# design 1

==> design_1/sizes.png <==
Scale bar: 10 um.
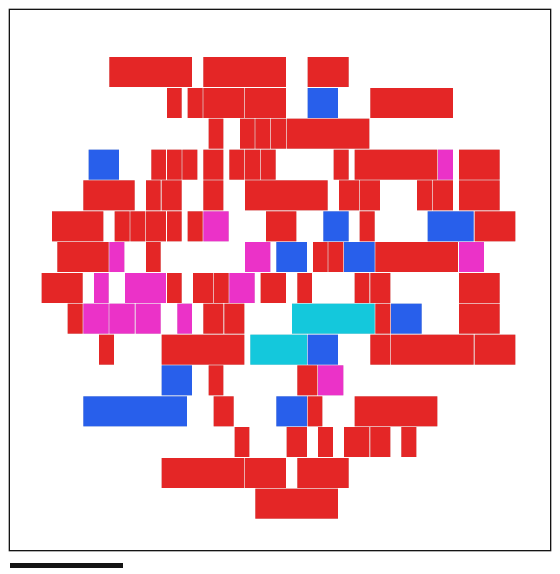
==> design_1/clk_routes.png <==
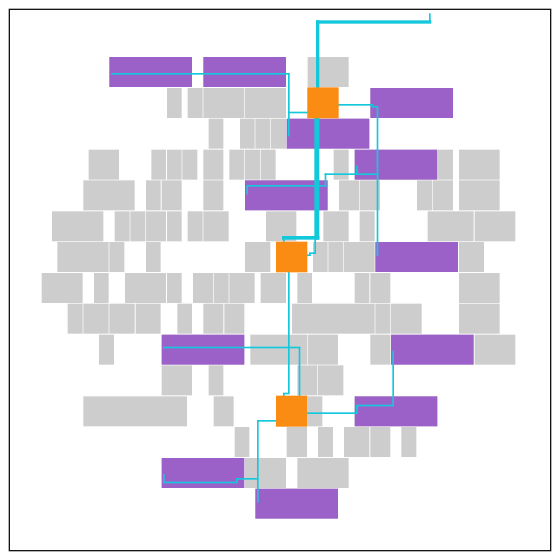
===== src/rtl/comparator_seq_accum.sv =====
// comparator_seq_accum
// Folds a stream of 2-bit slice compare results (MSB slice first) into one
// word-level lt/gt/eq result. The first non-equal well-formed slice decides
// the word. Any malformed slice triplet poisons the word through err.
module comparator_seq_accum #(
    parameter int NSLICE = 4
) (
    input  logic clk,
    input  logic rst,
    input  logic start,
    input  logic slice_valid,
    input  logic l_in,
    input  logic g_in,
    input  logic e_in,
    output logic slice_ready,
    output logic busy,
    output logic done,
    output logic lt,
    output logic gt,
    output logic eq,
    output logic err
);

    localparam int CW = (NSLICE > 2) ? $clog2(NSLICE) : 1;
    localparam logic [CW-1:0] LAST = CW'(NSLICE - 1);

    typedef enum logic [1:0] {
        S_IDLE,
        S_RUN,
        S_DONE
    } state_t;

    state_t        state_q;
    logic [CW-1:0] cnt_q;
    logic          decided_q, decided_d;
    logic          pend_lt_q, pend_lt_d;   // 1: pending lt, 0: pending gt
    logic          err_q, err_d;
    logic          slice_ready_q, busy_q, done_q;
    logic          lt_q, gt_q, eq_q;

    logic          accept;
    logic          wellformed;
    logic          launch;

    // Slice acceptance, well-formedness and next pending-result state
    always_comb begin
        accept     = slice_valid && slice_ready_q;
        // exactly one of l/g/e set
        wellformed = (l_in ^ g_in ^ e_in) & ~(l_in & g_in & e_in);
        launch     = start && ((state_q == S_IDLE) || (state_q == S_DONE));
        decided_d  = decided_q;
        pend_lt_d  = pend_lt_q;
        err_d      = err_q;
        if (accept) begin
            if (!wellformed) begin
                err_d = 1'b1;
            end else if (!decided_q && (l_in || g_in)) begin
                decided_d = 1'b1;
                pend_lt_d = l_in;
            end
        end
    end

    // Control FSM with registered handshake and result outputs
    always_ff @(posedge clk) begin
        if (rst) begin
            state_q       <= S_IDLE;
            cnt_q         <= '0;
            decided_q     <= 1'b0;
            pend_lt_q     <= 1'b0;
            err_q         <= 1'b0;
            slice_ready_q <= 1'b0;
            busy_q        <= 1'b0;
            done_q        <= 1'b0;
            lt_q          <= 1'b0;
            gt_q          <= 1'b0;
            eq_q          <= 1'b0;
        end else begin
            done_q <= 1'b0;
            if (launch) begin
                // Shared by IDLE and DONE so back-to-back words need no idle cycle
                state_q       <= S_RUN;
                cnt_q         <= '0;
                decided_q     <= 1'b0;
                err_q         <= 1'b0;
                slice_ready_q <= 1'b1;
                busy_q        <= 1'b1;
            end else begin
                case (state_q)
                    S_RUN: begin
                        if (accept) begin
                            decided_q <= decided_d;
                            pend_lt_q <= pend_lt_d;
                            err_q     <= err_d;
                            if (cnt_q == LAST) begin
                                state_q       <= S_DONE;
                                slice_ready_q <= 1'b0;
                                busy_q        <= 1'b0;
                                done_q        <= 1'b1;
                                if (err_d) begin
                                    {lt_q, gt_q, eq_q} <= 3'b000;
                                end else if (!decided_d) begin
                                    {lt_q, gt_q, eq_q} <= 3'b001;
                                end else begin
                                    {lt_q, gt_q, eq_q} <= {pend_lt_d, ~pend_lt_d, 1'b0};
                                end
                            end else begin
                                cnt_q <= cnt_q + 1'b1;
                            end
                        end
                    end
                    S_DONE: begin
                        state_q <= S_IDLE;
                    end
                    default: begin
                        state_q <= S_IDLE;
                    end
                endcase
            end
        end
    end

    assign slice_ready = slice_ready_q;
    assign busy        = busy_q;
    assign done        = done_q;
    assign lt          = lt_q;
    assign gt          = gt_q;
    assign eq          = eq_q;
    assign err         = err_q;

endmodule


===== config.mk =====
export PLATFORM = sky130hd
export DESIGN_NAME = comparator_seq_accum
export DESIGN_NICKNAME = d
export VERILOG_FILES = /design/src/rtl/comparator_seq_accum.sv
export SDC_FILE = /design/constraint.sdc
export NUM_CORES = 1
export LEC_CHECK = 0
export ABC_AREA = 1
export CAP_MARGIN = 5
export CORE_MARGIN = 2
export CORE_UTILIZATION = 32
export CTS_CLUSTER_DIAMETER = 40
export DETAILED_ROUTE_END_ITERATION = 10
export PLACE_DENSITY = 0.65
export SLEW_MARGIN = 40
export SYNTH_ARGS = -nofsm -noshare
export SYNTH_HDL_FRONTEND = slang
export SYNTH_SLANG_ARGS = --single-unit

===== constraint.sdc =====
create_clock -name clk -period 1.5 [get_ports clk]
set_input_delay 0.225 -clock clk [delete_from_list [all_inputs] [get_ports clk]]
set_output_delay 0.225 -clock clk [all_outputs]
set_load 0.01 [all_outputs]

==> impl_metrics.json <==
{
  "intPower_mw": 0.527,
  "ys_sh_adder_pct": 6.16,
  "cts_made_buffers": 3,
  "hp-class": "flip-flop to flip-flop",
  "port_buffers": 13,
  "root_buffer": "clkbuf_4",
  "top_layer": "met4",
  "simple_gate_share_pct": 33.7,
  "status": "completed",
  "synth_area_um2": 609,
  "hp-start": "lt",
  "worst_slack_ns": 0.0668,
  "finalSetupTns_ns": 0,
  "combinationalPowerShare_pct": 16.7,
  "yosysMostFrequentCell": "nand2_1",
  "cp-startpoint": "busy",
  "warning_count": 27,
  "async_reset_ff_share_pct": 0,
  "largestRegisters": "cnt_q (2), state_q (2)",
  "crit_fanout": 4,
  "synthCells": 86,
  "layout_top_cell": "nand2_1",
  "clk_pin_slew_ns": 0.08,
  "grt.overflow.total": 0,
  "wl_um": 1080
}
## Picture notes: design_1/sizes.png
- _0 and _1 cells: red (cells 81; share 76%; most used nand2_1)
- _2 cells: magenta (cells 13; share 12%; most used nand2_2)
- _3 and _4 cells: blue (cells 11; share 10%; most used buf_4)
- _6 and larger: cyan (cells 2; share 1.9%)

## Picture notes: design_1/clk_routes.png
- clock wires: cyan (length 167 um)
- flip-flops: purple (count 12)
- clock drivers: orange (count 3)
- routed clock nets: 4
clk_skew: 0.00213 ns
clock latency at the later pin of the worst-skew pair: 0.27 ns
Clk pwr share: 36.3%

routing by layer:
layer  global-route usage, %  vias to the layer above
li1                        -                      309
met1                    12.7                      230
met2                    17.6                       11
met3                    2.26                        2
met4                    9.73                        0
met5                       0                        -
worst reg2reg max path: cells and delay by family (launching register included):
family | cells | cell delay, ns
fa+ha+maj | 1 | 0.16
flops | 1 | 0.36
buf+inv | 2 | 0.14
simple gates | 5 | 0.47
cell type report:
class                      instances  area, um2  area share [%]
sequential                        12        240            27.5
tap                               25       31.3            3.58
multi-input combinational         56        328            37.5
timing repair buffer              18        173            19.7
inverter                          17       66.3            7.58
clock buffer                       4       36.3            4.15

# design 2

$ cat config.mk
export PLATFORM = sky130hd
export DESIGN_NAME = wr_req_master_encode
export DESIGN_NICKNAME = d
export VERILOG_FILES = /design/src/rtl/vector_cache_pkg.sv /design/src/rtl/wr_req_master_encode_rr_arb.sv /design/src/rtl/wr_req_master_encode.sv
export SDC_FILE = /design/constraint.sdc
export NUM_CORES = 1
export LEC_CHECK = 0
export CORE_AREA = 4 4 215 217
export DETAILED_ROUTE_END_ITERATION = 8
export DIE_AREA = 0 0 219 221
export GPL_TIMING_DRIVEN = 0
export PLACE_DENSITY = 0.53
export SLEW_MARGIN = 10
export SYNTH_ARGS = -nofsm -noshare
export SYNTH_HDL_FRONTEND = slang
export SYNTH_HIERARCHICAL = 1
export SYNTH_SLANG_ARGS = --single-unit
$ cat constraint.sdc
create_clock -name clk -period 10.8 [get_ports clk]
set_clock_uncertainty 0.05 [all_clocks]
set_input_delay 2.16 -clock clk [delete_from_list [all_inputs] [get_ports clk]]
set_output_delay 2.16 -clock clk [all_outputs]
set_load 0.01 [all_outputs]
$ cat src/rtl/vector_cache_pkg.sv
// Shared types for the vector cache write path: request/response payloads and txnid sizing.
package vector_cache_pkg;

    localparam int WB_REQ_NUM  = 8;
    localparam int TAG_NUM     = 4;
    localparam int TXNID_WIDTH = $clog2(WB_REQ_NUM) + 2;

    typedef struct packed {
        logic [TXNID_WIDTH-1:0] txnid;
        logic [15:0]            addr;
        logic [31:0]            data;
    } wr_req_pld_t;

    typedef struct packed {
        logic [TXNID_WIDTH-1:0] txnid;
        logic [1:0]             resp;
    } wr_resp_pld_t;

endpackage

$ cat src/rtl/wr_req_master_encode_rr_arb.sv
// Round-robin arbiter: one-hot grant starting at the pointer; pointer moves past the winner on advance.
module rr_arb #(
    parameter int N = 8
) (
    input  logic                 clk_i,
    input  logic                 rst_i,
    input  logic [N-1:0]         req_i,
    input  logic                 adv_i,
    output logic [N-1:0]         gnt_o,
    output logic [$clog2(N)-1:0] gnt_idx_o
);
    localparam int IW = $clog2(N);

    logic [IW-1:0] ptr_q;
    logic [IW-1:0] ptr_d;
    logic [IW-1:0] idx;
    logic          found;

    always_comb begin
        gnt_o     = '0;
        gnt_idx_o = '0;
        found     = 1'b0;
        idx       = '0;
        for (int i = 0; i < N; i++) begin
            // N is a power of two, so the index wraps naturally
            idx = ptr_q + IW'(i);
            if (!found && req_i[idx]) begin
                found     = 1'b1;
                gnt_o     = '0;
                gnt_o[idx] = 1'b1;
                gnt_idx_o = idx;
            end
        end
    end

    assign ptr_d = (adv_i && found) ? gnt_idx_o + IW'(1) : ptr_q;

    always_ff @(posedge clk_i) begin
        if (rst_i) begin
            ptr_q <= '0;
        end else begin
            ptr_q <= ptr_d;
        end
    end

endmodule

$ cat src/rtl/wr_req_master_encode.sv
// Write-request master encoder: arbitrates masters, allocates a per-master tag and stamps txnid.
// Optional macro WR_REQ_TXNID_CHK_EN adds the sticky txnid_err output for illegal releases.
module wr_req_master_encode
    import vector_cache_pkg::*;
#(
    parameter int MST_NUM = WB_REQ_NUM,
    parameter int TAG_NUM = vector_cache_pkg::TAG_NUM
) (
    input  logic                              clk,
    input  logic                              rst,
    input  logic [MST_NUM-1:0]                mst_req_vld,
    output logic [MST_NUM-1:0]                mst_req_rdy,
    input  wr_req_pld_t  [MST_NUM-1:0]        mst_req_pld,
    output logic                              out_req_vld,
    input  logic                              out_req_rdy,
    output wr_req_pld_t                       out_req_pld,
    input  logic [MST_NUM-1:0]                w_resp_vld,
    input  wr_resp_pld_t [MST_NUM-1:0]        w_resp_pld
`ifdef WR_REQ_TXNID_CHK_EN
    ,
    output logic                              txnid_err
`endif
);
    localparam int MW = $clog2(MST_NUM);

    logic [MST_NUM-1:0][TAG_NUM-1:0] busy_q;
    logic [MST_NUM-1:0][TAG_NUM-1:0] busy_d;
    logic [MST_NUM-1:0][TAG_NUM-1:0] rel_mask;
    logic [MST_NUM-1:0]              eligible;
    logic [MST_NUM-1:0]              gnt;
    logic [MW-1:0]                   win_idx;
    logic [1:0]                      free_tag;
    logic                            load_ok;
    logic                            accept;
    logic                            out_vld_q;
    wr_req_pld_t                     out_pld_q;
    wr_req_pld_t                     win_pld;
    logic                            unused_resp_bits;

    always_comb begin
        eligible = '0;
        for (int m = 0; m < MST_NUM; m++) begin
            eligible[m] = mst_req_vld[m] & ~(&busy_q[m]);
        end
    end

    rr_arb #(.N(MST_NUM)) u_rr_arb (
        .clk_i     (clk),
        .rst_i     (rst),
        .req_i     (eligible),
        .adv_i     (accept),
        .gnt_o     (gnt),
        .gnt_idx_o (win_idx)
    );

    assign load_ok     = ~out_vld_q | out_req_rdy;
    assign accept      = (|gnt) & load_ok & ~rst;
    assign mst_req_rdy = accept ? gnt : '0;

    always_comb begin
        free_tag = '0;
        for (int t = TAG_NUM - 1; t >= 0; t--) begin
            if (!busy_q[win_idx][t]) free_tag = 2'(t);
        end
    end

    always_comb begin
        win_pld                   = mst_req_pld[win_idx];
        win_pld.txnid             = '0;
        win_pld.txnid[1:0]        = free_tag;
        win_pld.txnid[2 +: MW]    = win_idx;
    end

    always_comb begin
        rel_mask         = '0;
        unused_resp_bits = 1'b0;
        for (int m = 0; m < MST_NUM; m++) begin
            if (w_resp_vld[m]) rel_mask[m] = TAG_NUM'(1) << w_resp_pld[m].txnid[1:0];
            unused_resp_bits ^= ^{w_resp_pld[m].txnid[TXNID_WIDTH-1:2], w_resp_pld[m].resp};
        end
    end

    // Release only clears busy tags, so an allocation in the same cycle can never collide with it
    always_comb begin
        busy_d = busy_q & ~rel_mask;
        if (accept) busy_d[win_idx][free_tag] = 1'b1;
    end

    always_ff @(posedge clk) begin
        if (rst) begin
            busy_q    <= '0;
            out_vld_q <= 1'b0;
            out_pld_q <= '0;
        end else begin
            busy_q <= busy_d;
            if (load_ok) begin
                out_vld_q <= accept;
                if (accept) out_pld_q <= win_pld;
            end
        end
    end

    assign out_req_vld = out_vld_q;
    assign out_req_pld = out_pld_q;

`ifdef WR_REQ_TXNID_CHK_EN
    logic err_q;

    always_ff @(posedge clk) begin
        if (rst) begin
            err_q <= 1'b0;
        end else if (|(rel_mask & ~busy_q)) begin
            err_q <= 1'b1;
        end
    end

    assign txnid_err = err_q;
`endif

endmodule

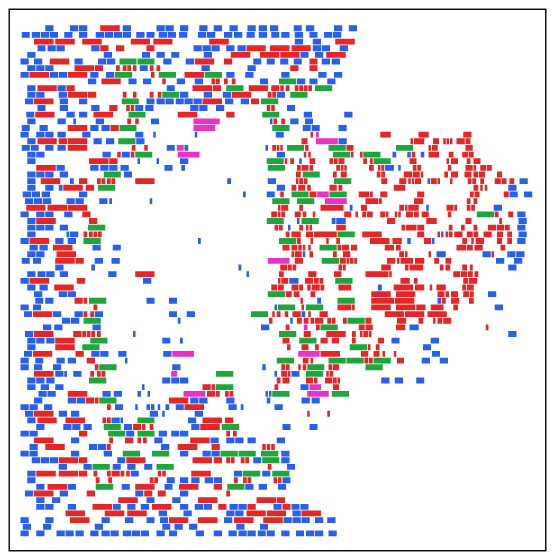
(design_2/placement_by_type.png)
- combinational and other logic: red (cells 609)
- sequential cells: green (cells 89)
- remaining buffers and delay cells: blue (cells 547)
- clock drivers and dummy loads: magenta (cells 16)
Final Cell Area: 13800 um2
core area: 44100 um2

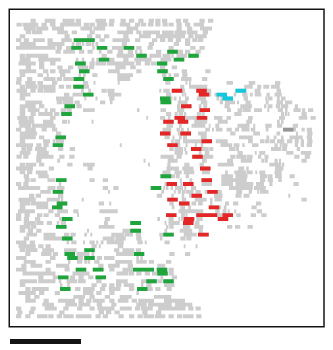
(design_2/flops_by_reg.png)
Scale bar: 50 um. Other sequential cells in the stronger gray, the rest of the logic in the fainter gray.
- busy_q: red (sequential cells 32; where center)
- out_req_pld: green (sequential cells 53)
- u_rr_arb/ptr_q: cyan (sequential cells 3)
P_seq: 0.469 mW
area occupied by registers: 1780 um2

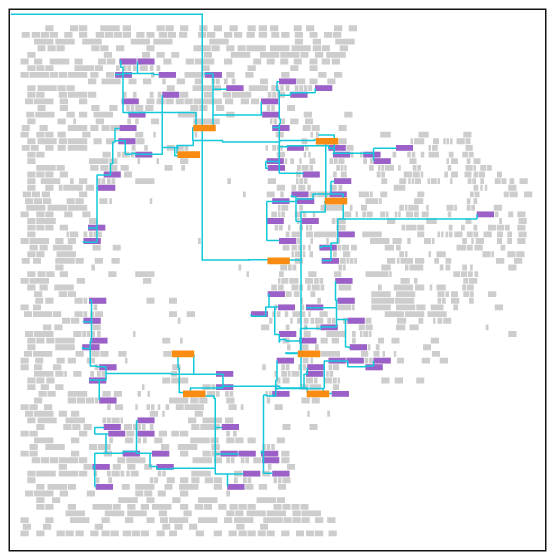
(design_2/clk_routes.png)
- clock drivers: orange (count 9)
- flip-flops: purple (count 89)
- clock wires: cyan (length 1650 um)
- routed clock nets: 10

==> impl_metrics.json <==
{
  "design.seq.count": 89,
  "status": "completed",
  "end_kind": "output port",
  "ys_sh_adder_pct": 1.10,
  "insertion_delay_ns": 0.36,
  "nFillCells": 4657,
  "dominant-cell-class": "multi-input combinational cells",
  "ys_cells": 765,
  "layout_top_cell": "clkdlybuf4s50_1",
  "slew_headroom_pct": 38.4,
  "cp.required_ns": 8.59,
  "wl_met3_um": 3430,
  "drc": 0,
  "critPathTopFamily": "AND-OR/OR-AND gates",
  "r2r_cells": 18,
  "gp_congestion": 0.908,
  "grt_util_all_layers_pct": 19.4,
  "hold_violations": 0,
  "cts-htree-levels": 3,
  "synthToLayoutAreaGrowth_pct": 74.2,
  "crit_fanout": 10,
  "antenna_found_initial": 33,
  "buffers": 547,
  "ys_seq_share_pct": 22.5
}
power by group:
part           switching [mW]  total (mW)  internal [mW]  leakage [nW]
Clock                   0.150       0.343          0.193         0.149
Sequential             0.0458       0.469          0.423         0.731
Combinational            1.19        2.34           1.15          3.98
synthesized netlist by cell type, drive strengths merged, types with 8 or more instances:
master / instances
a21oi: 19
a41oi: 8
and3: 10
buf: 31
clkbuf: 36
dfxtp: 89
inv: 30
mux2: 13
mux2i: 61
mux4: 112
nand2: 35
nand3: 78
nand3b: 8
nor2: 17
nor3: 14
o211ai: 15
o21ai: 87
o311ai: 9

# design 3

File: config.mk
export PLATFORM = sky130hd
export DESIGN_NAME = uart_tx_queue
export DESIGN_NICKNAME = d
export VERILOG_FILES = /design/src/rtl/uart_pkg.sv /design/src/rtl/sync_fifo.sv /design/src/rtl/uart_tx_queue.sv
export SDC_FILE = /design/constraint.sdc
export NUM_CORES = 1
export LEC_CHECK = 0
export ABC_AREA = 1
export CORE_MARGIN = 8
export CORE_UTILIZATION = 30
export CTS_CLUSTER_SIZE = 30
export DETAILED_ROUTE_END_ITERATION = 7
export SLEW_MARGIN = 20
export SYNTH_ARGS = -nofsm -noshare
export SYNTH_HDL_FRONTEND = slang
export SYNTH_HIERARCHICAL = 1
export SYNTH_SLANG_ARGS = --single-unit
File: constraint.sdc
create_clock -name clk -period 2.9 [get_ports clk]
set_input_delay 0.435 -clock clk [delete_from_list [all_inputs] [get_ports clk]]
set_output_delay 0.435 -clock clk [all_outputs]
set_load 0.02 [all_outputs]
File: src/rtl/uart_pkg.sv
// Shared constants and types for the UART transmit path.
// The frame constants describe the downstream 9600-baud transmitter at 50 MHz.
package uart_pkg;

    localparam int unsigned CLK_FREQ     = 50_000_000;
    localparam int unsigned BAUD         = 9600;
    localparam int unsigned CLKS_PER_BIT = 5208;
    localparam int unsigned FRAME_CLKS   = 52083;

    typedef enum logic {
        StIdle = 1'b0,
        StWait = 1'b1
    } tx_state_e;

    // Fallback for tools without $clog2.
    function automatic int unsigned clog2(input int unsigned value);
        int unsigned result;
        result = 0;
        while ((32'd1 << result) < value) begin
            result = result + 1;
        end
        return result;
    endfunction

endpackage

File: src/rtl/sync_fifo.sv
// Synchronous FIFO with occupancy count and synchronous clear.
// Storage is not reset; only pointers and count are.
module sync_fifo #(
    parameter int unsigned DEPTH = 16,
    parameter int unsigned WIDTH = 8
) (
    input  logic                       clk,
    input  logic                       rst,
    input  logic                       clr,
    input  logic                       wr_en,
    input  logic [WIDTH-1:0]           wr_data,
    input  logic                       rd_en,
    output logic [WIDTH-1:0]           rd_data,
    output logic [$clog2(DEPTH):0]     count,
    output logic                       full,
    output logic                       empty
);

    localparam int unsigned AW = $clog2(DEPTH);
    localparam logic [AW:0]   CntOne  = (AW+1)'(1);
    localparam logic [AW:0]   CntFull = (AW+1)'(DEPTH);
    localparam logic [AW-1:0] PtrOne  = AW'(1);

    logic [WIDTH-1:0] mem [DEPTH];
    logic [AW-1:0]    wr_ptr_q, wr_ptr_d;
    logic [AW-1:0]    rd_ptr_q, rd_ptr_d;
    logic [AW:0]      count_q, count_d;
    logic             do_wr, do_rd;

    assign full    = (count_q == CntFull);
    assign empty   = (count_q == '0);
    assign count   = count_q;
    assign rd_data = mem[rd_ptr_q];
    assign do_wr   = wr_en && !full;
    assign do_rd   = rd_en && !empty;

    always_comb begin
        wr_ptr_d = wr_ptr_q;
        rd_ptr_d = rd_ptr_q;
        count_d  = count_q;
        if (clr) begin
            wr_ptr_d = '0;
            rd_ptr_d = '0;
            count_d  = '0;
        end else begin
            if (do_wr) wr_ptr_d = wr_ptr_q + PtrOne;
            if (do_rd) rd_ptr_d = rd_ptr_q + PtrOne;
            if (do_wr && !do_rd) count_d = count_q + CntOne;
            if (do_rd && !do_wr) count_d = count_q - CntOne;
        end
    end

    always_ff @(posedge clk) begin
        if (rst) begin
            wr_ptr_q <= '0;
            rd_ptr_q <= '0;
            count_q  <= '0;
        end else begin
            wr_ptr_q <= wr_ptr_d;
            rd_ptr_q <= rd_ptr_d;
            count_q  <= count_d;
        end
    end

    always_ff @(posedge clk) begin
        if (do_wr && !clr) mem[wr_ptr_q] <= wr_data;
    end

endmodule

File: src/rtl/uart_tx_queue.sv
// Byte queue feeding a UART transmitter one byte at a time, waiting for
// tx_done (or a timeout) before launching the next byte.
module uart_tx_queue
    import uart_pkg::*;
#(
    parameter int unsigned DEPTH   = 16,
    parameter int unsigned TIMEOUT = 65535
) (
    input  logic                   clk,
    input  logic                   rst,
    input  logic                   in_valid,
    input  logic [7:0]             in_data,
    output logic                   in_ready,
    input  logic                   flush,
    output logic                   tx_en,
    output logic [7:0]             tx_data,
    input  logic                   tx_done,
    output logic [$clog2(DEPTH):0] count,
    output logic                   busy,
    output logic                   timeout_err
);

    tx_state_e   state_q, state_d;
    logic        tx_en_q;
    logic [7:0]  tx_data_q;
    logic [31:0] tmo_cnt_q, tmo_cnt_d;
    logic        timeout_err_q;

    logic        push, launch, timed_out, timeout_hit;
    logic        fifo_full, fifo_empty;
    logic [7:0]  fifo_rd_data;

    assign in_ready = !fifo_full && !flush;
    assign push     = in_valid && in_ready;

    sync_fifo #(
        .DEPTH (DEPTH),
        .WIDTH (8)
    ) u_fifo (
        .clk     (clk),
        .rst     (rst),
        .clr     (flush),
        .wr_en   (push),
        .wr_data (in_data),
        .rd_en   (launch),
        .rd_data (fifo_rd_data),
        .count   (count),
        .full    (fifo_full),
        .empty   (fifo_empty)
    );

    // Counter starts at 0 on launch, so TIMEOUT-1 is reached TIMEOUT edges later.
    assign timed_out = (TIMEOUT != 0) && (tmo_cnt_q == TIMEOUT - 1);

    always_ff @(posedge clk) begin
        if (rst) state_q <= StIdle;
        else     state_q <= state_d;
    end

    always_comb begin
        state_d = state_q;
        unique case (state_q)
            StIdle: if (!fifo_empty && !flush) state_d = StWait;
            StWait: if (tx_done || timed_out)  state_d = StIdle;
            default: state_d = StIdle;
        endcase
    end

    always_comb begin
        launch      = (state_q == StIdle) && !fifo_empty && !flush;
        busy        = (state_q == StWait);
        timeout_hit = (state_q == StWait) && !tx_done && timed_out;
        tmo_cnt_d   = tmo_cnt_q;
        if (launch)    tmo_cnt_d = '0;
        else if (busy) tmo_cnt_d = tmo_cnt_q + 32'd1;
    end

    always_ff @(posedge clk) begin
        if (rst) begin
            tx_en_q       <= 1'b0;
            tx_data_q     <= 8'h00;
            tmo_cnt_q     <= '0;
            timeout_err_q <= 1'b0;
        end else begin
            tx_en_q   <= launch;
            tmo_cnt_q <= tmo_cnt_d;
            if (launch)      tx_data_q     <= fifo_rd_data;
            if (timeout_hit) timeout_err_q <= 1'b1;
        end
    end

    assign tx_en       = tx_en_q;
    assign tx_data     = tx_data_q;
    assign timeout_err = timeout_err_q;

endmodule

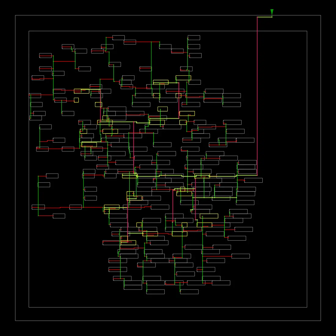
(design_3/clocks.png)
clock latency at the later pin of the worst-skew pair: 0.43 ns
TritonCTS Buffers: 17
clk_skew: 0.0107 ns

==> impl_metrics.json <==
{
  "clk_share_pct": 5.93,
  "setup_violations": 0,
  "pg_clk_mw": 2.36,
  "drtPass1Iterations": 5,
  "status": "completed",
  "seqCellArea_um2": 5050,
  "warning_count": 30,
  "min_path_cells": 2,
  "common_cells": "nand2_1 (252), inv_1 (148), edfxtp_1 (128)",
  "die_h_um": 186,
  "grt_pass1_wl_um": 32800,
  "hold_end": "timeout_err",
  "yosysTopAreaCellShare_pct": 44.1,
  "topCombFamilyByArea": "simple AND/OR/NAND/NOR gates",
  "routedWlPerCell_um": 14.3,
  "cts_buffer_depth": 2,
  "edf_count": 128,
  "p_clk_share_pct": 43.0,
  "vias": 6397
}
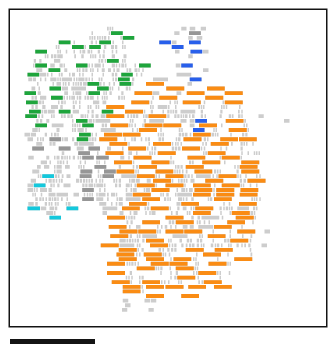
(design_3/flops_by_reg.png)
Scale bar: 50 um. Other sequential cells in the stronger gray, the rest of the logic in the fainter gray.
- u_fifo/count: cyan (sequential cells 5)
- tmo_cnt_q: green (sequential cells 32; where north-west)
- tx_data: blue (sequential cells 8; where north)
- u_fifo/mem: orange (sequential cells 128)
- not colored: 15

==> through the flow <==
stage               instances  hold WS [ns]  setup WS, ns  area [um2]  util [%]
floorplan                 972         0.452         0.383        8710         -
global placement         1382         0.452         0.119        9490      33.1
detailed placement       1382         0.455        0.0876        9490      33.1
CTS                      1414         0.473         0.255       10100      35.2
global route             1414         0.494        0.0480       10100      35.3
finish                   1414         0.472         0.347       10100      35.3
==> kinds of logic after synthesis <==
kind of cell / count (synthesis)
buf+inv: 182
simple gates: 533
fa+ha+maj: 12
xor+xnor: 5
compound gates: 52
flops: 188

# design 4

[src/rtl/mem_pkg.sv]
// Shared types, defaults and range-check helper for the memory copy engine.
`timescale 1ns/1ps
package mem_pkg;

    localparam int DEF_MEM_SIZE = 256;
    localparam int DEF_DATA_W   = 32;
    localparam int DEF_LEN_W    = 9;

    typedef enum logic [1:0] {
        IDLE  = 2'd0,
        READ  = 2'd1,
        WRITE = 2'd2,
        FIN   = 2'd3
    } copy_state_t;

    // 33-bit sum so a base near 2^32 cannot wrap back into range.
    function automatic logic in_range(input logic [31:0] base,
                                      input logic [31:0] len,
                                      input logic [31:0] size);
        logic [32:0] end_excl;
        end_excl = {1'b0, base} + {1'b0, len};
        return end_excl <= {1'b0, size};
    endfunction

endpackage

[src/rtl/mem_copy_engine.sv]
// Block copy initiator driving a single-port word memory (comb read, sync write).
// Optional running checksum of the words read: define MEM_COPY_CHECKSUM_EN.
`timescale 1ns/1ps
module mem_copy_engine
    import mem_pkg::*;
#(
    parameter int MEM_SIZE = mem_pkg::DEF_MEM_SIZE,
    parameter int DATA_W   = mem_pkg::DEF_DATA_W,
    parameter int LEN_W    = mem_pkg::DEF_LEN_W
) (
    input  logic              clk,
    input  logic              rst,
    input  logic              start,
    input  logic [31:0]       src_addr,
    input  logic [31:0]       dst_addr,
    input  logic [LEN_W-1:0]  length,
    output logic              busy,
    output logic              done,
    output logic              error,
    output logic [31:0]       mem_address,
    output logic              mem_write_enable,
    output logic [DATA_W-1:0] mem_write_data,
    input  logic [DATA_W-1:0] mem_read_data
`ifdef MEM_COPY_CHECKSUM_EN
    ,
    output logic [DATA_W-1:0] checksum
`endif
);

    copy_state_t       state, state_next;
    logic [31:0]       src_q, dst_q;
    logic [LEN_W-1:0]  len_q, idx_q;
    logic [DATA_W-1:0] data_q;
    logic              err_q;
    logic              accept;
    logic              range_ok;
    logic              last_word;
    logic [31:0]       idx_ext;

    assign idx_ext   = {{(32-LEN_W){1'b0}}, idx_q};
    assign last_word = (idx_q == (len_q - LEN_W'(1)));
    assign range_ok  = in_range(src_addr, {{(32-LEN_W){1'b0}}, length}, 32'(MEM_SIZE)) &&
                       in_range(dst_addr, {{(32-LEN_W){1'b0}}, length}, 32'(MEM_SIZE));

    always_ff @(posedge clk or posedge rst) begin
        if (rst) state <= IDLE;
        else     state <= state_next;
    end

    always_comb begin
        state_next       = state;
        accept           = 1'b0;
        busy             = 1'b0;
        done             = 1'b0;
        error            = 1'b0;
        mem_address      = '0;
        mem_write_enable = 1'b0;
        mem_write_data   = '0;
        case (state)
            IDLE: begin
                if (start) begin
                    accept = 1'b1;
                    if (length == '0 || !range_ok) state_next = FIN;
                    else                           state_next = READ;
                end
            end
            READ: begin
                busy        = 1'b1;
                mem_address = src_q + idx_ext;
                state_next  = WRITE;
            end
            WRITE: begin
                busy             = 1'b1;
                mem_address      = dst_q + idx_ext;
                mem_write_enable = 1'b1;
                mem_write_data   = data_q;
                state_next       = last_word ? FIN : READ;
            end
            FIN: begin
                done       = 1'b1;
                error      = err_q;
                state_next = IDLE;
            end
            default: state_next = IDLE;
        endcase
    end

    always_ff @(posedge clk or posedge rst) begin
        if (rst) begin
            src_q  <= '0;
            dst_q  <= '0;
            len_q  <= '0;
            idx_q  <= '0;
            data_q <= '0;
            err_q  <= 1'b0;
        end else if (accept) begin
            src_q <= src_addr;
            dst_q <= dst_addr;
            len_q <= length;
            idx_q <= '0;
            err_q <= (length != '0) && !range_ok;
        end else if (state == READ) begin
            data_q <= mem_read_data;
        end else if (state == WRITE) begin
            idx_q <= idx_q + LEN_W'(1);
        end
    end

`ifdef MEM_COPY_CHECKSUM_EN
    always_ff @(posedge clk or posedge rst) begin
        if (rst)                checksum <= '0;
        else if (accept)        checksum <= '0;
        else if (state == READ) checksum <= checksum + mem_read_data;
    end
`endif

endmodule

[config.mk]
export PLATFORM = sky130hd
export DESIGN_NAME = mem_copy_engine
export DESIGN_NICKNAME = d
export VERILOG_FILES = /design/src/rtl/mem_pkg.sv /design/src/rtl/mem_copy_engine.sv
export SDC_FILE = /design/constraint.sdc
export NUM_CORES = 1
export LEC_CHECK = 0
export ABC_AREA = 0
export CAP_MARGIN = 30
export CELL_PAD_IN_SITES_DETAIL_PLACEMENT = 1
export CELL_PAD_IN_SITES_GLOBAL_PLACEMENT = 1
export CORE_ASPECT_RATIO = 1.1
export CORE_MARGIN = 2
export CORE_UTILIZATION = 30
export CTS_CLUSTER_SIZE = 10
export DETAILED_ROUTE_END_ITERATION = 7
export PLACE_DENSITY = 0.64
export SLEW_MARGIN = 20
export SYNTH_ARGS = -nofsm -noshare
export SYNTH_HDL_FRONTEND = slang
export SYNTH_SLANG_ARGS = --single-unit
[constraint.sdc]
create_clock -name clk -period 9.29 [get_ports clk]
set_input_delay 1.858 -clock clk [delete_from_list [all_inputs] [get_ports clk]]
set_output_delay 1.858 -clock clk [all_outputs]
set_load 0.005 [all_outputs]
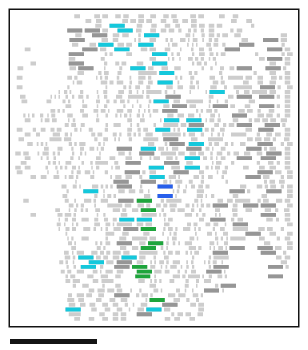
(design_4/flops_by_reg.png)
Scale bar: 50 um. Other sequential cells in the stronger gray, the rest of the logic in the fainter gray.
- state: blue (sequential cells 2)
- len_q: green (sequential cells 9; where south)
- dst_q: cyan (sequential cells 32)

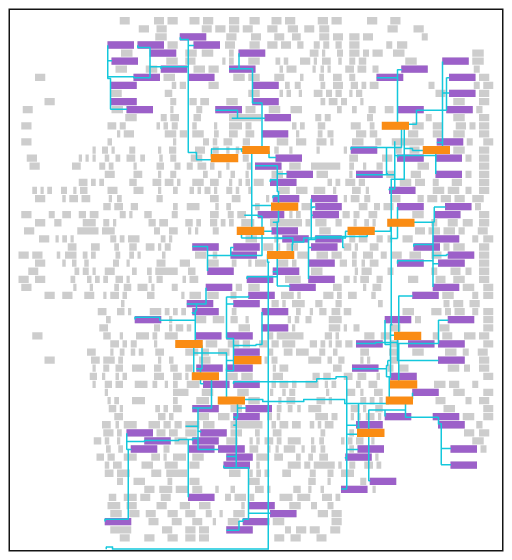
(design_4/clk_routes.png)
- clock drivers: orange (count 17)
- flip-flops: purple (count 117)
- clock wires: cyan (length 1810 um)
- routed clock nets: 18

## how the worst min path moves through the flow
| stage | start | endpoint | slack (ns) |
|---|---|---|---|
| 2_1_floorplan | err_q | err_q | 0.44 |
| 3_3_place_gp | err_q | err_q | 0.47 |
| 3_5_place_dp | err_q | err_q | 0.48 |
| 4_1_cts | err_q | err_q | 0.49 |
| 5_1_grt | data_q[12] | data_q[12] | 0.51 |
| 6_report | err_q | err_q | 0.49 |
## registers in the layout, summed over array words and instances, names as in the netlist
signal / flops
err_q: 1
state: 2
data_q: 32
dst_q: 32
src_q: 32
idx_q: 9
len_q: 9
==> impl_metrics.json <==
{
  "fp_util_pct": 30.3,
  "critPathTopFamily": "simple AND/OR/NAND/NOR gates",
  "p_sw_share_pct": 35.4,
  "hold_violations": 0,
  "cts.sinks": 117,
  "status": "completed",
  "async_reset_ff_share_pct": 100,
  "crit_slowest_cell": "nor2b_1",
  "core_um2": 28500,
  "cts_made_buffers": 17,
  "flop_cell": "dfrtp_1",
  "synth_flops": 117,
  "slew_headroom_pct": 40.8,
  "p_clk_share_pct": 21.1,
  "taps": 368,
  "post-place-ws_ns": 2.85,
  "dominant-cell-class": "multi-input combinational cells"
}

# design 5

==> design_5/clocks.png <==
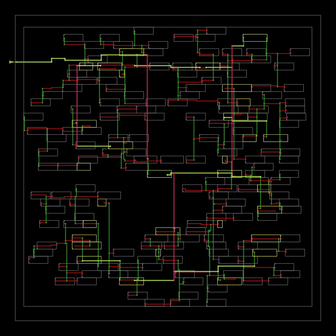
==> design_5/sizes.png <==
Scale bar: 20 um.
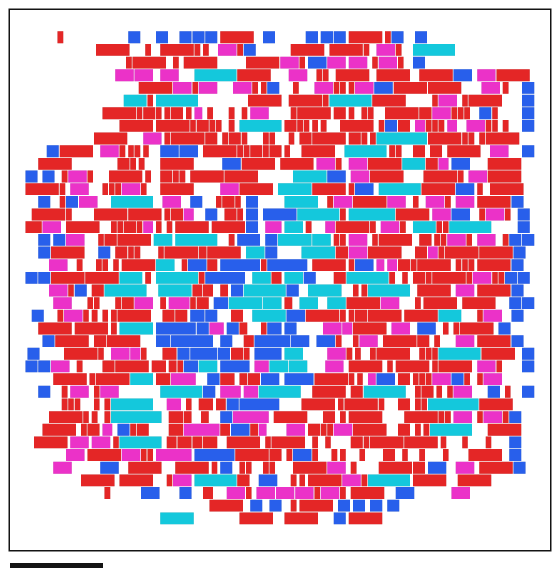
==> src/rtl/bus_pkg.sv <==
// Shared bus definitions for the serial transmitter/receiver pair: field widths,
// CRC-4 polynomial, broadcast mode and the receiver state encoding.
package bus_pkg;

    localparam int unsigned ADDR_W = 4;
    localparam int unsigned MOD_W  = 2;
    localparam int unsigned CRC_W  = 4;

    localparam logic [CRC_W-1:0] CRC_POLY  = 4'b0011;
    localparam logic [MOD_W-1:0] MOD_BCAST = 2'b11;

    typedef enum logic [2:0] {
        IDLE,
        ADDR,
        MODE,
        DATA,
        CRC,
        DONE
    } bus_state_e;

endpackage

==> src/rtl/bus_crc4.sv <==
// Serial CRC-4 (x^4+x+1, init 0), one message bit per enabled clock, MSB first.
module bus_crc4
    import bus_pkg::*;
(
    input  logic             clock,
    input  logic             reset_n,
    input  logic             clr,
    input  logic             en,
    input  logic             din,
    output logic [CRC_W-1:0] crc
);

    logic [CRC_W-1:0] crc_q, crc_d;
    logic             fb;

    always_comb begin
        crc_d = crc_q;
        fb    = crc_q[CRC_W-1] ^ din;
        if (clr) begin
            crc_d = '0;
        end else if (en) begin
            crc_d = {crc_q[CRC_W-2:0], 1'b0} ^ (fb ? CRC_POLY : '0);
        end
    end

    always_ff @(posedge clock) begin
        if (!reset_n) begin
            crc_q <= '0;
        end else begin
            crc_q <= crc_d;
        end
    end

    assign crc = crc_q;

endmodule

==> src/rtl/bus_rx_deserializer.sv <==
// Serial bus frame receiver: start bit, addr, mode, data, crc (MSB first).
// Define BUS_RX_CRC_CHECK_EN to enable CRC checking and the crc_err pulse.
module bus_rx_deserializer
    import bus_pkg::*;
#(
    parameter logic [ADDR_W-1:0] MY_ADDR = 4'd1,
    parameter int unsigned       DATA_W  = 64
) (
    input  logic              clock,
    input  logic              reset_n,
    input  logic              bus_in,
    output logic [DATA_W-1:0] data_out,
    output logic [3:0]        addr_out,
    output logic [1:0]        mod_out,
    output logic              valid_out,
    output logic              crc_err,
    output logic              busy
);

    localparam int unsigned FRAME_W = ADDR_W + MOD_W + DATA_W;
    localparam int unsigned CNT_W   = $clog2(DATA_W);

    bus_state_e          state_q, state_d;
    logic [CNT_W-1:0]    cnt_q, cnt_d;
    logic [FRAME_W-1:0]  shift_q, shift_d;
    logic [DATA_W-1:0]   data_q, data_d;
    logic [ADDR_W-1:0]   addr_q, addr_d;
    logic [MOD_W-1:0]    mod_q, mod_d;
    logic                valid_q, valid_d;
    logic                addressed;
    logic                crc_ok;

    logic [ADDR_W-1:0]   rx_addr;
    logic [MOD_W-1:0]    rx_mod;
    logic [DATA_W-1:0]   rx_data;

    assign rx_addr   = shift_q[FRAME_W-1 -: ADDR_W];
    assign rx_mod    = shift_q[DATA_W +: MOD_W];
    assign rx_data   = shift_q[DATA_W-1:0];
    assign addressed = (rx_addr == MY_ADDR) || (rx_mod == MOD_BCAST);

`ifdef BUS_RX_CRC_CHECK_EN
    logic [CRC_W-1:0] crc_rx_q, crc_rx_d;
    logic [CRC_W-1:0] crc_calc;
    logic             crc_err_q, crc_err_d;
    logic             crc_en;

    // CRC covers addr, mode and data only; it is cleared while waiting for a start bit.
    assign crc_en = (state_q == ADDR) || (state_q == MODE) || (state_q == DATA);

    bus_crc4 u_crc (
        .clock   (clock),
        .reset_n (reset_n),
        .clr     (state_q == IDLE),
        .en      (crc_en),
        .din     (bus_in),
        .crc     (crc_calc)
    );

    assign crc_ok  = (crc_calc == crc_rx_q);
    assign crc_err = crc_err_q;
`else
    assign crc_ok  = 1'b1;
    assign crc_err = 1'b0;
`endif

    always_comb begin
        state_d = state_q;
        cnt_d   = cnt_q;
        shift_d = shift_q;
        data_d  = data_q;
        addr_d  = addr_q;
        mod_d   = mod_q;
        valid_d = 1'b0;
`ifdef BUS_RX_CRC_CHECK_EN
        crc_rx_d  = crc_rx_q;
        crc_err_d = 1'b0;
`endif
        unique case (state_q)
            IDLE: begin
                if (bus_in) state_d = ADDR;
            end
            ADDR: begin
                shift_d = {shift_q[FRAME_W-2:0], bus_in};
                cnt_d   = cnt_q + 1'b1;
                if (cnt_q == CNT_W'(ADDR_W - 1)) begin
                    cnt_d   = '0;
                    state_d = MODE;
                end
            end
            MODE: begin
                shift_d = {shift_q[FRAME_W-2:0], bus_in};
                cnt_d   = cnt_q + 1'b1;
                if (cnt_q == CNT_W'(MOD_W - 1)) begin
                    cnt_d   = '0;
                    state_d = DATA;
                end
            end
            DATA: begin
                shift_d = {shift_q[FRAME_W-2:0], bus_in};
                cnt_d   = cnt_q + 1'b1;
                if (cnt_q == CNT_W'(DATA_W - 1)) begin
                    cnt_d   = '0;
                    state_d = CRC;
                end
            end
            CRC: begin
`ifdef BUS_RX_CRC_CHECK_EN
                crc_rx_d = {crc_rx_q[CRC_W-2:0], bus_in};
`endif
                cnt_d = cnt_q + 1'b1;
                if (cnt_q == CNT_W'(CRC_W - 1)) begin
                    cnt_d   = '0;
                    state_d = DONE;
                end
            end
            DONE: begin
                state_d = IDLE;
                if (addressed && crc_ok) begin
                    data_d  = rx_data;
                    addr_d  = rx_addr;
                    mod_d   = rx_mod;
                    valid_d = 1'b1;
                end
`ifdef BUS_RX_CRC_CHECK_EN
                else if (addressed) begin
                    crc_err_d = 1'b1;
                end
`endif
            end
            default: state_d = IDLE;
        endcase
    end

    always_ff @(posedge clock) begin
        if (!reset_n) begin
            state_q <= IDLE;
            cnt_q   <= '0;
            shift_q <= '0;
            data_q  <= '0;
            addr_q  <= '0;
            mod_q   <= '0;
            valid_q <= 1'b0;
`ifdef BUS_RX_CRC_CHECK_EN
            crc_rx_q  <= '0;
            crc_err_q <= 1'b0;
`endif
        end else begin
            state_q <= state_d;
            cnt_q   <= cnt_d;
            shift_q <= shift_d;
            data_q  <= data_d;
            addr_q  <= addr_d;
            mod_q   <= mod_d;
            valid_q <= valid_d;
`ifdef BUS_RX_CRC_CHECK_EN
            crc_rx_q  <= crc_rx_d;
            crc_err_q <= crc_err_d;
`endif
        end
    end

    assign data_out  = data_q;
    assign addr_out  = addr_q;
    assign mod_out   = mod_q;
    assign valid_out = valid_q;
    assign busy      = (state_q == ADDR) || (state_q == MODE) ||
                       (state_q == DATA) || (state_q == CRC);

endmodule

==> config.mk <==
export PLATFORM = sky130hd
export DESIGN_NAME = bus_rx_deserializer
export DESIGN_NICKNAME = d
export VERILOG_FILES = /design/src/rtl/bus_pkg.sv /design/src/rtl/bus_crc4.sv /design/src/rtl/bus_rx_deserializer.sv
export SDC_FILE = /design/constraint.sdc
export NUM_CORES = 1
export LEC_CHECK = 0
export ABC_CLOCK_PERIOD_IN_PS = 1600
export CORE_MARGIN = 3
export CORE_UTILIZATION = 50
export DETAILED_ROUTE_END_ITERATION = 10
export PLACE_DENSITY = 0.76
export SETUP_SLACK_MARGIN = 0.2
export SYNTH_ARGS = -nofsm -noshare
export SYNTH_HDL_FRONTEND = slang
export SYNTH_HIERARCHICAL = 1
export SYNTH_SLANG_ARGS = --single-unit
==> constraint.sdc <==
create_clock -name clock -period 1.6 [get_ports clock]
set_input_delay 0.16 -clock clock [delete_from_list [all_inputs] [get_ports clock]]
set_output_delay 0.16 -clock clock [all_outputs]
set_load 0.05 [all_outputs]
==> impl_metrics.json <==
{
  "setup_violations": 75,
  "violations": "negative setup slack",
  "hp-class": "primary input to flip-flop",
  "cellLeakagePower_nw": 3.08,
  "start_kind": "flip-flop",
  "ys_seq_share_pct": 49.6,
  "synthXorXnorAreaFrac_pct": 0.579,
  "flop_cell": "dfxtp_1",
  "worst_slack_ns": -0.139,
  "core_um2": 11600,
  "slew_violations": 0,
  "hold_end": "shift_q[64]",
  "ys_sh_mux_pct": 0,
  "io_pins": 76,
  "gp_congestion": 0.844,
  "status": "complete, but fails checks"
}
Notes on design_5/clocks.png above:
TritonCTS Buffers: 17
clk_buf instances: 23
clock latency at the later pin of the worst-skew pair: 0.43 ns
clk_skew: 0.00922 ns
clk sink count: 150

Notes on design_5/sizes.png above:
- _6 and larger: cyan (cells 60; share 7.5%; most used clkbuf_16)
- _0 and _1 cells: red (cells 483; share 61%; most used nand2_1)
- _2 cells: magenta (cells 115; share 14%; most used a21boi_2)
- _3 and _4 cells: blue (cells 139; share 17%; most used buf_4)

==> sequential cells by signal (all words and copies together) (netlist names) <==
signal	cells
valid_out	1
cnt_q	6
addr_out	4
state_q	3
data_out	64
mod_out	2
shift_q	70
==> power groups by stage <==
stage / registers, mW / clock network, mW / logic, mW
2_1_floorplan: 3.84 / 0 / 0.284
3_3_place_gp: 3.84 / 0 / 0.364
3_5_place_dp: 3.85 / 0 / 0.370
4_1_cts: 3.77 / 4.22 / 0.421
5_1_grt: 3.77 / 4.43 / 0.664
6_report: 3.77 / 4.19 / 0.628

# design 6

**src/rtl/prm_edge_query_seq.sv**
```systemverilog
// prm_edge_query_seq: broadcasts obstacle codes to the edge-checker bank and ORs
// the checker masks of one obstacle list into a single blocked-edge bitmap.
module prm_edge_query_seq #(
    parameter int NUM_EDGE = 512,
    parameter int CHK_LAT  = 1
) (
    input  logic                CLK,
    input  logic                RST_n,
    input  logic                obs_valid,
    input  logic [14:0]         obs_code,
    input  logic                obs_last,
    output logic                obs_ready,
    output logic [14:0]         chk_query,
    input  logic [NUM_EDGE-1:0] chk_mask,
    output logic                res_valid,
    input  logic                res_ready,
    output logic [NUM_EDGE-1:0] res_mask,
    output logic [15:0]         res_count,
    output logic                busy
);

    typedef enum logic [1:0] {IDLE, RUN, DRAIN, DONE} state_t;

    state_t              state_q, state_d;
    logic [CHK_LAT-1:0]  tag_valid_q, tag_last_q;
    logic [NUM_EDGE-1:0] acc_q;
    logic [15:0]         count_q;
    logic [14:0]         query_q;
    logic                accept;
    logic                exit_valid;
    logic                exit_last;
    logic                clear;

    assign obs_ready  = (state_q == IDLE) || (state_q == RUN);
    assign accept     = obs_valid && obs_ready;
    assign exit_valid = tag_valid_q[CHK_LAT-1];
    assign exit_last  = tag_valid_q[CHK_LAT-1] && tag_last_q[CHK_LAT-1];
    assign clear      = (state_q == DONE) && res_ready;

    always_ff @(posedge CLK or negedge RST_n) begin
        if (!RST_n) begin
            state_q <= IDLE;
        end else begin
            state_q <= state_d;
        end
    end

    always_comb begin
        state_d = state_q;
        unique case (state_q)
            IDLE:    if (accept) state_d = obs_last ? DRAIN : RUN;
            RUN:     if (accept && obs_last) state_d = DRAIN;
            DRAIN:   if (exit_last) state_d = DONE;
            DONE:    if (res_ready) state_d = IDLE;
            default: state_d = IDLE;
        endcase
    end

    // Tags travel in step with the checker pipeline; only the oldest stage qualifies chk_mask.
    always_ff @(posedge CLK or negedge RST_n) begin
        if (!RST_n) begin
            tag_valid_q <= '0;
            tag_last_q  <= '0;
        end else begin
            tag_valid_q[0] <= accept;
            tag_last_q[0]  <= accept && obs_last;
            for (int i = 1; i < CHK_LAT; i++) begin
                tag_valid_q[i] <= tag_valid_q[i-1];
                tag_last_q[i]  <= tag_last_q[i-1];
            end
        end
    end

    always_ff @(posedge CLK or negedge RST_n) begin
        if (!RST_n) begin
            query_q <= '0;
            acc_q   <= '0;
            count_q <= '0;
        end else begin
            if (accept) begin
                query_q <= obs_code;
            end
            if (clear) begin
                acc_q <= '0;
            end else if (exit_valid) begin
                acc_q <= acc_q | chk_mask;
            end
            if (clear) begin
                count_q <= '0;
            end else if (accept && (count_q != 16'hFFFF)) begin
                count_q <= count_q + 16'd1;
            end
        end
    end

    assign chk_query = query_q;
    assign res_valid = (state_q == DONE);
    assign res_mask  = acc_q;
    assign res_count = count_q;
    assign busy      = (state_q != IDLE);

endmodule

```
**config.mk**
```make
export PLATFORM = sky130hd
export DESIGN_NAME = prm_edge_query_seq
export DESIGN_NICKNAME = d
export VERILOG_FILES = /design/src/rtl/prm_edge_query_seq.sv
export SDC_FILE = /design/constraint.sdc
export NUM_CORES = 1
export LEC_CHECK = 0
export CAP_MARGIN = 20
export CORE_AREA = 2 2 417 419
export DETAILED_ROUTE_END_ITERATION = 10
export DIE_AREA = 0 0 419 421
export HOLD_SLACK_MARGIN = 0.03
export PLACE_DENSITY = 0.3
export SYNTH_ARGS = -nofsm -noshare
export SYNTH_HDL_FRONTEND = slang
export SYNTH_SLANG_ARGS = --single-unit
```
**constraint.sdc**
```tcl
create_clock -name CLK -period 2.15 [get_ports CLK]
set_clock_uncertainty 0.15 [all_clocks]
set_input_delay 0.645 -clock CLK [delete_from_list [all_inputs] [get_ports CLK]]
set_output_delay 0.645 -clock CLK [all_outputs]
set_load 0.05 [all_outputs]
```
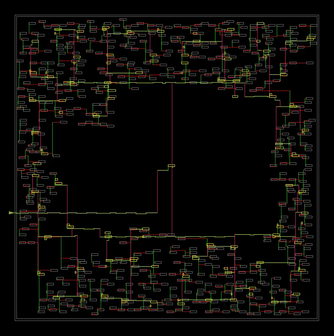
(design_6/clocks.png)
TritonCTS Buffers: 77
clk_buf instances: 109

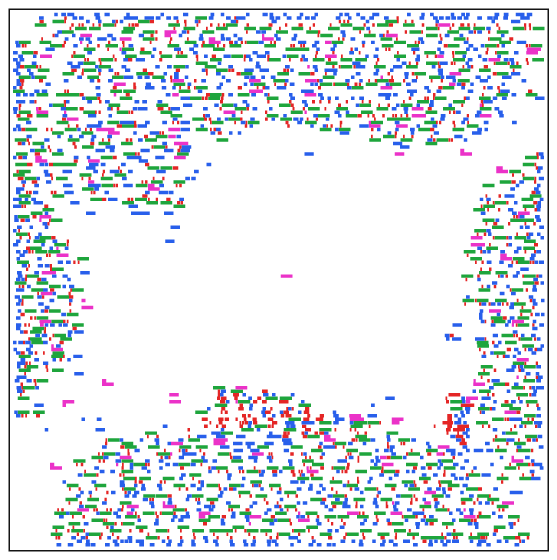
(design_6/placement_by_type.png)
- remaining buffers and delay cells: blue (cells 1250)
- sequential cells: green (cells 547)
- combinational and other logic: red (cells 1165)
- clock drivers and dummy loads: magenta (cells 142)
core area: 172000 um2
Seq/total area: 36.8%
num rows: 153

-- repair_timing --
| action | CTS | global route |
|---|---|---|
| pin swaps | 12 | 16 |
| hold buffers | 1 | 0 |
| resized | 134 | 101 |
| buffers inserted | 36 | 12 |
| gates cloned | 0 | 2 |
| endpoints found under the hold margin | 15 | 0 |
| endpoints found under the setup margin | 117 | 86 |
-- per-layer routing --
layer	track usage (%)	up-vias
li1	-	8553
met1	14.4	9224
met2	21.1	582
met3	4.79	156
met4	3.59	6
met5	0.410	-
-- worst min-delay path, cell delays in order, from the launching register on --
cell,delay [ns]
dfrtp_1,0.34
nand2_1,0.05
nand2_1,0.05
==> impl_metrics.json <==
{
  "syn_nets": 2373,
  "antenna_found_initial": 34,
  "root_buffer": "clkbuf_16",
  "post-place-ws_ns": -0.595,
  "wl_met2_um": 57200,
  "num-nets-final": 3579,
  "cts_buffer_depth": 3,
  "top_layer": "met5",
  "path_buffers": 3,
  "cts.sinks": 547,
  "violations": "negative setup slack",
  "dominant-cell-class": "registers",
  "warning_count": 32,
  "crit_slowest_cell": "dfrtp_2",
  "comb_cells": 1158,
  "io_pins": 1078,
  "cp-startpoint": "state_q[0]",
  "setup_violations": 7,
  "hold_end": "chk_query[1]",
  "area_leaders": "dfrtp_1 (70%), a21oi_1 (14%), nor2_1 (9.9%)",
  "finalSetupTns_ns": -1.32,
  "status": "complete, but fails checks",
  "worst_slack_ns": -0.440,
  "synthCells": 1835,
  "ant_nets": 0,
  "die_x_um": 419,
  "fp_util_pct": 11.3,
  "top_area_cell": "dfrtp_1"
}

# design 7

`config.mk`:
```
export PLATFORM = sky130hd
export DESIGN_NAME = uart_rx
export DESIGN_NICKNAME = d
export VERILOG_FILES = /design/src/rtl/uart_pkg.sv /design/src/rtl/uart_sync2.sv /design/src/rtl/uart_rx.sv
export SDC_FILE = /design/constraint.sdc
export NUM_CORES = 1
export LEC_CHECK = 0
export ABC_CLOCK_PERIOD_IN_PS = 1800
export CORE_MARGIN = 5
export CORE_UTILIZATION = 58
export CTS_CLUSTER_SIZE = 20
export DETAILED_ROUTE_END_ITERATION = 10
export HOLD_SLACK_MARGIN = 0.12
export MAX_ROUTING_LAYER = met4
export PLACE_DENSITY = 0.76
export SYNTH_ARGS = -nofsm -noshare
export SYNTH_HDL_FRONTEND = slang
export SYNTH_SLANG_ARGS = --single-unit
```
`constraint.sdc`:
```
create_clock -name clk -period 1.8 [get_ports clk]
set_input_delay 0.45 -clock clk [delete_from_list [all_inputs] [get_ports clk]]
set_output_delay 0.45 -clock clk [all_outputs]
set_load 0.02 [all_outputs]
```
`src/rtl/uart_pkg.sv`:
```
// Shared types and frame constants for the UART receiver.
package uart_pkg;

  localparam int unsigned CLKS_PER_BIT_DEFAULT = 434;
  localparam int unsigned DATA_BITS            = 8;
  localparam int unsigned BIT_IDX_W            = $clog2(DATA_BITS);

  typedef enum logic [2:0] {
    IDLE,
    START,
    DATA,
    STOP,
    WAIT_IDLE
  } rx_state_t;

endpackage

```
`src/rtl/uart_sync2.sv`:
```
// Two-flop synchronizer for a single asynchronous input bit.
module uart_sync2 #(
  parameter logic RST_VAL = 1'b1
) (
  input  logic clk,
  input  logic rstn,
  input  logic d,
  output logic q
);

  logic meta;

  // Double-register the asynchronous input; both stages reset to the idle level.
  always_ff @(posedge clk) begin
    if (!rstn) begin
      meta <= RST_VAL;
      q    <= RST_VAL;
    end else begin
      meta <= d;
      q    <= meta;
    end
  end

endmodule

```
`src/rtl/uart_rx.sv`:
```
// 8N1 UART receiver: centre-samples each bit, strobes get_bit per data bit and
// packet_done when a frame with a valid stop bit completes.
module uart_rx
  import uart_pkg::*;
#(
  parameter int unsigned CLKS_PER_BIT = CLKS_PER_BIT_DEFAULT
) (
  input  logic       clk,
  input  logic       rstn,
  input  logic       serial_dat_in,
  output logic       get_bit,
  output logic       packet_done,
  output logic [7:0] data
);

  localparam int unsigned CW = $clog2(CLKS_PER_BIT);
  localparam logic [CW-1:0] HALF_LAST = CW'(CLKS_PER_BIT / 2 - 1);
  localparam logic [CW-1:0] BIT_LAST  = CW'(CLKS_PER_BIT - 1);
  localparam logic [BIT_IDX_W-1:0] IDX_LAST = BIT_IDX_W'(DATA_BITS - 1);

  logic rx;

  rx_state_t             state_q, state_d;
  logic [CW-1:0]         clk_cnt_q, clk_cnt_d;
  logic [BIT_IDX_W-1:0]  bit_idx_q, bit_idx_d;
  logic [7:0]            sh_q, sh_d;
  logic [7:0]            data_d;
  logic                  get_bit_d, packet_done_d;

  uart_sync2 #(.RST_VAL(1'b1)) u_sync (
    .clk  (clk),
    .rstn (rstn),
    .d    (serial_dat_in),
    .q    (rx)
  );

  // State, counters, shift register and registered outputs.
  always_ff @(posedge clk) begin
    if (!rstn) begin
      state_q     <= IDLE;
      clk_cnt_q   <= '0;
      bit_idx_q   <= '0;
      sh_q        <= 8'h00;
      data        <= 8'h00;
      get_bit     <= 1'b0;
      packet_done <= 1'b0;
    end else begin
      state_q     <= state_d;
      clk_cnt_q   <= clk_cnt_d;
      bit_idx_q   <= bit_idx_d;
      sh_q        <= sh_d;
      data        <= data_d;
      get_bit     <= get_bit_d;
      packet_done <= packet_done_d;
    end
  end

  // Next-state, counter and output-strobe decode.
  always_comb begin
    state_d       = state_q;
    clk_cnt_d     = clk_cnt_q;
    bit_idx_d     = bit_idx_q;
    sh_d          = sh_q;
    data_d        = data;
    get_bit_d     = 1'b0;
    packet_done_d = 1'b0;

    unique case (state_q)
      IDLE: begin
        clk_cnt_d = '0;
        if (!rx) state_d = START;
      end

      START: begin
        if (clk_cnt_q == HALF_LAST) begin
          clk_cnt_d = '0;
          bit_idx_d = '0;
          // A start bit that has gone high by mid-bit was a glitch.
          state_d   = rx ? IDLE : DATA;
        end else begin
          clk_cnt_d = clk_cnt_q + CW'(1);
        end
      end

      DATA: begin
        if (clk_cnt_q == BIT_LAST) begin
          clk_cnt_d       = '0;
          sh_d[bit_idx_q] = rx;
          get_bit_d       = 1'b1;
          if (bit_idx_q == IDX_LAST) state_d = STOP;
          else bit_idx_d = bit_idx_q + BIT_IDX_W'(1);
        end else begin
          clk_cnt_d = clk_cnt_q + CW'(1);
        end
      end

      STOP: begin
        if (clk_cnt_q == BIT_LAST) begin
          clk_cnt_d = '0;
          state_d   = WAIT_IDLE;
          // A low stop bit is a framing error: keep the previous byte.
          if (rx) begin
            data_d        = sh_q;
            packet_done_d = 1'b1;
          end
        end else begin
          clk_cnt_d = clk_cnt_q + CW'(1);
        end
      end

      WAIT_IDLE: begin
        // Hold off until the line is released so a stuck-low line cannot retrigger.
        if (rx) state_d = IDLE;
      end

      default: state_d = IDLE;
    endcase
  end

endmodule

```
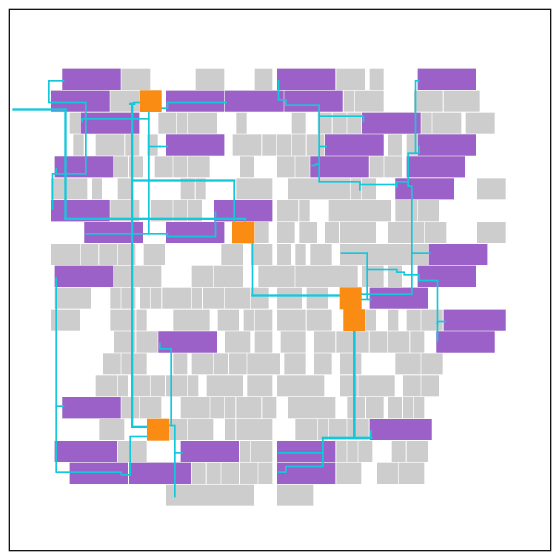
(design_7/clk_routes.png)
- flip-flops: purple (count 35)
- clock wires: cyan (length 429 um)
- clock drivers: orange (count 5)
- routed clock nets: 6
- flops lie: all over the die

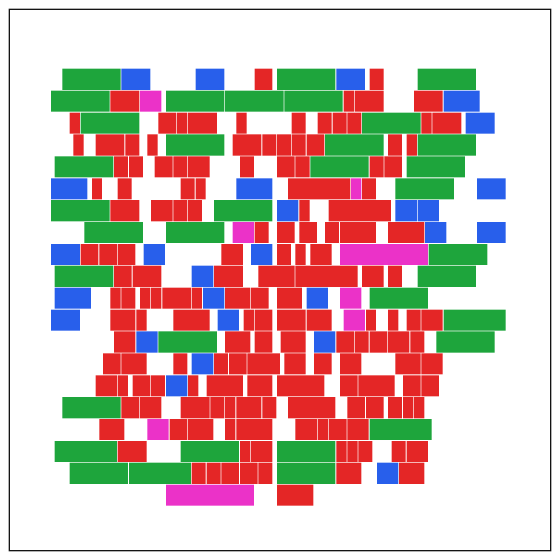
(design_7/placement_by_type.png)
- remaining buffers and delay cells: blue (cells 27)
- sequential cells: green (cells 35)
- combinational and other logic: red (cells 160)
- clock drivers and dummy loads: magenta (cells 8)

==> impl_metrics.json <==
{
  "cts_buffer_depth": 2,
  "status": "completed",
  "ys_sh_aoi_pct": 14.2,
  "drtIter0Drc": 162,
  "r2r_slack_ns": 0.08,
  "die_x_um": 67.1,
  "synth_warnings": 0,
  "nFillCells": 220,
  "fp_util_pct": 61.4,
  "row_count": 20,
  "grt.busiest_layer": "met2",
  "min_period_over_period_pct": 96.9,
  "report.power.total_mw": 1.53,
  "die_h_um": 67.1,
  "ys_sh_mux_pct": 4.77,
  "place_area_um2": 2060,
  "ys_cells": 210,
  "drc": 0
}
==> state kept, by name (all words and copies together), names as in the netlist <==
register / flops
u_sync.meta: 1
data: 8
clk_cnt_q: 9
get_bit: 1
u_sync.q: 1
sh_q: 8
state_q: 3
packet_done: 1
bit_idx_q: 3
==> final cells by class <==
type	count	area [um2]	area share, %
repair buffers	27	243	11.0
well taps	44	55.1	2.49
inverters	6	22.5	1.02
flip-flops and latches	35	706	31.9
clock buffers	6	41.3	1.87
multi-input cells	154	1080	49.0
clock inverters	2	60.1	2.72

# design 8

### src/rtl/cluster_pwr_seq_pkg.sv
// Shared types and constants for the cluster power sequencer.
package cluster_pwr_seq_pkg;

  // Width of the dwell-time down-counter; bounds PWR_WAIT/RST_WAIT to 255.
  localparam int CNT_W = 8;

  // Sequencer states; encoding is visible on state_o.
  typedef enum logic [2:0] {
    ST_OFF     = 3'd0,
    ST_PWR_UP  = 3'd1,
    ST_CLK_EN  = 3'd2,
    ST_RST_REL = 3'd3,
    ST_RUN     = 3'd4,
    ST_DRAIN   = 3'd5,
    ST_ISO     = 3'd6,
    ST_PWR_DN  = 3'd7
  } pwr_state_e;

endpackage

### src/rtl/cluster_pwr_seq.sv
// Cluster power sequencer: walks a cluster through power switch, clock
// enable and reset release on power-up, and back through drain and
// isolation on power-down. Requests arriving mid-transition are latched
// as pending and honoured once the opposite sequence completes.
module cluster_pwr_seq
  import cluster_pwr_seq_pkg::*;
#(
  parameter int PWR_WAIT = 16,
  parameter int RST_WAIT = 8
) (
  input  logic        clk_i,
  input  logic        rst_ni,
  input  logic        pwr_on_req_i,
  input  logic        pwr_off_req_i,
  input  logic [31:0] boot_addr_i,
  input  logic        fetch_en_cfg_i,
  input  logic        cluster_busy_i,
  output logic        cluster_pow_o,
  output logic        cluster_byp_o,
  output logic        cluster_clk_en_o,
  output logic        cluster_rstn_o,
  output logic        cluster_fetch_enable_o,
  output logic [63:0] cluster_boot_addr_o,
  output logic        evt_o,
  output logic [2:0]  state_o
);

  if (PWR_WAIT < 1 || PWR_WAIT > 255) begin : g_bad_pwr_wait
    $error("cluster_pwr_seq: PWR_WAIT must be in 1..255");
  end
  if (RST_WAIT < 1 || RST_WAIT > 255) begin : g_bad_rst_wait
    $error("cluster_pwr_seq: RST_WAIT must be in 1..255");
  end

  // Counter reload values: a state lasts WAIT cycles when loaded with WAIT-1.
  localparam logic [CNT_W-1:0] PWR_LOAD = CNT_W'(PWR_WAIT - 1);
  localparam logic [CNT_W-1:0] RST_LOAD = CNT_W'(RST_WAIT - 1);

  pwr_state_e       state;
  logic [CNT_W-1:0] cnt;
  logic             pend_on;
  logic             pend_off;
  logic [31:0]      boot_addr;
  logic             evt;

  // An on request is only meaningful without a competing off in the same cycle.
  logic on_only;
  assign on_only = pwr_on_req_i & ~pwr_off_req_i;

  // Sequencer state, dwell counter, pending flags, boot address and event pulse.
  always_ff @(posedge clk_i or negedge rst_ni) begin
    if (!rst_ni) begin
      state     <= ST_OFF;
      cnt       <= '0;
      pend_on   <= 1'b0;
      pend_off  <= 1'b0;
      boot_addr <= '0;
      evt       <= 1'b0;
    end else begin
      evt <= 1'b0;
      case (state)
        ST_OFF: begin
          if (on_only || pend_on) begin
            state     <= ST_PWR_UP;
            cnt       <= PWR_LOAD;
            pend_on   <= 1'b0;
            boot_addr <= boot_addr_i;
          end
        end
        ST_PWR_UP: begin
          if (pwr_off_req_i) pend_off <= 1'b1;
          if (cnt == '0) begin
            state <= ST_CLK_EN;
            cnt   <= RST_LOAD;
          end else begin
            cnt <= cnt - 1'b1;
          end
        end
        ST_CLK_EN: begin
          if (pwr_off_req_i) pend_off <= 1'b1;
          if (cnt == '0) begin
            state <= ST_RST_REL;
          end else begin
            cnt <= cnt - 1'b1;
          end
        end
        ST_RST_REL: begin
          if (pwr_off_req_i) pend_off <= 1'b1;
          state <= ST_RUN;
          evt   <= 1'b1;
        end
        ST_RUN: begin
          if (pwr_off_req_i || pend_off) begin
            state    <= ST_DRAIN;
            pend_off <= 1'b0;
          end
        end
        ST_DRAIN: begin
          if (on_only) pend_on <= 1'b1;
          if (!cluster_busy_i) state <= ST_ISO;
        end
        ST_ISO: begin
          if (on_only) pend_on <= 1'b1;
          state <= ST_PWR_DN;
          cnt   <= PWR_LOAD;
        end
        ST_PWR_DN: begin
          if (on_only) pend_on <= 1'b1;
          if (cnt == '0) begin
            state <= ST_OFF;
            evt   <= 1'b1;
          end else begin
            cnt <= cnt - 1'b1;
          end
        end
      endcase
    end
  end

  // Moore decode of cluster controls from the registered state.
  always_comb begin
    cluster_pow_o          = 1'b1;
    cluster_byp_o          = 1'b0;
    cluster_clk_en_o       = 1'b0;
    cluster_rstn_o         = 1'b0;
    cluster_fetch_enable_o = 1'b0;
    case (state)
      ST_OFF: begin
        cluster_pow_o = 1'b0;
        cluster_byp_o = 1'b1;
      end
      ST_PWR_UP, ST_PWR_DN: begin
        cluster_byp_o = 1'b1;
      end
      ST_CLK_EN: begin
        cluster_clk_en_o = 1'b1;
      end
      ST_RST_REL, ST_DRAIN: begin
        cluster_clk_en_o = 1'b1;
        cluster_rstn_o   = 1'b1;
      end
      ST_RUN: begin
        cluster_clk_en_o       = 1'b1;
        cluster_rstn_o         = 1'b1;
        cluster_fetch_enable_o = fetch_en_cfg_i;
      end
      default: begin
      end
    endcase
  end

  assign cluster_boot_addr_o = {32'h0, boot_addr};
  assign evt_o               = evt;
  assign state_o             = state;

endmodule

### config.mk
export PLATFORM = sky130hd
export DESIGN_NAME = cluster_pwr_seq
export DESIGN_NICKNAME = d
export VERILOG_FILES = /design/src/rtl/cluster_pwr_seq_pkg.sv /design/src/rtl/cluster_pwr_seq.sv
export SDC_FILE = /design/constraint.sdc
export NUM_CORES = 1
export LEC_CHECK = 0
export ABC_AREA = 1
export CELL_PAD_IN_SITES_DETAIL_PLACEMENT = 0
export CELL_PAD_IN_SITES_GLOBAL_PLACEMENT = 1
export CORE_UTILIZATION = 30
export DETAILED_ROUTE_END_ITERATION = 12
export PLACE_DENSITY_LB_ADDON = 0.05
export SKIP_CTS_REPAIR_TIMING = 1
export SLEW_MARGIN = 20
export SYNTH_ARGS = -nofsm -noshare
export SYNTH_HDL_FRONTEND = slang
export SYNTH_SLANG_ARGS = --single-unit
### constraint.sdc
create_clock -name clk_i -period 3.3 [get_ports clk_i]
set_clock_uncertainty 0.15 [all_clocks]
set_input_delay 0.99 -clock clk_i [delete_from_list [all_inputs] [get_ports clk_i]]
set_output_delay 0.99 -clock clk_i [all_outputs]
set_load 0.02 [all_outputs]
==> impl_metrics.json <==
{
  "start_kind": "flip-flop",
  "end_kind": "output port",
  "status": "completed",
  "maxCapViolCount": 0,
  "routedWlPerCell_um": 12.4,
  "grt_pass1_vias": 1805,
  "synth_warnings": 0,
  "p_sw_share_pct": 42.6,
  "critPathTopFamily": "buffers and inverters",
  "power_density_nw_per_um2": 1040,
  "cp-startpoint": "state_o[0]",
  "viasPerCell": 4.20,
  "crit_fanout": 5,
  "simple_gate_share_pct": 17.4,
  "inv_count": 20,
  "buffers": 82,
  "fin_area_um2": 3460,
  "die_x_um": 95.0,
  "maxPowerGroup": "combinational logic",
  "buffer_area_share_pct": 23.7,
  "cts_buffer_depth": 2,
  "report.power.total_mw": 3.59,
  "tritoncts": "built",
  "fp_util_pct": 31.3
}
path summary, 6_finish.rpt:
path                             endpoint  depth (start not counted)
min                              pend_off                          1
max                        cluster_rstn_o                          5
max in group asynchronous    boot_addr[9]                          2
min in group asynchronous           evt_o                          1
max reg2reg                 boot_addr[10]                          7
min reg2reg                      pend_off                          1
per-layer routing:
metal,share of wire (%),track usage (%),up-vias
met5,0,0,-
met4,1.4,4.17,0
met3,5.8,3.22,7
met2,47,20.3,68
met1,45,17.9,868
li1,-,-,923
registers in the layout (all words and copies together), names as in the netlist:
name       cells
pend_on        1
boot_addr     32
pend_off       1
evt_o          1
cnt            8
state_o        3
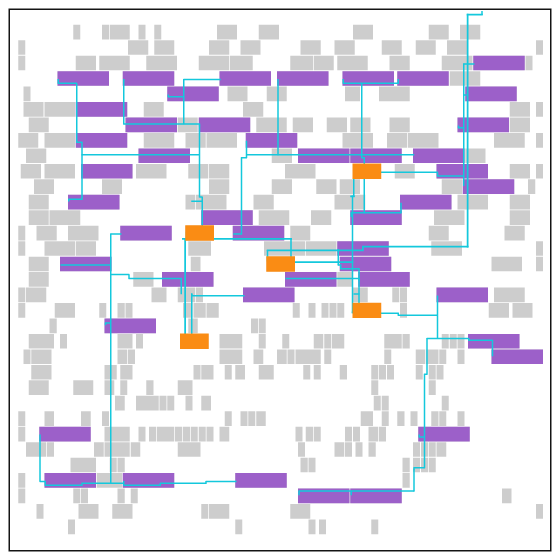
(design_8/clk_routes.png)
- flip-flops: purple (count 46)
- clock drivers: orange (count 5)
- clock wires: cyan (length 673 um)
- routed clock nets: 6
- flops lie: all over the die
Clk pwr share: 9.9%
clock distribution power: 0.355 mW
clock latency at the later pin of the worst-skew pair: 0.30 ns

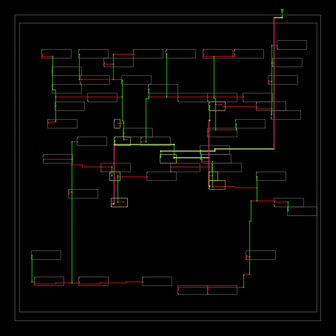
(design_8/clocks.png)
Seq cells: 46
clk_buf instances: 5
TritonCTS Buffers: 5
clk sink count: 46


# design 9

--- config.mk ---
export PLATFORM = sky130hd
export DESIGN_NAME = hansen_mem_arbiter_flat
export DESIGN_NICKNAME = d
export VERILOG_FILES = /design/src/rtl/hansen_mem_arbiter_if.sv /design/src/rtl/hansen_mem_arbiter.sv /design/src/flat_wrapper.sv
export SDC_FILE = /design/constraint.sdc
export NUM_CORES = 1
export LEC_CHECK = 0
export CORE_AREA = 2 2 105 107
export CTS_CLUSTER_DIAMETER = 60
export DETAILED_ROUTE_END_ITERATION = 10
export DIE_AREA = 0 0 107 109
export PLACE_DENSITY = 0.68
export SYNTH_ARGS = -nofsm -noshare
export SYNTH_HDL_FRONTEND = slang
export SYNTH_SLANG_ARGS = --single-unit
--- constraint.sdc ---
create_clock -name clk -period 4.1 [get_ports clk]
set_clock_uncertainty 0.1 [all_clocks]
set_input_delay 0.41 -clock clk [delete_from_list [all_inputs] [get_ports clk]]
set_output_delay 0.41 -clock clk [all_outputs]
set_load 0.05 [all_outputs]
--- src/rtl/hansen_mem_arbiter_if.sv ---
// Request/response bundle between the core's D and I ports,
// the arbiter and the unified single-port memory.
interface hansen_mem_arbiter_if #(
  parameter int ADDR_W = 32,
  parameter int DATA_W = 32
);
  logic              d_req_valid;
  logic              d_req_ready;
  logic              d_req_we;
  logic [ADDR_W-1:0] d_req_addr;
  logic [DATA_W-1:0] d_req_wdata;
  logic              d_rsp_valid;
  logic [DATA_W-1:0] d_rsp_rdata;
  logic              i_req_valid;
  logic              i_req_ready;
  logic [ADDR_W-1:0] i_req_addr;
  logic              i_rsp_valid;
  logic [DATA_W-1:0] i_rsp_rdata;
  logic              m_req_valid;
  logic              m_req_ready;
  logic              m_req_we;
  logic [ADDR_W-1:0] m_req_addr;
  logic [DATA_W-1:0] m_req_wdata;
  logic              m_rsp_valid;
  logic [DATA_W-1:0] m_rsp_rdata;

  modport slave (
    input  d_req_valid, d_req_we, d_req_addr, d_req_wdata,
    output d_req_ready, d_rsp_valid, d_rsp_rdata,
    input  i_req_valid, i_req_addr,
    output i_req_ready, i_rsp_valid, i_rsp_rdata,
    output m_req_valid, m_req_we, m_req_addr, m_req_wdata,
    input  m_req_ready, m_rsp_valid, m_rsp_rdata
  );

  modport master (
    output d_req_valid, d_req_we, d_req_addr, d_req_wdata,
    input  d_req_ready, d_rsp_valid, d_rsp_rdata,
    output i_req_valid, i_req_addr,
    input  i_req_ready, i_rsp_valid, i_rsp_rdata,
    input  m_req_valid, m_req_we, m_req_addr, m_req_wdata,
    output m_req_ready, m_rsp_valid, m_rsp_rdata
  );
endinterface

--- src/rtl/hansen_mem_arbiter.sv ---
// D/I memory arbiter: grant lock under backpressure, fetch
// starvation guard, in-order response routing via a tag FIFO.
module hansen_mem_arbiter #(
  parameter int ADDR_W       = 32,
  parameter int DATA_W       = 32,
  parameter int MAX_OUT      = 4,
  parameter int STARVE_LIMIT = 8
) (
  input  logic                     clk,
  input  logic                     reset,
  hansen_mem_arbiter_if.slave      bus,
  output logic [$clog2(MAX_OUT):0] outstanding,
  output logic                     rsp_err
);

  localparam int PW = $clog2(MAX_OUT);
  localparam int CW = PW + 1;
  localparam int SW = $clog2(STARVE_LIMIT + 1);

  localparam logic [1:0] ST_IDLE   = 2'd0;
  localparam logic [1:0] ST_LOCK_D = 2'd1;
  localparam logic [1:0] ST_LOCK_I = 2'd2;

  logic [1:0]         r_state;
  logic [1:0]         w_state_nx;
  logic [CW-1:0]      r_cnt;
  logic [PW-1:0]      r_wptr;
  logic [PW-1:0]      r_rptr;
  logic [MAX_OUT-1:0] r_tags;
  logic [SW-1:0]      r_starve;
  logic               r_err;

  logic w_full;
  logic w_d_elig;
  logic w_i_elig;
  logic w_starved;
  logic w_gnt_d;
  logic w_gnt_i;
  logic w_m_valid;
  logic w_d_ready;
  logic w_i_ready;
  logic w_push;
  logic w_pop;
  logic w_head;

  // Fullness only ever looks at the registered count, so a
  // same-cycle pop does not free a slot until the next cycle.
  assign w_full    = (r_cnt == CW'(MAX_OUT));
  assign w_d_elig  = bus.d_req_valid & (bus.d_req_we | ~w_full);
  assign w_i_elig  = bus.i_req_valid & ~w_full;
  assign w_starved = bus.i_req_valid &
                     (r_starve == SW'(STARVE_LIMIT));

  // Grant selection: locked owner, else D first unless I starved
  always_comb begin
    w_gnt_d = 1'b0;
    w_gnt_i = 1'b0;
    case (r_state)
      ST_LOCK_D: w_gnt_d = 1'b1;
      ST_LOCK_I: w_gnt_i = 1'b1;
      default: begin
        w_gnt_i = w_i_elig & (~w_d_elig | w_starved);
        w_gnt_d = w_d_elig & ~w_gnt_i;
      end
    endcase
  end

  assign w_m_valid = (w_gnt_d & w_d_elig) |
                     (w_gnt_i & w_i_elig);
  assign w_d_ready = w_gnt_d & w_d_elig & bus.m_req_ready;
  assign w_i_ready = w_gnt_i & w_i_elig & bus.m_req_ready;

  assign bus.m_req_valid = w_m_valid;
  assign bus.d_req_ready = w_d_ready;
  assign bus.i_req_ready = w_i_ready;

  // Request mux: fetches are reads with zero write data
  always_comb begin
    bus.m_req_we    = 1'b0;
    bus.m_req_addr  = '0;
    bus.m_req_wdata = '0;
    if (w_gnt_i) begin
      bus.m_req_addr = bus.i_req_addr;
    end else if (w_gnt_d) begin
      bus.m_req_we    = bus.d_req_we;
      bus.m_req_addr  = bus.d_req_addr;
      bus.m_req_wdata = bus.d_req_wdata;
    end
  end

  // Grant FSM next state; a dropped valid while locked unlocks
  always_comb begin
    w_state_nx = r_state;
    case (r_state)
      ST_LOCK_D: begin
        if (!bus.d_req_valid || (w_m_valid && bus.m_req_ready))
          w_state_nx = ST_IDLE;
      end
      ST_LOCK_I: begin
        if (!bus.i_req_valid || (w_m_valid && bus.m_req_ready))
          w_state_nx = ST_IDLE;
      end
      default: begin
        w_state_nx = ST_IDLE;
        if (w_m_valid && !bus.m_req_ready)
          w_state_nx = w_gnt_i ? ST_LOCK_I : ST_LOCK_D;
      end
    endcase
  end

  // Grant state register
  always_ff @(posedge clk or posedge reset) begin
    if (reset) r_state <= ST_IDLE;
    else       r_state <= w_state_nx;
  end

  assign w_push = (w_d_ready & ~bus.d_req_we) | w_i_ready;
  assign w_pop  = bus.m_rsp_valid & (r_cnt != '0);
  assign w_head = r_tags[r_rptr];

  // Tag FIFO: 0 = D, 1 = I; stray responses leave it untouched
  always_ff @(posedge clk or posedge reset) begin
    if (reset) begin
      r_cnt  <= '0;
      r_wptr <= '0;
      r_rptr <= '0;
      r_tags <= '0;
    end else begin
      if (w_push) begin
        r_tags[r_wptr] <= w_gnt_i;
        r_wptr         <= r_wptr + 1'b1;
      end
      if (w_pop)
        r_rptr <= r_rptr + 1'b1;
      r_cnt <= r_cnt + CW'(w_push) - CW'(w_pop);
    end
  end

  // Sticky error for a response with nothing outstanding
  always_ff @(posedge clk or posedge reset) begin
    if (reset)
      r_err <= 1'b0;
    else if (bus.m_rsp_valid && r_cnt == '0)
      r_err <= 1'b1;
  end

  // Fetch starvation counter, saturating at the limit
  always_ff @(posedge clk or posedge reset) begin
    if (reset) begin
      r_starve <= '0;
    end else if (bus.i_req_valid && !w_i_ready) begin
      if (r_starve != SW'(STARVE_LIMIT))
        r_starve <= r_starve + 1'b1;
    end else begin
      r_starve <= '0;
    end
  end

  assign bus.d_rsp_valid = w_pop & ~w_head;
  assign bus.i_rsp_valid = w_pop & w_head;
  assign bus.d_rsp_rdata = bus.m_rsp_rdata;
  assign bus.i_rsp_rdata = bus.m_rsp_rdata;

  assign outstanding = r_cnt;
  assign rsp_err     = r_err;

endmodule

--- src/flat_wrapper.sv ---
// flat-port wrapper written by rule: the top's interface ports become plain ports
module hansen_mem_arbiter_flat 
#(
  parameter int ADDR_W       = 32,
  parameter int DATA_W       = 32,
  parameter int MAX_OUT      = 4,
  parameter int STARVE_LIMIT = 8
)
  (clk, reset, outstanding, rsp_err, bus_d_req_valid, bus_d_req_we, bus_d_req_addr, bus_d_req_wdata, bus_d_req_ready, bus_d_rsp_valid, bus_d_rsp_rdata, bus_i_req_valid, bus_i_req_addr, bus_i_req_ready, bus_i_rsp_valid, bus_i_rsp_rdata, bus_m_req_valid, bus_m_req_we, bus_m_req_addr, bus_m_req_wdata, bus_m_req_ready, bus_m_rsp_valid, bus_m_rsp_rdata);
  hansen_mem_arbiter_if #(.ADDR_W(ADDR_W), .DATA_W(DATA_W)) bus_i ();
  input  logic clk;
  input  logic reset;
  output logic [$clog2(MAX_OUT):0] outstanding;
  output logic rsp_err;
  input wire logic [$bits(bus_i.d_req_valid)-1:0] bus_d_req_valid;
  input wire logic [$bits(bus_i.d_req_we)-1:0] bus_d_req_we;
  input wire logic [$bits(bus_i.d_req_addr)-1:0] bus_d_req_addr;
  input wire logic [$bits(bus_i.d_req_wdata)-1:0] bus_d_req_wdata;
  output wire logic [$bits(bus_i.d_req_ready)-1:0] bus_d_req_ready;
  output wire logic [$bits(bus_i.d_rsp_valid)-1:0] bus_d_rsp_valid;
  output wire logic [$bits(bus_i.d_rsp_rdata)-1:0] bus_d_rsp_rdata;
  input wire logic [$bits(bus_i.i_req_valid)-1:0] bus_i_req_valid;
  input wire logic [$bits(bus_i.i_req_addr)-1:0] bus_i_req_addr;
  output wire logic [$bits(bus_i.i_req_ready)-1:0] bus_i_req_ready;
  output wire logic [$bits(bus_i.i_rsp_valid)-1:0] bus_i_rsp_valid;
  output wire logic [$bits(bus_i.i_rsp_rdata)-1:0] bus_i_rsp_rdata;
  output wire logic [$bits(bus_i.m_req_valid)-1:0] bus_m_req_valid;
  output wire logic [$bits(bus_i.m_req_we)-1:0] bus_m_req_we;
  output wire logic [$bits(bus_i.m_req_addr)-1:0] bus_m_req_addr;
  output wire logic [$bits(bus_i.m_req_wdata)-1:0] bus_m_req_wdata;
  input wire logic [$bits(bus_i.m_req_ready)-1:0] bus_m_req_ready;
  input wire logic [$bits(bus_i.m_rsp_valid)-1:0] bus_m_rsp_valid;
  input wire logic [$bits(bus_i.m_rsp_rdata)-1:0] bus_m_rsp_rdata;
  assign bus_i.d_req_valid = bus_d_req_valid;
  assign bus_i.d_req_we = bus_d_req_we;
  assign bus_i.d_req_addr = bus_d_req_addr;
  assign bus_i.d_req_wdata = bus_d_req_wdata;
  assign bus_d_req_ready = bus_i.d_req_ready;
  assign bus_d_rsp_valid = bus_i.d_rsp_valid;
  assign bus_d_rsp_rdata = bus_i.d_rsp_rdata;
  assign bus_i.i_req_valid = bus_i_req_valid;
  assign bus_i.i_req_addr = bus_i_req_addr;
  assign bus_i_req_ready = bus_i.i_req_ready;
  assign bus_i_rsp_valid = bus_i.i_rsp_valid;
  assign bus_i_rsp_rdata = bus_i.i_rsp_rdata;
  assign bus_m_req_valid = bus_i.m_req_valid;
  assign bus_m_req_we = bus_i.m_req_we;
  assign bus_m_req_addr = bus_i.m_req_addr;
  assign bus_m_req_wdata = bus_i.m_req_wdata;
  assign bus_i.m_req_ready = bus_m_req_ready;
  assign bus_i.m_rsp_valid = bus_m_rsp_valid;
  assign bus_i.m_rsp_rdata = bus_m_rsp_rdata;
  hansen_mem_arbiter #(.ADDR_W(ADDR_W), .DATA_W(DATA_W), .MAX_OUT(MAX_OUT), .STARVE_LIMIT(STARVE_LIMIT)) u_core (.clk(clk), .reset(reset), .bus(bus_i), .outstanding(outstanding), .rsp_err(rsp_err));
endmodule
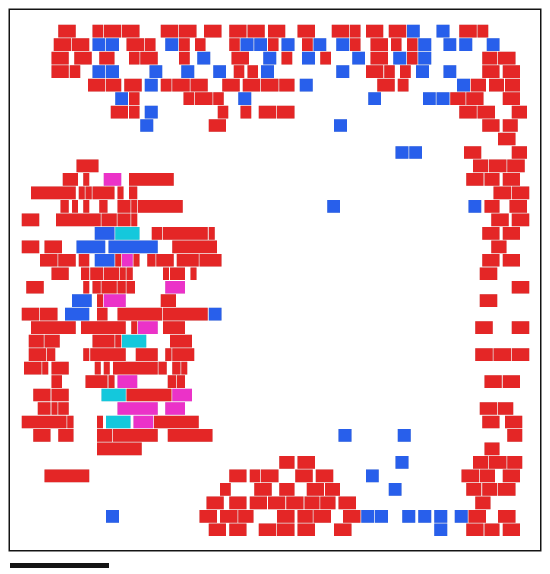
(design_9/sizes.png)
Scale bar: 20 um.
- _2 cells: magenta (cells 10; share 2.8%; most used mux2_2)
- _6 and larger: cyan (cells 4; share 1.1%; most used clkbuf_8)
- _0 and _1 cells: red (cells 276; share 78%; most used clkdlybuf4s50_1)
- _3 and _4 cells: blue (cells 64; share 18%; most used buf_4)

==> impl_metrics.json <==
{
  "status": "completed",
  "die_x_um": 107,
  "insertion_delay_ns": 0.26,
  "die_h_um": 109,
  "seqCellArea_um2": 450,
  "viasPerCell": 4.23,
  "clk_share_pct": 1.57,
  "tritoncts": "built",
  "yosysMostFrequentCell": "buf_4",
  "critPathTopFamily": "buffers and inverters",
  "cts_made_buffers": 3,
  "drc": 0,
  "fp_util_pct": 20.2,
  "crit_chain": "inv_1 -> ha_1 -> nand3b_1 -> a21oi_1 -> mux2_2 -> a22o_1 -> clkdlybuf4s50_1",
  "timing.rr.start": "u_core.r_state[0]",
  "top_area_cell": "buf_4",
  "tightest_slew_ns": 0.698,
  "grt.busiest_layer": "met2",
  "r2r_cells": 10,
  "io_pins": 273,
  "simple_gate_share_pct": 18.9
}
sequential cells by signal, summed over array words and instances (netlist names):
name	count
u_core.outstanding	3
u_core.r_rptr	2
u_core.r_state	2
u_core.r_tags	4
u_core.r_starve	4
u_core.rsp_err	1
u_core.r_wptr	2
power by group:
| group | total (mW) | leakage [nW] | internal (mW) | switching, mW |
|---|---|---|---|---|
| clock network | 0.146 | 0.0288 | 0.0855 | 0.0609 |
| registers | 0.313 | 0.225 | 0.246 | 0.0664 |
| logic | 2.15 | 1.30 | 0.742 | 1.40 |
| total | 2.61 | 1.55 | 1.07 | 1.53 |

# design 10

==> design_10/sizes.png <==
Scale bar: 100 um.
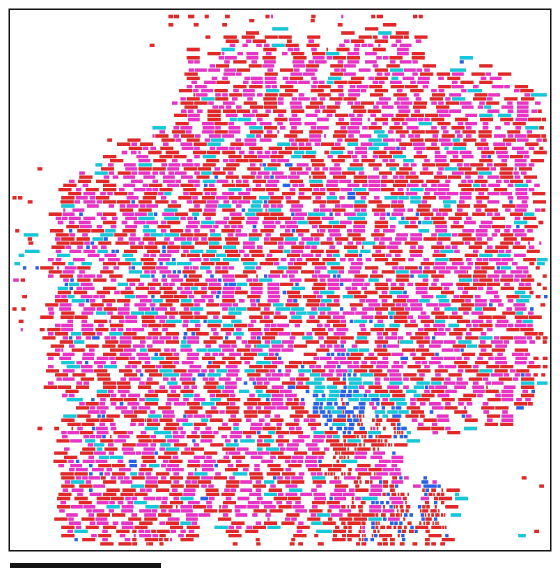
==> design_10/flops_by_reg.png <==
Scale bar: 100 um. Other cells in gray.
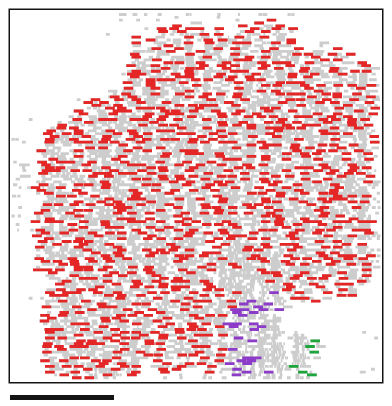
===== config.mk =====
export PLATFORM = sky130hd
export DESIGN_NAME = regfile_mp
export DESIGN_NICKNAME = d
export VERILOG_FILES = /design/src/rtl/regfile_pkg.sv /design/src/rtl/regfile_scoreboard.sv /design/src/rtl/regfile_mp.sv
export SDC_FILE = /design/constraint.sdc
export NUM_CORES = 2
export LEC_CHECK = 0
export CORE_MARGIN = 1
export CORE_UTILIZATION = 45
export DETAILED_ROUTE_END_ITERATION = 6
export HOLD_SLACK_MARGIN = 0.02
export PLACE_DENSITY = 0.7
export SKIP_LAST_GASP = 1
export SYNTH_ARGS = -nofsm -noshare
export SYNTH_HDL_FRONTEND = slang
export SYNTH_SLANG_ARGS = --single-unit

===== constraint.sdc =====
create_clock -name clk -period 3.7 [get_ports clk]
set_clock_uncertainty 0.05 [all_clocks]
set_input_delay 0.74 -clock clk [delete_from_list [all_inputs] [get_ports clk]]
set_output_delay 0.74 -clock clk [all_outputs]
set_load 0.01 [all_outputs]

===== src/rtl/regfile_pkg.sv =====
// regfile_pkg: shared defaults and small helpers for the multi-port register file.
package regfile_pkg;

    localparam int DEF_DATA_W = 32;
    localparam int DEF_ADDR_W = 5;
    localparam int DEF_NUM_RD = 2;
    localparam int MAX_NUM_RD = 4;

    // Architectural zero register: never written, never pending.
    localparam int REG_ZERO = 0;

    // Low bit of port 'port' inside a flattened bus of 'width'-bit lanes.
    function automatic int unsigned slice_lo(input int unsigned port, input int unsigned width);
        return port * width;
    endfunction

endpackage


===== src/rtl/regfile_scoreboard.sv =====
// regfile_scoreboard: per-register pending bits, per-port busy lookup and a
// registered count of pending registers. A reserve on the same edge as a write
// to the same register wins, because it models a younger in-flight writer.
module regfile_scoreboard
    import regfile_pkg::*;
#(
    parameter int ADDR_W = DEF_ADDR_W,
    parameter int NUM_RD = DEF_NUM_RD
) (
    input  logic                     clk,
    input  logic                     rst_n,
    input  logic                     wr_en,
    input  logic [ADDR_W-1:0]        wr_addr,
    input  logic                     rsv_en,
    input  logic [ADDR_W-1:0]        rsv_addr,
    input  logic [NUM_RD*ADDR_W-1:0] rd_addr,
    output logic [NUM_RD-1:0]        rd_busy,
    output logic [ADDR_W:0]          pend_cnt
);

    localparam int DEPTH = 1 << ADDR_W;

    logic [DEPTH-1:0] pend_q, pend_d;
    logic [ADDR_W:0]  cnt_q, cnt_d;
    logic             wr_hit, rsv_hit, set_new, clr_old;

    // Next pending vector and counter: clear on write, then set on reserve.
    always_comb begin
        pend_d  = pend_q;
        cnt_d   = cnt_q;
        wr_hit  = wr_en && (wr_addr != ADDR_W'(REG_ZERO));
        rsv_hit = rsv_en && (rsv_addr != ADDR_W'(REG_ZERO));
        set_new = rsv_hit && !pend_q[rsv_addr];
        clr_old = wr_hit && pend_q[wr_addr] && !(rsv_hit && (rsv_addr == wr_addr));
        if (wr_hit) begin
            pend_d[wr_addr] = 1'b0;
        end
        if (rsv_hit) begin
            pend_d[rsv_addr] = 1'b1;
        end
        pend_d[REG_ZERO] = 1'b0;
        case ({set_new, clr_old})
            2'b10:   cnt_d = cnt_q + (ADDR_W+1)'(1);
            2'b01:   cnt_d = cnt_q - (ADDR_W+1)'(1);
            default: cnt_d = cnt_q;
        endcase
    end

    // Pending bits and counter registers.
    always_ff @(posedge clk or negedge rst_n) begin
        if (!rst_n) begin
            pend_q <= '0;
            cnt_q  <= '0;
        end else begin
            pend_q <= pend_d;
            cnt_q  <= cnt_d;
        end
    end

    // Per-port busy lookup.
    for (genvar i = 0; i < NUM_RD; i++) begin : g_busy
        assign rd_busy[i] = pend_q[rd_addr[slice_lo(i, ADDR_W) +: ADDR_W]];
    end

    assign pend_cnt = cnt_q;

endmodule


===== src/rtl/regfile_mp.sv =====
// regfile_mp: GPR storage with NUM_RD combinational read ports, one clocked
// write port and a pending-write scoreboard. Register 0 is hardwired to zero.
// Build option REGFILE_BYPASS_EN: forward the in-cycle write data (and a
// cleared busy) to any read port addressing the register being written.
module regfile_mp
    import regfile_pkg::*;
#(
    parameter int DATA_W = DEF_DATA_W,
    parameter int ADDR_W = DEF_ADDR_W,
    parameter int NUM_RD = DEF_NUM_RD
) (
    input  logic                     clk,
    input  logic                     rst_n,
    input  logic [NUM_RD*ADDR_W-1:0] rd_addr,
    output logic [NUM_RD*DATA_W-1:0] rd_data,
    output logic [NUM_RD-1:0]        rd_busy,
    input  logic                     wr_en,
    input  logic [ADDR_W-1:0]        wr_addr,
    input  logic [DATA_W-1:0]        wr_data,
    input  logic                     rsv_en,
    input  logic [ADDR_W-1:0]        rsv_addr,
    output logic [ADDR_W:0]          pend_cnt
);

    localparam int DEPTH = 1 << ADDR_W;

    logic [DATA_W-1:0] mem_q [DEPTH];
    logic [NUM_RD-1:0] sb_busy;
    logic              wr_hit;

    assign wr_hit = wr_en && (wr_addr != ADDR_W'(REG_ZERO));

    // Storage array; entry 0 is never written so it always reads zero.
    always_ff @(posedge clk or negedge rst_n) begin
        if (!rst_n) begin
            for (int k = 0; k < DEPTH; k++) begin
                mem_q[k] <= '0;
            end
        end else if (wr_hit) begin
            mem_q[wr_addr] <= wr_data;
        end
    end

    regfile_scoreboard #(
        .ADDR_W (ADDR_W),
        .NUM_RD (NUM_RD)
    ) u_sb (
        .clk      (clk),
        .rst_n    (rst_n),
        .wr_en    (wr_en),
        .wr_addr  (wr_addr),
        .rsv_en   (rsv_en),
        .rsv_addr (rsv_addr),
        .rd_addr  (rd_addr),
        .rd_busy  (sb_busy),
        .pend_cnt (pend_cnt)
    );

    for (genvar i = 0; i < NUM_RD; i++) begin : g_rd
        logic [ADDR_W-1:0] addr;
        logic [DATA_W-1:0] data;
        logic              busy;

        assign addr = rd_addr[slice_lo(i, ADDR_W) +: ADDR_W];

        // Read mux for port i, with optional same-cycle write forwarding.
        always_comb begin
            data = mem_q[addr];
            busy = sb_busy[i];
`ifdef REGFILE_BYPASS_EN
            if (wr_hit && (addr == wr_addr)) begin
                data = wr_data;
                if (!(rsv_en && (rsv_addr == wr_addr))) begin
                    busy = 1'b0;
                end
            end
`endif
        end

        assign rd_data[slice_lo(i, DATA_W) +: DATA_W] = data;
        assign rd_busy[i] = busy;
    end

endmodule


==> impl_metrics.json <==
{
  "status": "complete, but fails checks",
  "violations": "negative setup slack",
  "clk_pin_slew_ns": 0.06,
  "grt_pass1_vias": 36300,
  "tightest_slew_ns": 1.19,
  "r2r_slack_ns": 0.46,
  "synthXorXnorAreaFrac_pct": 0.124,
  "common_cells": "dfrtp_1 (1061), mux2_2 (1060), mux4_2 (672)",
  "intPower_mw": 26.4,
  "edf_count": 0,
  "p_sw_mw": 9.52,
  "crit_slowest_cell": "mux4_2",
  "clock.fmax_mhz": 266,
  "seqPwrFrac_pct": 43.2,
  "slew_violations": 0,
  "cp-startpoint": "rd_addr[0]",
  "ctsHoldBuffers": 1,
  "antenna_found_initial": 4,
  "ys_sh_adder_pct": 0.146,
  "slew_headroom_pct": 20.7,
  "drive_gt1_share_pct": 63.4,
  "worst_slack_ns": -0.0551,
  "grt_util_all_layers_pct": 26.1,
  "setup_violations": 8,
  "cp-endpoint": "rd_data[31]",
  "grt.overflow.total": 0,
  "row_count": 129,
  "async_reset_ff_share_pct": 100,
  "place_area_um2": 62200,
  "area_leaders": "dfrtp_1 (47%), mux4_2 (27%), mux2_2 (21%)"
}
Notes on design_10/sizes.png above:
- _3 and _4 cells: blue (cells 240; share 6.5%; most used buf_4)
- _0 and _1 cells: red (cells 1349; share 37%; most used dfrtp_1)
- _6 and larger: cyan (cells 340; share 9.2%; most used buf_12)
- _2 cells: magenta (cells 1758; share 48%; most used mux2_2)
Final Cell Area: 67400 um2
Non-CTS buffers: 477
fin worst setup slack: -0.0551 ns
Syn-to-layout area delta: 19.1%

Notes on design_10/flops_by_reg.png above:
- u_sb.pend_q: purple (sequential cells 31)
- mem_q: red (sequential cells 1024; where all over the die)
- u_sb.pend_cnt: green (sequential cells 6; where south-east)
P_seq: 15.5 mW
Final Util: 54.3%
Seq/total area: 39.4%
area occupied by registers: 26600 um2

-- final cells by class --
class / instances / area [um2] / area share, %
multi-input combinational: 1919 / 28600 / 42.4
sequential: 1061 / 26600 / 39.4
timing repair buffer: 477 / 6050 / 8.98
clock buffer: 165 / 3440 / 5.11
tap: 1637 / 2050 / 3.04
clock inverter: 49 / 649 / 0.964
inverter: 16 / 60.1 / 0.0891
antenna: 1 / 2.50 / 0.00371
-- registers in the layout, indices dropped and copies added, names as in the netlist --
register       flops
u_sb.pend_cnt      6
u_sb.pend_q       31
mem_q           1024

# design 11

File: config.mk
export PLATFORM = sky130hd
export DESIGN_NAME = barrel_shifter_pipe
export DESIGN_NICKNAME = d
export VERILOG_FILES = /design/src/rtl/barrel_shifter_pipe.sv
export SDC_FILE = /design/constraint.sdc
export NUM_CORES = 1
export LEC_CHECK = 0
export CORE_MARGIN = 8
export CORE_UTILIZATION = 60
export CTS_BUF_LIST = sky130_fd_sc_hd__clkbuf_8
export DETAILED_ROUTE_END_ITERATION = 8
export PLACE_DENSITY = 0.82
export SLEW_MARGIN = 30
export SYNTH_ARGS = -nofsm -noshare
export SYNTH_HDL_FRONTEND = slang
export SYNTH_SLANG_ARGS = --single-unit
File: constraint.sdc
create_clock -name clk -period 8.2 [get_ports clk]
set_input_delay 2.05 -clock clk [delete_from_list [all_inputs] [get_ports clk]]
set_output_delay 2.05 -clock clk [all_outputs]
set_load 0.05 [all_outputs]
File: src/rtl/barrel_shifter_pipe.sv
// barrel_shifter_pipe: pipelined ARM LSL/LSR/ASR/ROR operand shifter with valid/stall/flush handshake
// Define BS_ZERO_FLAG_EN to add the registered BS_Out_Zero output.
module barrel_shifter_pipe #(
    parameter int PIPE_DEPTH = 2
) (
    input  logic        clk,
    input  logic        reset_n,
    input  logic        BS_In_Valid,
    input  logic        BS_Stall,
    input  logic        BS_Flush,
    input  logic [31:0] BS_Operand,
    input  logic [4:0]  BS_Shift_Amt,
    input  logic [1:0]  BS_Shift_Type,
    input  logic        BS_Imm_Shift,
    input  logic        BS_Carry_In,
`ifdef BS_ZERO_FLAG_EN
    output logic        BS_Out_Zero,
`endif
    output logic        BS_Out_Valid,
    output logic [31:0] BS_Out,
    output logic        BS_Carry_Out
);
    localparam logic [1:0] LSL = 2'd0, LSR = 2'd1, ASR = 2'd2, ROR = 2'd3;

    function automatic logic [31:0] shf(input logic [31:0] x, input logic [1:0] t, input logic [4:0] a);
        logic [31:0] asr;
        asr = $signed(x) >>> a;
        shf = t == LSL ? x << a : t == LSR ? x >> a : t == ASR ? asr : (x >> a) | (x << (6'd32 - {1'b0, a}));
    endfunction

    logic        sp, sp_cy, cy0;
    logic [31:0] sp_out;
    logic [4:0]  li, ri;

    // amt==0 is always resolved here; only immediate encodings change the result
    always_comb begin
        sp = BS_Shift_Amt == 5'd0;
        li = 5'd0 - BS_Shift_Amt;
        ri = BS_Shift_Amt - 5'd1;
        sp_out = !BS_Imm_Shift || BS_Shift_Type == LSL ? BS_Operand :
                 BS_Shift_Type == LSR ? 32'd0 :
                 BS_Shift_Type == ASR ? {32{BS_Operand[31]}} : {BS_Carry_In, BS_Operand[31:1]};
        sp_cy = !BS_Imm_Shift || BS_Shift_Type == LSL ? BS_Carry_In :
                BS_Shift_Type == ROR ? BS_Operand[0] : BS_Operand[31];
        cy0 = sp ? sp_cy : BS_Operand[BS_Shift_Type == LSL ? li : ri];
    end

    logic [31:0] nxt_d;
    logic        nxt_cy, nxt_v;

    generate
        if (PIPE_DEPTH == 1) begin : g_one
            assign nxt_d  = sp ? sp_out : shf(BS_Operand, BS_Shift_Type, BS_Shift_Amt);
            assign nxt_cy = cy0;
            assign nxt_v  = BS_In_Valid;
        end else begin : g_two
            logic        s0_v, s0_cy;
            logic [31:0] s0_d;
            logic [1:0]  s0_t, s0_f;
            always_ff @(posedge clk) begin
                if (!reset_n) begin
                    s0_v  <= 1'b0;
                    s0_cy <= 1'b0;
                    s0_d  <= 32'd0;
                    s0_t  <= 2'd0;
                    s0_f  <= 2'd0;
                end else begin
                    if (!BS_Stall) begin
                        s0_v  <= BS_In_Valid;
                        s0_cy <= cy0;
                        s0_d  <= sp ? sp_out : shf(BS_Operand, BS_Shift_Type, {BS_Shift_Amt[4:2], 2'b00});
                        s0_t  <= BS_Shift_Type;
                        s0_f  <= sp ? 2'd0 : BS_Shift_Amt[1:0];
                    end
                    if (BS_Flush) s0_v <= 1'b0;
                end
            end
            // coarse and fine shifts of the same kind compose exactly, rotate included
            assign nxt_d  = shf(s0_d, s0_t, {3'b000, s0_f});
            assign nxt_cy = s0_cy;
            assign nxt_v  = s0_v;
        end
    endgenerate

    always_ff @(posedge clk) begin
        if (!reset_n) begin
            BS_Out_Valid <= 1'b0;
            BS_Out       <= 32'd0;
            BS_Carry_Out <= 1'b0;
        end else begin
            if (!BS_Stall) begin
                BS_Out_Valid <= nxt_v;
                BS_Out       <= nxt_d;
                BS_Carry_Out <= nxt_cy;
            end
            if (BS_Flush) BS_Out_Valid <= 1'b0;
        end
    end

`ifdef BS_ZERO_FLAG_EN
    always_ff @(posedge clk) begin
        if (!reset_n) BS_Out_Zero <= 1'b0;
        else if (!BS_Stall) BS_Out_Zero <= nxt_d == 32'd0;
    end
`endif
endmodule

==> impl_metrics.json <==
{
  "status": "completed",
  "grt.overflow.total": 0,
  "finalNonFillerCells": 1329,
  "cp.required_ns": 8.42,
  "power_density_nw_per_um2": 136,
  "ctsHoldBuffers": 0,
  "place_area_um2": 9630,
  "yosysTopAreaCellShare_pct": 15.7,
  "drtIter0Drc": 1593,
  "timing.rr.start": "g_two.s0_f[0]",
  "crit_slowest_cell": "clkdlybuf4s50_1",
  "tritoncts": "built",
  "r2r_cells": 9,
  "synthToLayoutAreaGrowth_pct": 7.25,
  "drive_gt1_share_pct": 11.3,
  "insertion_delay_ns": 0.36,
  "grt.busiest_layer": "met2",
  "grt_util_all_layers_pct": 35.6,
  "maxCapViolCount": 0,
  "flop_cell": "dfxtp_1",
  "grt_pass1_wl_um": 55200,
  "hold_end": "BS_Out[28]",
  "clk_share_pct": 2.17,
  "cts-htree-levels": 3,
  "ys_area_um2": 9200,
  "wl_um": 35800
}
==> flip-flops by register name (all words and copies together), names as in the netlist <==
signal and count:
BS_Out_Valid 1, g_two.s0_cy 1, g_two.s0_t 2, BS_Out 32
g_two.s0_v 1, BS_Carry_Out 1, g_two.s0_d 32, g_two.s0_f 2
==> report_power, final <==
group	switching [mW]	internal [mW]	leakage [nW]	total, mW
clock	0.142	0.176	0.120	0.319
combinational	0.366	0.238	3.12	0.604
sequential	0.0417	0.377	0.595	0.419
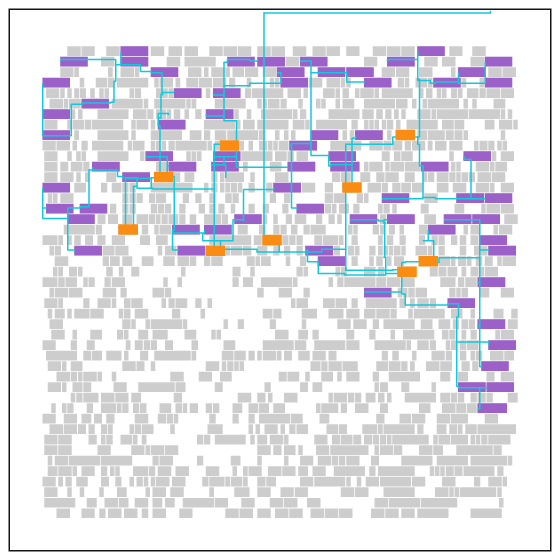
(design_11/clk_routes.png)
- clock drivers: orange (count 9)
- clock wires: cyan (length 1110 um)
- flip-flops: purple (count 72)
- routed clock nets: 10

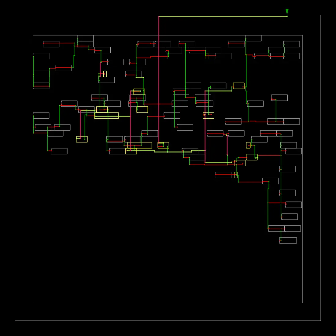
(design_11/clocks.png)
Seq cells: 72
clk_buf instances: 10
TritonCTS Buffers: 9
clk_skew: 0.0136 ns
clk sink count: 72


# design 12

==> design_12/placement_by_type.png <==
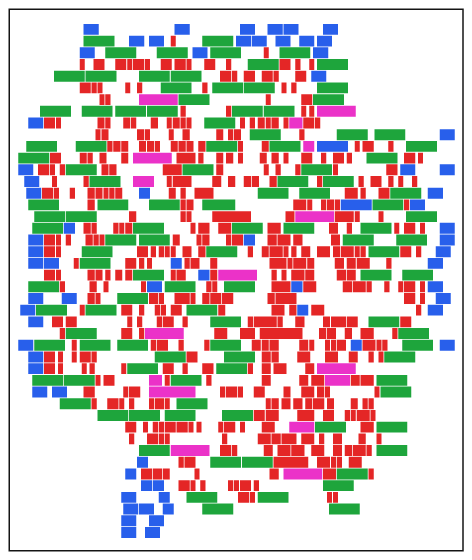
==> design_12/clk_routes.png <==
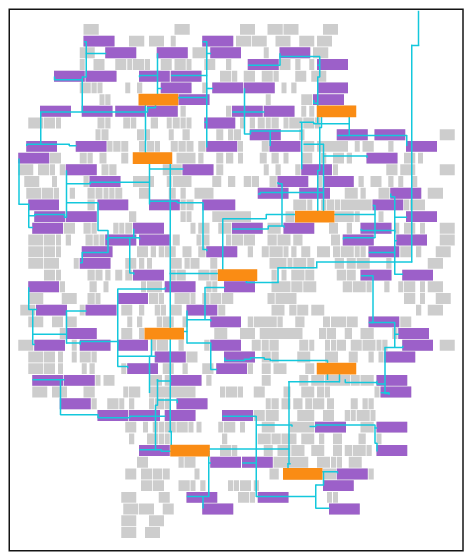
## config.mk

```make
export PLATFORM = sky130hd
export DESIGN_NAME = imem_loader
export DESIGN_NICKNAME = d
export VERILOG_FILES = /design/src/rtl/loader_pkg.sv /design/src/rtl/byte_packer.sv /design/src/rtl/imem_loader.sv
export SDC_FILE = /design/constraint.sdc
export NUM_CORES = 1
export LEC_CHECK = 0
export CAP_MARGIN = 40
export CORE_ASPECT_RATIO = 1.2
export CORE_MARGIN = 1.5
export CORE_UTILIZATION = 39
export DETAILED_ROUTE_END_ITERATION = 8
export PLACE_DENSITY = 0.65
export SETUP_SLACK_MARGIN = 0.4
export SYNTH_ARGS = -nofsm -noshare
export SYNTH_HDL_FRONTEND = slang
export SYNTH_SLANG_ARGS = --single-unit
```

## constraint.sdc

```tcl
create_clock -name i_clk -period 3 [get_ports i_clk]
set_input_delay 0.3 -clock i_clk [delete_from_list [all_inputs] [get_ports i_clk]]
set_output_delay 0.3 -clock i_clk [all_outputs]
set_load 0.01 [all_outputs]
```

## src/rtl/loader_pkg.sv

```systemverilog
// ---------------------------------------------------------------------------
// loader_pkg
// Shared definitions for the instruction-memory loader.
//   state_t        : loader FSM states (length bytes, data, checksum, done, error)
//   CNT_W          : width of the little-endian word-count field in a frame
//   accepts_bytes(): 1 for the states in which the loader takes stream bytes
// ---------------------------------------------------------------------------
package loader_pkg;

    localparam int CNT_W = 16;

    typedef enum logic [2:0] {
        ST_LEN0 = 3'd0,
        ST_LEN1 = 3'd1,
        ST_DATA = 3'd2,
        ST_CHK  = 3'd3,
        ST_DONE = 3'd4,
        ST_ERR  = 3'd5
    } state_t;

    // DONE and ERR wait for a new start pulse; every other state consumes bytes.
    function automatic logic accepts_bytes(input state_t s);
        return (s == ST_LEN0) || (s == ST_LEN1) || (s == ST_DATA) || (s == ST_CHK);
    endfunction

endpackage

```

## src/rtl/byte_packer.sv

```systemverilog
// ---------------------------------------------------------------------------
// byte_packer
// Collects four consecutive bytes into one little-endian 32-bit word.
// The first byte of a word lands in [7:0], the fourth in [31:24].
// Ports:
//   i_clk         clock, rising edge
//   i_rst_n       synchronous reset, active-low
//   i_clear       return to lane 0 (used whenever the loader is not in DATA)
//   i_byte_en     a byte is accepted this cycle
//   i_byte        the accepted byte
//   o_word_valid  combinational: the accepted byte completes a word
//   o_word        combinational: the completed word (valid with o_word_valid)
// ---------------------------------------------------------------------------
module byte_packer (
    input  logic        i_clk,
    input  logic        i_rst_n,
    input  logic        i_clear,
    input  logic        i_byte_en,
    input  logic [7:0]  i_byte,
    output logic        o_word_valid,
    output logic [31:0] o_word
);

    logic [1:0]  r_lane;
    logic [23:0] r_shift;

    // Lanes 0..2 are stored; the fourth byte is passed straight into the word so
    // the completed word is available on the same edge that accepts it.
    always_ff @(posedge i_clk) begin
        if (!i_rst_n || i_clear) begin
            r_lane  <= '0;
            r_shift <= '0;
        end else if (i_byte_en) begin
            r_lane <= r_lane + 2'd1;
            case (r_lane)
                2'd0:    r_shift[7:0]   <= i_byte;
                2'd1:    r_shift[15:8]  <= i_byte;
                2'd2:    r_shift[23:16] <= i_byte;
                default: ;
            endcase
        end
    end

    assign o_word_valid = i_byte_en && (r_lane == 2'd3);
    assign o_word       = {i_byte, r_shift};

endmodule

```

## src/rtl/imem_loader.sv

```systemverilog
// ---------------------------------------------------------------------------
// imem_loader
// Write side of the instruction memory. A byte stream (valid/ready) carries a
// 16-bit little-endian word count N followed by 4*N data bytes. Bytes are packed
// into little-endian words and written to addresses 0..N-1 while the CPU is held.
// o_cpu_run rises once the whole image is in memory.
//
// Optional feature macro: IMEM_LOADER_CHECKSUM_EN
//   When defined, one extra byte follows the frame; it must equal the XOR of all
//   preceding frame bytes (both count bytes included). A mismatch ends in ERR.
//
// Parameters:
//   DEPTH   instruction-memory size in 32-bit words
//   ADDR_W  word-address width, equal to clog2(DEPTH)
// Ports:
//   i_clk         clock, rising edge
//   i_rst_n       synchronous reset, active-low
//   i_start       1-cycle pulse; leaves DONE/ERR and begins a new load
//   i_byte_valid  source presents a byte
//   i_byte_data   stream byte
//   o_byte_ready  loader accepts a byte this cycle
//   o_imem_we     instruction-memory write strobe, one cycle per word
//   o_imem_addr   word address
//   o_imem_wdata  packed word
//   o_cpu_run     image valid, CPU may run
//   o_load_err    sticky error flag, cleared by start or reset
// ---------------------------------------------------------------------------
module imem_loader
    import loader_pkg::*;
#(
    parameter int DEPTH  = 256,
    parameter int ADDR_W = 8
) (
    input  logic              i_clk,
    input  logic              i_rst_n,
    input  logic              i_start,
    input  logic              i_byte_valid,
    input  logic [7:0]        i_byte_data,
    output logic              o_byte_ready,
    output logic              o_imem_we,
    output logic [ADDR_W-1:0] o_imem_addr,
    output logic [31:0]       o_imem_wdata,
    output logic              o_cpu_run,
    output logic              o_load_err
);

`ifdef IMEM_LOADER_CHECKSUM_EN
    localparam state_t ST_FRAME_END = ST_CHK;
`else
    localparam state_t ST_FRAME_END = ST_DONE;
`endif

    state_t             r_state;
    state_t             w_next_state;
    logic [7:0]         r_cnt_lo;
    logic [CNT_W-1:0]   r_word_total;
    logic [CNT_W-1:0]   r_word_cnt;
    logic               r_imem_we;
    logic [ADDR_W-1:0]  r_imem_addr;
    logic [31:0]        r_imem_wdata;
    logic               r_cpu_run;
    logic               r_load_err;

    logic               w_byte_ready;
    logic               w_accept;
    logic               w_data_en;
    logic [CNT_W-1:0]   w_count;
    logic               w_word_valid;
    logic [31:0]        w_word;
    logic               w_last_word;

`ifdef IMEM_LOADER_CHECKSUM_EN
    logic [7:0]         r_chk;
`endif

    assign w_byte_ready = accepts_bytes(r_state);
    assign w_accept     = i_byte_valid && w_byte_ready;
    assign w_data_en    = w_accept && (r_state == ST_DATA);
    assign w_count      = {i_byte_data, r_cnt_lo};
    assign w_last_word  = w_word_valid && (r_word_cnt == (r_word_total - CNT_W'(1)));

    byte_packer u_packer (
        .i_clk        (i_clk),
        .i_rst_n      (i_rst_n),
        .i_clear      (r_state != ST_DATA),
        .i_byte_en    (w_data_en),
        .i_byte       (i_byte_data),
        .o_word_valid (w_word_valid),
        .o_word       (w_word)
    );

    // Oversized counts are rejected as soon as the high count byte arrives, so
    // the address counter can never run past the end of memory.
    always_comb begin
        w_next_state = r_state;
        case (r_state)
            ST_LEN0: begin
                if (w_accept) w_next_state = ST_LEN1;
            end
            ST_LEN1: begin
                if (w_accept) begin
                    if (w_count == '0)
                        w_next_state = ST_FRAME_END;
                    else if (w_count > CNT_W'(DEPTH))
                        w_next_state = ST_ERR;
                    else
                        w_next_state = ST_DATA;
                end
            end
            ST_DATA: begin
                if (w_last_word) w_next_state = ST_FRAME_END;
            end
            ST_CHK: begin
`ifdef IMEM_LOADER_CHECKSUM_EN
                if (w_accept)
                    w_next_state = (i_byte_data == r_chk) ? ST_DONE : ST_ERR;
`else
                w_next_state = ST_LEN0;
`endif
            end
            ST_DONE, ST_ERR: begin
                if (i_start) w_next_state = ST_LEN0;
            end
            default: w_next_state = ST_LEN0;
        endcase
    end

    // Write port is registered: the strobe appears the cycle after the fourth
    // byte of a word is accepted. Address/data only move when a word is written.
    always_ff @(posedge i_clk) begin
        if (!i_rst_n) begin
            r_state      <= ST_LEN0;
            r_cnt_lo     <= '0;
            r_word_total <= '0;
            r_word_cnt   <= '0;
            r_imem_we    <= 1'b0;
            r_imem_addr  <= '0;
            r_imem_wdata <= '0;
            r_cpu_run    <= 1'b0;
            r_load_err   <= 1'b0;
        end else begin
            r_state   <= w_next_state;
            r_imem_we <= w_word_valid;
            if (w_accept && (r_state == ST_LEN0)) begin
                r_cnt_lo   <= i_byte_data;
                r_word_cnt <= '0;
            end else if (w_word_valid) begin
                r_word_cnt <= r_word_cnt + CNT_W'(1);
            end
            if (w_accept && (r_state == ST_LEN1))
                r_word_total <= w_count;
            if (w_word_valid) begin
                r_imem_addr  <= r_word_cnt[ADDR_W-1:0];
                r_imem_wdata <= w_word;
            end
            // Registered from the current state, so run follows DONE by a cycle
            // and a start pulse in DONE drops it on the very next edge.
            r_cpu_run  <= (r_state == ST_DONE) && !i_start;
            r_load_err <= (w_next_state == ST_ERR);
        end
    end

`ifdef IMEM_LOADER_CHECKSUM_EN
    // Running XOR over the frame; the first count byte restarts it.
    always_ff @(posedge i_clk) begin
        if (!i_rst_n) begin
            r_chk <= '0;
        end else if (w_accept) begin
            if (r_state == ST_LEN0)
                r_chk <= i_byte_data;
            else
                r_chk <= r_chk ^ i_byte_data;
        end
    end
`endif

    assign o_byte_ready = w_byte_ready;
    assign o_imem_we    = r_imem_we;
    assign o_imem_addr  = r_imem_addr;
    assign o_imem_wdata = r_imem_wdata;
    assign o_cpu_run    = r_cpu_run;
    assign o_load_err   = r_load_err;

endmodule
```

==> impl_metrics.json <==
{
  "grt.busiest_layer": "met2",
  "post-place-ws_ns": 0.465,
  "design.seq.count": 112,
  "syn_nets": 620,
  "crit_chain": "or4_1 -> or3_1 -> or3_1 -> a2111oi_4 -> o2111ai_2 -> o2bb2ai_1",
  "p_sw_share_pct": 24.0,
  "status": "completed",
  "warning_count": 29,
  "viasPerCell": 5.11,
  "topCombFamilyByArea": "simple AND/OR/NAND/NOR gates",
  "dominant-cell-class": "multi-input combinational cells",
  "routedWlPerCell_um": 14.5,
  "seq_share_pct": 37.4,
  "crit_fanout": 6,
  "gp_congestion": 0.887,
  "ys_seq_share_pct": 45.9,
  "min_path_cells": 2
}
About design_12/placement_by_type.png:
- combinational and other logic: red (cells 454)
- sequential cells: green (cells 112)
- clock drivers and dummy loads: magenta (cells 16)
- remaining buffers and delay cells: blue (cells 71)
Final Util: 49.3%
num rows: 44
Final Cell Area: 6000 um2

About design_12/clk_routes.png:
- clock drivers: orange (count 9)
- flip-flops: purple (count 112)
- clock wires: cyan (length 1340 um)
- flops lie: all over the die

-- path summary, 6_finish.rpt --
path	startpoint	end	slack, ns
setup / recovery	r_word_total[9]	r_state[1]	0.51
hold / removal	u_packer.r_shift[6]	u_packer.r_shift[6]	0.46
setup reg to reg	r_word_total[9]	r_state[1]	0.51
hold reg to reg	u_packer.r_shift[6]	u_packer.r_shift[6]	0.46
-- layer usage --
layer | vias to the layer above | share of wire [%]
met3 | 17 | 3.6
met4 | 0 | 1.7
met5 | - | 0
li1 | 2123 | -
met2 | 80 | 49
met1 | 1943 | 46

# design 13

<file path="src/rtl/cdb_arbiter.sv">
// cdb_arbiter: common-data-bus arbiter. Each producer owns a small FIFO of
// completed results {rob_idx, value}. Every cycle the FIFO heads that are
// oldest relative to rob_head are broadcast on up to NUM_LANES registered
// CDB lanes. Lanes are packed from lane 0, and a source wins at most one lane.
module cdb_arbiter #(
  parameter int NUM_SRC   = 4,
  parameter int NUM_LANES = 2,
  parameter int DATA_W    = 16,
  parameter int IDX_W     = 4,
  parameter int QDEPTH    = 2,
  localparam int SRC_W    = (NUM_SRC > 1) ? $clog2(NUM_SRC) : 1
) (
  input  logic                           clk,
  input  logic                           rst,
  input  logic                           flush,
  input  logic [IDX_W-1:0]               rob_head,
  input  logic [NUM_SRC-1:0]             src_valid,
  input  logic [NUM_SRC*IDX_W-1:0]       src_idx,
  input  logic [NUM_SRC*DATA_W-1:0]      src_value,
  output logic [NUM_SRC-1:0]             src_ready,
  output logic [NUM_LANES-1:0]           cdb_valid,
  output logic [NUM_LANES*IDX_W-1:0]     cdb_idx,
  output logic [NUM_LANES*DATA_W-1:0]    cdb_value,
  output logic [NUM_LANES*SRC_W-1:0]     cdb_src
);

  localparam int PTR_W  = (QDEPTH > 1) ? $clog2(QDEPTH) : 1;
  localparam int CNT_W  = $clog2(QDEPTH + 1);
  localparam int RANK_W = $clog2(NUM_SRC + 1);

  // Advance a FIFO pointer, wrapping at QDEPTH (also correct for QDEPTH == 1).
  function automatic logic [PTR_W-1:0] ptr_inc(input logic [PTR_W-1:0] ptr);
    if (ptr == PTR_W'(QDEPTH - 1)) begin
      ptr_inc = {PTR_W{1'b0}};
    end else begin
      ptr_inc = ptr + PTR_W'(1);
    end
  endfunction

  // Per-source FIFO state
  logic [IDX_W-1:0]  fifo_idx_r [NUM_SRC][QDEPTH];
  logic [DATA_W-1:0] fifo_val_r [NUM_SRC][QDEPTH];
  logic [PTR_W-1:0]  rd_ptr_r   [NUM_SRC];
  logic [PTR_W-1:0]  wr_ptr_r   [NUM_SRC];
  logic [CNT_W-1:0]  count_r    [NUM_SRC];
  logic [CNT_W-1:0]  count_next_s [NUM_SRC];
  logic [NUM_SRC-1:0] ready_r;

  // Arbitration signals
  logic [NUM_SRC-1:0] push_s;
  logic [NUM_SRC-1:0] pop_s;
  logic [NUM_SRC-1:0] cand_s;
  logic [IDX_W-1:0]   head_idx_s [NUM_SRC];
  logic [DATA_W-1:0]  head_val_s [NUM_SRC];
  logic [IDX_W-1:0]   age_s      [NUM_SRC];
  logic [RANK_W-1:0]  rank_s     [NUM_SRC];
  logic [NUM_SRC-1:0] hit_s      [NUM_LANES];

  logic [NUM_LANES-1:0]        lane_valid_s;
  logic [NUM_LANES*IDX_W-1:0]  lane_idx_s;
  logic [NUM_LANES*DATA_W-1:0] lane_val_s;
  logic [NUM_LANES*SRC_W-1:0]  lane_src_s;

  // Registered CDB lanes
  logic [NUM_LANES-1:0]        cdb_valid_r;
  logic [NUM_LANES*IDX_W-1:0]  cdb_idx_r;
  logic [NUM_LANES*DATA_W-1:0] cdb_value_r;
  logic [NUM_LANES*SRC_W-1:0]  cdb_src_r;

  assign src_ready = ready_r;
  assign cdb_valid = cdb_valid_r;
  assign cdb_idx   = cdb_idx_r;
  assign cdb_value = cdb_value_r;
  assign cdb_src   = cdb_src_r;

  // Heads, ages (modulo ROB size) and age rank of every non-empty FIFO.
  always_comb begin
    for (int i = 0; i < NUM_SRC; i++) begin
      head_idx_s[i] = fifo_idx_r[i][rd_ptr_r[i]];
      head_val_s[i] = fifo_val_r[i][rd_ptr_r[i]];
      cand_s[i]     = (count_r[i] != {CNT_W{1'b0}});
      age_s[i]      = head_idx_s[i] - rob_head;
      push_s[i]     = src_valid[i] & ready_r[i];
    end
    for (int i = 0; i < NUM_SRC; i++) begin
      rank_s[i] = {RANK_W{1'b0}};
      for (int j = 0; j < NUM_SRC; j++) begin
        // j beats i when older, or equally old with a lower source index
        rank_s[i] = rank_s[i] + RANK_W'(cand_s[j] &&
                    ((age_s[j] < age_s[i]) || ((age_s[j] == age_s[i]) && (j < i))));
      end
      pop_s[i] = cand_s[i] && (rank_s[i] < RANK_W'(NUM_LANES));
    end
  end

  // Route the candidate of rank l onto lane l; ranks are dense, so lanes pack from 0.
  always_comb begin
    lane_valid_s = {NUM_LANES{1'b0}};
    lane_idx_s   = {(NUM_LANES*IDX_W){1'b0}};
    lane_val_s   = {(NUM_LANES*DATA_W){1'b0}};
    lane_src_s   = {(NUM_LANES*SRC_W){1'b0}};
    for (int l = 0; l < NUM_LANES; l++) begin
      hit_s[l] = {NUM_SRC{1'b0}};
      for (int i = 0; i < NUM_SRC; i++) begin
        hit_s[l][i] = cand_s[i] && (rank_s[i] == RANK_W'(l));
        lane_valid_s[l] = lane_valid_s[l] | hit_s[l][i];
        lane_idx_s[l*IDX_W +: IDX_W] = lane_idx_s[l*IDX_W +: IDX_W] |
                                       ({IDX_W{hit_s[l][i]}} & head_idx_s[i]);
        lane_val_s[l*DATA_W +: DATA_W] = lane_val_s[l*DATA_W +: DATA_W] |
                                         ({DATA_W{hit_s[l][i]}} & head_val_s[i]);
        lane_src_s[l*SRC_W +: SRC_W] = lane_src_s[l*SRC_W +: SRC_W] |
                                       ({SRC_W{hit_s[l][i]}} & SRC_W'(i));
      end
    end
  end

  // Next occupancy per FIFO: a push and a pop together leave the count unchanged.
  always_comb begin
    for (int i = 0; i < NUM_SRC; i++) begin
      case ({push_s[i], pop_s[i]})
        2'b10:   count_next_s[i] = count_r[i] + CNT_W'(1);
        2'b01:   count_next_s[i] = count_r[i] - CNT_W'(1);
        default: count_next_s[i] = count_r[i];
      endcase
    end
  end

  // FIFO data storage; only pointers/counts need reset since empty FIFOs are never read.
  always_ff @(posedge clk) begin
    for (int i = 0; i < NUM_SRC; i++) begin
      if (!flush && push_s[i]) begin
        fifo_idx_r[i][wr_ptr_r[i]] <= src_idx[i*IDX_W +: IDX_W];
        fifo_val_r[i][wr_ptr_r[i]] <= src_value[i*DATA_W +: DATA_W];
      end
    end
  end

  // FIFO control, ready flags and CDB lane registers; flush overrides push and pop.
  always_ff @(posedge clk or posedge rst) begin
    if (rst) begin
      for (int i = 0; i < NUM_SRC; i++) begin
        rd_ptr_r[i] <= {PTR_W{1'b0}};
        wr_ptr_r[i] <= {PTR_W{1'b0}};
        count_r[i]  <= {CNT_W{1'b0}};
      end
      ready_r     <= {NUM_SRC{1'b1}};
      cdb_valid_r <= {NUM_LANES{1'b0}};
      cdb_idx_r   <= {(NUM_LANES*IDX_W){1'b0}};
      cdb_value_r <= {(NUM_LANES*DATA_W){1'b0}};
      cdb_src_r   <= {(NUM_LANES*SRC_W){1'b0}};
    end else if (flush) begin
      for (int i = 0; i < NUM_SRC; i++) begin
        rd_ptr_r[i] <= {PTR_W{1'b0}};
        wr_ptr_r[i] <= {PTR_W{1'b0}};
        count_r[i]  <= {CNT_W{1'b0}};
      end
      ready_r     <= {NUM_SRC{1'b1}};
      cdb_valid_r <= {NUM_LANES{1'b0}};
      cdb_idx_r   <= {(NUM_LANES*IDX_W){1'b0}};
      cdb_value_r <= {(NUM_LANES*DATA_W){1'b0}};
      cdb_src_r   <= {(NUM_LANES*SRC_W){1'b0}};
    end else begin
      for (int i = 0; i < NUM_SRC; i++) begin
        if (push_s[i]) begin
          wr_ptr_r[i] <= ptr_inc(wr_ptr_r[i]);
        end
        if (pop_s[i]) begin
          rd_ptr_r[i] <= ptr_inc(rd_ptr_r[i]);
        end
        count_r[i] <= count_next_s[i];
        ready_r[i] <= (count_next_s[i] < CNT_W'(QDEPTH));
      end
      cdb_valid_r <= lane_valid_s;
      cdb_idx_r   <= lane_idx_s;
      cdb_value_r <= lane_val_s;
      cdb_src_r   <= lane_src_s;
    end
  end

endmodule

</file>
<file path="config.mk">
export PLATFORM = sky130hd
export DESIGN_NAME = cdb_arbiter
export DESIGN_NICKNAME = d
export VERILOG_FILES = /design/src/rtl/cdb_arbiter.sv
export SDC_FILE = /design/constraint.sdc
export NUM_CORES = 1
export LEC_CHECK = 0
export CAP_MARGIN = 10
export CORE_MARGIN = 2
export CORE_UTILIZATION = 43
export CTS_CLUSTER_DIAMETER = 120
export DETAILED_ROUTE_END_ITERATION = 10
export PLACE_DENSITY = 0.64
export SLEW_MARGIN = 25
export SYNTH_ARGS = -nofsm -noshare
export SYNTH_HDL_FRONTEND = slang
export SYNTH_SLANG_ARGS = --single-unit
</file>
<file path="constraint.sdc">
create_clock -name clk -period 7.95 [get_ports clk]
set_input_delay 1.1925 -clock clk [delete_from_list [all_inputs] [get_ports clk]]
set_output_delay 1.1925 -clock clk [all_outputs]
set_load 0.03 [all_outputs]
</file>
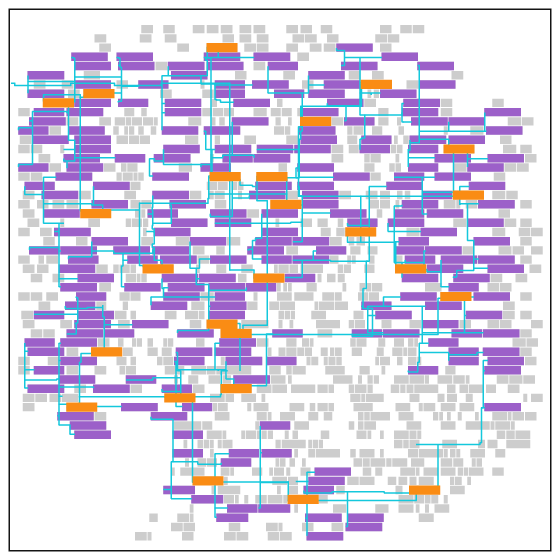
(design_13/clk_routes.png)
- clock wires: cyan (length 2700 um)
- flip-flops: purple (count 226)
- clock drivers: orange (count 25)
- routed clock nets: 26

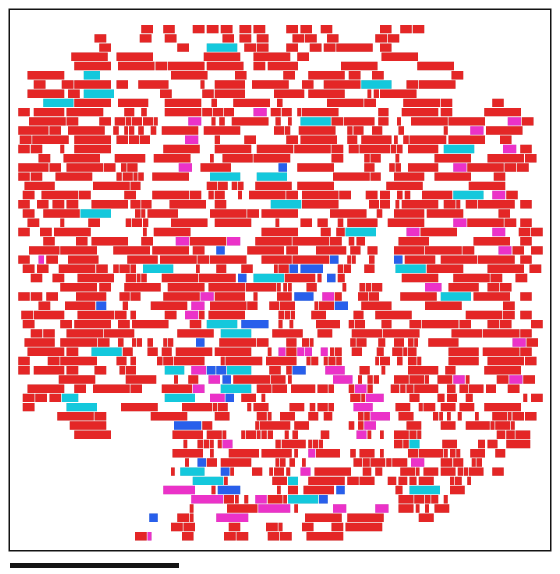
(design_13/sizes.png)
Scale bar: 50 um.
- _6 and larger: cyan (cells 32; share 3.5%; most used clkbuf_16)
- _3 and _4 cells: blue (cells 25; share 2.8%; most used buf_4)
- _0 and _1 cells: red (cells 799; share 88%; most used edfxtp_1)
- _2 cells: magenta (cells 52; share 5.7%; most used mux2_2)

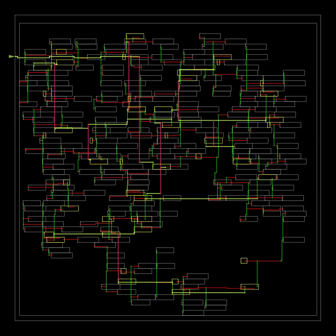
(design_13/clocks.png)
clock distribution power: 1.09 mW
clk_skew: 0.0211 ns
clk_buf instances: 38
clk sink count: 226

[registers in the layout (all words and copies together) (netlist names), 8 cells and up]
name,count
cdb_idx,8
cdb_value,32
count_r,8
fifo_idx_r,32
fifo_val_r,128
[power by group through the flow]
stage / sequential, mW / combinational (mW) / clock, mW
detailed placement: 1.56 / 1.74 / 0
floorplan: 1.70 / 1.05 / 0
global route: 1.56 / 1.92 / 1.16
global placement: 1.56 / 1.72 / 0
finish: 1.54 / 1.75 / 1.09
CTS: 1.54 / 1.75 / 1.11
[tightest hold or removal path, stage by stage, from the launching register on]
cell and delay, ns:
dfrtp_1 0.38, xor2_1 0.08, nor2_1 0.08
==> impl_metrics.json <==
{
  "synth_flops": 226,
  "dp_hpwl_um": 17800,
  "post_cts_buffers": 0,
  "die_x_um": 159,
  "root_buffer": "clkbuf_16",
  "seq_share_pct": 49.8,
  "buffer_area_share_pct": 11.7,
  "tightest_slew_ns": 1.10,
  "hp-start": "wr_ptr_r[1]",
  "port_buffers": 140,
  "status": "completed",
  "num-nets-final": 1035,
  "worst_hold_slack_ns": 0.576,
  "ctsHoldBuffers": 0,
  "dp.cells": 1180,
  "post-place-ws_ns": 1.71,
  "top_layer": "met5"
}

# design 14

==> design_14/clk_routes.png <==
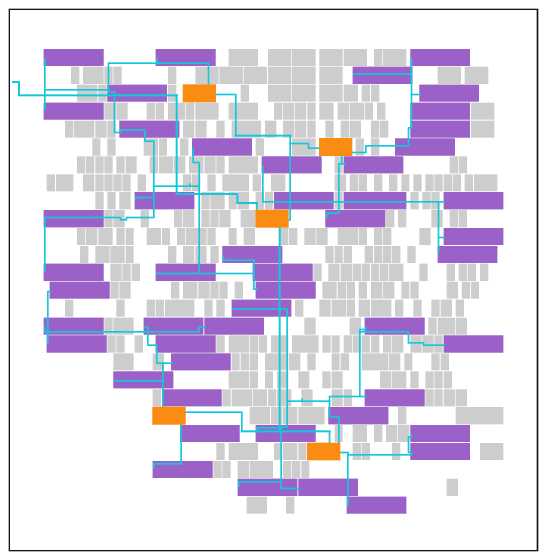
==> design_14/flops_by_reg.png <==
Scale bar: 20 um. Other sequential cells in the stronger gray, the rest of the logic in the fainter gray.
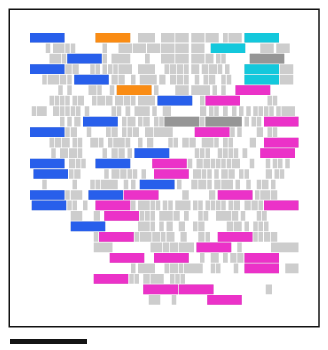
==> src/rtl/display_scan_ctrl.sv <==
// Digit-scan sequencer for a 4-digit 7-segment display: dead-time/on-time slots,
// blink phase generation and per-digit gating (blink, leading-zero blank, dot).
module display_scan_ctrl #(
  parameter int SCAN_DIV    = 50000,
  parameter int DEAD_CYCLES = 500,
  parameter int BLINK_DIV   = 12500000
) (
  input  logic       i_Clk,
  input  logic       i_Rst_n,
  input  logic       i_Enable,
  input  logic [3:0] i_Blink_Mask,
  input  logic       i_Blank_Leading,
  input  logic [3:0] i_Lead_Digit,
  input  logic       i_Dot_En,
  input  logic       i_Dot_Blink,
  output logic [1:0] o_Select,
  output logic [3:0] o_Enable_Digits,
  output logic       o_Enable_Dot,
  output logic       o_Blink_Phase
);

  localparam int SW = (SCAN_DIV > 1) ? $clog2(SCAN_DIV) : 1;
  localparam int BW = (BLINK_DIV > 1) ? $clog2(BLINK_DIV) : 1;
  localparam logic [SW-1:0] DEAD_LAST  = SW'(DEAD_CYCLES - 1);
  localparam logic [SW-1:0] ON_LAST    = SW'(SCAN_DIV - DEAD_CYCLES - 1);
  localparam logic [BW-1:0] BLINK_LAST = BW'(BLINK_DIV - 1);

  typedef enum logic {S_DEAD = 1'b0, S_ON = 1'b1} state_t;

  state_t        state_q;
  logic [SW-1:0] slot_cnt_q;
  logic [1:0]    select_q;
  logic [3:0]    en_digits_q;
  logic          en_dot_q;
  logic [BW-1:0] blink_cnt_q;
  logic [BW-1:0] blink_cnt_d;
  logic          blink_phase_q;
  logic          blink_phase_d;
  logic [3:0]    digit_onehot_s;
  logic          digit_vis_s;
  logic          dot_vis_s;

  // Blink counter next state; the gating below uses the phase that becomes visible
  // on the same edge so o_Blink_Phase and the enables always agree.
  always_comb begin
    if (blink_cnt_q == BLINK_LAST) begin
      blink_cnt_d   = '0;
      blink_phase_d = ~blink_phase_q;
    end else begin
      blink_cnt_d   = blink_cnt_q + BW'(1);
      blink_phase_d = blink_phase_q;
    end
  end

  // Visibility of the current slot's digit and of the dot.
  always_comb begin
    digit_onehot_s = 4'b1000 >> select_q;
    digit_vis_s    = ~((|(i_Blink_Mask & digit_onehot_s)) & ~blink_phase_d) &
                     ~((select_q == 2'd0) & i_Blank_Leading & (i_Lead_Digit == 4'd0));
    dot_vis_s      = i_Dot_En & (~i_Dot_Blink | blink_phase_d);
  end

  // Free-running blink phase generator.
  always_ff @(posedge i_Clk or negedge i_Rst_n) begin
    if (!i_Rst_n) begin
      blink_cnt_q   <= '0;
      blink_phase_q <= 1'b1;
    end else begin
      blink_cnt_q   <= blink_cnt_d;
      blink_phase_q <= blink_phase_d;
    end
  end

  // Scan FSM with registered select and enables.
  always_ff @(posedge i_Clk or negedge i_Rst_n) begin
    if (!i_Rst_n) begin
      state_q     <= S_DEAD;
      slot_cnt_q  <= '0;
      select_q    <= 2'd0;
      en_digits_q <= 4'b0000;
      en_dot_q    <= 1'b0;
    end else if (!i_Enable) begin
      state_q     <= S_DEAD;
      slot_cnt_q  <= '0;
      en_digits_q <= 4'b0000;
      en_dot_q    <= 1'b0;
    end else begin
      case (state_q)
        S_DEAD: begin
          if (slot_cnt_q == DEAD_LAST) begin
            state_q     <= S_ON;
            slot_cnt_q  <= '0;
            en_digits_q <= digit_vis_s ? digit_onehot_s : 4'b0000;
            en_dot_q    <= dot_vis_s;
          end else begin
            slot_cnt_q  <= slot_cnt_q + SW'(1);
            en_digits_q <= 4'b0000;
            en_dot_q    <= 1'b0;
          end
        end
        S_ON: begin
          if (slot_cnt_q == ON_LAST) begin
            // Select advances only together with the enables going dark.
            state_q     <= S_DEAD;
            slot_cnt_q  <= '0;
            select_q    <= select_q + 2'd1;
            en_digits_q <= 4'b0000;
            en_dot_q    <= 1'b0;
          end else begin
            slot_cnt_q  <= slot_cnt_q + SW'(1);
            en_digits_q <= digit_vis_s ? digit_onehot_s : 4'b0000;
            en_dot_q    <= dot_vis_s;
          end
        end
        default: begin
          state_q     <= S_DEAD;
          slot_cnt_q  <= '0;
          en_digits_q <= 4'b0000;
          en_dot_q    <= 1'b0;
        end
      endcase
    end
  end

  assign o_Select        = select_q;
  assign o_Enable_Digits = en_digits_q;
  assign o_Enable_Dot    = en_dot_q;
  assign o_Blink_Phase   = blink_phase_q;

endmodule

==> config.mk <==
export PLATFORM = sky130hd
export DESIGN_NAME = display_scan_ctrl
export DESIGN_NICKNAME = d
export VERILOG_FILES = /design/src/rtl/display_scan_ctrl.sv
export SDC_FILE = /design/constraint.sdc
export NUM_CORES = 1
export LEC_CHECK = 0
export ABC_AREA = 1
export CAP_MARGIN = 25
export CORE_AREA = 5 5 75 77
export DETAILED_ROUTE_END_ITERATION = 6
export DIE_AREA = 0 0 80 82
export PLACE_DENSITY = 0.79
export SYNTH_ARGS = -nofsm -noshare
export SYNTH_HDL_FRONTEND = slang
export SYNTH_SLANG_ARGS = --single-unit
export TNS_END_PERCENT = 100
==> constraint.sdc <==
create_clock -name i_Clk -period 1.8 [get_ports i_Clk]
set_input_delay 0.18 -clock i_Clk [delete_from_list [all_inputs] [get_ports i_Clk]]
set_output_delay 0.18 -clock i_Clk [all_outputs]
set_load 0.01 [all_outputs]
==> impl_metrics.json <==
{
  "post-place-ws_ns": 0.171,
  "drtIter0Drc": 131,
  "area_leaders": "dfrtp_1 (45%), nand2_1 (11%), nor2_1 (9.8%)",
  "p_sw_mw": 0.411,
  "chip_area_um2": 6560,
  "min_period_over_period_pct": 90.4,
  "path_depth": 9,
  "ys_sh_adder_pct": 2.79,
  "clock.fmax_mhz": 615,
  "most-common-layout-cells": "nand2_1 (76), nor2_1 (70), inv_1 (51), dfrtp_1 (48), nand3_1 (33)",
  "combinationalPowerShare_pct": 4.7,
  "grt_pass1_vias": 2253,
  "flop_cell": "dfrtp_1",
  "status": "completed",
  "edf_count": 0,
  "synth_flops": 49,
  "hold_violations": 0,
  "async_reset_ff_share_pct": 100,
  "max_stage_delay_ns": 0.37,
  "clk_pin_slew_ns": 0.09,
  "buffer_area_share_pct": 7.59,
  "met1_usage_pct": 24.2
}
About design_14/clk_routes.png:
- clock drivers: orange (count 5)
- clock wires: cyan (length 605 um)
- flip-flops: purple (count 49)
- routed clock nets: 6
- flops lie: all over the die

About design_14/flops_by_reg.png:
- slot_cnt_q: blue (sequential cells 16)
- o_Enable_Digits: cyan (sequential cells 4; where north-east)
- o_Select: orange (sequential cells 2)
- blink_cnt_q: magenta (sequential cells 24)
- not colored: 3
Final Util: 62.7%
Seq/total area: 39.6%

[power groups by stage]
stage	registers, mW	logic [mW]	clock network (mW)
global placement	1.13	0.0847	0
global route	1.11	0.0977	0.698
CTS	1.11	0.0886	0.653
detailed placement	1.13	0.0864	0
finish	1.11	0.0857	0.630
floorplan	1.13	0.0254	0
[routing by layer]
layer / vias to the layer above / wire length, um
met5: - / 0
met4: 0 / 97
met3: 11 / 139
met2: 37 / 2690
met1: 1068 / 2550
li1: 1185 / -

# design 15

==> design_15/sizes.png <==
Scale bar: 20 um.
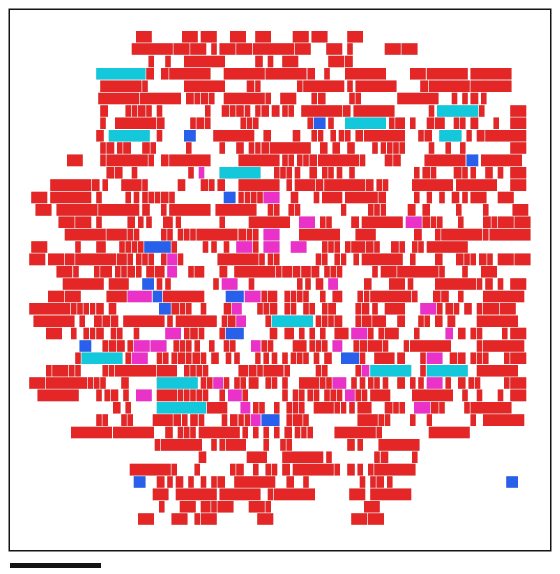
[src/rtl/seq_divider16_if.sv]
// Start/busy/done handshake and operand/result bus of the sequential divider.
interface seq_divider16_if #(
  parameter int unsigned WIDTH = 16
);
  logic             start;
  logic [WIDTH-1:0] A;
  logic [WIDTH-1:0] B;
  logic [WIDTH-1:0] quotient;
  logic [WIDTH-1:0] remainder;
  logic             busy;
  logic             done;
  logic             div_by_zero;

  // Requester side: issues operands, observes results.
  modport master (
    output start, A, B,
    input  quotient, remainder, busy, done, div_by_zero
  );

  // Divider side.
  modport slave (
    input  start, A, B,
    output quotient, remainder, busy, done, div_by_zero
  );
endinterface

[src/rtl/seq_divider16.sv]
// Iterative unsigned restoring divider: one quotient bit per clock,
// results held from done until the next accepted start.
module seq_divider16 #(
  parameter int unsigned WIDTH = 16
) (
  input  logic          clk,
  input  logic          rst_n,
  seq_divider16_if.slave bus
);

  localparam int unsigned CNT_W = $clog2(WIDTH) + 1;

  typedef enum logic [1:0] {
    IDLE = 2'd0,
    RUN  = 2'd1,
    DONE = 2'd2
  } state_t;

  state_t           state;
  logic [WIDTH-1:0] dvd;       // dividend shifting out, quotient bits shifting in
  logic [WIDTH-1:0] dvs;       // latched divisor
  logic [WIDTH-1:0] prem;      // partial remainder; always < divisor between steps
  logic [CNT_W-1:0] cnt;

  logic [WIDTH:0]   prem_sh;   // partial remainder after the left shift, WIDTH+1 bits
  logic [WIDTH:0]   trial;
  logic [WIDTH-1:0] prem_nxt;
  logic [WIDTH-1:0] dvd_nxt;
  logic             last_iter;

  // One restoring step: shift, trial subtract, keep or restore.
  always_comb begin
    prem_sh  = {prem, dvd[WIDTH-1]};
    trial    = prem_sh - {1'b0, dvs};
    prem_nxt = prem_sh[WIDTH-1:0];
    dvd_nxt  = {dvd[WIDTH-2:0], 1'b0};
    if (!trial[WIDTH]) begin
      prem_nxt = trial[WIDTH-1:0];
      dvd_nxt  = {dvd[WIDTH-2:0], 1'b1};
    end
  end

  assign last_iter = (cnt == CNT_W'(WIDTH - 1));

  // Control FSM with registered datapath and outputs.
  always_ff @(posedge clk or negedge rst_n) begin
    if (!rst_n) begin
      state           <= IDLE;
      dvd             <= '0;
      dvs             <= '0;
      prem            <= '0;
      cnt             <= '0;
      bus.quotient    <= '0;
      bus.remainder   <= '0;
      bus.busy        <= 1'b0;
      bus.done        <= 1'b0;
      bus.div_by_zero <= 1'b0;
    end else begin
      case (state)
        IDLE: begin
          bus.done <= 1'b0;
          if (bus.start) begin
            bus.busy <= 1'b1;
            if (bus.B != '0) begin
              dvd             <= bus.A;
              dvs             <= bus.B;
              prem            <= '0;
              cnt             <= '0;
              bus.div_by_zero <= 1'b0;
              state           <= RUN;
            end else begin
              // Divide by zero completes immediately with a saturated quotient.
              bus.quotient    <= '1;
              bus.remainder   <= bus.A;
              bus.div_by_zero <= 1'b1;
              bus.done        <= 1'b1;
              state           <= DONE;
            end
          end
        end
        RUN: begin
          prem <= prem_nxt;
          dvd  <= dvd_nxt;
          cnt  <= cnt + CNT_W'(1);
          if (last_iter) begin
            bus.quotient  <= dvd_nxt;
            bus.remainder <= prem_nxt;
            bus.done      <= 1'b1;
            state         <= DONE;
          end
        end
        DONE: begin
          bus.done <= 1'b0;
          bus.busy <= 1'b0;
          state    <= IDLE;
        end
        default: begin
          state <= IDLE;
        end
      endcase
    end
  end

endmodule

[src/flat_wrapper.sv]
// flat-port wrapper written by rule: the top's interface ports become plain ports
module seq_divider16_flat 
#(
  parameter int unsigned WIDTH = 16
)
  (clk, rst_n, bus_start, bus_A, bus_B, bus_quotient, bus_remainder, bus_busy, bus_done, bus_div_by_zero);
  seq_divider16_if #(.WIDTH(WIDTH)) bus_i ();
  input  logic clk;
  input  logic rst_n;
  input wire logic [$bits(bus_i.start)-1:0] bus_start;
  input wire logic [$bits(bus_i.A)-1:0] bus_A;
  input wire logic [$bits(bus_i.B)-1:0] bus_B;
  output wire logic [$bits(bus_i.quotient)-1:0] bus_quotient;
  output wire logic [$bits(bus_i.remainder)-1:0] bus_remainder;
  output wire logic [$bits(bus_i.busy)-1:0] bus_busy;
  output wire logic [$bits(bus_i.done)-1:0] bus_done;
  output wire logic [$bits(bus_i.div_by_zero)-1:0] bus_div_by_zero;
  assign bus_i.start = bus_start;
  assign bus_i.A = bus_A;
  assign bus_i.B = bus_B;
  assign bus_quotient = bus_i.quotient;
  assign bus_remainder = bus_i.remainder;
  assign bus_busy = bus_i.busy;
  assign bus_done = bus_i.done;
  assign bus_div_by_zero = bus_i.div_by_zero;
  seq_divider16 #(.WIDTH(WIDTH)) u_core (.clk(clk), .rst_n(rst_n), .bus(bus_i));
endmodule
[config.mk]
export PLATFORM = sky130hd
export DESIGN_NAME = seq_divider16_flat
export DESIGN_NICKNAME = d
export VERILOG_FILES = /design/src/rtl/seq_divider16_if.sv /design/src/rtl/seq_divider16.sv /design/src/flat_wrapper.sv
export SDC_FILE = /design/constraint.sdc
export NUM_CORES = 1
export LEC_CHECK = 0
export ABC_AREA = 1
export CORE_MARGIN = 4
export CORE_UTILIZATION = 45
export CTS_CLUSTER_SIZE = 25
export DETAILED_ROUTE_END_ITERATION = 12
export PLACE_DENSITY = 0.71
export REMOVE_ABC_BUFFERS = 1
export SETUP_SLACK_MARGIN = 0.15
export SKIP_LAST_GASP = 1
export SLEW_MARGIN = 20
export SYNTH_ARGS = -nofsm -noshare
export SYNTH_HDL_FRONTEND = slang
export SYNTH_SLANG_ARGS = --single-unit
[constraint.sdc]
create_clock -name clk -period 3.7 [get_ports clk]
set_input_delay 0.555 -clock clk [delete_from_list [all_inputs] [get_ports clk]]
set_output_delay 0.555 -clock clk [all_outputs]
set_load 0.02 [all_outputs]
==> impl_metrics.json <==
{
  "status": "completed",
  "worst_hold_slack_ns": 0.287,
  "cts.sinks": 90,
  "rsz0062_at_grt": "no",
  "ys_types": 32,
  "insertion_delay_ns": 0.35,
  "maxPowerGroup": "combinational logic",
  "path_depth": 9,
  "top_layer": "met4",
  "slew_violations": 0,
  "maxCapViolCount": 0,
  "crit_chain": "inv_1 -> ha_2 -> buf_4 -> nor2_1 -> nor2_1 -> nand2_2 -> buf_4 -> nand2_1 -> o21ai_0",
  "wl_met3_um": 446,
  "grt.overflow.total": 0,
  "core_um2": 12000,
  "ys_sh_mux_pct": 0,
  "synth_warnings": 0,
  "inv_count": 125,
  "clock_skew_ns": 0.00940,
  "r2r_slack_ns": 1.20,
  "synthCells": 774,
  "ys_cells": 774,
  "viasPerCell": 4.84
}
Notes on design_15/sizes.png above:
- _2 cells: magenta (cells 36; share 4.3%; most used nand3_2)
- _6 and larger: cyan (cells 12; share 1.4%; most used clkbuf_16)
- _0 and _1 cells: red (cells 775; share 92%; most used nand2_1)
- _3 and _4 cells: blue (cells 15; share 1.8%; most used buf_4)
Syn-to-layout area delta: 19.9%
Final Cell Area: 6620 um2
fin worst setup slack: 1.20 ns
Non-CTS buffers: 76

cell usage after synthesis, drive strengths merged:
cell type | instances | area (um2)
a21oi | 31 | 163
a31oi | 3 | 18.8
and2 | 4 | 25.0
buf | 13 | 103
clkbuf | 15 | 56.3
dfrtp | 90 | 2250
fa | 1 | 20.0
ha | 21 | 263
inv | 125 | 472
nand2 | 272 | 1060
nand3 | 64 | 415
nand3b | 1 | 7.51
nand4 | 5 | 31.3
nor2 | 53 | 216
nor3 | 1 | 5.00
o21ai | 61 | 309
o22ai | 4 | 25.0
or2 | 3 | 18.8
xor2 | 7 | 61.3

# design 16

`config.mk`:
```
export PLATFORM = sky130hd
export DESIGN_NAME = pmem_line_responder
export DESIGN_NICKNAME = d
export VERILOG_FILES = /design/src/rtl/pmem_types_pkg.sv /design/src/rtl/pmem_line_responder.sv
export SDC_FILE = /design/constraint.sdc
export NUM_CORES = 1
export LEC_CHECK = 0
export CORE_ASPECT_RATIO = 1.25
export CORE_MARGIN = 2
export CORE_UTILIZATION = 35
export DETAILED_ROUTE_END_ITERATION = 12
export GPL_ROUTABILITY_DRIVEN = 1
export MAX_ROUTING_LAYER = met4
export PLACE_DENSITY = 0.67
export SYNTH_ARGS = -nofsm -noshare
export SYNTH_HDL_FRONTEND = slang
export SYNTH_SLANG_ARGS = --single-unit
```
`constraint.sdc`:
```
create_clock -name clk -period 4.3 [get_ports clk]
set_input_delay 1.29 -clock clk [delete_from_list [all_inputs] [get_ports clk]]
set_output_delay 1.29 -clock clk [all_outputs]
set_load 0.05 [all_outputs]
```
`src/rtl/pmem_types_pkg.sv`:
```
// Shared sizes, FSM state encoding and beat-slicing helpers for the
// line-to-burst memory responder.
package pmem_types_pkg;

  localparam int LINE_WIDTH  = 256;
  localparam int BEAT_WIDTH  = 64;
  localparam int BEATS       = 4;
  localparam int OFFSET_BITS = 5;

  typedef enum logic [1:0] {
    ST_IDLE     = 2'd0,
    ST_RD_BURST = 2'd1,
    ST_WR_BURST = 2'd2,
    ST_DONE     = 2'd3
  } state_e;

  // Extract beat idx of a line; beat 0 is the least significant 64 bits.
  function automatic logic [BEAT_WIDTH-1:0] beat_of(
    input logic [LINE_WIDTH-1:0] line,
    input logic [1:0]            idx
  );
    return line[int'(idx) * BEAT_WIDTH +: BEAT_WIDTH];
  endfunction

  // Replace beat idx of a line with a new 64-bit value.
  function automatic logic [LINE_WIDTH-1:0] put_beat(
    input logic [LINE_WIDTH-1:0] line,
    input logic [1:0]            idx,
    input logic [BEAT_WIDTH-1:0] beat
  );
    logic [LINE_WIDTH-1:0] res;
    res = line;
    res[int'(idx) * BEAT_WIDTH +: BEAT_WIDTH] = beat;
    return res;
  endfunction

endpackage

```
`src/rtl/pmem_line_responder.sv`:
```
// Converts one 256-bit line request into a four-beat 64-bit burst to backing
// memory; all outputs are registered and the completion pulse lasts one cycle.
module pmem_line_responder
  import pmem_types_pkg::*;
(
  input  logic                  clk,
  input  logic                  rst,
  input  logic                  pmem_read,
  input  logic                  pmem_write,
  input  logic [31:0]           pmem_address,
  input  logic [LINE_WIDTH-1:0] pmem_wdata,
  output logic [LINE_WIDTH-1:0] pmem_rdata,
  output logic                  pmem_resp,
  output logic                  mem_read,
  output logic                  mem_write,
  output logic [31:0]           mem_address,
  output logic [BEAT_WIDTH-1:0] mem_wdata,
  input  logic [BEAT_WIDTH-1:0] mem_rdata,
  input  logic                  mem_resp
);

  state_e                r_state;
  logic [1:0]            r_beat;
  logic [LINE_WIDTH-1:0] r_line;

  // The line offset bits never reach the backing memory.
  logic w_offset_unused;
  assign w_offset_unused = ^pmem_address[OFFSET_BITS-1:0];

  // Burst sequencer: request accept, beat counting, line capture and outputs.
  always_ff @(posedge clk or negedge rst) begin
    if (!rst) begin
      r_state     <= ST_IDLE;
      r_beat      <= 2'd0;
      r_line      <= '0;
      pmem_rdata  <= '0;
      pmem_resp   <= 1'b0;
      mem_read    <= 1'b0;
      mem_write   <= 1'b0;
      mem_address <= 32'd0;
      mem_wdata   <= '0;
    end else begin
      case (r_state)
        ST_IDLE: begin
          pmem_resp <= 1'b0;
          // Write has priority when both requests are present.
          if (pmem_write) begin
            r_state     <= ST_WR_BURST;
            r_beat      <= 2'd0;
            r_line      <= pmem_wdata;
            mem_write   <= 1'b1;
            mem_read    <= 1'b0;
            mem_address <= {pmem_address[31:OFFSET_BITS], {OFFSET_BITS{1'b0}}};
            mem_wdata   <= beat_of(pmem_wdata, 2'd0);
          end else if (pmem_read) begin
            r_state     <= ST_RD_BURST;
            r_beat      <= 2'd0;
            mem_read    <= 1'b1;
            mem_write   <= 1'b0;
            mem_address <= {pmem_address[31:OFFSET_BITS], {OFFSET_BITS{1'b0}}};
          end else begin
            r_state <= ST_IDLE;
          end
        end

        ST_RD_BURST: begin
          if (mem_resp) begin
            r_line <= put_beat(r_line, r_beat, mem_rdata);
            r_beat <= r_beat + 2'd1;
            if (r_beat == 2'd3) begin
              r_state    <= ST_DONE;
              mem_read   <= 1'b0;
              pmem_resp  <= 1'b1;
              pmem_rdata <= put_beat(r_line, r_beat, mem_rdata);
            end else begin
              r_state <= ST_RD_BURST;
            end
          end else begin
            r_state <= ST_RD_BURST;
          end
        end

        ST_WR_BURST: begin
          if (mem_resp) begin
            r_beat <= r_beat + 2'd1;
            if (r_beat == 2'd3) begin
              r_state   <= ST_DONE;
              mem_write <= 1'b0;
              pmem_resp <= 1'b1;
            end else begin
              r_state   <= ST_WR_BURST;
              mem_wdata <= beat_of(r_line, r_beat + 2'd1);
            end
          end else begin
            r_state <= ST_WR_BURST;
          end
        end

        ST_DONE: begin
          r_state   <= ST_IDLE;
          pmem_resp <= 1'b0;
        end

        default: begin
          r_state   <= ST_IDLE;
          r_beat    <= 2'd0;
          pmem_resp <= 1'b0;
          mem_read  <= 1'b0;
          mem_write <= 1'b0;
        end
      endcase
    end
  end

endmodule

```
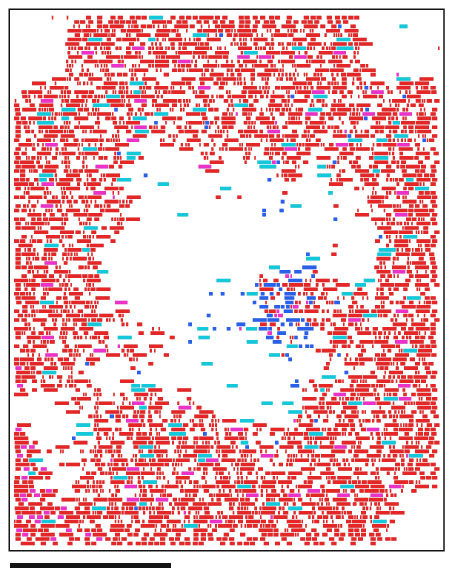
(design_16/sizes.png)
Scale bar: 100 um.
- _2 cells: magenta (cells 112; share 2.9%; most used mux4_2)
- _6 and larger: cyan (cells 117; share 3.0%; most used clkbuf_16)
- _3 and _4 cells: blue (cells 93; share 2.4%; most used buf_4)
- _0 and _1 cells: red (cells 3552; share 92%; most used clkdlybuf4s50_1)
fin worst setup slack: 0.803 ns
Non-CTS buffers: 786
Syn-to-layout area delta: 34.4%

==> impl_metrics.json <==
{
  "dp_hpwl_um": 88100,
  "design.seq.count": 610,
  "ys_sh_aoi_pct": 20.9,
  "timing.rr.start": "r_beat[0]",
  "status": "completed",
  "dominant-cell-class": "registers",
  "end_kind": "flip-flop",
  "gp_congestion": 0.864,
  "clk_pin_slew_ns": 0.06,
  "worstSetupPathType": "flip-flop to flip-flop",
  "start_kind": "flip-flop",
  "clk_share_pct": 5.65,
  "cts_made_buffers": 68,
  "yosysMostFrequentCell": "dfrtp_1",
  "nFillCells": 8256,
  "hold_violations": 0,
  "wl_um": 136000,
  "grt_max_degree": 120,
  "yosysTopAreaCellShare_pct": 49.7,
  "fp_util_pct": 35.3,
  "drtIter0Drc": 3629,
  "slew_violations": 0,
  "routedWlPerCell_um": 26.8,
  "min_path_cells": 2
}
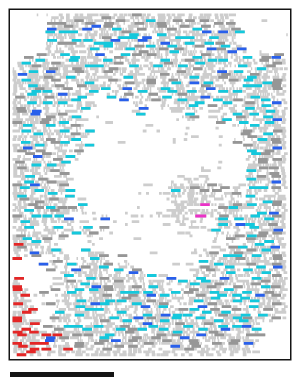
(design_16/flops_by_reg.png)
Scale bar: 100 um. Other sequential cells in the stronger gray, the rest of the logic in the fainter gray.
- r_line: cyan (sequential cells 256; where all over the die)
- mem_address: red (sequential cells 27; where south-west)
- mem_wdata: blue (sequential cells 64; where all over the die)
- r_beat: magenta (sequential cells 2)
- not colored: 261

-- metal layers --
| metal | GRT usage [%] | vias up | share of wire [%] |
|---|---|---|---|
| met4 | 17.5 | 0 | 6.0 |
| met3 | 7.02 | 430 | 9.6 |
| met2 | 46.4 | 1875 | 46 |
| met5 | - | - | 0 |
| li1 | - | 12900 | - |
| met1 | 36.9 | 14800 | 38 |
-- per-stage QoR --
stage	power [mW]	worst slack [ns]	util (%)
after global routing	35.2	0.615	47.4
after floorplan	20.7	1.87	-
after detailed placement	27.4	0.639	44.7
final	33.7	0.803	47.4
after global placement	27.1	0.645	44.7
after CTS	33.7	0.720	47.3

# design 17

==> design_17/clk_routes.png <==
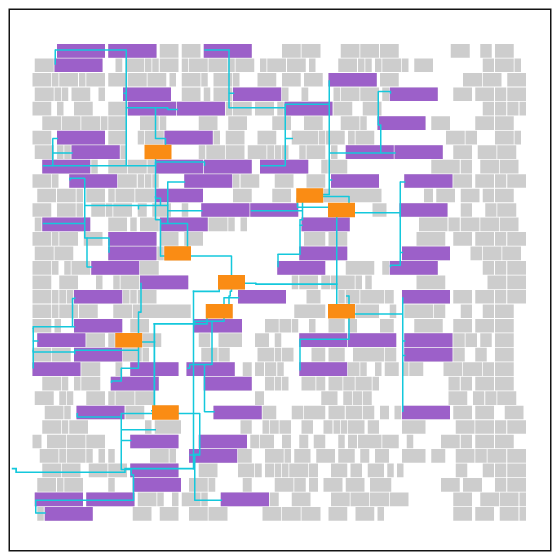
==> design_17/flops_by_reg.png <==
Scale bar: 20 um. Other sequential cells in the stronger gray, the rest of the logic in the fainter gray.
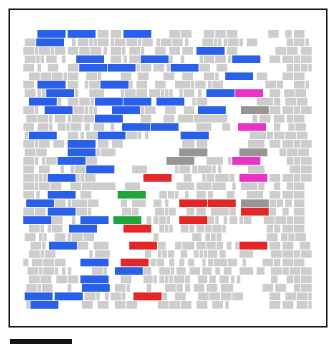
==> src/rtl/dsp_mac_sequencer_pkg.sv <==
// -----------------------------------------------------------------------------
// dsp_mac_sequencer_pkg
//   Shared types and constants for the DSP MAC sequencer: FSM state encoding,
//   OPMODE words for the DSP slice, and the 2-bit tag that travels alongside
//   each operand pair through the slice's multiplier pipeline.
//   Optional feature macro used by the top: DSP_MAC_OVF_EN.
// -----------------------------------------------------------------------------
package dsp_mac_sequencer_pkg;

    localparam int OPND_W = 18;
    localparam int P_W    = 48;

    typedef enum logic [1:0] {
        ST_IDLE   = 2'd0,
        ST_STREAM = 2'd1,
        ST_DRAIN  = 2'd2,
        ST_DONE   = 2'd3
    } state_t;

    // OPMODE words: bit 0 selects X=M, bit 3 selects Z=P.
    localparam logic [7:0] OPM_OFF   = 8'h00;
    localparam logic [7:0] OPM_FIRST = 8'h01;  // X=M, Z=0
    localparam logic [7:0] OPM_ACC   = 8'h09;  // X=M, Z=P
    localparam logic [7:0] OPM_HOLD  = 8'h08;  // X=0, Z=P

    typedef struct packed {
        logic acc;    // a pair was accepted in the cycle this tag was pushed
        logic first;  // that pair was the first of the run
    } tag_t;

    function automatic logic [7:0] tag_opmode(input tag_t t);
        if (!t.acc)  return OPM_HOLD;
        if (t.first) return OPM_FIRST;
        return OPM_ACC;
    endfunction

endpackage

==> src/rtl/dsp_mac_sequencer_tag_pipe.sv <==
// -----------------------------------------------------------------------------
// dsp_tag_pipe
//   DEPTH-deep shift register of tag_t, advancing only when en=1. Its output
//   lines up with the product of the pair that produced the tag reaching the
//   slice's post-adder.
// Ports:
//   clk    in   clock, rising edge
//   rst_n  in   asynchronous active-low clear
//   en     in   shift enable
//   din    in   tag pushed this cycle
//   dout   out  tag at the end of the pipe
// -----------------------------------------------------------------------------
module dsp_tag_pipe
    import dsp_mac_sequencer_pkg::*;
#(
    parameter int DEPTH = 3
) (
    input  logic clk,
    input  logic rst_n,
    input  logic en,
    input  tag_t din,
    output tag_t dout
);

    tag_t [DEPTH-1:0] stage_q;

    // NOTE: the stages are reset, unlike a plain data delay line, because a
    // stale acc bit here would steer OPMODE on the first cycles of a run.
    always_ff @(posedge clk or negedge rst_n) begin
        if (!rst_n) begin
            stage_q <= '0;
        end else if (en) begin
            stage_q[0] <= din;
            for (int i = 1; i < DEPTH; i++) begin
                stage_q[i] <= stage_q[i-1];
            end
        end
    end

    assign dout = stage_q[DEPTH-1];

endmodule

==> src/rtl/dsp_mac_sequencer.sv <==
// -----------------------------------------------------------------------------
// dsp_mac_sequencer
//   Drives one DSP slice as a streaming multiply-accumulate engine: accepts
//   len (A,B) pairs, issues per-cycle OPMODE/CE/RST aligned to the slice's
//   MUL_LAT-deep multiplier pipeline, and returns sum(A*B) from P.
// Ports:
//   clk, rst_n            clock / asynchronous active-low reset
//   start, len            one-cycle start pulse and pair count (sampled in IDLE)
//   busy                  high outside IDLE
//   in_valid/in_ready     operand stream handshake; in_a, in_b operands
//   dsp_a, dsp_b          operands to the slice (zero when nothing is accepted)
//   dsp_opmode            slice OPMODE (slice has no OPMODE register)
//   dsp_ce, dsp_rst       common clock enable / active-high reset for the slice
//   dsp_p                 slice P output
//   res_valid/res_ready   result handshake; res_data registered result
// Optional (macro DSP_MAC_OVF_EN):
//   dsp_carryout in, res_ovf out: sticky carry-out over accumulating cycles.
// -----------------------------------------------------------------------------
module dsp_mac_sequencer
    import dsp_mac_sequencer_pkg::*;
#(
    parameter int LEN_W   = 10,
    parameter int MUL_LAT = 3
) (
    input  logic              clk,
    input  logic              rst_n,
    input  logic              start,
    input  logic [LEN_W-1:0]  len,
    output logic              busy,
    input  logic              in_valid,
    output logic              in_ready,
    input  logic [OPND_W-1:0] in_a,
    input  logic [OPND_W-1:0] in_b,
    output logic [OPND_W-1:0] dsp_a,
    output logic [OPND_W-1:0] dsp_b,
    output logic [7:0]        dsp_opmode,
    output logic              dsp_ce,
    output logic              dsp_rst,
    input  logic [P_W-1:0]    dsp_p,
`ifdef DSP_MAC_OVF_EN
    input  logic              dsp_carryout,
    output logic              res_ovf,
`endif
    output logic              res_valid,
    input  logic              res_ready,
    output logic [P_W-1:0]    res_data
);

    // DRAIN lasts until the last product has been added into P.
    localparam int DRAIN_CYC = MUL_LAT + 1;
    localparam int CNT_W     = $clog2(DRAIN_CYC);
    localparam logic [CNT_W-1:0] DRAIN_LAST = CNT_W'(DRAIN_CYC - 1);

    state_t            state_q, state_d;
    logic [LEN_W-1:0]  remaining_q;
    logic              first_q;
    logic [CNT_W-1:0]  drain_cnt_q;
    logic [P_W-1:0]    res_data_q;
    logic              accept, last_accept, drain_done;
    tag_t              tag_in, tag_out;

    assign in_ready    = (state_q == ST_STREAM) && (remaining_q != '0);
    assign accept      = in_valid && in_ready;
    assign last_accept = accept && (remaining_q == LEN_W'(1));
    assign drain_done  = (state_q == ST_DRAIN) && (drain_cnt_q == DRAIN_LAST);

    assign busy      = (state_q != ST_IDLE);
    assign dsp_ce    = (state_q == ST_STREAM) || (state_q == ST_DRAIN);
    assign dsp_rst   = (state_q == ST_IDLE);
    assign dsp_a     = accept ? in_a : '0;
    assign dsp_b     = accept ? in_b : '0;
    assign res_valid = (state_q == ST_DONE);
    assign res_data  = res_data_q;

    assign tag_in = '{acc: accept, first: accept && first_q};

    dsp_tag_pipe #(.DEPTH(MUL_LAT)) u_tag_pipe (
        .clk   (clk),
        .rst_n (rst_n),
        .en    (dsp_ce),
        .din   (tag_in),
        .dout  (tag_out)
    );

    // NOTE: flops use <= so every register samples pre-edge values; the
    // combinational block below uses = because it models wires, not state.
    always_ff @(posedge clk or negedge rst_n) begin
        if (!rst_n) state_q <= ST_IDLE;
        else        state_q <= state_d;
    end

    // NOTE: state_d and dsp_opmode get defaults first so every path assigns
    // them and no latch is inferred.
    always_comb begin
        state_d    = state_q;
        dsp_opmode = OPM_OFF;
        case (state_q)
            ST_IDLE: begin
                if (start) state_d = (len == '0) ? ST_DONE : ST_STREAM;
            end
            ST_STREAM: begin
                dsp_opmode = tag_opmode(tag_out);
                if (last_accept) state_d = ST_DRAIN;
            end
            ST_DRAIN: begin
                dsp_opmode = tag_opmode(tag_out);
                if (drain_done) state_d = ST_DONE;
            end
            ST_DONE: begin
                if (res_ready) state_d = ST_IDLE;
            end
            default: state_d = ST_IDLE;
        endcase
    end

    // Pair counter, first-pair flag, drain timer and result register.
    always_ff @(posedge clk or negedge rst_n) begin
        if (!rst_n) begin
            remaining_q <= '0;
            first_q     <= 1'b0;
            drain_cnt_q <= '0;
            res_data_q  <= '0;
        end else begin
            drain_cnt_q <= (state_q == ST_DRAIN) ? drain_cnt_q + CNT_W'(1) : '0;
            case (state_q)
                ST_IDLE: begin
                    if (start) begin
                        remaining_q <= len;
                        first_q     <= 1'b1;
                        if (len == '0) res_data_q <= '0;
                    end
                end
                ST_STREAM: begin
                    if (accept) begin
                        remaining_q <= remaining_q - LEN_W'(1);
                        first_q     <= 1'b0;
                    end
                end
                ST_DRAIN: begin
                    // P now holds the complete sum; CE drops next cycle.
                    if (drain_done) res_data_q <= dsp_p;
                end
                default: ;
            endcase
        end
    end

`ifdef DSP_MAC_OVF_EN
    logic ovf_q;

    always_ff @(posedge clk or negedge rst_n) begin
        if (!rst_n) begin
            ovf_q <= 1'b0;
        end else if ((state_q == ST_IDLE) && start) begin
            ovf_q <= 1'b0;
        end else if (dsp_ce && tag_out.acc && dsp_carryout) begin
            ovf_q <= 1'b1;
        end
    end

    assign res_ovf = ovf_q;
`endif

endmodule

==> config.mk <==
export PLATFORM = sky130hd
export DESIGN_NAME = dsp_mac_sequencer
export DESIGN_NICKNAME = d
export VERILOG_FILES = /design/src/rtl/dsp_mac_sequencer_pkg.sv /design/src/rtl/dsp_mac_sequencer_tag_pipe.sv /design/src/rtl/dsp_mac_sequencer.sv
export SDC_FILE = /design/constraint.sdc
export NUM_CORES = 1
export LEC_CHECK = 0
export CAP_MARGIN = 10
export CORE_MARGIN = 4
export CORE_UTILIZATION = 43
export DETAILED_ROUTE_END_ITERATION = 8
export PLACE_DENSITY = 0.86
export SYNTH_ARGS = -nofsm -noshare
export SYNTH_HDL_FRONTEND = slang
export SYNTH_HIERARCHICAL = 1
export SYNTH_SLANG_ARGS = --single-unit
==> constraint.sdc <==
create_clock -name clk -period 4.5 [get_ports clk]
set_input_delay 0.9 -clock clk [delete_from_list [all_inputs] [get_ports clk]]
set_output_delay 0.9 -clock clk [all_outputs]
set_load 0.02 [all_outputs]
==> impl_metrics.json <==
{
  "comb_cells": 246,
  "warning_count": 31,
  "ctsHoldBuffers": 0,
  "comb_area_um2": 1700,
  "hp-start": "drain_cnt_q[0]",
  "grt_pass1_vias": 3541,
  "status": "completed",
  "clk_share_pct": 3.92,
  "clock.fmax_mhz": 274,
  "die_h_um": 102,
  "viasPerCell": 5.00,
  "worstSetupPathType": "flip-flop to output port",
  "ys_sh_aoi_pct": 6.69,
  "clock_buffers": 11,
  "layout_top_cell": "clkdlybuf4s50_1",
  "async_reset_ff_share_pct": 100,
  "synthCells": 396,
  "yosysTopAreaCellShare_pct": 45.9,
  "drtPass1Iterations": 4,
  "gp_congestion": 0.900,
  "crit_chain": "or4_4 -> nor3_1 -> a21oi_2 -> buf_4 -> and2_1 -> clkdlybuf4s50_1",
  "cts-htree-levels": 3,
  "tightest_slew_ns": 1.04,
  "cellLeakagePower_nw": 2.45,
  "hold_end": "drain_cnt_q[0]",
  "antenna_found_initial": 0,
  "root_buffer": "clkbuf_8"
}
## Picture notes: design_17/clk_routes.png
- clock drivers: orange (count 9)
- clock wires: cyan (length 825 um)
- flip-flops: purple (count 69)
- flops lie: all over the die

## Picture notes: design_17/flops_by_reg.png
- remaining_q: red (sequential cells 10)
- res_data: blue (sequential cells 48)
- drain_cnt_q: green (sequential cells 2)
- u_tag_pipe/stage_q: magenta (sequential cells 4; where east)
- not colored: 5

-- through the flow --
step                      hold WS (ns)  setup slack, ns  power, mW
after floorplan                  0.409             1.78       1.99
after global placement           0.423            0.952       2.61
after detailed placement         0.428            0.890       2.66
after CTS                        0.438            0.823       3.24
after global routing             0.473            0.707       3.43
final                            0.434            0.844       3.21
-- critical path, delay by kind of cell, from the launching register on --
family / cells / cell delay [ns]
AND/OR/NAND/NOR: 3 / 1.12
buffers and inverters: 2 / 0.76
AND-OR/OR-AND: 1 / 0.10
flip-flops: 1 / 0.45

# design 18

`src/rtl/safe_lock_ctrl.sv`:
```
// Safe-box password controller: keypad entry buffer, password compare, open/set/lockout sequencing.
// Latency: one cycle from sampled strobe to visible outputs. No backpressure; every strobe is acted on or dropped.
module safe_lock_ctrl #(
    parameter logic [15:0] DEFAULT_PW     = 16'h1234,
    parameter int unsigned MAX_FAILS      = 3,
    parameter int unsigned LOCKOUT_CYCLES = 500000000
) (
    input  logic       clk,
    input  logic       rst_n,
    input  logic       key_valid,
    input  logic [3:0] key_code,
    input  logic       key_enter,
    input  logic       key_clear,
    input  logic       key_set,
    input  logic       door_close,
    output logic [3:0] p0,
    output logic [3:0] p1,
    output logic [3:0] p2,
    output logic [3:0] p3,
    output logic       show_digits,
    output logic       unlocked,
    output logic       alarm,
    output logic [2:0] entry_cnt,
    output logic [2:0] fail_cnt
);

    localparam logic [1:0]  ST_ENTRY   = 2'd0;
    localparam logic [1:0]  ST_OPEN    = 2'd1;
    localparam logic [1:0]  ST_SET_PW  = 2'd2;
    localparam logic [1:0]  ST_LOCKOUT = 2'd3;
    localparam logic [2:0]  MAX_F      = 3'(MAX_FAILS);
    localparam logic [31:0] LOCK_LEN   = 32'(LOCKOUT_CYCLES);

    logic [1:0]  state, state_n;
    logic [15:0] pw, pw_n;
    logic [15:0] entry_buf, entry_buf_n;
    logic [2:0]  entry_cnt_n, fail_cnt_n;
    logic [31:0] timer, timer_n;
    logic [15:0] disp_n;
    logic        digit_ok;

    assign digit_ok = key_valid && (key_code <= 4'd9) && (entry_cnt < 3'd4);

    always_comb begin
        state_n     = state;
        pw_n        = pw;
        entry_buf_n = entry_buf;
        entry_cnt_n = entry_cnt;
        fail_cnt_n  = fail_cnt;
        timer_n     = timer;
        case (state)
            ST_ENTRY: begin
                if (key_clear) begin
                    entry_buf_n = '0;
                    entry_cnt_n = '0;
                end else if (key_enter) begin
                    if (entry_cnt == 3'd4) begin
                        entry_buf_n = '0;
                        entry_cnt_n = '0;
                        if (entry_buf == pw) begin
                            state_n    = ST_OPEN;
                            fail_cnt_n = '0;
                        end else begin
                            fail_cnt_n = (fail_cnt < MAX_F) ? fail_cnt + 3'd1 : fail_cnt;
                            if (fail_cnt_n == MAX_F) begin
                                state_n = ST_LOCKOUT;
                                timer_n = LOCK_LEN;
                            end
                        end
                    end
                end else if (!key_set && digit_ok) begin
                    entry_buf_n = {entry_buf[11:0], key_code};
                    entry_cnt_n = entry_cnt + 3'd1;
                end
            end
            ST_OPEN: begin
                if (door_close) begin
                    state_n     = ST_ENTRY;
                    entry_buf_n = '0;
                    entry_cnt_n = '0;
                end else if (key_clear) begin
                    entry_buf_n = '0;
                    entry_cnt_n = '0;
                end else if (!key_enter && key_set) begin
                    state_n     = ST_SET_PW;
                    entry_buf_n = '0;
                    entry_cnt_n = '0;
                end
            end
            ST_SET_PW: begin
                if (door_close) begin
                    state_n     = ST_ENTRY;
                    entry_buf_n = '0;
                    entry_cnt_n = '0;
                end else if (key_clear) begin
                    entry_buf_n = '0;
                    entry_cnt_n = '0;
                end else if (key_enter) begin
                    if (entry_cnt == 3'd4) begin
                        pw_n        = entry_buf;
                        entry_buf_n = '0;
                        entry_cnt_n = '0;
                        state_n     = ST_OPEN;
                    end
                end else if (!key_set && digit_ok) begin
                    entry_buf_n = {entry_buf[11:0], key_code};
                    entry_cnt_n = entry_cnt + 3'd1;
                end
            end
            default: begin
                // Expiry on timer==1 gives exactly LOCK_LEN cycles of alarm.
                timer_n = timer - 32'd1;
                if (timer <= 32'd1) begin
                    state_n     = ST_ENTRY;
                    timer_n     = '0;
                    fail_cnt_n  = '0;
                    entry_buf_n = '0;
                    entry_cnt_n = '0;
                end
            end
        endcase
    end

    always_comb begin
        case (state_n)
            ST_LOCKOUT: disp_n = 16'hEEEE;
            ST_OPEN:    disp_n = pw_n;
            default:    disp_n = entry_buf_n;
        endcase
    end

    always_ff @(posedge clk or negedge rst_n) begin
        if (!rst_n) begin
            state       <= ST_ENTRY;
            pw          <= DEFAULT_PW;
            entry_buf   <= '0;
            entry_cnt   <= '0;
            fail_cnt    <= '0;
            timer       <= '0;
            p0          <= '0;
            p1          <= '0;
            p2          <= '0;
            p3          <= '0;
            show_digits <= 1'b0;
            unlocked    <= 1'b0;
            alarm       <= 1'b0;
        end else begin
            state       <= state_n;
            pw          <= pw_n;
            entry_buf   <= entry_buf_n;
            entry_cnt   <= entry_cnt_n;
            fail_cnt    <= fail_cnt_n;
            timer       <= timer_n;
            p0          <= disp_n[3:0];
            p1          <= disp_n[7:4];
            p2          <= disp_n[11:8];
            p3          <= disp_n[15:12];
            show_digits <= (state_n != ST_ENTRY);
            unlocked    <= (state_n == ST_OPEN) || (state_n == ST_SET_PW);
            alarm       <= (state_n == ST_LOCKOUT);
        end
    end

endmodule
```
`config.mk`:
```
export PLATFORM = sky130hd
export DESIGN_NAME = safe_lock_ctrl
export DESIGN_NICKNAME = d
export VERILOG_FILES = /design/src/rtl/safe_lock_ctrl.sv
export SDC_FILE = /design/constraint.sdc
export NUM_CORES = 1
export LEC_CHECK = 0
export CAP_MARGIN = 5
export CORE_ASPECT_RATIO = 0.7
export CORE_MARGIN = 3
export CORE_UTILIZATION = 35
export CTS_CLUSTER_DIAMETER = 60
export CTS_CLUSTER_SIZE = 16
export DETAILED_ROUTE_END_ITERATION = 8
export SLEW_MARGIN = 20
export SYNTH_ARGS = -nofsm -noshare
export SYNTH_HDL_FRONTEND = slang
export SYNTH_SLANG_ARGS = --single-unit
```
`constraint.sdc`:
```
create_clock -name clk -period 4.1 [get_ports clk]
set_clock_uncertainty 0.15 [all_clocks]
set_input_delay 0.615 -clock clk [delete_from_list [all_inputs] [get_ports clk]]
set_output_delay 0.615 -clock clk [all_outputs]
set_load 0.01 [all_outputs]
```
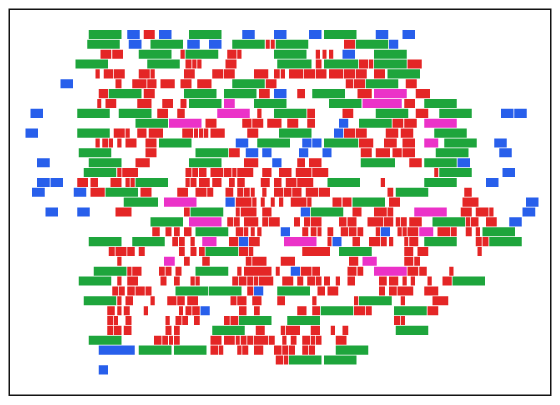
(design_18/placement_by_type.png)
- remaining buffers and delay cells: blue (cells 54)
- clock drivers and dummy loads: magenta (cells 16)
- sequential cells: green (cells 91)
- combinational and other logic: red (cells 384)
Final Util: 43.7%
core area: 13600 um2
num rows: 35

==> per-layer routing <==
metal	GRT usage [%]	wire, um
met1	27.4	6760
met2	22.1	5330
met3	4.09	946
met4	4.31	134
met5	0	0
==> cell families (layout without fill, tap and decap cells) <==
family,count (synthesis),in the layout
AND/OR/NAND/NOR,159,159
multiplexers,19,19
buffers and inverters,44,86
XOR/XNOR,17,17
AND-OR/OR-AND,161,161
adder cells (fa/ha/maj),12,12
flip-flops,91,91
==> impl_metrics.json <==
{
  "edf_count": 0,
  "worstSetupPathType": "flip-flop to flip-flop",
  "status": "completed",
  "cts_resized": 0,
  "dp.cells": 713,
  "r2r_cells": 10,
  "inv_count": 16,
  "ys_cells": 503,
  "crit_fanout": 33,
  "tritoncts": "built",
  "synthToLayoutAreaGrowth_pct": 18.6,
  "design.seq.count": 91,
  "timing.rr.start": "fail_cnt[0]",
  "p_sw_mw": 1.53,
  "cp.arrival_ns": 3.90,
  "start_kind": "flip-flop"
}

# design 19

==> design_19/clocks.png <==
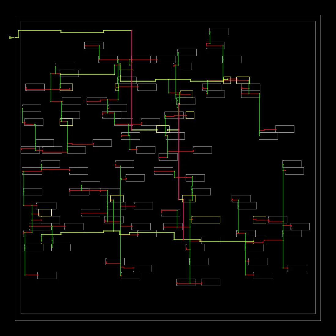
==> design_19/flops_by_reg.png <==
Scale bar: 20 um. Other sequential cells in the stronger gray, the rest of the logic in the fainter gray.
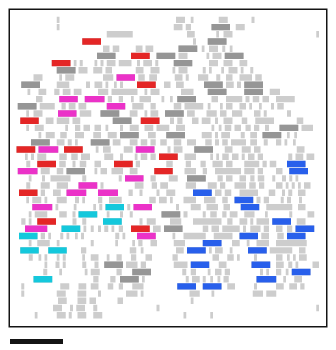
[src/rtl/sgmii_pkg.sv]
// Shared SGMII auto-negotiation constants: code groups, config word bits, FSM states.
// Latency: n/a (definitions only).
// Backpressure: n/a.
package sgmii_pkg;

    // Code groups used to frame /C/ and /I/ ordered sets
    localparam logic [7:0] K28_5 = 8'hBC;
    localparam logic [7:0] D21_5 = 8'hB5;
    localparam logic [7:0] D2_2  = 8'h42;
    localparam logic [7:0] D5_6  = 8'hC5;
    localparam logic [7:0] D16_2 = 8'h50;

    // Config word as sent by the MAC side, and the acknowledge bit position
    localparam logic [15:0] SGMII_CFG_ABIL    = 16'h0001;
    localparam int          SGMII_CFG_ACK_BIT = 14;
    localparam logic [15:0] SGMII_ACK_MASK    = 16'h0001 << SGMII_CFG_ACK_BIT;

    // Condensed Clause-37 / SGMII arbitration states
    typedef enum logic [2:0] {
        AN_RESTART        = 3'd0,
        AN_ABILITY_DETECT = 3'd1,
        AN_ACK_DETECT     = 3'd2,
        AN_COMPLETE_ACK   = 3'd3,
        AN_IDLE_DETECT    = 3'd4,
        AN_LINK_OK        = 3'd5
    } an_state_e;

endpackage

[src/rtl/sgmii_os_parse.sv]
// Ordered-set parser: recognises /C/ config words and /I/ idles in the decoded TBI byte stream.
// Latency: cfg_valid/idle_valid are registered, high the cycle after the final byte of the set.
// Backpressure: none; one byte consumed every cycle, pulses are single-cycle.
module sgmii_os_parse
    import sgmii_pkg::*;
(
    input  logic        clk_125mhz,
    input  logic        rst,
    input  logic [7:0]  rx_byte,
    input  logic        rx_is_k,
    output logic        cfg_valid,
    output logic [15:0] cfg_word,
    output logic        idle_valid
);

    localparam logic [1:0] PS_HUNT = 2'd0;
    localparam logic [1:0] PS_K    = 2'd1;
    localparam logic [1:0] PS_LO   = 2'd2;
    localparam logic [1:0] PS_HI   = 2'd3;

    logic [1:0] pst;
    logic [7:0] lo_byte;

    // Walk K28.5 -> qualifier -> low -> high; any K restarts (K28.5) or aborts (other K)
    always_ff @(posedge clk_125mhz) begin
        if (rst) begin
            pst        <= PS_HUNT;
            lo_byte    <= 8'h00;
            cfg_word   <= 16'h0000;
            cfg_valid  <= 1'b0;
            idle_valid <= 1'b0;
        end else begin
            cfg_valid  <= 1'b0;
            idle_valid <= 1'b0;
            if (rx_is_k) begin
                pst <= (rx_byte == K28_5) ? PS_K : PS_HUNT;
            end else begin
                case (pst)
                    PS_K: begin
                        if (rx_byte == D21_5 || rx_byte == D2_2) begin
                            pst <= PS_LO;
                        end else begin
                            pst <= PS_HUNT;
                            if (rx_byte == D5_6 || rx_byte == D16_2) begin
                                idle_valid <= 1'b1;
                            end
                        end
                    end
                    PS_LO: begin
                        lo_byte <= rx_byte;
                        pst     <= PS_HI;
                    end
                    PS_HI: begin
                        cfg_word  <= {rx_byte, lo_byte};
                        cfg_valid <= 1'b1;
                        pst       <= PS_HUNT;
                    end
                    default: pst <= PS_HUNT;
                endcase
            end
        end
    end

endmodule

[src/rtl/sgmii_autoneg.sv]
// SGMII auto-negotiation sequencer (MAC side): FSM, word match tracking, link timer.
// Latency: last byte of a decisive word at N -> new state and outputs at N+2; outputs decode from state.
// Backpressure: none; RX stream is consumed every cycle, TX encoder just samples tx_cfg_en/tx_cfg_reg.
module sgmii_autoneg
    import sgmii_pkg::*;
#(
    parameter int LINK_TIMER = 200000
) (
    input  logic        clk_125mhz,
    input  logic        rst,
    input  logic        rx_sync,
    input  logic [7:0]  rx_byte,
    input  logic        rx_is_k,
    input  logic        mr_restart,
    output logic        tx_cfg_en,
    output logic [15:0] tx_cfg_reg,
    output logic        sgmii_autoneg_done,
    output logic [1:0]  link_speed,
    output logic        link_duplex,
    output logic        link_up
);

    localparam int            TW         = $clog2(LINK_TIMER);
    localparam logic [TW-1:0] TIMER_LAST = TW'(LINK_TIMER - 1);

    logic        cfg_valid;
    logic [15:0] cfg_word;
    logic        idle_valid;

    sgmii_os_parse u_parse (
        .clk_125mhz (clk_125mhz),
        .rst        (rst),
        .rx_byte    (rx_byte),
        .rx_is_k    (rx_is_k),
        .cfg_valid  (cfg_valid),
        .cfg_word   (cfg_word),
        .idle_valid (idle_valid)
    );

    an_state_e   state, state_nxt;
    logic [TW-1:0] timer;
    logic [1:0]  match_cnt, match_nxt;
    logic [15:0] prev_m;
    logic [15:0] ability;
    logic [1:0]  ack_cnt;
    logic [1:0]  idle_cnt;

    logic        restart;
    logic        timer_exp;
    logic [15:0] word_m;
    logic        word_zero;
    logic        abil_match;
    logic        idle_hit;
    logic        state_entry;

    assign restart     = !rx_sync || mr_restart;
    assign timer_exp   = (timer == TIMER_LAST);
    assign word_m      = cfg_word & ~SGMII_ACK_MASK;
    assign word_zero   = (cfg_word == 16'h0000);
    assign abil_match  = (word_m == ability);
    // Third idle may arrive in the same cycle the timer expires
    assign idle_hit    = (idle_cnt == 2'd3) || (idle_cnt == 2'd2 && idle_valid);
    assign state_entry = restart || (state_nxt != state);

    // Consecutive-match count for the incoming word (ack bit ignored)
    always_comb begin
        match_nxt = match_cnt;
        if (cfg_valid) begin
            if (word_zero)
                match_nxt = 2'd0;
            else if (word_m == prev_m)
                match_nxt = (match_cnt == 2'd3) ? 2'd3 : match_cnt + 2'd1;
            else
                match_nxt = 2'd1;
        end
    end

    // Next-state: restarts first, then word-driven exits ahead of timer exits
    always_comb begin
        state_nxt = state;
        if (restart) begin
            state_nxt = AN_RESTART;
        end else begin
            case (state)
                AN_RESTART:
                    if (timer_exp) state_nxt = AN_ABILITY_DETECT;
                AN_ABILITY_DETECT:
                    if (cfg_valid && !word_zero && match_nxt == 2'd3) state_nxt = AN_ACK_DETECT;
                AN_ACK_DETECT:
                    if (cfg_valid) begin
                        if (word_zero)
                            state_nxt = AN_RESTART;
                        else if (!abil_match)
                            state_nxt = AN_ABILITY_DETECT;
                        else if (cfg_word[SGMII_CFG_ACK_BIT] && ack_cnt == 2'd2)
                            state_nxt = AN_COMPLETE_ACK;
                    end
                AN_COMPLETE_ACK:
                    if (cfg_valid && word_zero)
                        state_nxt = AN_RESTART;
                    else if (cfg_valid && !abil_match)
                        state_nxt = AN_ABILITY_DETECT;
                    else if (timer_exp)
                        state_nxt = AN_IDLE_DETECT;
                AN_IDLE_DETECT:
                    if (cfg_valid)
                        state_nxt = AN_RESTART;
                    else if (timer_exp && idle_hit)
                        state_nxt = AN_LINK_OK;
                AN_LINK_OK:
                    if (cfg_valid) state_nxt = AN_RESTART;
                default: state_nxt = AN_RESTART;
            endcase
        end
    end

    // State, link timer and per-state event counters
    always_ff @(posedge clk_125mhz) begin
        if (rst) begin
            state     <= AN_RESTART;
            timer     <= '0;
            match_cnt <= 2'd0;
            prev_m    <= 16'h0000;
            ack_cnt   <= 2'd0;
            idle_cnt  <= 2'd0;
        end else begin
            state     <= state_nxt;
            match_cnt <= restart ? 2'd0 : match_nxt;
            if (cfg_valid)
                prev_m <= word_m;
            if (state_entry)
                timer <= '0;
            else if (!timer_exp)
                timer <= timer + 1'b1;
            if (state_entry)
                ack_cnt <= 2'd0;
            else if (state == AN_ACK_DETECT && cfg_valid)
                ack_cnt <= cfg_word[SGMII_CFG_ACK_BIT] ? ack_cnt + 2'd1 : 2'd0;
            if (state_entry || cfg_valid)
                idle_cnt <= 2'd0;
            else if (idle_valid && idle_cnt != 2'd3)
                idle_cnt <= idle_cnt + 2'd1;
        end
    end

    // Capture the partner ability and publish it when the link comes up
    always_ff @(posedge clk_125mhz) begin
        if (rst) begin
            ability     <= 16'h0000;
            link_speed  <= 2'b00;
            link_duplex <= 1'b0;
            link_up     <= 1'b0;
        end else begin
            if (state == AN_ABILITY_DETECT && state_nxt == AN_ACK_DETECT)
                ability <= word_m;
            if (state != AN_LINK_OK && state_nxt == AN_LINK_OK) begin
                link_speed  <= ability[11:10];
                link_duplex <= ability[12];
                link_up     <= ability[15];
            end
        end
    end

    // Outputs decode straight from the state register
    always_comb begin
        tx_cfg_en          = 1'b1;
        tx_cfg_reg         = SGMII_CFG_ABIL | SGMII_ACK_MASK;
        sgmii_autoneg_done = 1'b0;
        case (state)
            AN_RESTART:        tx_cfg_reg = 16'h0000;
            AN_ABILITY_DETECT: tx_cfg_reg = SGMII_CFG_ABIL;
            AN_IDLE_DETECT:    tx_cfg_en  = 1'b0;
            AN_LINK_OK: begin
                tx_cfg_en          = 1'b0;
                sgmii_autoneg_done = 1'b1;
            end
            default: ;
        endcase
    end

endmodule

[config.mk]
export PLATFORM = sky130hd
export DESIGN_NAME = sgmii_autoneg
export DESIGN_NICKNAME = d
export VERILOG_FILES = /design/src/rtl/sgmii_pkg.sv /design/src/rtl/sgmii_os_parse.sv /design/src/rtl/sgmii_autoneg.sv
export SDC_FILE = /design/constraint.sdc
export NUM_CORES = 1
export LEC_CHECK = 0
export CAP_MARGIN = 10
export CELL_PAD_IN_SITES_DETAIL_PLACEMENT = 1
export CELL_PAD_IN_SITES_GLOBAL_PLACEMENT = 2
export CORE_MARGIN = 2
export CORE_UTILIZATION = 33
export CTS_BUF_LIST = sky130_fd_sc_hd__clkbuf_8
export DETAILED_ROUTE_END_ITERATION = 6
export PLACE_DENSITY = 0.77
export SLEW_MARGIN = 20
export SYNTH_ARGS = -nofsm -noshare
export SYNTH_HDL_FRONTEND = slang
export SYNTH_SLANG_ARGS = --single-unit
[constraint.sdc]
create_clock -name clk_125mhz -period 2.7 [get_ports clk_125mhz]
set_clock_uncertainty 0.2 [all_clocks]
set_input_delay 0.675 -clock clk_125mhz [delete_from_list [all_inputs] [get_ports clk_125mhz]]
set_output_delay 0.675 -clock clk_125mhz [all_outputs]
set_load 0.03 [all_outputs]
==> impl_metrics.json <==
{
  "cellLeakagePower_nw": 2.38,
  "cts_buffer_depth": 2,
  "layout_top_cell": "nand2_1",
  "setup_violations": 41,
  "r2r_slack_ns": -0.18,
  "io_pins": 35,
  "ys_sh_aoi_pct": 6.90,
  "grt_pass1_vias": 4033,
  "clk_pin_slew_ns": 0.09,
  "worst_slack_ns": -0.178,
  "status": "complete, but fails checks",
  "dp.cells": 739,
  "top_area_cell": "dfxtp_1",
  "grt_max_degree": 64,
  "finalSetupTns_ns": -4.86,
  "grt_util_all_layers_pct": 18.5,
  "yosysTopAreaCellShare_pct": 40.6,
  "violations": "negative setup slack",
  "grt_pass1_wl_um": 20700,
  "comb_area_um2": 2510,
  "cp-startpoint": "u_parse.cfg_word[6]"
}
Notes on design_19/clocks.png above:
Seq cells: 89
clk_buf instances: 12
TritonCTS Buffers: 9

Notes on design_19/flops_by_reg.png above:
- prev_m: red (sequential cells 15)
- u_parse.cfg_word: magenta (sequential cells 16)
- u_parse.lo_byte: cyan (sequential cells 8)
- timer: blue (sequential cells 18)
- not colored: 32
Final Util: 43.6%
Seq/total area: 31.3%
area occupied by registers: 1790 um2

-- sequential cells by signal (all words and copies together), names as in the netlist --
register	cells
link_up	1
ack_cnt	2
u_parse.lo_byte	8
idle_cnt	2
ability	15
u_parse.pst	2
u_parse.idle_valid	1
state	3
u_parse.cfg_valid	1
u_parse.cfg_word	16
link_speed	2
link_duplex	1
timer	18
prev_m	15
match_cnt	2
-- metal layers --
metal,vias up,global-route usage (%),wire (um)
met5,-,0,0
met4,0,5.15,188
met3,13,4.74,320
met2,36,34.2,6500
met1,1808,20.9,5130
li1,1831,-,-

# design 20

==> config.mk <==
export PLATFORM = sky130hd
export DESIGN_NAME = axi_stream_burst_wr_flat
export DESIGN_NICKNAME = d
export VERILOG_FILES = /design/src/rtl/axi_stream_burst_wr_if.sv /design/src/rtl/axi_stream_burst_wr.sv /design/src/flat_wrapper.sv
export SDC_FILE = /design/constraint.sdc
export NUM_CORES = 1
export LEC_CHECK = 0
export CAP_MARGIN = 10
export CELL_PAD_IN_SITES_DETAIL_PLACEMENT = 1
export CELL_PAD_IN_SITES_GLOBAL_PLACEMENT = 1
export CORE_MARGIN = 10
export CORE_UTILIZATION = 25
export DETAILED_ROUTE_END_ITERATION = 12
export HOLD_SLACK_MARGIN = 0.03
export PLACE_DENSITY = 0.57
export SYNTH_ARGS = -nofsm -noshare
export SYNTH_HDL_FRONTEND = slang
export SYNTH_SLANG_ARGS = --single-unit
==> constraint.sdc <==
create_clock -name clock -period 63.6 [get_ports clock]
set_input_delay 9.54 -clock clock [delete_from_list [all_inputs] [get_ports clock]]
set_output_delay 9.54 -clock clock [all_outputs]
set_load 0.01 [all_outputs]
==> src/rtl/axi_stream_burst_wr_if.sv <==
// Bundle of the word stream and the AXI-3 write-helper request/status lines
// used by axi_stream_burst_wr. The burst feeder is the master side.
//
// Handshake: a stream word transfers on a rising clock edge where s_valid and
// s_ready are both 1. The source holds s_data stable while s_valid is high and
// the word has not yet transferred. The helper request is a single-cycle
// wr_enable pulse, issued only while wr_status reads 0 (helper ready).
// Status 2 (ok) or 3 (error) then lasts exactly one cycle.
interface axi_stream_burst_wr_if #(
  parameter int ADDR_WIDTH    = 32,
  parameter int BUS_WIDTH     = 32,
  parameter int MAX_BURST_LEN = 16
);
  logic [BUS_WIDTH-1:0]               s_data;
  logic                               s_valid;
  logic                               s_ready;
  logic                               wr_enable;
  logic [ADDR_WIDTH-1:0]              wr_addr;
  logic [MAX_BURST_LEN*BUS_WIDTH-1:0] wr_data;
  logic [3:0]                         wr_burst_len;
  logic [2:0]                         wr_burst_size;
  logic [1:0]                         wr_burst_type;
  logic [BUS_WIDTH/8-1:0]             wr_strb;
  logic [1:0]                         wr_status;

  modport master (
    input  s_data, s_valid, wr_status,
    output s_ready, wr_enable, wr_addr, wr_data, wr_burst_len,
           wr_burst_size, wr_burst_type, wr_strb
  );

  modport slave (
    output s_data, s_valid, wr_status,
    input  s_ready, wr_enable, wr_addr, wr_data, wr_burst_len,
           wr_burst_size, wr_burst_type, wr_strb
  );
endinterface

==> src/rtl/axi_stream_burst_wr.sv <==
// Stream-to-burst feeder: packs a valid/ready word stream into INCR bursts of
// up to MAX_BURST_LEN beats. It walks a linear buffer from base_addr and never
// lets a burst cross a 4 KB boundary.
module axi_stream_burst_wr #(
  parameter int ADDR_WIDTH    = 32,
  parameter int BUS_WIDTH     = 32,
  parameter int MAX_BURST_LEN = 16,
  parameter int COUNT_WIDTH   = 16
) (
  input  logic                   clock,
  input  logic                   reset,
  input  logic                   start,
  input  logic [ADDR_WIDTH-1:0]  base_addr,
  input  logic [COUNT_WIDTH-1:0] total_words,
  output logic                   busy,
  output logic                   done,
  output logic                   error,
  output logic [COUNT_WIDTH-1:0] words_written,
  output logic [2:0]             state_dbg,
  axi_stream_burst_wr_if.master  bus
);

  localparam int BYTES  = BUS_WIDTH / 8;
  localparam int SHIFT  = $clog2(BYTES);
  localparam int DATA_W = MAX_BURST_LEN * BUS_WIDTH;
  localparam logic [ADDR_WIDTH-1:0] ALIGN_MASK = ~ADDR_WIDTH'(BYTES - 1);

  typedef enum logic [2:0] {
    ST_IDLE   = 3'd0,
    ST_CALC   = 3'd1,
    ST_FILL   = 3'd2,
    ST_ISSUE  = 3'd3,
    ST_WAIT   = 3'd4,
    ST_FINISH = 3'd5
  } state_t;

  state_t state;
  state_t state_nx;

  logic [ADDR_WIDTH-1:0]  cur_addr;
  logic [COUNT_WIDTH-1:0] remaining;
  logic [4:0]             beats_q;
  logic [3:0]             fill_idx;
  logic [ADDR_WIDTH-1:0]  wr_addr_q;
  logic [3:0]             wr_len_q;
  logic [DATA_W-1:0]      wr_data_q;
  logic [COUNT_WIDTH-1:0] words_q;
  logic                   error_q;
  logic                   wr_en;

  // Beats left before the next 4 KB boundary. The address is always aligned,
  // so this is at least 1.
  logic [12:0] to_4k;
  logic [4:0]  rem_cap;
  logic [4:0]  room_cap;
  logic [4:0]  beats_calc;

  assign to_4k      = (13'd4096 - {1'b0, cur_addr[11:0]}) >> SHIFT;
  assign rem_cap    = (remaining >= COUNT_WIDTH'(MAX_BURST_LEN)) ? 5'(MAX_BURST_LEN) : remaining[4:0];
  assign room_cap   = (to_4k >= 13'(MAX_BURST_LEN)) ? 5'(MAX_BURST_LEN) : to_4k[4:0];
  assign beats_calc = (room_cap < rem_cap) ? room_cap : rem_cap;

  // State register.
  always_ff @(posedge clock or posedge reset) begin
    if (reset) state <= ST_IDLE;
    else       state <= state_nx;
  end

  // Next-state decode and the single-cycle helper request.
  always_comb begin
    state_nx = state;
    wr_en    = 1'b0;
    case (state)
      ST_IDLE: begin
        if (start) state_nx = (total_words == '0) ? ST_FINISH : ST_CALC;
      end
      ST_CALC:  state_nx = ST_FILL;
      ST_FILL: begin
        if (bus.s_valid && (fill_idx == wr_len_q)) state_nx = ST_ISSUE;
      end
      ST_ISSUE: begin
        if (bus.wr_status == 2'd0) begin
          wr_en    = 1'b1;
          state_nx = ST_WAIT;
        end
      end
      ST_WAIT: begin
        if (bus.wr_status == 2'd2)
          state_nx = (remaining == COUNT_WIDTH'(beats_q)) ? ST_FINISH : ST_CALC;
        else if (bus.wr_status == 2'd3)
          state_nx = ST_FINISH;
      end
      ST_FINISH: state_nx = ST_IDLE;
      default:   state_nx = ST_IDLE;
    endcase
  end

  // Job bookkeeping, burst sizing and beat packing.
  always_ff @(posedge clock or posedge reset) begin
    if (reset) begin
      cur_addr  <= '0;
      remaining <= '0;
      beats_q   <= '0;
      fill_idx  <= '0;
      wr_addr_q <= '0;
      wr_len_q  <= '0;
      wr_data_q <= '0;
      words_q   <= '0;
      error_q   <= 1'b0;
    end else begin
      case (state)
        ST_IDLE: begin
          if (start) begin
            cur_addr  <= base_addr & ALIGN_MASK;
            remaining <= total_words;
            error_q   <= 1'b0;
            words_q   <= '0;
          end
        end
        ST_CALC: begin
          beats_q   <= beats_calc;
          wr_len_q  <= 4'(beats_calc - 5'd1);
          wr_addr_q <= cur_addr;
          fill_idx  <= '0;
        end
        ST_FILL: begin
          if (bus.s_valid) begin
            wr_data_q[int'(fill_idx)*BUS_WIDTH +: BUS_WIDTH] <= bus.s_data;
            fill_idx <= fill_idx + 4'd1;
          end
        end
        ST_WAIT: begin
          if (bus.wr_status == 2'd2) begin
            words_q   <= words_q + COUNT_WIDTH'(beats_q);
            remaining <= remaining - COUNT_WIDTH'(beats_q);
            cur_addr  <= cur_addr + (ADDR_WIDTH'(beats_q) << SHIFT);
          end else if (bus.wr_status == 2'd3) begin
            error_q <= 1'b1;
          end
        end
        default: ;
      endcase
    end
  end

  assign busy          = (state != ST_IDLE);
  assign done          = (state == ST_FINISH);
  assign error         = error_q;
  assign words_written = words_q;
  assign state_dbg     = state;

  assign bus.s_ready       = (state == ST_FILL);
  assign bus.wr_enable     = wr_en;
  assign bus.wr_addr       = wr_addr_q;
  assign bus.wr_data       = wr_data_q;
  assign bus.wr_burst_len  = wr_len_q;
  assign bus.wr_burst_size = 3'(SHIFT);
  assign bus.wr_burst_type = 2'b01;
  assign bus.wr_strb       = '1;

endmodule
==> src/flat_wrapper.sv <==
// flat-port wrapper written by rule: the top's interface ports become plain ports
module axi_stream_burst_wr_flat 
#(
  parameter int ADDR_WIDTH    = 32,
  parameter int BUS_WIDTH     = 32,
  parameter int MAX_BURST_LEN = 16,
  parameter int COUNT_WIDTH   = 16
)
  (clock, reset, start, base_addr, total_words, busy, done, error, words_written, state_dbg, bus_s_data, bus_s_valid, bus_wr_status, bus_s_ready, bus_wr_enable, bus_wr_addr, bus_wr_data, bus_wr_burst_len, bus_wr_burst_size, bus_wr_burst_type, bus_wr_strb);
  axi_stream_burst_wr_if #(.ADDR_WIDTH(ADDR_WIDTH), .BUS_WIDTH(BUS_WIDTH), .MAX_BURST_LEN(MAX_BURST_LEN)) bus_i ();
  input  logic clock;
  input  logic reset;
  input  logic start;
  input  logic [ADDR_WIDTH-1:0] base_addr;
  input  logic [COUNT_WIDTH-1:0] total_words;
  output logic busy;
  output logic done;
  output logic error;
  output logic [COUNT_WIDTH-1:0] words_written;
  output logic [2:0] state_dbg;
  input wire logic [$bits(bus_i.s_data)-1:0] bus_s_data;
  input wire logic [$bits(bus_i.s_valid)-1:0] bus_s_valid;
  input wire logic [$bits(bus_i.wr_status)-1:0] bus_wr_status;
  output wire logic [$bits(bus_i.s_ready)-1:0] bus_s_ready;
  output wire logic [$bits(bus_i.wr_enable)-1:0] bus_wr_enable;
  output wire logic [$bits(bus_i.wr_addr)-1:0] bus_wr_addr;
  output wire logic [$bits(bus_i.wr_data)-1:0] bus_wr_data;
  output wire logic [$bits(bus_i.wr_burst_len)-1:0] bus_wr_burst_len;
  output wire logic [$bits(bus_i.wr_burst_size)-1:0] bus_wr_burst_size;
  output wire logic [$bits(bus_i.wr_burst_type)-1:0] bus_wr_burst_type;
  output wire logic [$bits(bus_i.wr_strb)-1:0] bus_wr_strb;
  assign bus_i.s_data = bus_s_data;
  assign bus_i.s_valid = bus_s_valid;
  assign bus_i.wr_status = bus_wr_status;
  assign bus_s_ready = bus_i.s_ready;
  assign bus_wr_enable = bus_i.wr_enable;
  assign bus_wr_addr = bus_i.wr_addr;
  assign bus_wr_data = bus_i.wr_data;
  assign bus_wr_burst_len = bus_i.wr_burst_len;
  assign bus_wr_burst_size = bus_i.wr_burst_size;
  assign bus_wr_burst_type = bus_i.wr_burst_type;
  assign bus_wr_strb = bus_i.wr_strb;
  axi_stream_burst_wr #(.ADDR_WIDTH(ADDR_WIDTH), .BUS_WIDTH(BUS_WIDTH), .MAX_BURST_LEN(MAX_BURST_LEN), .COUNT_WIDTH(COUNT_WIDTH)) u_core (.clock(clock), .reset(reset), .start(start), .base_addr(base_addr), .total_words(total_words), .busy(busy), .done(done), .error(error), .words_written(words_written), .state_dbg(state_dbg), .bus(bus_i));
endmodule
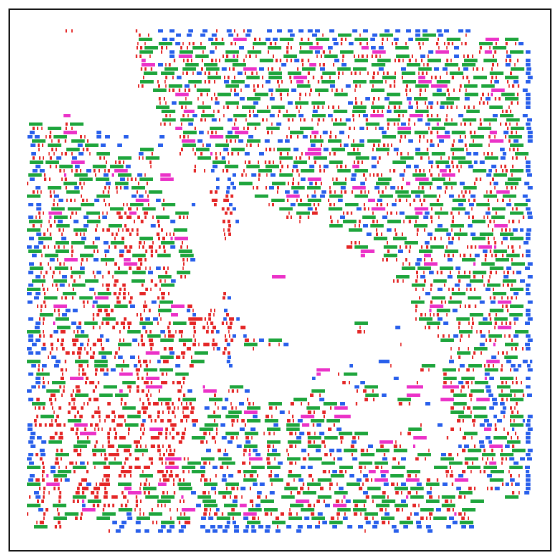
(design_20/placement_by_type.png)
- combinational and other logic: red (cells 2122)
- clock drivers and dummy loads: magenta (cells 145)
- remaining buffers and delay cells: blue (cells 717)
- sequential cells: green (cells 621)
num rows: 119
Seq/total area: 41.5%
core area: 106000 um2
Final Cell Area: 37500 um2

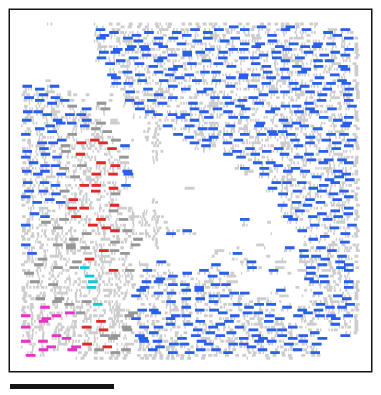
(design_20/flops_by_reg.png)
Scale bar: 100 um. Other sequential cells in the stronger gray, the rest of the logic in the fainter gray.
- u_core.cur_addr: red (sequential cells 30)
- u_core.words_written: magenta (sequential cells 16; where south-west)
- u_core.bus.wr_data: blue (sequential cells 512; where all over the die)
- u_core.beats_q: cyan (sequential cells 5; where south-west)
- not colored: 58
Final Util: 35.5%
P_seq: 0.489 mW

==> impl_metrics.json <==
{
  "path_depth": 4,
  "worst_hold_slack_ns": 0.472,
  "seqPwrFrac_pct": 35.5,
  "status": "completed",
  "cts-htree-levels": 3,
  "period_needed_ns": 20.90,
  "viasPerCell": 4.74,
  "min_path_cells": 2,
  "finalSetupTns_ns": 0,
  "clock.fmax_mhz": 47.8,
  "grt_pass1_vias": 24600,
  "crit_fanout": 6,
  "start_kind": "primary input",
  "dp_hpwl_um": 87500,
  "slew_violations": 0,
  "post-place-ws_ns": 42.74,
  "synthToLayoutAreaGrowth_pct": 40.4,
  "synth_area_um2": 26700,
  "die_h_um": 347,
  "peakVddDrop_mv": 0.0214
}
[worst min-delay path, delay by kind of cell, from the launching register on]
| family | cells | cell delay (ns) |
|---|---|---|
| flops | 1 | 0.34 |
| simple gates | 1 | 0.05 |
| compound gates | 1 | 0.05 |
[cell type report]
type	instances	area, um2	area share [%]
timing repair buffer	717	7010	18.7
tap	1391	1740	4.65
sequential	621	15500	41.5
antenna	2	5.00	0.0134
inverter	35	139	0.371
clock inverter	29	415	1.11
multi-input combinational	2087	10200	27.3
clock buffer	116	2360	6.29

# design 21

==> design_21/clocks.png <==
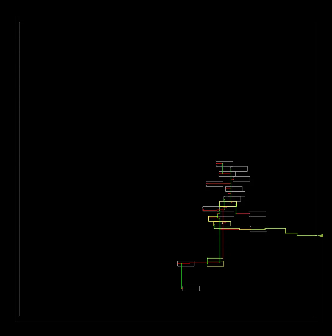
==> config.mk <==
export PLATFORM = sky130hd
export DESIGN_NAME = alu_arbiter
export DESIGN_NICKNAME = d
export VERILOG_FILES = /design/src/rtl/alu_pkg.sv /design/src/rtl/rr_arbiter.sv /design/src/rtl/alu_arbiter.sv
export SDC_FILE = /design/constraint.sdc
export NUM_CORES = 1
export LEC_CHECK = 0
export CAP_MARGIN = 20
export CELL_PAD_IN_SITES_DETAIL_PLACEMENT = 1
export CELL_PAD_IN_SITES_GLOBAL_PLACEMENT = 1
export CORE_AREA = 2 2 163 165
export DETAILED_ROUTE_END_ITERATION = 12
export DIE_AREA = 0 0 165 167
export PLACE_DENSITY_LB_ADDON = 0.1
export SYNTH_ARGS = -nofsm -noshare
export SYNTH_HDL_FRONTEND = slang
export SYNTH_HIERARCHICAL = 1
export SYNTH_SLANG_ARGS = --single-unit
==> constraint.sdc <==
create_clock -name clk -period 4.7 [get_ports clk]
set_clock_uncertainty 0.15 [all_clocks]
set_input_delay 0.47 -clock clk [delete_from_list [all_inputs] [get_ports clk]]
set_output_delay 0.47 -clock clk [all_outputs]
set_load 0.02 [all_outputs]
==> src/rtl/alu_pkg.sv <==
// Shared ALU definitions: opcode encoding and opcode bounds.
package alu_pkg;

  localparam int unsigned OP_W = 3;

  typedef enum logic [OP_W-1:0] {
    NOP = 3'h0,
    ADD = 3'h1,
    SUB = 3'h2,
    AND = 3'h3,
    OR  = 3'h4,
    SLT = 3'h5
  } op_type_t;

  localparam logic [OP_W-1:0] OP_MAX = 3'h5;

endpackage : alu_pkg

==> src/rtl/rr_arbiter.sv <==
// Round-robin arbiter: one-hot grant to the first request at or after the pointer.
module rr_arbiter #(
  parameter int unsigned N = 4
) (
  input  logic         clk,
  input  logic         rst,
  input  logic [N-1:0] req,
  input  logic         advance,
  output logic [N-1:0] grant
);

  localparam int unsigned PTR_W = (N > 1) ? $clog2(N) : 1;

  logic [PTR_W-1:0] ptr_q, ptr_d;
  logic [PTR_W-1:0] gidx;
  logic [PTR_W-1:0] idx;
  logic             found;

  // Scan ptr, ptr+1, ... mod N; the winner moves the pointer just past itself.
  always_comb begin
    grant = '0;
    found = 1'b0;
    gidx  = ptr_q;
    idx   = '0;
    ptr_d = ptr_q;
    for (int unsigned k = 0; k < N; k++) begin
      idx = PTR_W'((32'(ptr_q) + k) % N);
      if (!found && req[idx]) begin
        grant[idx] = 1'b1;
        found      = 1'b1;
        gidx       = idx;
      end
    end
    if (advance && found) begin
      ptr_d = (32'(gidx) + 32'd1 == N) ? '0 : PTR_W'(32'(gidx) + 32'd1);
    end
  end

  always_ff @(posedge clk or posedge rst) begin
    if (rst) begin
      ptr_q <= '0;
    end else begin
      ptr_q <= ptr_d;
    end
  end

endmodule : rr_arbiter

==> src/rtl/alu_arbiter.sv <==
// Shares one fixed-latency alu among NUM_REQ requesters; tags each issued op and
// routes the result back to its owner ALU_LAT cycles later.
module alu_arbiter
  import alu_pkg::*;
#(
  parameter int unsigned NUM_REQ = 4,
  parameter int unsigned WIDTH   = 32,
  parameter int unsigned ALU_LAT = 2
) (
  input  logic                     clk,
  input  logic                     rst,
  input  logic [NUM_REQ-1:0]       req_valid,
  output logic [NUM_REQ-1:0]       req_ready,
  input  logic [NUM_REQ*OP_W-1:0]  req_op,
  input  logic [NUM_REQ*WIDTH-1:0] req_a,
  input  logic [NUM_REQ*WIDTH-1:0] req_b,
  output logic [NUM_REQ-1:0]       rsp_valid,
  output logic [WIDTH-1:0]         rsp_data,
  output logic                     rsp_err,
  output logic [OP_W-1:0]          alu_op,
  output logic [WIDTH-1:0]         alu_a,
  output logic [WIDTH-1:0]         alu_b,
  input  logic [WIDTH-1:0]         alu_out
);

  localparam int unsigned ID_W = (NUM_REQ > 1) ? $clog2(NUM_REQ) : 1;
  localparam int unsigned LAST = ALU_LAT - 1;

  logic [NUM_REQ-1:0] busy_q, busy_d;
  logic [NUM_REQ-1:0] eligible;
  logic [NUM_REQ-1:0] grant;
  logic               any_grant;
  logic [ID_W-1:0]    gidx;
  logic [OP_W-1:0]    sel_op;
  logic [WIDTH-1:0]   sel_a, sel_b;
  logic               illegal;

  logic [ALU_LAT-1:0] vld_q, vld_d;
  logic [ALU_LAT-1:0] err_q, err_d;
  logic [ID_W-1:0]    id_q [ALU_LAT];
  logic [ID_W-1:0]    id_d [ALU_LAT];

  // A requester with an op in flight sits out until its response returns.
  assign eligible = req_valid & ~busy_q;

  rr_arbiter #(.N(NUM_REQ)) u_rr (
    .clk     (clk),
    .rst     (rst),
    .req     (eligible),
    .advance (1'b1),
    .grant   (grant)
  );

  // Operand mux and index encode for the granted requester.
  always_comb begin
    any_grant = |grant;
    gidx      = '0;
    sel_op    = NOP;
    sel_a     = '0;
    sel_b     = '0;
    for (int unsigned i = 0; i < NUM_REQ; i++) begin
      if (grant[i]) begin
        gidx   = ID_W'(i);
        sel_op = req_op[i*OP_W +: OP_W];
        sel_a  = req_a[i*WIDTH +: WIDTH];
        sel_b  = req_b[i*WIDTH +: WIDTH];
      end
    end
    illegal   = any_grant && (sel_op > OP_MAX);
    req_ready = grant;
    alu_op    = (any_grant && !illegal) ? sel_op : NOP;
    alu_a     = sel_a;
    alu_b     = sel_b;
  end

  // Tag pipe tracks the alu pipeline; its last stage selects the result owner.
  always_comb begin
    vld_d    = '0;
    err_d    = '0;
    id_d     = id_q;
    vld_d[0] = any_grant;
    err_d[0] = illegal;
    id_d[0]  = gidx;
    for (int unsigned s = 1; s < ALU_LAT; s++) begin
      vld_d[s] = vld_q[s-1];
      err_d[s] = err_q[s-1];
      id_d[s]  = id_q[s-1];
    end
  end

  // Response demux; data and err are forced to zero when nothing returns.
  always_comb begin
    rsp_valid = '0;
    for (int unsigned i = 0; i < NUM_REQ; i++) begin
      rsp_valid[i] = vld_q[LAST] && (id_q[LAST] == ID_W'(i));
    end
    rsp_data = vld_q[LAST] ? alu_out : '0;
    rsp_err  = vld_q[LAST] && err_q[LAST];
    busy_d   = (busy_q | grant) & ~rsp_valid;
  end

  always_ff @(posedge clk or posedge rst) begin
    if (rst) begin
      busy_q <= '0;
      vld_q  <= '0;
      err_q  <= '0;
      for (int unsigned s = 0; s < ALU_LAT; s++) begin
        id_q[s] <= '0;
      end
    end else begin
      busy_q <= busy_d;
      vld_q  <= vld_d;
      err_q  <= err_d;
      id_q   <= id_d;
    end
  end

endmodule : alu_arbiter

==> impl_metrics.json <==
{
  "status": "completed",
  "rsz0062_at_grt": "no",
  "synth_warnings": 6,
  "comb_share_pct": 31.2,
  "hold_violations": 0,
  "row_count": 59,
  "syn_area_per_cell_um2": 6.88,
  "edf_count": 0,
  "grtUsageMet2_pct": 33.6,
  "ant_nets": 0,
  "simple_gate_share_pct": 31.9,
  "wl_met1_um": 8470,
  "utilization_pct": 31.5,
  "finalNonFillerCells": 1213,
  "viasPerCell": 4.40,
  "cp.required_ns": 4.08,
  "chip_area_um2": 27600,
  "vias": 5337,
  "wl_met3_um": 2270,
  "ys_area_um2": 3190,
  "finalSetupTns_ns": 0,
  "common_cells": "nand2_1 (132), a22oi_1 (73), o211ai_1 (56)",
  "synth_area_um2": 3190,
  "yosysTopAreaCellShare_pct": 17.2,
  "met1_usage_pct": 16.4,
  "wl_met2_um": 13900,
  "ys_sh_aoi_pct": 40.8,
  "grt.busiest_layer": "met2",
  "drtIter0Drc": 171
}
Notes on design_21/clocks.png above:
TritonCTS Buffers: 3
Seq cells: 14
clk_buf instances: 4

[worst max-delay path by stage]
stage / slack [ns] / endpoint / startpoint / cells after the start
after floorplan: 0.32 / alu_a[0] / u_rr/ptr_q[0] / 14
after global placement: 0.14 / alu_op[0] / req_valid[1] / 12
after detailed placement: 0.05 / alu_op[0] / req_valid[1] / 12
after CTS: 0.09 / alu_op[0] / req_valid[2] / 13
after global routing: 0.002 / alu_a[6] / req_valid[2] / 14
final: 0.16 / alu_a[6] / req_valid[2] / 14

# design 22

$ cat src/rtl/mux_rr_arbiter_pkg.sv
// Shared definitions for the two-requester round-robin arbiter.
// Provides the owner-FSM state encoding and the owner identifiers
// stored in the "last owner" register and driven onto out_sel.
package mux_arb_pkg;

  // Owner FSM: nobody owns the output, A owns it, or B owns it.
  typedef enum logic [1:0] {
    IDLE  = 2'd0,
    OWN_A = 2'd1,
    OWN_B = 2'd2
  } state_e;

  // Owner identifiers; the value doubles as the out_sel encoding.
  localparam logic OWNER_A = 1'b0;
  localparam logic OWNER_B = 1'b1;

endpackage

$ cat src/rtl/mux_rr_arbiter_if.sv
// Bus bundle for mux_rr_arbiter.
// Carries both requester handshakes (valid/data in, ready out) and the
// registered output beat (valid/data/sel out, ready in).
//   master : environment side (drives requesters and out_ready)
//   slave  : arbiter side
interface mux_rr_arbiter_if #(
  parameter int WIDTH = 8
);
  import mux_arb_pkg::*;

  logic             a_valid;
  logic [WIDTH-1:0] a_data;
  logic             a_ready;
  logic             b_valid;
  logic [WIDTH-1:0] b_data;
  logic             b_ready;
  logic             out_valid;
  logic [WIDTH-1:0] out_data;
  logic             out_sel;
  logic             out_ready;

  modport master (
    output a_valid, a_data, b_valid, b_data, out_ready,
    input  a_ready, b_ready, out_valid, out_data, out_sel
  );

  modport slave (
    input  a_valid, a_data, b_valid, b_data, out_ready,
    output a_ready, b_ready, out_valid, out_data, out_sel
  );

endinterface

$ cat src/rtl/mux_rr_arbiter_mux2.sv
// Team 1-bit 2:1 mux cell.
//   a   : input selected when s = 0
//   b   : input selected when s = 1
//   s   : select
//   out : selected bit
module mux2 (
  input  logic a,
  input  logic b,
  input  logic s,
  output logic out
);

  assign out = s ? b : a;

endmodule

$ cat src/rtl/mux_rr_arbiter.sv
// Two-requester round-robin arbiter feeding one registered output stage.
// A requester keeps ownership for up to MAX_BURST consecutive beats while
// the other one waits; with no contention the owner may continue forever.
//   clk, rst_n : clock, asynchronous active-low reset
//   bus        : requester A/B handshakes and the registered output beat
// Readies are combinational; out_valid/out_data/out_sel are registered.
module mux_rr_arbiter #(
  parameter int WIDTH     = 8,
  parameter int MAX_BURST = 4
) (
  input  logic              clk,
  input  logic              rst_n,
  mux_rr_arbiter_if.slave   bus
);
  import mux_arb_pkg::*;

  localparam int               CNT_W   = $clog2(MAX_BURST + 1);
  localparam logic [CNT_W-1:0] MAX_CNT = CNT_W'(MAX_BURST);

  state_e           state_q,     state_d;
  logic             last_q,      last_d;
  logic [CNT_W-1:0] cnt_q,       cnt_d;
  logic             out_valid_q, out_valid_d;
  logic [WIDTH-1:0] out_data_q,  out_data_d;
  logic             out_sel_q,   out_sel_d;

  logic             load_s;
  logic             below_max_s;
  logic             grant_a_s;
  logic             grant_b_s;
  logic             keep_owner_s;
  logic [WIDTH-1:0] mux_out_s;

  // The output register can take a new beat when empty or being drained.
  assign load_s      = !out_valid_q || bus.out_ready;
  assign below_max_s = (cnt_q < MAX_CNT);

  // Grant decision; grants are already qualified by load so they double as readies.
  always_comb begin
    grant_a_s = 1'b0;
    grant_b_s = 1'b0;
    if (load_s) begin
      case (state_q)
        IDLE: begin
          if (bus.a_valid && bus.b_valid) begin
            // Contention from idle: the requester that did not own last wins.
            if (last_q == OWNER_A) begin
              grant_b_s = 1'b1;
            end else begin
              grant_a_s = 1'b1;
            end
          end else if (bus.a_valid) begin
            grant_a_s = 1'b1;
          end else if (bus.b_valid) begin
            grant_b_s = 1'b1;
          end else begin
            grant_a_s = 1'b0;
          end
        end
        OWN_A: begin
          if (bus.a_valid && (below_max_s || !bus.b_valid)) begin
            grant_a_s = 1'b1;
          end else if (bus.b_valid) begin
            grant_b_s = 1'b1;
          end else begin
            grant_a_s = 1'b0;
          end
        end
        OWN_B: begin
          if (bus.b_valid && (below_max_s || !bus.a_valid)) begin
            grant_b_s = 1'b1;
          end else if (bus.a_valid) begin
            grant_a_s = 1'b1;
          end else begin
            grant_b_s = 1'b0;
          end
        end
        default: begin
          grant_a_s = 1'b0;
          grant_b_s = 1'b0;
        end
      endcase
    end else begin
      grant_a_s = 1'b0;
    end
  end

  assign bus.a_ready = grant_a_s;
  assign bus.b_ready = grant_b_s;

  // Data select: the mux select equals the out_sel value being loaded.
  genvar gi;
  generate
    for (gi = 0; gi < WIDTH; gi++) begin : g_data_mux
      mux2 u_mux2 (
        .a   (bus.a_data[gi]),
        .b   (bus.b_data[gi]),
        .s   (grant_b_s),
        .out (mux_out_s[gi])
      );
    end
  endgenerate

  // A grant continues the burst only when it goes to the current owner.
  assign keep_owner_s = (grant_a_s && (state_q == OWN_A)) ||
                        (grant_b_s && (state_q == OWN_B));

  // Next-state for the owner FSM, burst counter and output register.
  always_comb begin
    state_d     = state_q;
    last_d      = last_q;
    cnt_d       = cnt_q;
    out_valid_d = out_valid_q;
    out_data_d  = out_data_q;
    out_sel_d   = out_sel_q;
    if (load_s) begin
      if (grant_a_s || grant_b_s) begin
        out_valid_d = 1'b1;
        out_data_d  = mux_out_s;
        out_sel_d   = grant_b_s ? OWNER_B : OWNER_A;
        last_d      = grant_b_s ? OWNER_B : OWNER_A;
        state_d     = grant_b_s ? OWN_B : OWN_A;
        if (keep_owner_s) begin
          // Saturate so a long uncontended burst cannot wrap the counter.
          if (cnt_q >= MAX_CNT) begin
            cnt_d = MAX_CNT;
          end else begin
            cnt_d = cnt_q + CNT_W'(1'b1);
          end
        end else begin
          cnt_d = CNT_W'(1'b1);
        end
      end else begin
        // Nothing to send: drain the stage, keep data/sel and last owner.
        out_valid_d = 1'b0;
        state_d     = IDLE;
        cnt_d       = {CNT_W{1'b0}};
      end
    end else begin
      out_valid_d = out_valid_q;
    end
  end

  // State and output registers; last resets to B so A wins first contention.
  always_ff @(posedge clk or negedge rst_n) begin
    if (!rst_n) begin
      state_q     <= IDLE;
      last_q      <= OWNER_B;
      cnt_q       <= {CNT_W{1'b0}};
      out_valid_q <= 1'b0;
      out_data_q  <= {WIDTH{1'b0}};
      out_sel_q   <= OWNER_A;
    end else begin
      state_q     <= state_d;
      last_q      <= last_d;
      cnt_q       <= cnt_d;
      out_valid_q <= out_valid_d;
      out_data_q  <= out_data_d;
      out_sel_q   <= out_sel_d;
    end
  end

  assign bus.out_valid = out_valid_q;
  assign bus.out_data  = out_data_q;
  assign bus.out_sel   = out_sel_q;

endmodule

$ cat src/flat_wrapper.sv
// flat-port wrapper written by rule: the top's interface ports become plain ports
module mux_rr_arbiter_flat import mux_arb_pkg::*;
#(
  parameter int WIDTH     = 8,
  parameter int MAX_BURST = 4
)
  (clk, rst_n, bus_a_valid, bus_a_data, bus_b_valid, bus_b_data, bus_out_ready, bus_a_ready, bus_b_ready, bus_out_valid, bus_out_data, bus_out_sel);
  mux_rr_arbiter_if #(.WIDTH(WIDTH)) bus_i ();
  input  logic clk;
  input  logic rst_n;
  input wire logic [$bits(bus_i.a_valid)-1:0] bus_a_valid;
  input wire logic [$bits(bus_i.a_data)-1:0] bus_a_data;
  input wire logic [$bits(bus_i.b_valid)-1:0] bus_b_valid;
  input wire logic [$bits(bus_i.b_data)-1:0] bus_b_data;
  input wire logic [$bits(bus_i.out_ready)-1:0] bus_out_ready;
  output wire logic [$bits(bus_i.a_ready)-1:0] bus_a_ready;
  output wire logic [$bits(bus_i.b_ready)-1:0] bus_b_ready;
  output wire logic [$bits(bus_i.out_valid)-1:0] bus_out_valid;
  output wire logic [$bits(bus_i.out_data)-1:0] bus_out_data;
  output wire logic [$bits(bus_i.out_sel)-1:0] bus_out_sel;
  assign bus_i.a_valid = bus_a_valid;
  assign bus_i.a_data = bus_a_data;
  assign bus_i.b_valid = bus_b_valid;
  assign bus_i.b_data = bus_b_data;
  assign bus_i.out_ready = bus_out_ready;
  assign bus_a_ready = bus_i.a_ready;
  assign bus_b_ready = bus_i.b_ready;
  assign bus_out_valid = bus_i.out_valid;
  assign bus_out_data = bus_i.out_data;
  assign bus_out_sel = bus_i.out_sel;
  mux_rr_arbiter #(.WIDTH(WIDTH), .MAX_BURST(MAX_BURST)) u_core (.clk(clk), .rst_n(rst_n), .bus(bus_i));
endmodule
$ cat config.mk
export PLATFORM = sky130hd
export DESIGN_NAME = mux_rr_arbiter_flat
export DESIGN_NICKNAME = d
export VERILOG_FILES = /design/src/rtl/mux_rr_arbiter_pkg.sv /design/src/rtl/mux_rr_arbiter_if.sv /design/src/rtl/mux_rr_arbiter_mux2.sv /design/src/rtl/mux_rr_arbiter.sv /design/src/flat_wrapper.sv
export SDC_FILE = /design/constraint.sdc
export NUM_CORES = 1
export LEC_CHECK = 0
export ABC_AREA = 1
export CORE_ASPECT_RATIO = 1.2
export CORE_MARGIN = 1
export CORE_UTILIZATION = 47
export DETAILED_ROUTE_END_ITERATION = 6
export HOLD_SLACK_MARGIN = 0.15
export PLACE_DENSITY = 0.84
export SYNTH_ARGS = -nofsm -noshare
export SYNTH_HDL_FRONTEND = slang
export SYNTH_SLANG_ARGS = --single-unit
$ cat constraint.sdc
create_clock -name clk -period 2.3 [get_ports clk]
set_input_delay 0.46 -clock clk [delete_from_list [all_inputs] [get_ports clk]]
set_output_delay 0.46 -clock clk [all_outputs]
set_load 0.005 [all_outputs]
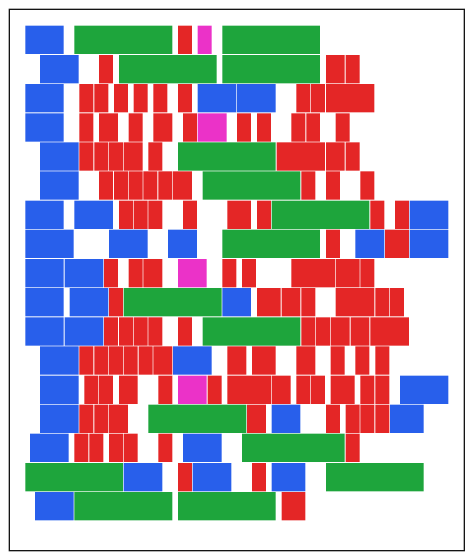
(design_22/placement_by_type.png)
- remaining buffers and delay cells: blue (cells 36)
- combinational and other logic: red (cells 116)
- sequential cells: green (cells 16)
- clock drivers and dummy loads: magenta (cells 4)
Final Util: 72.4%
core area: 1830 um2
Seq/total area: 30.3%
num rows: 17
Final Cell Area: 1320 um2

==> impl_metrics.json <==
{
  "worstSetupPathType": "primary input to output port",
  "status": "completed",
  "drive_gt1_share_pct": 13.4,
  "worst_hold_slack_ns": 0.487,
  "gp_congestion": 0.890,
  "syn_area_per_cell_um2": 6.90,
  "synthCells": 133,
  "cellLeakagePower_nw": 0.766,
  "async_reset_ff_share_pct": 100,
  "end_kind": "output port",
  "flop_cell": "dfrtp_1",
  "post_cts_buffers": 0,
  "cp-endpoint": "bus_a_ready",
  "drtPass1Iterations": 4,
  "layout_top_cell": "nand2_1",
  "peakVddDrop_mv": 0.710,
  "rsz0062_at_grt": "no"
}
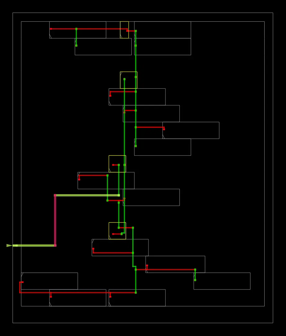
(design_22/clocks.png)
TritonCTS Buffers: 3
clock distribution power: 0.149 mW
clock latency at the later pin of the worst-skew pair: 0.28 ns
clk_buf instances: 4
clk sink count: 16

==> power by group <==
part / switching (mW) / internal (mW)
sequential: 0.0969 / 0.424
clock: 0.0818 / 0.0672
combinational: 0.478 / 0.422
total: 0.656 / 0.914
==> area by class of cell <==
cell class / count / area, um2
sequential: 16 / 402
inverter: 29 / 111
multi-input combinational: 87 / 408
tap: 19 / 23.8
fill: 149 / 505
timing repair buffer: 36 / 353
clock buffer: 4 / 26.3
==> repair_timing <==
action,in CTS,in global routing
endpoints found under the setup margin,2,1
pin swaps,1,1
resized,5,4
hold endpoints to repair,0,0

# design 23

==> design_23/clk_routes.png <==
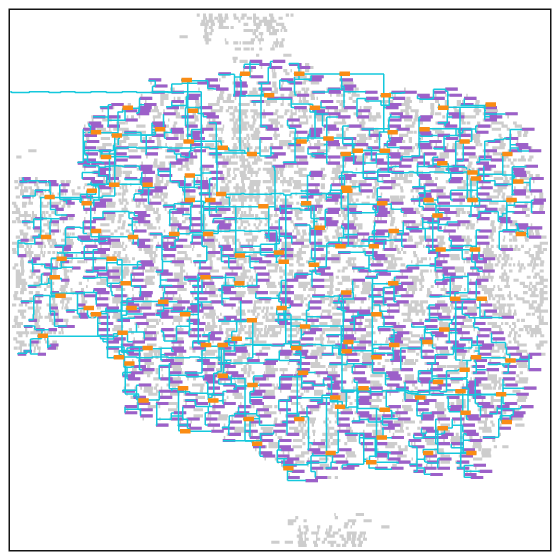
==> design_23/clocks.png <==
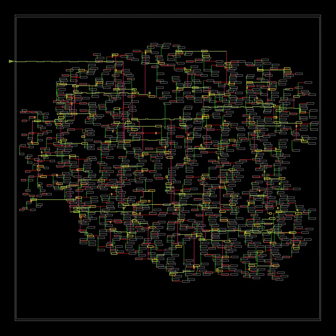
==> design_23/placement_by_type.png <==
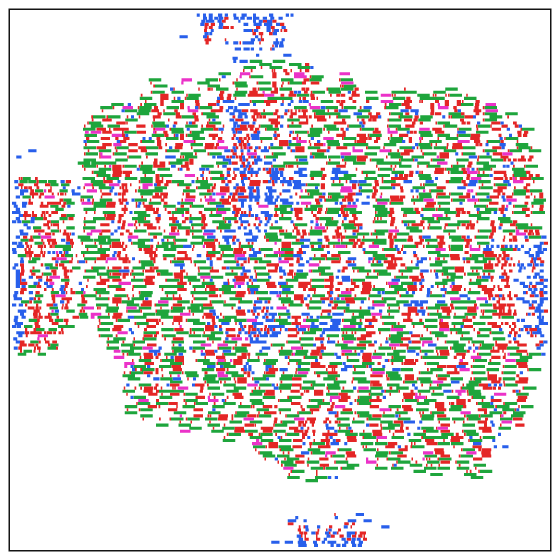
### config.mk
export PLATFORM = sky130hd
export DESIGN_NAME = wb_regfile
export DESIGN_NICKNAME = d
export VERILOG_FILES = /design/src/rtl/wb_regfile.sv
export SDC_FILE = /design/constraint.sdc
export NUM_CORES = 2
export LEC_CHECK = 0
export ABC_CLOCK_PERIOD_IN_PS = 3700
export CORE_MARGIN = 1.5
export CORE_UTILIZATION = 25
export CTS_CLUSTER_DIAMETER = 150
export DETAILED_ROUTE_END_ITERATION = 6
export MAX_ROUTING_LAYER = met4
export PLACE_DENSITY = 0.46
export SKIP_CTS_REPAIR_TIMING = 1
export SLEW_MARGIN = 20
export SYNTH_ARGS = -nofsm -noshare
export SYNTH_HDL_FRONTEND = slang
export SYNTH_SLANG_ARGS = --single-unit
### constraint.sdc
create_clock -name clk -period 3.7 [get_ports clk]
set_input_delay 0.74 -clock clk [delete_from_list [all_inputs] [get_ports clk]]
set_output_delay 0.74 -clock clk [all_outputs]
set_load 0.02 [all_outputs]
### src/rtl/wb_regfile.sv
// Writeback-stage register file. It muxes the WB result, writes the integer register
// file, serves two decode read ports with same-cycle bypass, and counts retired instructions.
module wb_regfile #(
  parameter int XLEN  = 32,
  parameter int NREGS = 32,
  parameter int CNT_W = 64,
  localparam int AW   = $clog2(NREGS)
) (
  input  logic             clk,
  input  logic             reset,
  input  logic             RegWriteW,
  input  logic [1:0]       ResultSrcW,
  input  logic             ValidW,
  input  logic [AW-1:0]    RdW,
  input  logic [XLEN-1:0]  ALUResultW,
  input  logic [XLEN-1:0]  ReadDataW,
  input  logic [XLEN-1:0]  PCPlus4W,
  input  logic [AW-1:0]    Rs1D,
  input  logic [AW-1:0]    Rs2D,
  output logic [XLEN-1:0]  RD1D,
  output logic [XLEN-1:0]  RD2D,
  output logic [XLEN-1:0]  ResultW,
  output logic             IllegalSrcW,
  output logic [CNT_W-1:0] InstRetCnt
);

  localparam logic [1:0] SRC_ALU = 2'b00;
  localparam logic [1:0] SRC_MEM = 2'b01;
  localparam logic [1:0] SRC_PC4 = 2'b10;
  localparam logic [1:0] SRC_RSV = 2'b11;

  function automatic logic [XLEN-1:0] sel_result(input logic [1:0]      src,
                                                 input logic [XLEN-1:0] alu,
                                                 input logic [XLEN-1:0] mem,
                                                 input logic [XLEN-1:0] pc4);
    logic [XLEN-1:0] r;
    case (src)
      SRC_ALU: r = alu;
      SRC_MEM: r = mem;
      SRC_PC4: r = pc4;
      default: r = '0;
    endcase
    return r;
  endfunction

  // Guards the array index when NREGS is not a power of two.
  function automatic logic idx_ok(input logic [AW-1:0] idx);
    return ({1'b0, idx} < (AW+1)'(NREGS));
  endfunction

  logic [XLEN-1:0]  regs_q [NREGS];
  logic [CNT_W-1:0] cnt_q;
  logic [CNT_W-1:0] cnt_d;
  logic             wr_en;
  logic             byp1;
  logic             byp2;

  assign ResultW     = sel_result(ResultSrcW, ALUResultW, ReadDataW, PCPlus4W);
  assign IllegalSrcW = RegWriteW & ValidW & (ResultSrcW == SRC_RSV);
  assign wr_en       = RegWriteW & ValidW & (RdW != '0) & (ResultSrcW != SRC_RSV)
                       & ~reset & idx_ok(RdW);
  assign byp1        = wr_en & (RdW == Rs1D);
  assign byp2        = wr_en & (RdW == Rs2D);
  assign cnt_d       = ValidW ? cnt_q + CNT_W'(1) : cnt_q;
  assign InstRetCnt  = cnt_q;

  always_comb begin
    RD1D = '0;
    RD2D = '0;
    if (!reset && Rs1D != '0 && idx_ok(Rs1D)) begin
      RD1D = byp1 ? ResultW : regs_q[Rs1D];
    end
    if (!reset && Rs2D != '0 && idx_ok(Rs2D)) begin
      RD2D = byp2 ? ResultW : regs_q[Rs2D];
    end
  end

  always_ff @(posedge clk) begin
    if (reset) begin
      for (int i = 0; i < NREGS; i++) begin
        regs_q[i] <= '0;
      end
      cnt_q <= '0;
    end else begin
      if (wr_en) begin
        regs_q[RdW] <= ResultW;
      end
      cnt_q <= cnt_d;
    end
  end

endmodule
==> impl_metrics.json <==
{
  "synthCells": 4273,
  "wl_um": 239000,
  "min_period_over_period_pct": 100,
  "violations": "negative setup slack",
  "hp-start": "InstRetCnt[63]",
  "tightest_slew_ns": 0.991,
  "worst_slack_ns": -0.00180,
  "drc": 0,
  "status": "complete, but fails checks",
  "synth_warnings": 0,
  "comb_area_um2": 22900,
  "maxPowerGroup": "sequential cells",
  "hp-class": "flip-flop to flip-flop",
  "wl_met1_um": 96600,
  "setup_violations": 1,
  "buffer_area_share_pct": 13.6,
  "nFillCells": 22200,
  "ys_sh_adder_pct": 0.0223,
  "fp_util_pct": 25.2,
  "n_antenna_cell": 1
}
## Picture notes: design_23/clk_routes.png
- clock drivers: orange (count 130)
- clock wires: cyan (length 16200 um)
- flip-flops: purple (count 1088)
- routed clock nets: 131
clock latency at the later pin of the worst-skew pair: 0.78 ns
clk_skew: 0.0194 ns
Clk pwr share: 39.4%
clock distribution power: 12.7 mW

## Picture notes: design_23/clocks.png
Seq cells: 1088
clk_buf instances: 161
TritonCTS Buffers: 130
clk sink count: 1088

## Picture notes: design_23/placement_by_type.png
- combinational and other logic: red (cells 2780)
- remaining buffers and delay cells: blue (cells 968)
- sequential cells: green (cells 1088)
- clock drivers and dummy loads: magenta (cells 228)

## stage by stage
| step | worst slack, ns | cells | area [um2] | hold WS, ns | utilization, % |
|---|---|---|---|---|---|
| after CTS | -0.875 | 7987 | 71500 | 0.494 | 32.2 |
| after global placement | -0.862 | 7759 | 67500 | 0.472 | 30.3 |
| after global routing | -0.0330 | 8039 | 72800 | 0.514 | 32.7 |
| after detailed placement | -0.867 | 7759 | 67500 | 0.481 | 30.3 |
| final | -0.00180 | 8040 | 72800 | 0.491 | 32.7 |
| after floorplan | 0.368 | 4304 | 56200 | 0.558 | - |

# design 24

==> design_24/sizes.png <==
Scale bar: 50 um.
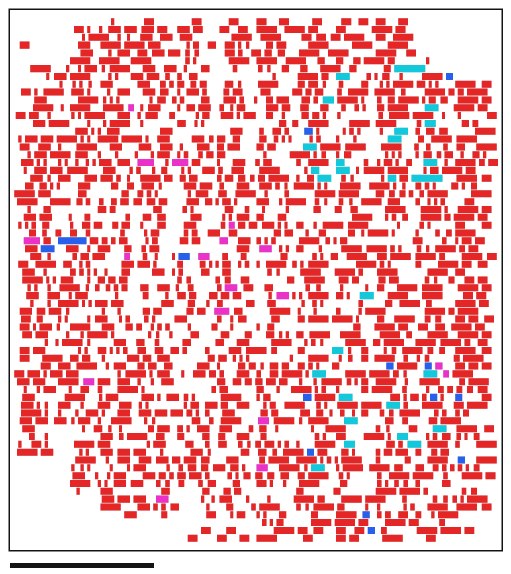
<file path="src/rtl/yuv422_to_rgb_if.sv">
// ----------------------------------------------------------------------------
// yuv422_to_rgb_if: sync/qualifier/data bundle for the YUV422 -> RGB converter
// Rev 1.0
// ----------------------------------------------------------------------------
`default_nettype none

interface yuv422_to_rgb_if #(
  parameter int X_CNT_WIDTH = 11,
  parameter int Y_CNT_WIDTH = 11
);
  logic                   in_vsync;
  logic                   in_hsync;
  logic                   in_de;
  logic                   in_valid;
  logic [31:0]            in_data;
  logic                   out_vsync;
  logic                   out_hsync;
  logic                   out_de;
  logic                   out_valid;
  logic [47:0]            out_data;
  logic [X_CNT_WIDTH-1:0] out_x;
  logic [Y_CNT_WIDTH-1:0] out_y;

  // master sources the YUV stream and observes the RGB stream
  modport master (
    output in_vsync, in_hsync, in_de, in_valid, in_data,
    input  out_vsync, out_hsync, out_de, out_valid, out_data, out_x, out_y
  );

  modport slave (
    input  in_vsync, in_hsync, in_de, in_valid, in_data,
    output out_vsync, out_hsync, out_de, out_valid, out_data, out_x, out_y
  );
endinterface

`default_nettype wire

</file>
<file path="src/rtl/yuv422_to_rgb.sv">
// ----------------------------------------------------------------------------
// yuv422_to_rgb: 2-stage BT.709 YUV422 pair -> RGB888 pair converter with x/y
// position counters. Rev 1.0
// ----------------------------------------------------------------------------
`default_nettype none

module yuv422_to_rgb #(
  parameter int X_CNT_WIDTH = 11,
  parameter int Y_CNT_WIDTH = 11
) (
  input  wire logic         clk,
  input  wire logic         rst,
  yuv422_to_rgb_if.slave    bus
);

  localparam logic signed [17:0] c_CRV  = 18'sd403;
  localparam logic signed [17:0] c_CGU  = 18'sd48;
  localparam logic signed [17:0] c_CGV  = 18'sd120;
  localparam logic signed [17:0] c_CBU  = 18'sd475;
  localparam logic signed [17:0] c_HALF = 18'sd128;

  function automatic logic [7:0] clamp8(input logic signed [17:0] a);
    if (a[17])      return 8'd0;
    else if (a[16]) return 8'hFF;
    else            return a[15:8];
  endfunction

  // {vsync, hsync, de, valid}; stage-1 copy doubles as the edge-detect history
  logic [3:0] sync1_q, sync2_q;
  logic signed [17:0] r0_q, g0_q, b0_q, r1_q, g1_q, b1_q;
  logic signed [17:0] r0_d, g0_d, b0_d, r1_d, g1_d, b1_d;
  logic [X_CNT_WIDTH-1:0] x_cnt_q, x_cnt_d, x1_q, x1_d, x2_q, x_cur;
  logic [Y_CNT_WIDTH-1:0] y_cnt_q, y_cnt_d, y1_q, y1_d, y2_q, y_cur;
  logic [47:0] data2_q;

  logic [7:0] y0, u, y1, v;
  logic signed [17:0] y0_s, y1_s, u_s, v_s, r_off, g_off, b_off;
  logic accept, hs_fall, vs_fall;

  assign y0 = bus.in_data[7:0];
  assign u  = bus.in_data[15:8];
  assign y1 = bus.in_data[23:16];
  assign v  = bus.in_data[31:24];

  assign y0_s  = $signed({2'b00, y0, 8'h00});
  assign y1_s  = $signed({2'b00, y1, 8'h00});
  assign u_s   = $signed({10'd0, u}) - c_HALF;
  assign v_s   = $signed({10'd0, v}) - c_HALF;
  assign r_off = c_CRV * v_s;
  assign g_off = c_CGU * u_s + c_CGV * v_s;
  assign b_off = c_CBU * u_s;

  assign accept  = bus.in_de & bus.in_valid;
  assign hs_fall = sync1_q[2] & ~bus.in_hsync;
  assign vs_fall = sync1_q[3] & ~bus.in_vsync;

  always_comb begin
    r0_d    = r0_q;
    g0_d    = g0_q;
    b0_d    = b0_q;
    r1_d    = r1_q;
    g1_d    = g1_q;
    b1_d    = b1_q;
    x1_d    = x1_q;
    y1_d    = y1_q;
    // a pair arriving on the hsync falling edge is the first of the new line
    x_cur   = hs_fall ? '0 : x_cnt_q;
    y_cur   = vs_fall ? '0 : (hs_fall ? y_cnt_q + Y_CNT_WIDTH'(1) : y_cnt_q);
    x_cnt_d = x_cur;
    y_cnt_d = y_cur;
    if (accept) begin
      r0_d    = y0_s + r_off;
      g0_d    = y0_s - g_off;
      b0_d    = y0_s + b_off;
      r1_d    = y1_s + r_off;
      g1_d    = y1_s - g_off;
      b1_d    = y1_s + b_off;
      x1_d    = x_cur;
      y1_d    = y_cur;
      x_cnt_d = x_cur + X_CNT_WIDTH'(1);
    end
  end

  always_ff @(posedge clk) begin
    if (rst) begin
      sync1_q <= '0;
      sync2_q <= '0;
      r0_q    <= '0;
      g0_q    <= '0;
      b0_q    <= '0;
      r1_q    <= '0;
      g1_q    <= '0;
      b1_q    <= '0;
      x_cnt_q <= '0;
      y_cnt_q <= '0;
      x1_q    <= '0;
      y1_q    <= '0;
      x2_q    <= '0;
      y2_q    <= '0;
      data2_q <= '0;
    end else begin
      sync1_q <= {bus.in_vsync, bus.in_hsync, bus.in_de, bus.in_valid};
      sync2_q <= sync1_q;
      r0_q    <= r0_d;
      g0_q    <= g0_d;
      b0_q    <= b0_d;
      r1_q    <= r1_d;
      g1_q    <= g1_d;
      b1_q    <= b1_d;
      x_cnt_q <= x_cnt_d;
      y_cnt_q <= y_cnt_d;
      x1_q    <= x1_d;
      y1_q    <= y1_d;
      x2_q    <= x1_q;
      y2_q    <= y1_q;
      data2_q <= {clamp8(r1_q), clamp8(g1_q), clamp8(b1_q),
                  clamp8(r0_q), clamp8(g0_q), clamp8(b0_q)};
    end
  end

  assign bus.out_vsync = sync2_q[3];
  assign bus.out_hsync = sync2_q[2];
  assign bus.out_de    = sync2_q[1];
  assign bus.out_valid = sync2_q[0];
  assign bus.out_data  = data2_q;
  assign bus.out_x     = x2_q;
  assign bus.out_y     = y2_q;

endmodule

`default_nettype wire

</file>
<file path="src/flat_wrapper.sv">
// flat-port wrapper written by rule: the top's interface ports become plain ports
module yuv422_to_rgb_flat 
#(
  parameter int X_CNT_WIDTH = 11,
  parameter int Y_CNT_WIDTH = 11
)
  (clk, rst, bus_in_vsync, bus_in_hsync, bus_in_de, bus_in_valid, bus_in_data, bus_out_vsync, bus_out_hsync, bus_out_de, bus_out_valid, bus_out_data, bus_out_x, bus_out_y);
  yuv422_to_rgb_if #(.X_CNT_WIDTH(X_CNT_WIDTH), .Y_CNT_WIDTH(Y_CNT_WIDTH)) bus_i ();
  input  wire logic clk;
  input  wire logic rst;
  input wire logic [$bits(bus_i.in_vsync)-1:0] bus_in_vsync;
  input wire logic [$bits(bus_i.in_hsync)-1:0] bus_in_hsync;
  input wire logic [$bits(bus_i.in_de)-1:0] bus_in_de;
  input wire logic [$bits(bus_i.in_valid)-1:0] bus_in_valid;
  input wire logic [$bits(bus_i.in_data)-1:0] bus_in_data;
  output wire logic [$bits(bus_i.out_vsync)-1:0] bus_out_vsync;
  output wire logic [$bits(bus_i.out_hsync)-1:0] bus_out_hsync;
  output wire logic [$bits(bus_i.out_de)-1:0] bus_out_de;
  output wire logic [$bits(bus_i.out_valid)-1:0] bus_out_valid;
  output wire logic [$bits(bus_i.out_data)-1:0] bus_out_data;
  output wire logic [$bits(bus_i.out_x)-1:0] bus_out_x;
  output wire logic [$bits(bus_i.out_y)-1:0] bus_out_y;
  assign bus_i.in_vsync = bus_in_vsync;
  assign bus_i.in_hsync = bus_in_hsync;
  assign bus_i.in_de = bus_in_de;
  assign bus_i.in_valid = bus_in_valid;
  assign bus_i.in_data = bus_in_data;
  assign bus_out_vsync = bus_i.out_vsync;
  assign bus_out_hsync = bus_i.out_hsync;
  assign bus_out_de = bus_i.out_de;
  assign bus_out_valid = bus_i.out_valid;
  assign bus_out_data = bus_i.out_data;
  assign bus_out_x = bus_i.out_x;
  assign bus_out_y = bus_i.out_y;
  yuv422_to_rgb #(.X_CNT_WIDTH(X_CNT_WIDTH), .Y_CNT_WIDTH(Y_CNT_WIDTH)) u_core (.clk(clk), .rst(rst), .bus(bus_i));
endmodule
</file>
<file path="config.mk">
export PLATFORM = sky130hd
export DESIGN_NAME = yuv422_to_rgb_flat
export DESIGN_NICKNAME = d
export VERILOG_FILES = /design/src/rtl/yuv422_to_rgb_if.sv /design/src/rtl/yuv422_to_rgb.sv /design/src/flat_wrapper.sv
export SDC_FILE = /design/constraint.sdc
export NUM_CORES = 1
export LEC_CHECK = 0
export CELL_PAD_IN_SITES_DETAIL_PLACEMENT = 1
export CELL_PAD_IN_SITES_GLOBAL_PLACEMENT = 2
export CORE_ASPECT_RATIO = 1.1
export CORE_UTILIZATION = 40
export CTS_BUF_LIST = sky130_fd_sc_hd__clkbuf_4 sky130_fd_sc_hd__clkbuf_8
export DETAILED_ROUTE_END_ITERATION = 6
export PLACE_DENSITY_LB_ADDON = 0.2
export SLEW_MARGIN = 5
export SYNTH_ARGS = -nofsm -noshare
export SYNTH_HDL_FRONTEND = slang
export SYNTH_SLANG_ARGS = --single-unit
</file>
<file path="constraint.sdc">
create_clock -name clk -period 13.53 [get_ports clk]
set_clock_uncertainty 0.1 [all_clocks]
set_input_delay 2.0295 -clock clk [delete_from_list [all_inputs] [get_ports clk]]
set_output_delay 2.0295 -clock clk [all_outputs]
set_load 0.02 [all_outputs]
</file>
==> impl_metrics.json <==
{
  "status": "completed",
  "n_antenna_cell": 0,
  "p_sw_mw": 1.68,
  "clk_pin_slew_ns": 0.10,
  "cp.arrival_ns": 8.75,
  "maxCapViolCount": 0,
  "dp_hpwl_um": 25200,
  "fp_util_pct": 40.8,
  "dominant-cell-class": "multi-input combinational cells",
  "cts_buffer_depth": 2,
  "ys_seq_share_pct": 29.1,
  "max_stage_delay_ns": 0.88,
  "routedWlPerCell_um": 16.1,
  "min_path_cells": 1,
  "clock_buffers": 17,
  "cts-htree-levels": 4,
  "grt_pass1_vias": 9881,
  "grt_max_degree": 77,
  "crit_slowest_cell": "clkdlybuf4s50_1",
  "post_cts_buffers": 0
}
Notes on design_24/sizes.png above:
- _2 cells: magenta (cells 18; share 1.2%; most used mux2_2)
- _6 and larger: cyan (cells 27; share 1.8%; most used clkbuf_8)
- _0 and _1 cells: red (cells 1448; share 96%; most used ha_1)
- _3 and _4 cells: blue (cells 14; share 0.93%; most used buf_4)

==> cell usage in the layout, fill, tap and decap left out, types with 17 or more instances in the layout <==
cell,count
ha_1,183
dfxtp_1,182
inv_1,155
a21oi_1,114
nor2_1,110
clkdlybuf4s50_1,110
nand2_1,107
xnor2_1,92
o21a_1,53
fa_1,52
nor2b_1,49
nor3_1,32
xor2_1,31
o21bai_1,21
a211oi_1,20
nand3_1,18
clkbuf_8,17
==> metal layers <==
metal,routed length (um),global-route usage [%],vias up
li1,-,-,4869
met1,14200,24.9,4512
met2,15500,36.2,113
met3,674,1.73,27
met4,506,5.68,0
met5,0,0,-

# design 25

==> design_25/flops_by_reg.png <==
Scale bar: 20 um. Other sequential cells in the stronger gray, the rest of the logic in the fainter gray.
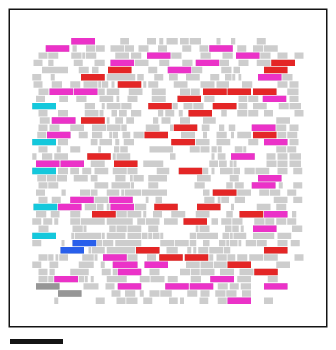
==> design_25/clocks.png <==
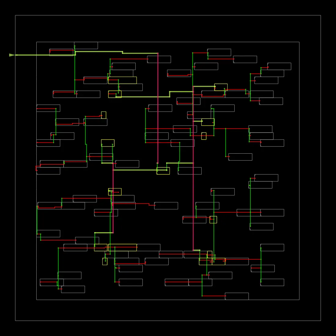
--- src/rtl/load_align_wb_pkg.sv ---
// Shared definitions for the load-return / writeback block: load funct3
// encodings, FSM state codes, captured MEM/WB metadata and the fault check.
package load_align_wb_pkg;

   localparam int LA_XLEN    = 32;
   localparam int LA_RADDR_W = 5;

   localparam logic [2:0] F3_LB  = 3'b000;
   localparam logic [2:0] F3_LH  = 3'b001;
   localparam logic [2:0] F3_LW  = 3'b010;
   localparam logic [2:0] F3_LBU = 3'b100;
   localparam logic [2:0] F3_LHU = 3'b101;

   // WB-stage FSM state codes
   localparam logic [1:0] ST_IDLE = 2'd0;
   localparam logic [1:0] ST_LOAD = 2'd1;
   localparam logic [1:0] ST_HELD = 2'd2;

   typedef struct packed {
      logic [2:0]            funct3;
      logic [1:0]            addr_lo;
      logic [LA_RADDR_W-1:0] rd_addr;
      logic [LA_XLEN-1:0]    rd_data;
      logic                  reg_write;
      logic                  fault;
   } wb_reg_t;

   // Misaligned word/halfword access or an encoding that is not a load.
   function automatic logic load_fault(input logic [2:0] f3, input logic [1:0] lo);
      case (f3)
         F3_LB, F3_LBU: load_fault = 1'b0;
         F3_LH, F3_LHU: load_fault = lo[0];
         F3_LW:         load_fault = (lo != 2'b00);
         default:       load_fault = 1'b1;
      endcase
   endfunction

endpackage

--- src/rtl/load_align_wb_if.sv ---
// MEM-stage inputs, SRAM read data and register-file write port of the
// load-return block. slave = the block, master = its surroundings.
interface load_align_wb_if
   import load_align_wb_pkg::*;
#(
   parameter int XLEN    = LA_XLEN,
   parameter int RADDR_W = LA_RADDR_W
);
   logic               wb_stall;
   logic               mem_flush;
   logic               mem_mem_read;
   logic               mem_reg_write;
   logic [2:0]         mem_funct3;
   logic [1:0]         mem_addr_lo;
   logic [RADDR_W-1:0] mem_rd_addr;
   logic [XLEN-1:0]    mem_rd_data;
   logic [XLEN-1:0]    dm_dout;
   logic               wb_reg_write;
   logic [RADDR_W-1:0] wb_rd_addr;
   logic [XLEN-1:0]    wb_rd_data;
   logic               wb_load_fault;
   logic               wb_load_busy;

   modport slave (
      input  wb_stall, mem_flush, mem_mem_read, mem_reg_write, mem_funct3,
             mem_addr_lo, mem_rd_addr, mem_rd_data, dm_dout,
      output wb_reg_write, wb_rd_addr, wb_rd_data, wb_load_fault, wb_load_busy
   );

   modport master (
      output wb_stall, mem_flush, mem_mem_read, mem_reg_write, mem_funct3,
             mem_addr_lo, mem_rd_addr, mem_rd_data, dm_dout,
      input  wb_reg_write, wb_rd_addr, wb_rd_data, wb_load_fault, wb_load_busy
   );
endinterface

--- src/rtl/load_align_wb_load_extend.sv ---
// Byte/halfword/word extraction with sign or zero extension. Purely
// combinational so a load-forwarding path can reuse it.
module load_extend
   import load_align_wb_pkg::*;
#(
   parameter int XLEN = LA_XLEN
) (
   input  logic [XLEN-1:0] i_src,
   input  logic [2:0]      i_funct3,
   input  logic [1:0]      i_addr_lo,
   output logic [XLEN-1:0] o_result
);

   logic [7:0]  w_byte;
   logic [15:0] w_half;

   function automatic logic [XLEN-1:0] ext8(input logic [7:0] b, input logic sgn);
      ext8 = {{(XLEN-8){sgn & b[7]}}, b};
   endfunction

   function automatic logic [XLEN-1:0] ext16(input logic [15:0] h, input logic sgn);
      ext16 = {{(XLEN-16){sgn & h[15]}}, h};
   endfunction

   assign w_byte = i_src[{i_addr_lo, 3'b000} +: 8];
   assign w_half = i_src[{i_addr_lo[1], 4'b0000} +: 16];

   // Select and extend the addressed lane; non-load encodings pass the word.
   always_comb begin
      o_result = i_src;
      case (i_funct3)
         F3_LB:   o_result = ext8(w_byte, 1'b1);
         F3_LBU:  o_result = ext8(w_byte, 1'b0);
         F3_LH:   o_result = ext16(w_half, 1'b1);
         F3_LHU:  o_result = ext16(w_half, 1'b0);
         default: o_result = i_src;
      endcase
   end

endmodule

--- src/rtl/load_align_wb.sv ---
// Load-return side of the data-memory interface: owns the MEM/WB register,
// aligns/extends SRAM read data and holds it across WB stalls.
module load_align_wb
   import load_align_wb_pkg::*;
#(
   parameter int XLEN    = LA_XLEN,
   parameter int RADDR_W = LA_RADDR_W
) (
   input logic           clk,
   input logic           rst,
   load_align_wb_if.slave bus
);

   wb_reg_t         r_wb_p1;
   wb_reg_t         w_next_wb;
   logic [1:0]      r_state_p1;
   logic            r_first_p1;
   logic [XLEN-1:0] r_hold_p1;
   logic            w_is_load;
   logic            w_fault;
   logic            w_busy;
   logic [XLEN-1:0] w_src;
   logic [XLEN-1:0] w_ext;

   // A flushed instruction is a bubble; only a live load can fault.
   assign w_is_load = bus.mem_mem_read & ~bus.mem_flush;
   assign w_fault   = w_is_load & load_fault(bus.mem_funct3, bus.mem_addr_lo);

   assign w_next_wb.funct3    = bus.mem_funct3;
   assign w_next_wb.addr_lo   = bus.mem_addr_lo;
   assign w_next_wb.rd_addr   = bus.mem_rd_addr;
   assign w_next_wb.rd_data   = bus.mem_rd_data;
   assign w_next_wb.reg_write = bus.mem_reg_write & ~bus.mem_flush & ~w_fault;
   assign w_next_wb.fault     = w_fault;

   // ---- MEM -> WB boundary ----
   // MEM/WB metadata register; a stall freezes it (stall beats flush).
   always_ff @(posedge clk or posedge rst) begin
      if (rst)                r_wb_p1 <= '0;
      else if (!bus.wb_stall) r_wb_p1 <= w_next_wb;
   end

   // Marks the first cycle an instruction sits in WB so a fault pulses once.
   always_ff @(posedge clk or posedge rst) begin
      if (rst) r_first_p1 <= 1'b0;
      else     r_first_p1 <= ~bus.wb_stall;
   end

   // WB load FSM: LOAD reads the live SRAM output, HELD reads the hold copy.
   always_ff @(posedge clk or posedge rst) begin
      if (rst)
         r_state_p1 <= ST_IDLE;
      else if (!bus.wb_stall)
         r_state_p1 <= (w_is_load & ~w_fault) ? ST_LOAD : ST_IDLE;
      else if (r_state_p1 == ST_LOAD)
         r_state_p1 <= ST_HELD;
   end

   // SRAM output is only valid in the LOAD cycle, so snapshot it on stall.
   always_ff @(posedge clk or posedge rst) begin
      if (rst)
         r_hold_p1 <= '0;
      else if (bus.wb_stall && (r_state_p1 == ST_LOAD))
         r_hold_p1 <= bus.dm_dout;
   end

   assign w_busy = (r_state_p1 == ST_LOAD) | (r_state_p1 == ST_HELD);
   assign w_src  = (r_state_p1 == ST_HELD) ? r_hold_p1 : bus.dm_dout;

   load_extend #(.XLEN(XLEN)) u_extend (
      .i_src     (w_src),
      .i_funct3  (r_wb_p1.funct3),
      .i_addr_lo (r_wb_p1.addr_lo),
      .o_result  (w_ext)
   );

   assign bus.wb_reg_write  = r_wb_p1.reg_write;
   assign bus.wb_rd_addr    = RADDR_W'(r_wb_p1.rd_addr);
   assign bus.wb_rd_data    = w_busy ? w_ext : XLEN'(r_wb_p1.rd_data);
   assign bus.wb_load_fault = r_wb_p1.fault & r_first_p1;
   assign bus.wb_load_busy  = w_busy;

endmodule

--- src/flat_wrapper.sv ---
// flat-port wrapper written by rule: the top's interface ports become plain ports
module load_align_wb_flat import load_align_wb_pkg::*;
#(
   parameter int XLEN    = LA_XLEN,
   parameter int RADDR_W = LA_RADDR_W
)
  (clk, rst, bus_wb_stall, bus_mem_flush, bus_mem_mem_read, bus_mem_reg_write, bus_mem_funct3, bus_mem_addr_lo, bus_mem_rd_addr, bus_mem_rd_data, bus_dm_dout, bus_wb_reg_write, bus_wb_rd_addr, bus_wb_rd_data, bus_wb_load_fault, bus_wb_load_busy);
  load_align_wb_if #(.XLEN(XLEN), .RADDR_W(RADDR_W)) bus_i ();
  input logic clk;
  input logic rst;
  input wire logic [$bits(bus_i.wb_stall)-1:0] bus_wb_stall;
  input wire logic [$bits(bus_i.mem_flush)-1:0] bus_mem_flush;
  input wire logic [$bits(bus_i.mem_mem_read)-1:0] bus_mem_mem_read;
  input wire logic [$bits(bus_i.mem_reg_write)-1:0] bus_mem_reg_write;
  input wire logic [$bits(bus_i.mem_funct3)-1:0] bus_mem_funct3;
  input wire logic [$bits(bus_i.mem_addr_lo)-1:0] bus_mem_addr_lo;
  input wire logic [$bits(bus_i.mem_rd_addr)-1:0] bus_mem_rd_addr;
  input wire logic [$bits(bus_i.mem_rd_data)-1:0] bus_mem_rd_data;
  input wire logic [$bits(bus_i.dm_dout)-1:0] bus_dm_dout;
  output wire logic [$bits(bus_i.wb_reg_write)-1:0] bus_wb_reg_write;
  output wire logic [$bits(bus_i.wb_rd_addr)-1:0] bus_wb_rd_addr;
  output wire logic [$bits(bus_i.wb_rd_data)-1:0] bus_wb_rd_data;
  output wire logic [$bits(bus_i.wb_load_fault)-1:0] bus_wb_load_fault;
  output wire logic [$bits(bus_i.wb_load_busy)-1:0] bus_wb_load_busy;
  assign bus_i.wb_stall = bus_wb_stall;
  assign bus_i.mem_flush = bus_mem_flush;
  assign bus_i.mem_mem_read = bus_mem_mem_read;
  assign bus_i.mem_reg_write = bus_mem_reg_write;
  assign bus_i.mem_funct3 = bus_mem_funct3;
  assign bus_i.mem_addr_lo = bus_mem_addr_lo;
  assign bus_i.mem_rd_addr = bus_mem_rd_addr;
  assign bus_i.mem_rd_data = bus_mem_rd_data;
  assign bus_i.dm_dout = bus_dm_dout;
  assign bus_wb_reg_write = bus_i.wb_reg_write;
  assign bus_wb_rd_addr = bus_i.wb_rd_addr;
  assign bus_wb_rd_data = bus_i.wb_rd_data;
  assign bus_wb_load_fault = bus_i.wb_load_fault;
  assign bus_wb_load_busy = bus_i.wb_load_busy;
  load_align_wb #(.XLEN(XLEN), .RADDR_W(RADDR_W)) u_core (.clk(clk), .rst(rst), .bus(bus_i));
endmodule
--- config.mk ---
export PLATFORM = sky130hd
export DESIGN_NAME = load_align_wb_flat
export DESIGN_NICKNAME = d
export VERILOG_FILES = /design/src/rtl/load_align_wb_pkg.sv /design/src/rtl/load_align_wb_if.sv /design/src/rtl/load_align_wb_load_extend.sv /design/src/rtl/load_align_wb.sv /design/src/flat_wrapper.sv
export SDC_FILE = /design/constraint.sdc
export NUM_CORES = 1
export LEC_CHECK = 0
export ABC_AREA = 0
export CAP_MARGIN = 25
export CORE_MARGIN = 8
export CORE_UTILIZATION = 45
export DETAILED_ROUTE_END_ITERATION = 8
export GPL_TIMING_DRIVEN = 0
export PLACE_DENSITY_LB_ADDON = 0.08
export REMOVE_ABC_BUFFERS = 1
export SKIP_CTS_REPAIR_TIMING = 1
export SYNTH_ARGS = -nofsm -noshare
export SYNTH_HDL_FRONTEND = slang
export SYNTH_HIERARCHICAL = 1
export SYNTH_SLANG_ARGS = --single-unit
--- constraint.sdc ---
create_clock -name clk -period 3.05 [get_ports clk]
set_input_delay 0.7625 -clock clk [delete_from_list [all_inputs] [get_ports clk]]
set_output_delay 0.7625 -clock clk [all_outputs]
set_load 0.01 [all_outputs]
==> impl_metrics.json <==
{
  "port_buffers": 119,
  "vias": 3454,
  "die_h_um": 119,
  "root_buffer": "clkbuf_8",
  "dp.cells": 610,
  "worst_slack_ns": -0.564,
  "violations": "negative setup slack",
  "status": "complete, but fails checks",
  "grt.busiest_layer": "met2",
  "clock.fmax_mhz": 277,
  "insertion_delay_ns": 0.36,
  "die_x_um": 119,
  "r2r_cells": 5,
  "crit_slowest_cell": "dfrtp_1",
  "hp-class": "flip-flop to flip-flop",
  "buffer_area_share_pct": 22.1,
  "setup_violations": 32,
  "critPathTopFamily": "multiplexers"
}
## Picture notes: design_25/flops_by_reg.png
- u_core/r_hold_p1: red (sequential cells 32)
- u_core/r_state_p1: blue (sequential cells 2)
- u_core/r_wb_p1: magenta (sequential cells 38; where all over the die)
- u_core/bus.wb_rd_addr: cyan (sequential cells 5; where west)
- not colored: 2
Seq/total area: 29.9%
P_seq: 1.39 mW
area occupied by registers: 1980 um2
Final Util: 64.0%

## Picture notes: design_25/clocks.png
clock distribution power: 0.859 mW
clk_buf instances: 9

-- final timing paths --
check / slack [ns] / endpoint / start
max reg2reg: 1.15 / u_core/r_hold_p1[2] / u_core/r_state_p1[1]
max: -0.56 / bus_wb_rd_data[10] / u_core/r_state_p1[0]
min: 0.48 / u_core/r_wb_p1[0] / u_core/r_wb_p1[0]
min reg2reg: 0.48 / u_core/r_wb_p1[0] / u_core/r_wb_p1[0]
max in group asynchronous: 1.70 / u_core/r_hold_p1[29] / rst
min in group asynchronous: 0.76 / u_core/bus.wb_rd_addr[0] / rst


==> notes/layouts.md <==
Pictures saved along the way, in no particular order.

Clock distribution.
(a)
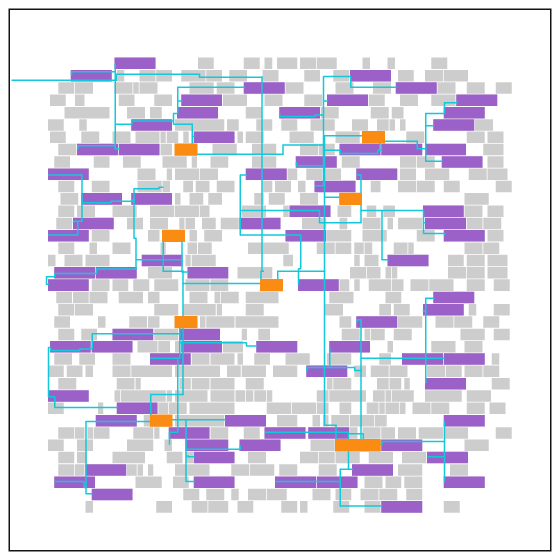
(b)
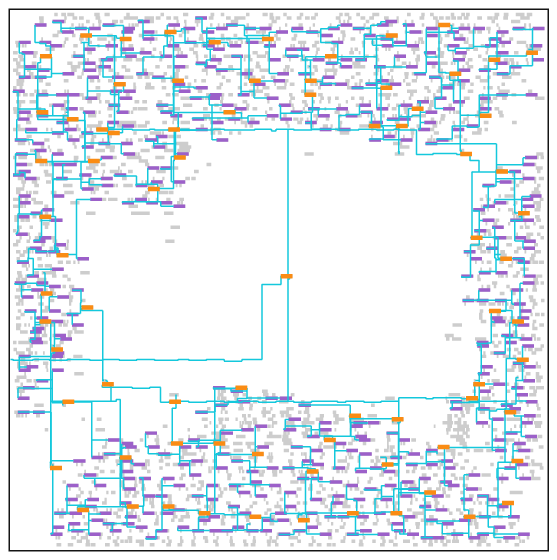
(c)
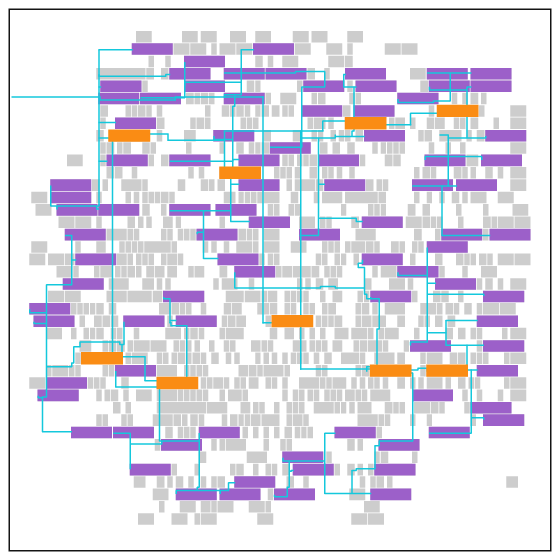
(d)
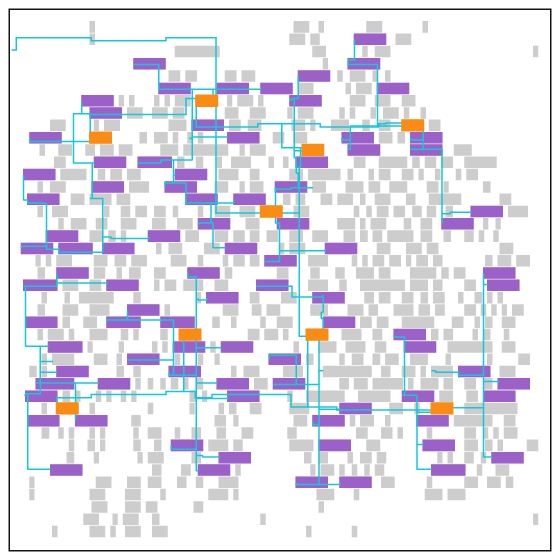
(e)
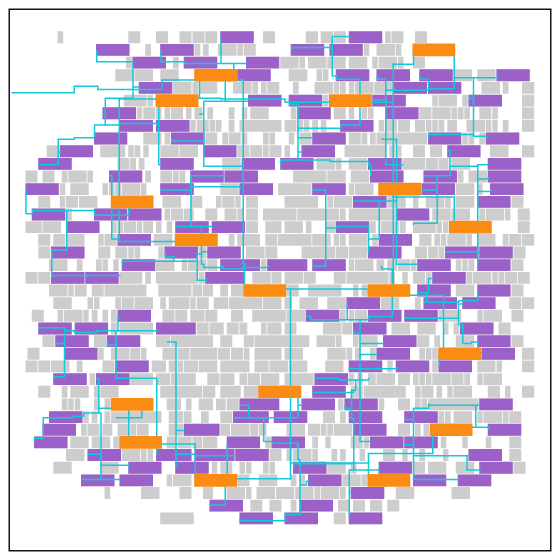
(f)
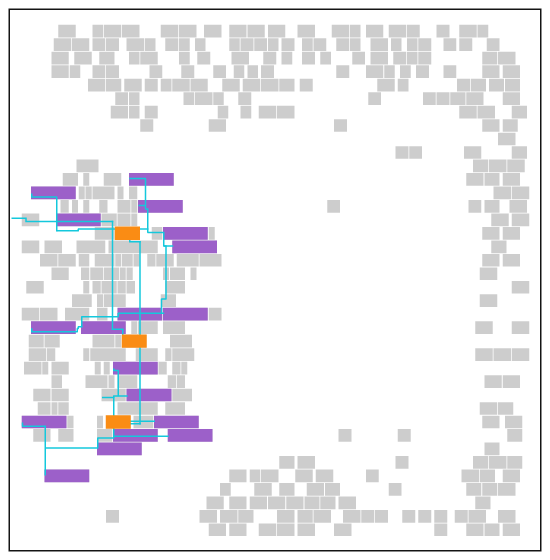
The one with the most sequential cells is (b).
The one with the fewest sequential cells is (f).
| from | picture |
|---|---|
| design 25 | (a) |
| design 19 | (d) |
| design 9 | (f) |
| design 6 | (b) |
| design 15 | (c) |
| design 5 | (e) |

Key to (e):
- clock wires: cyan (length 1790 um)
- flip-flops: purple (count 150)
- clock drivers: orange (count 17)
- flops lie: all over the die


==> gallery <==
Where the registers sit.
Plate I
Scale bar: 50 um. Other sequential cells in the stronger gray, the rest of the logic in the fainter gray.
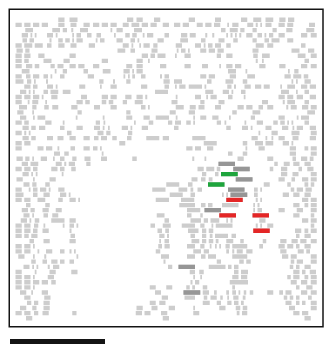
Plate II
Scale bar: 100 um. Other cells in gray.
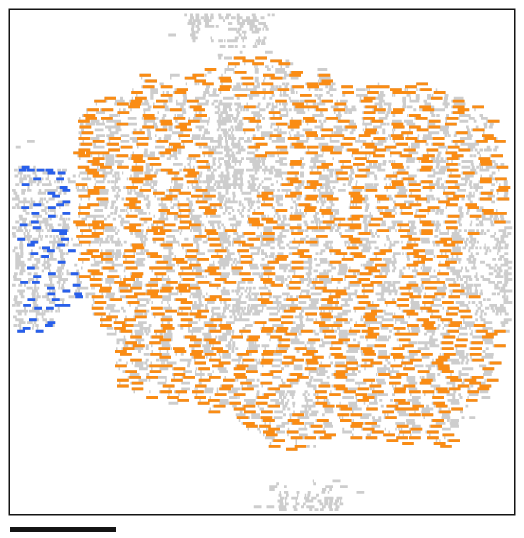
Plate III
Scale bar: 20 um. Other sequential cells in the stronger gray, the rest of the logic in the fainter gray.
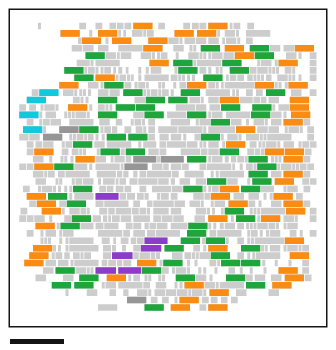
Plate IV
Scale bar: 50 um. Other sequential cells in the stronger gray, the rest of the logic in the fainter gray.
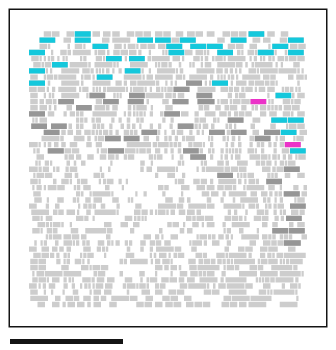
Plate V
Scale bar: 50 um. Other sequential cells in the stronger gray, the rest of the logic in the fainter gray.
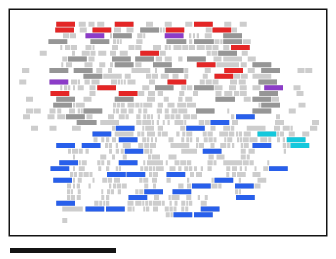
Plate VI
Scale bar: 20 um. Other sequential cells in the stronger gray, the rest of the logic in the fainter gray.
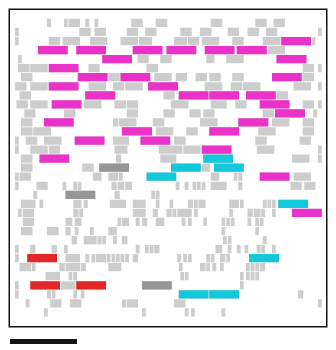
Plate V is design 18.
Plate VI is design 8.
Plate III is design 5.
Plate I is design 21.
Plate IV is design 11.
Plate II is design 23.
- smallest die: Plate VI
- most sequential cells: Plate II

Power and IR drop assume default switching activity.
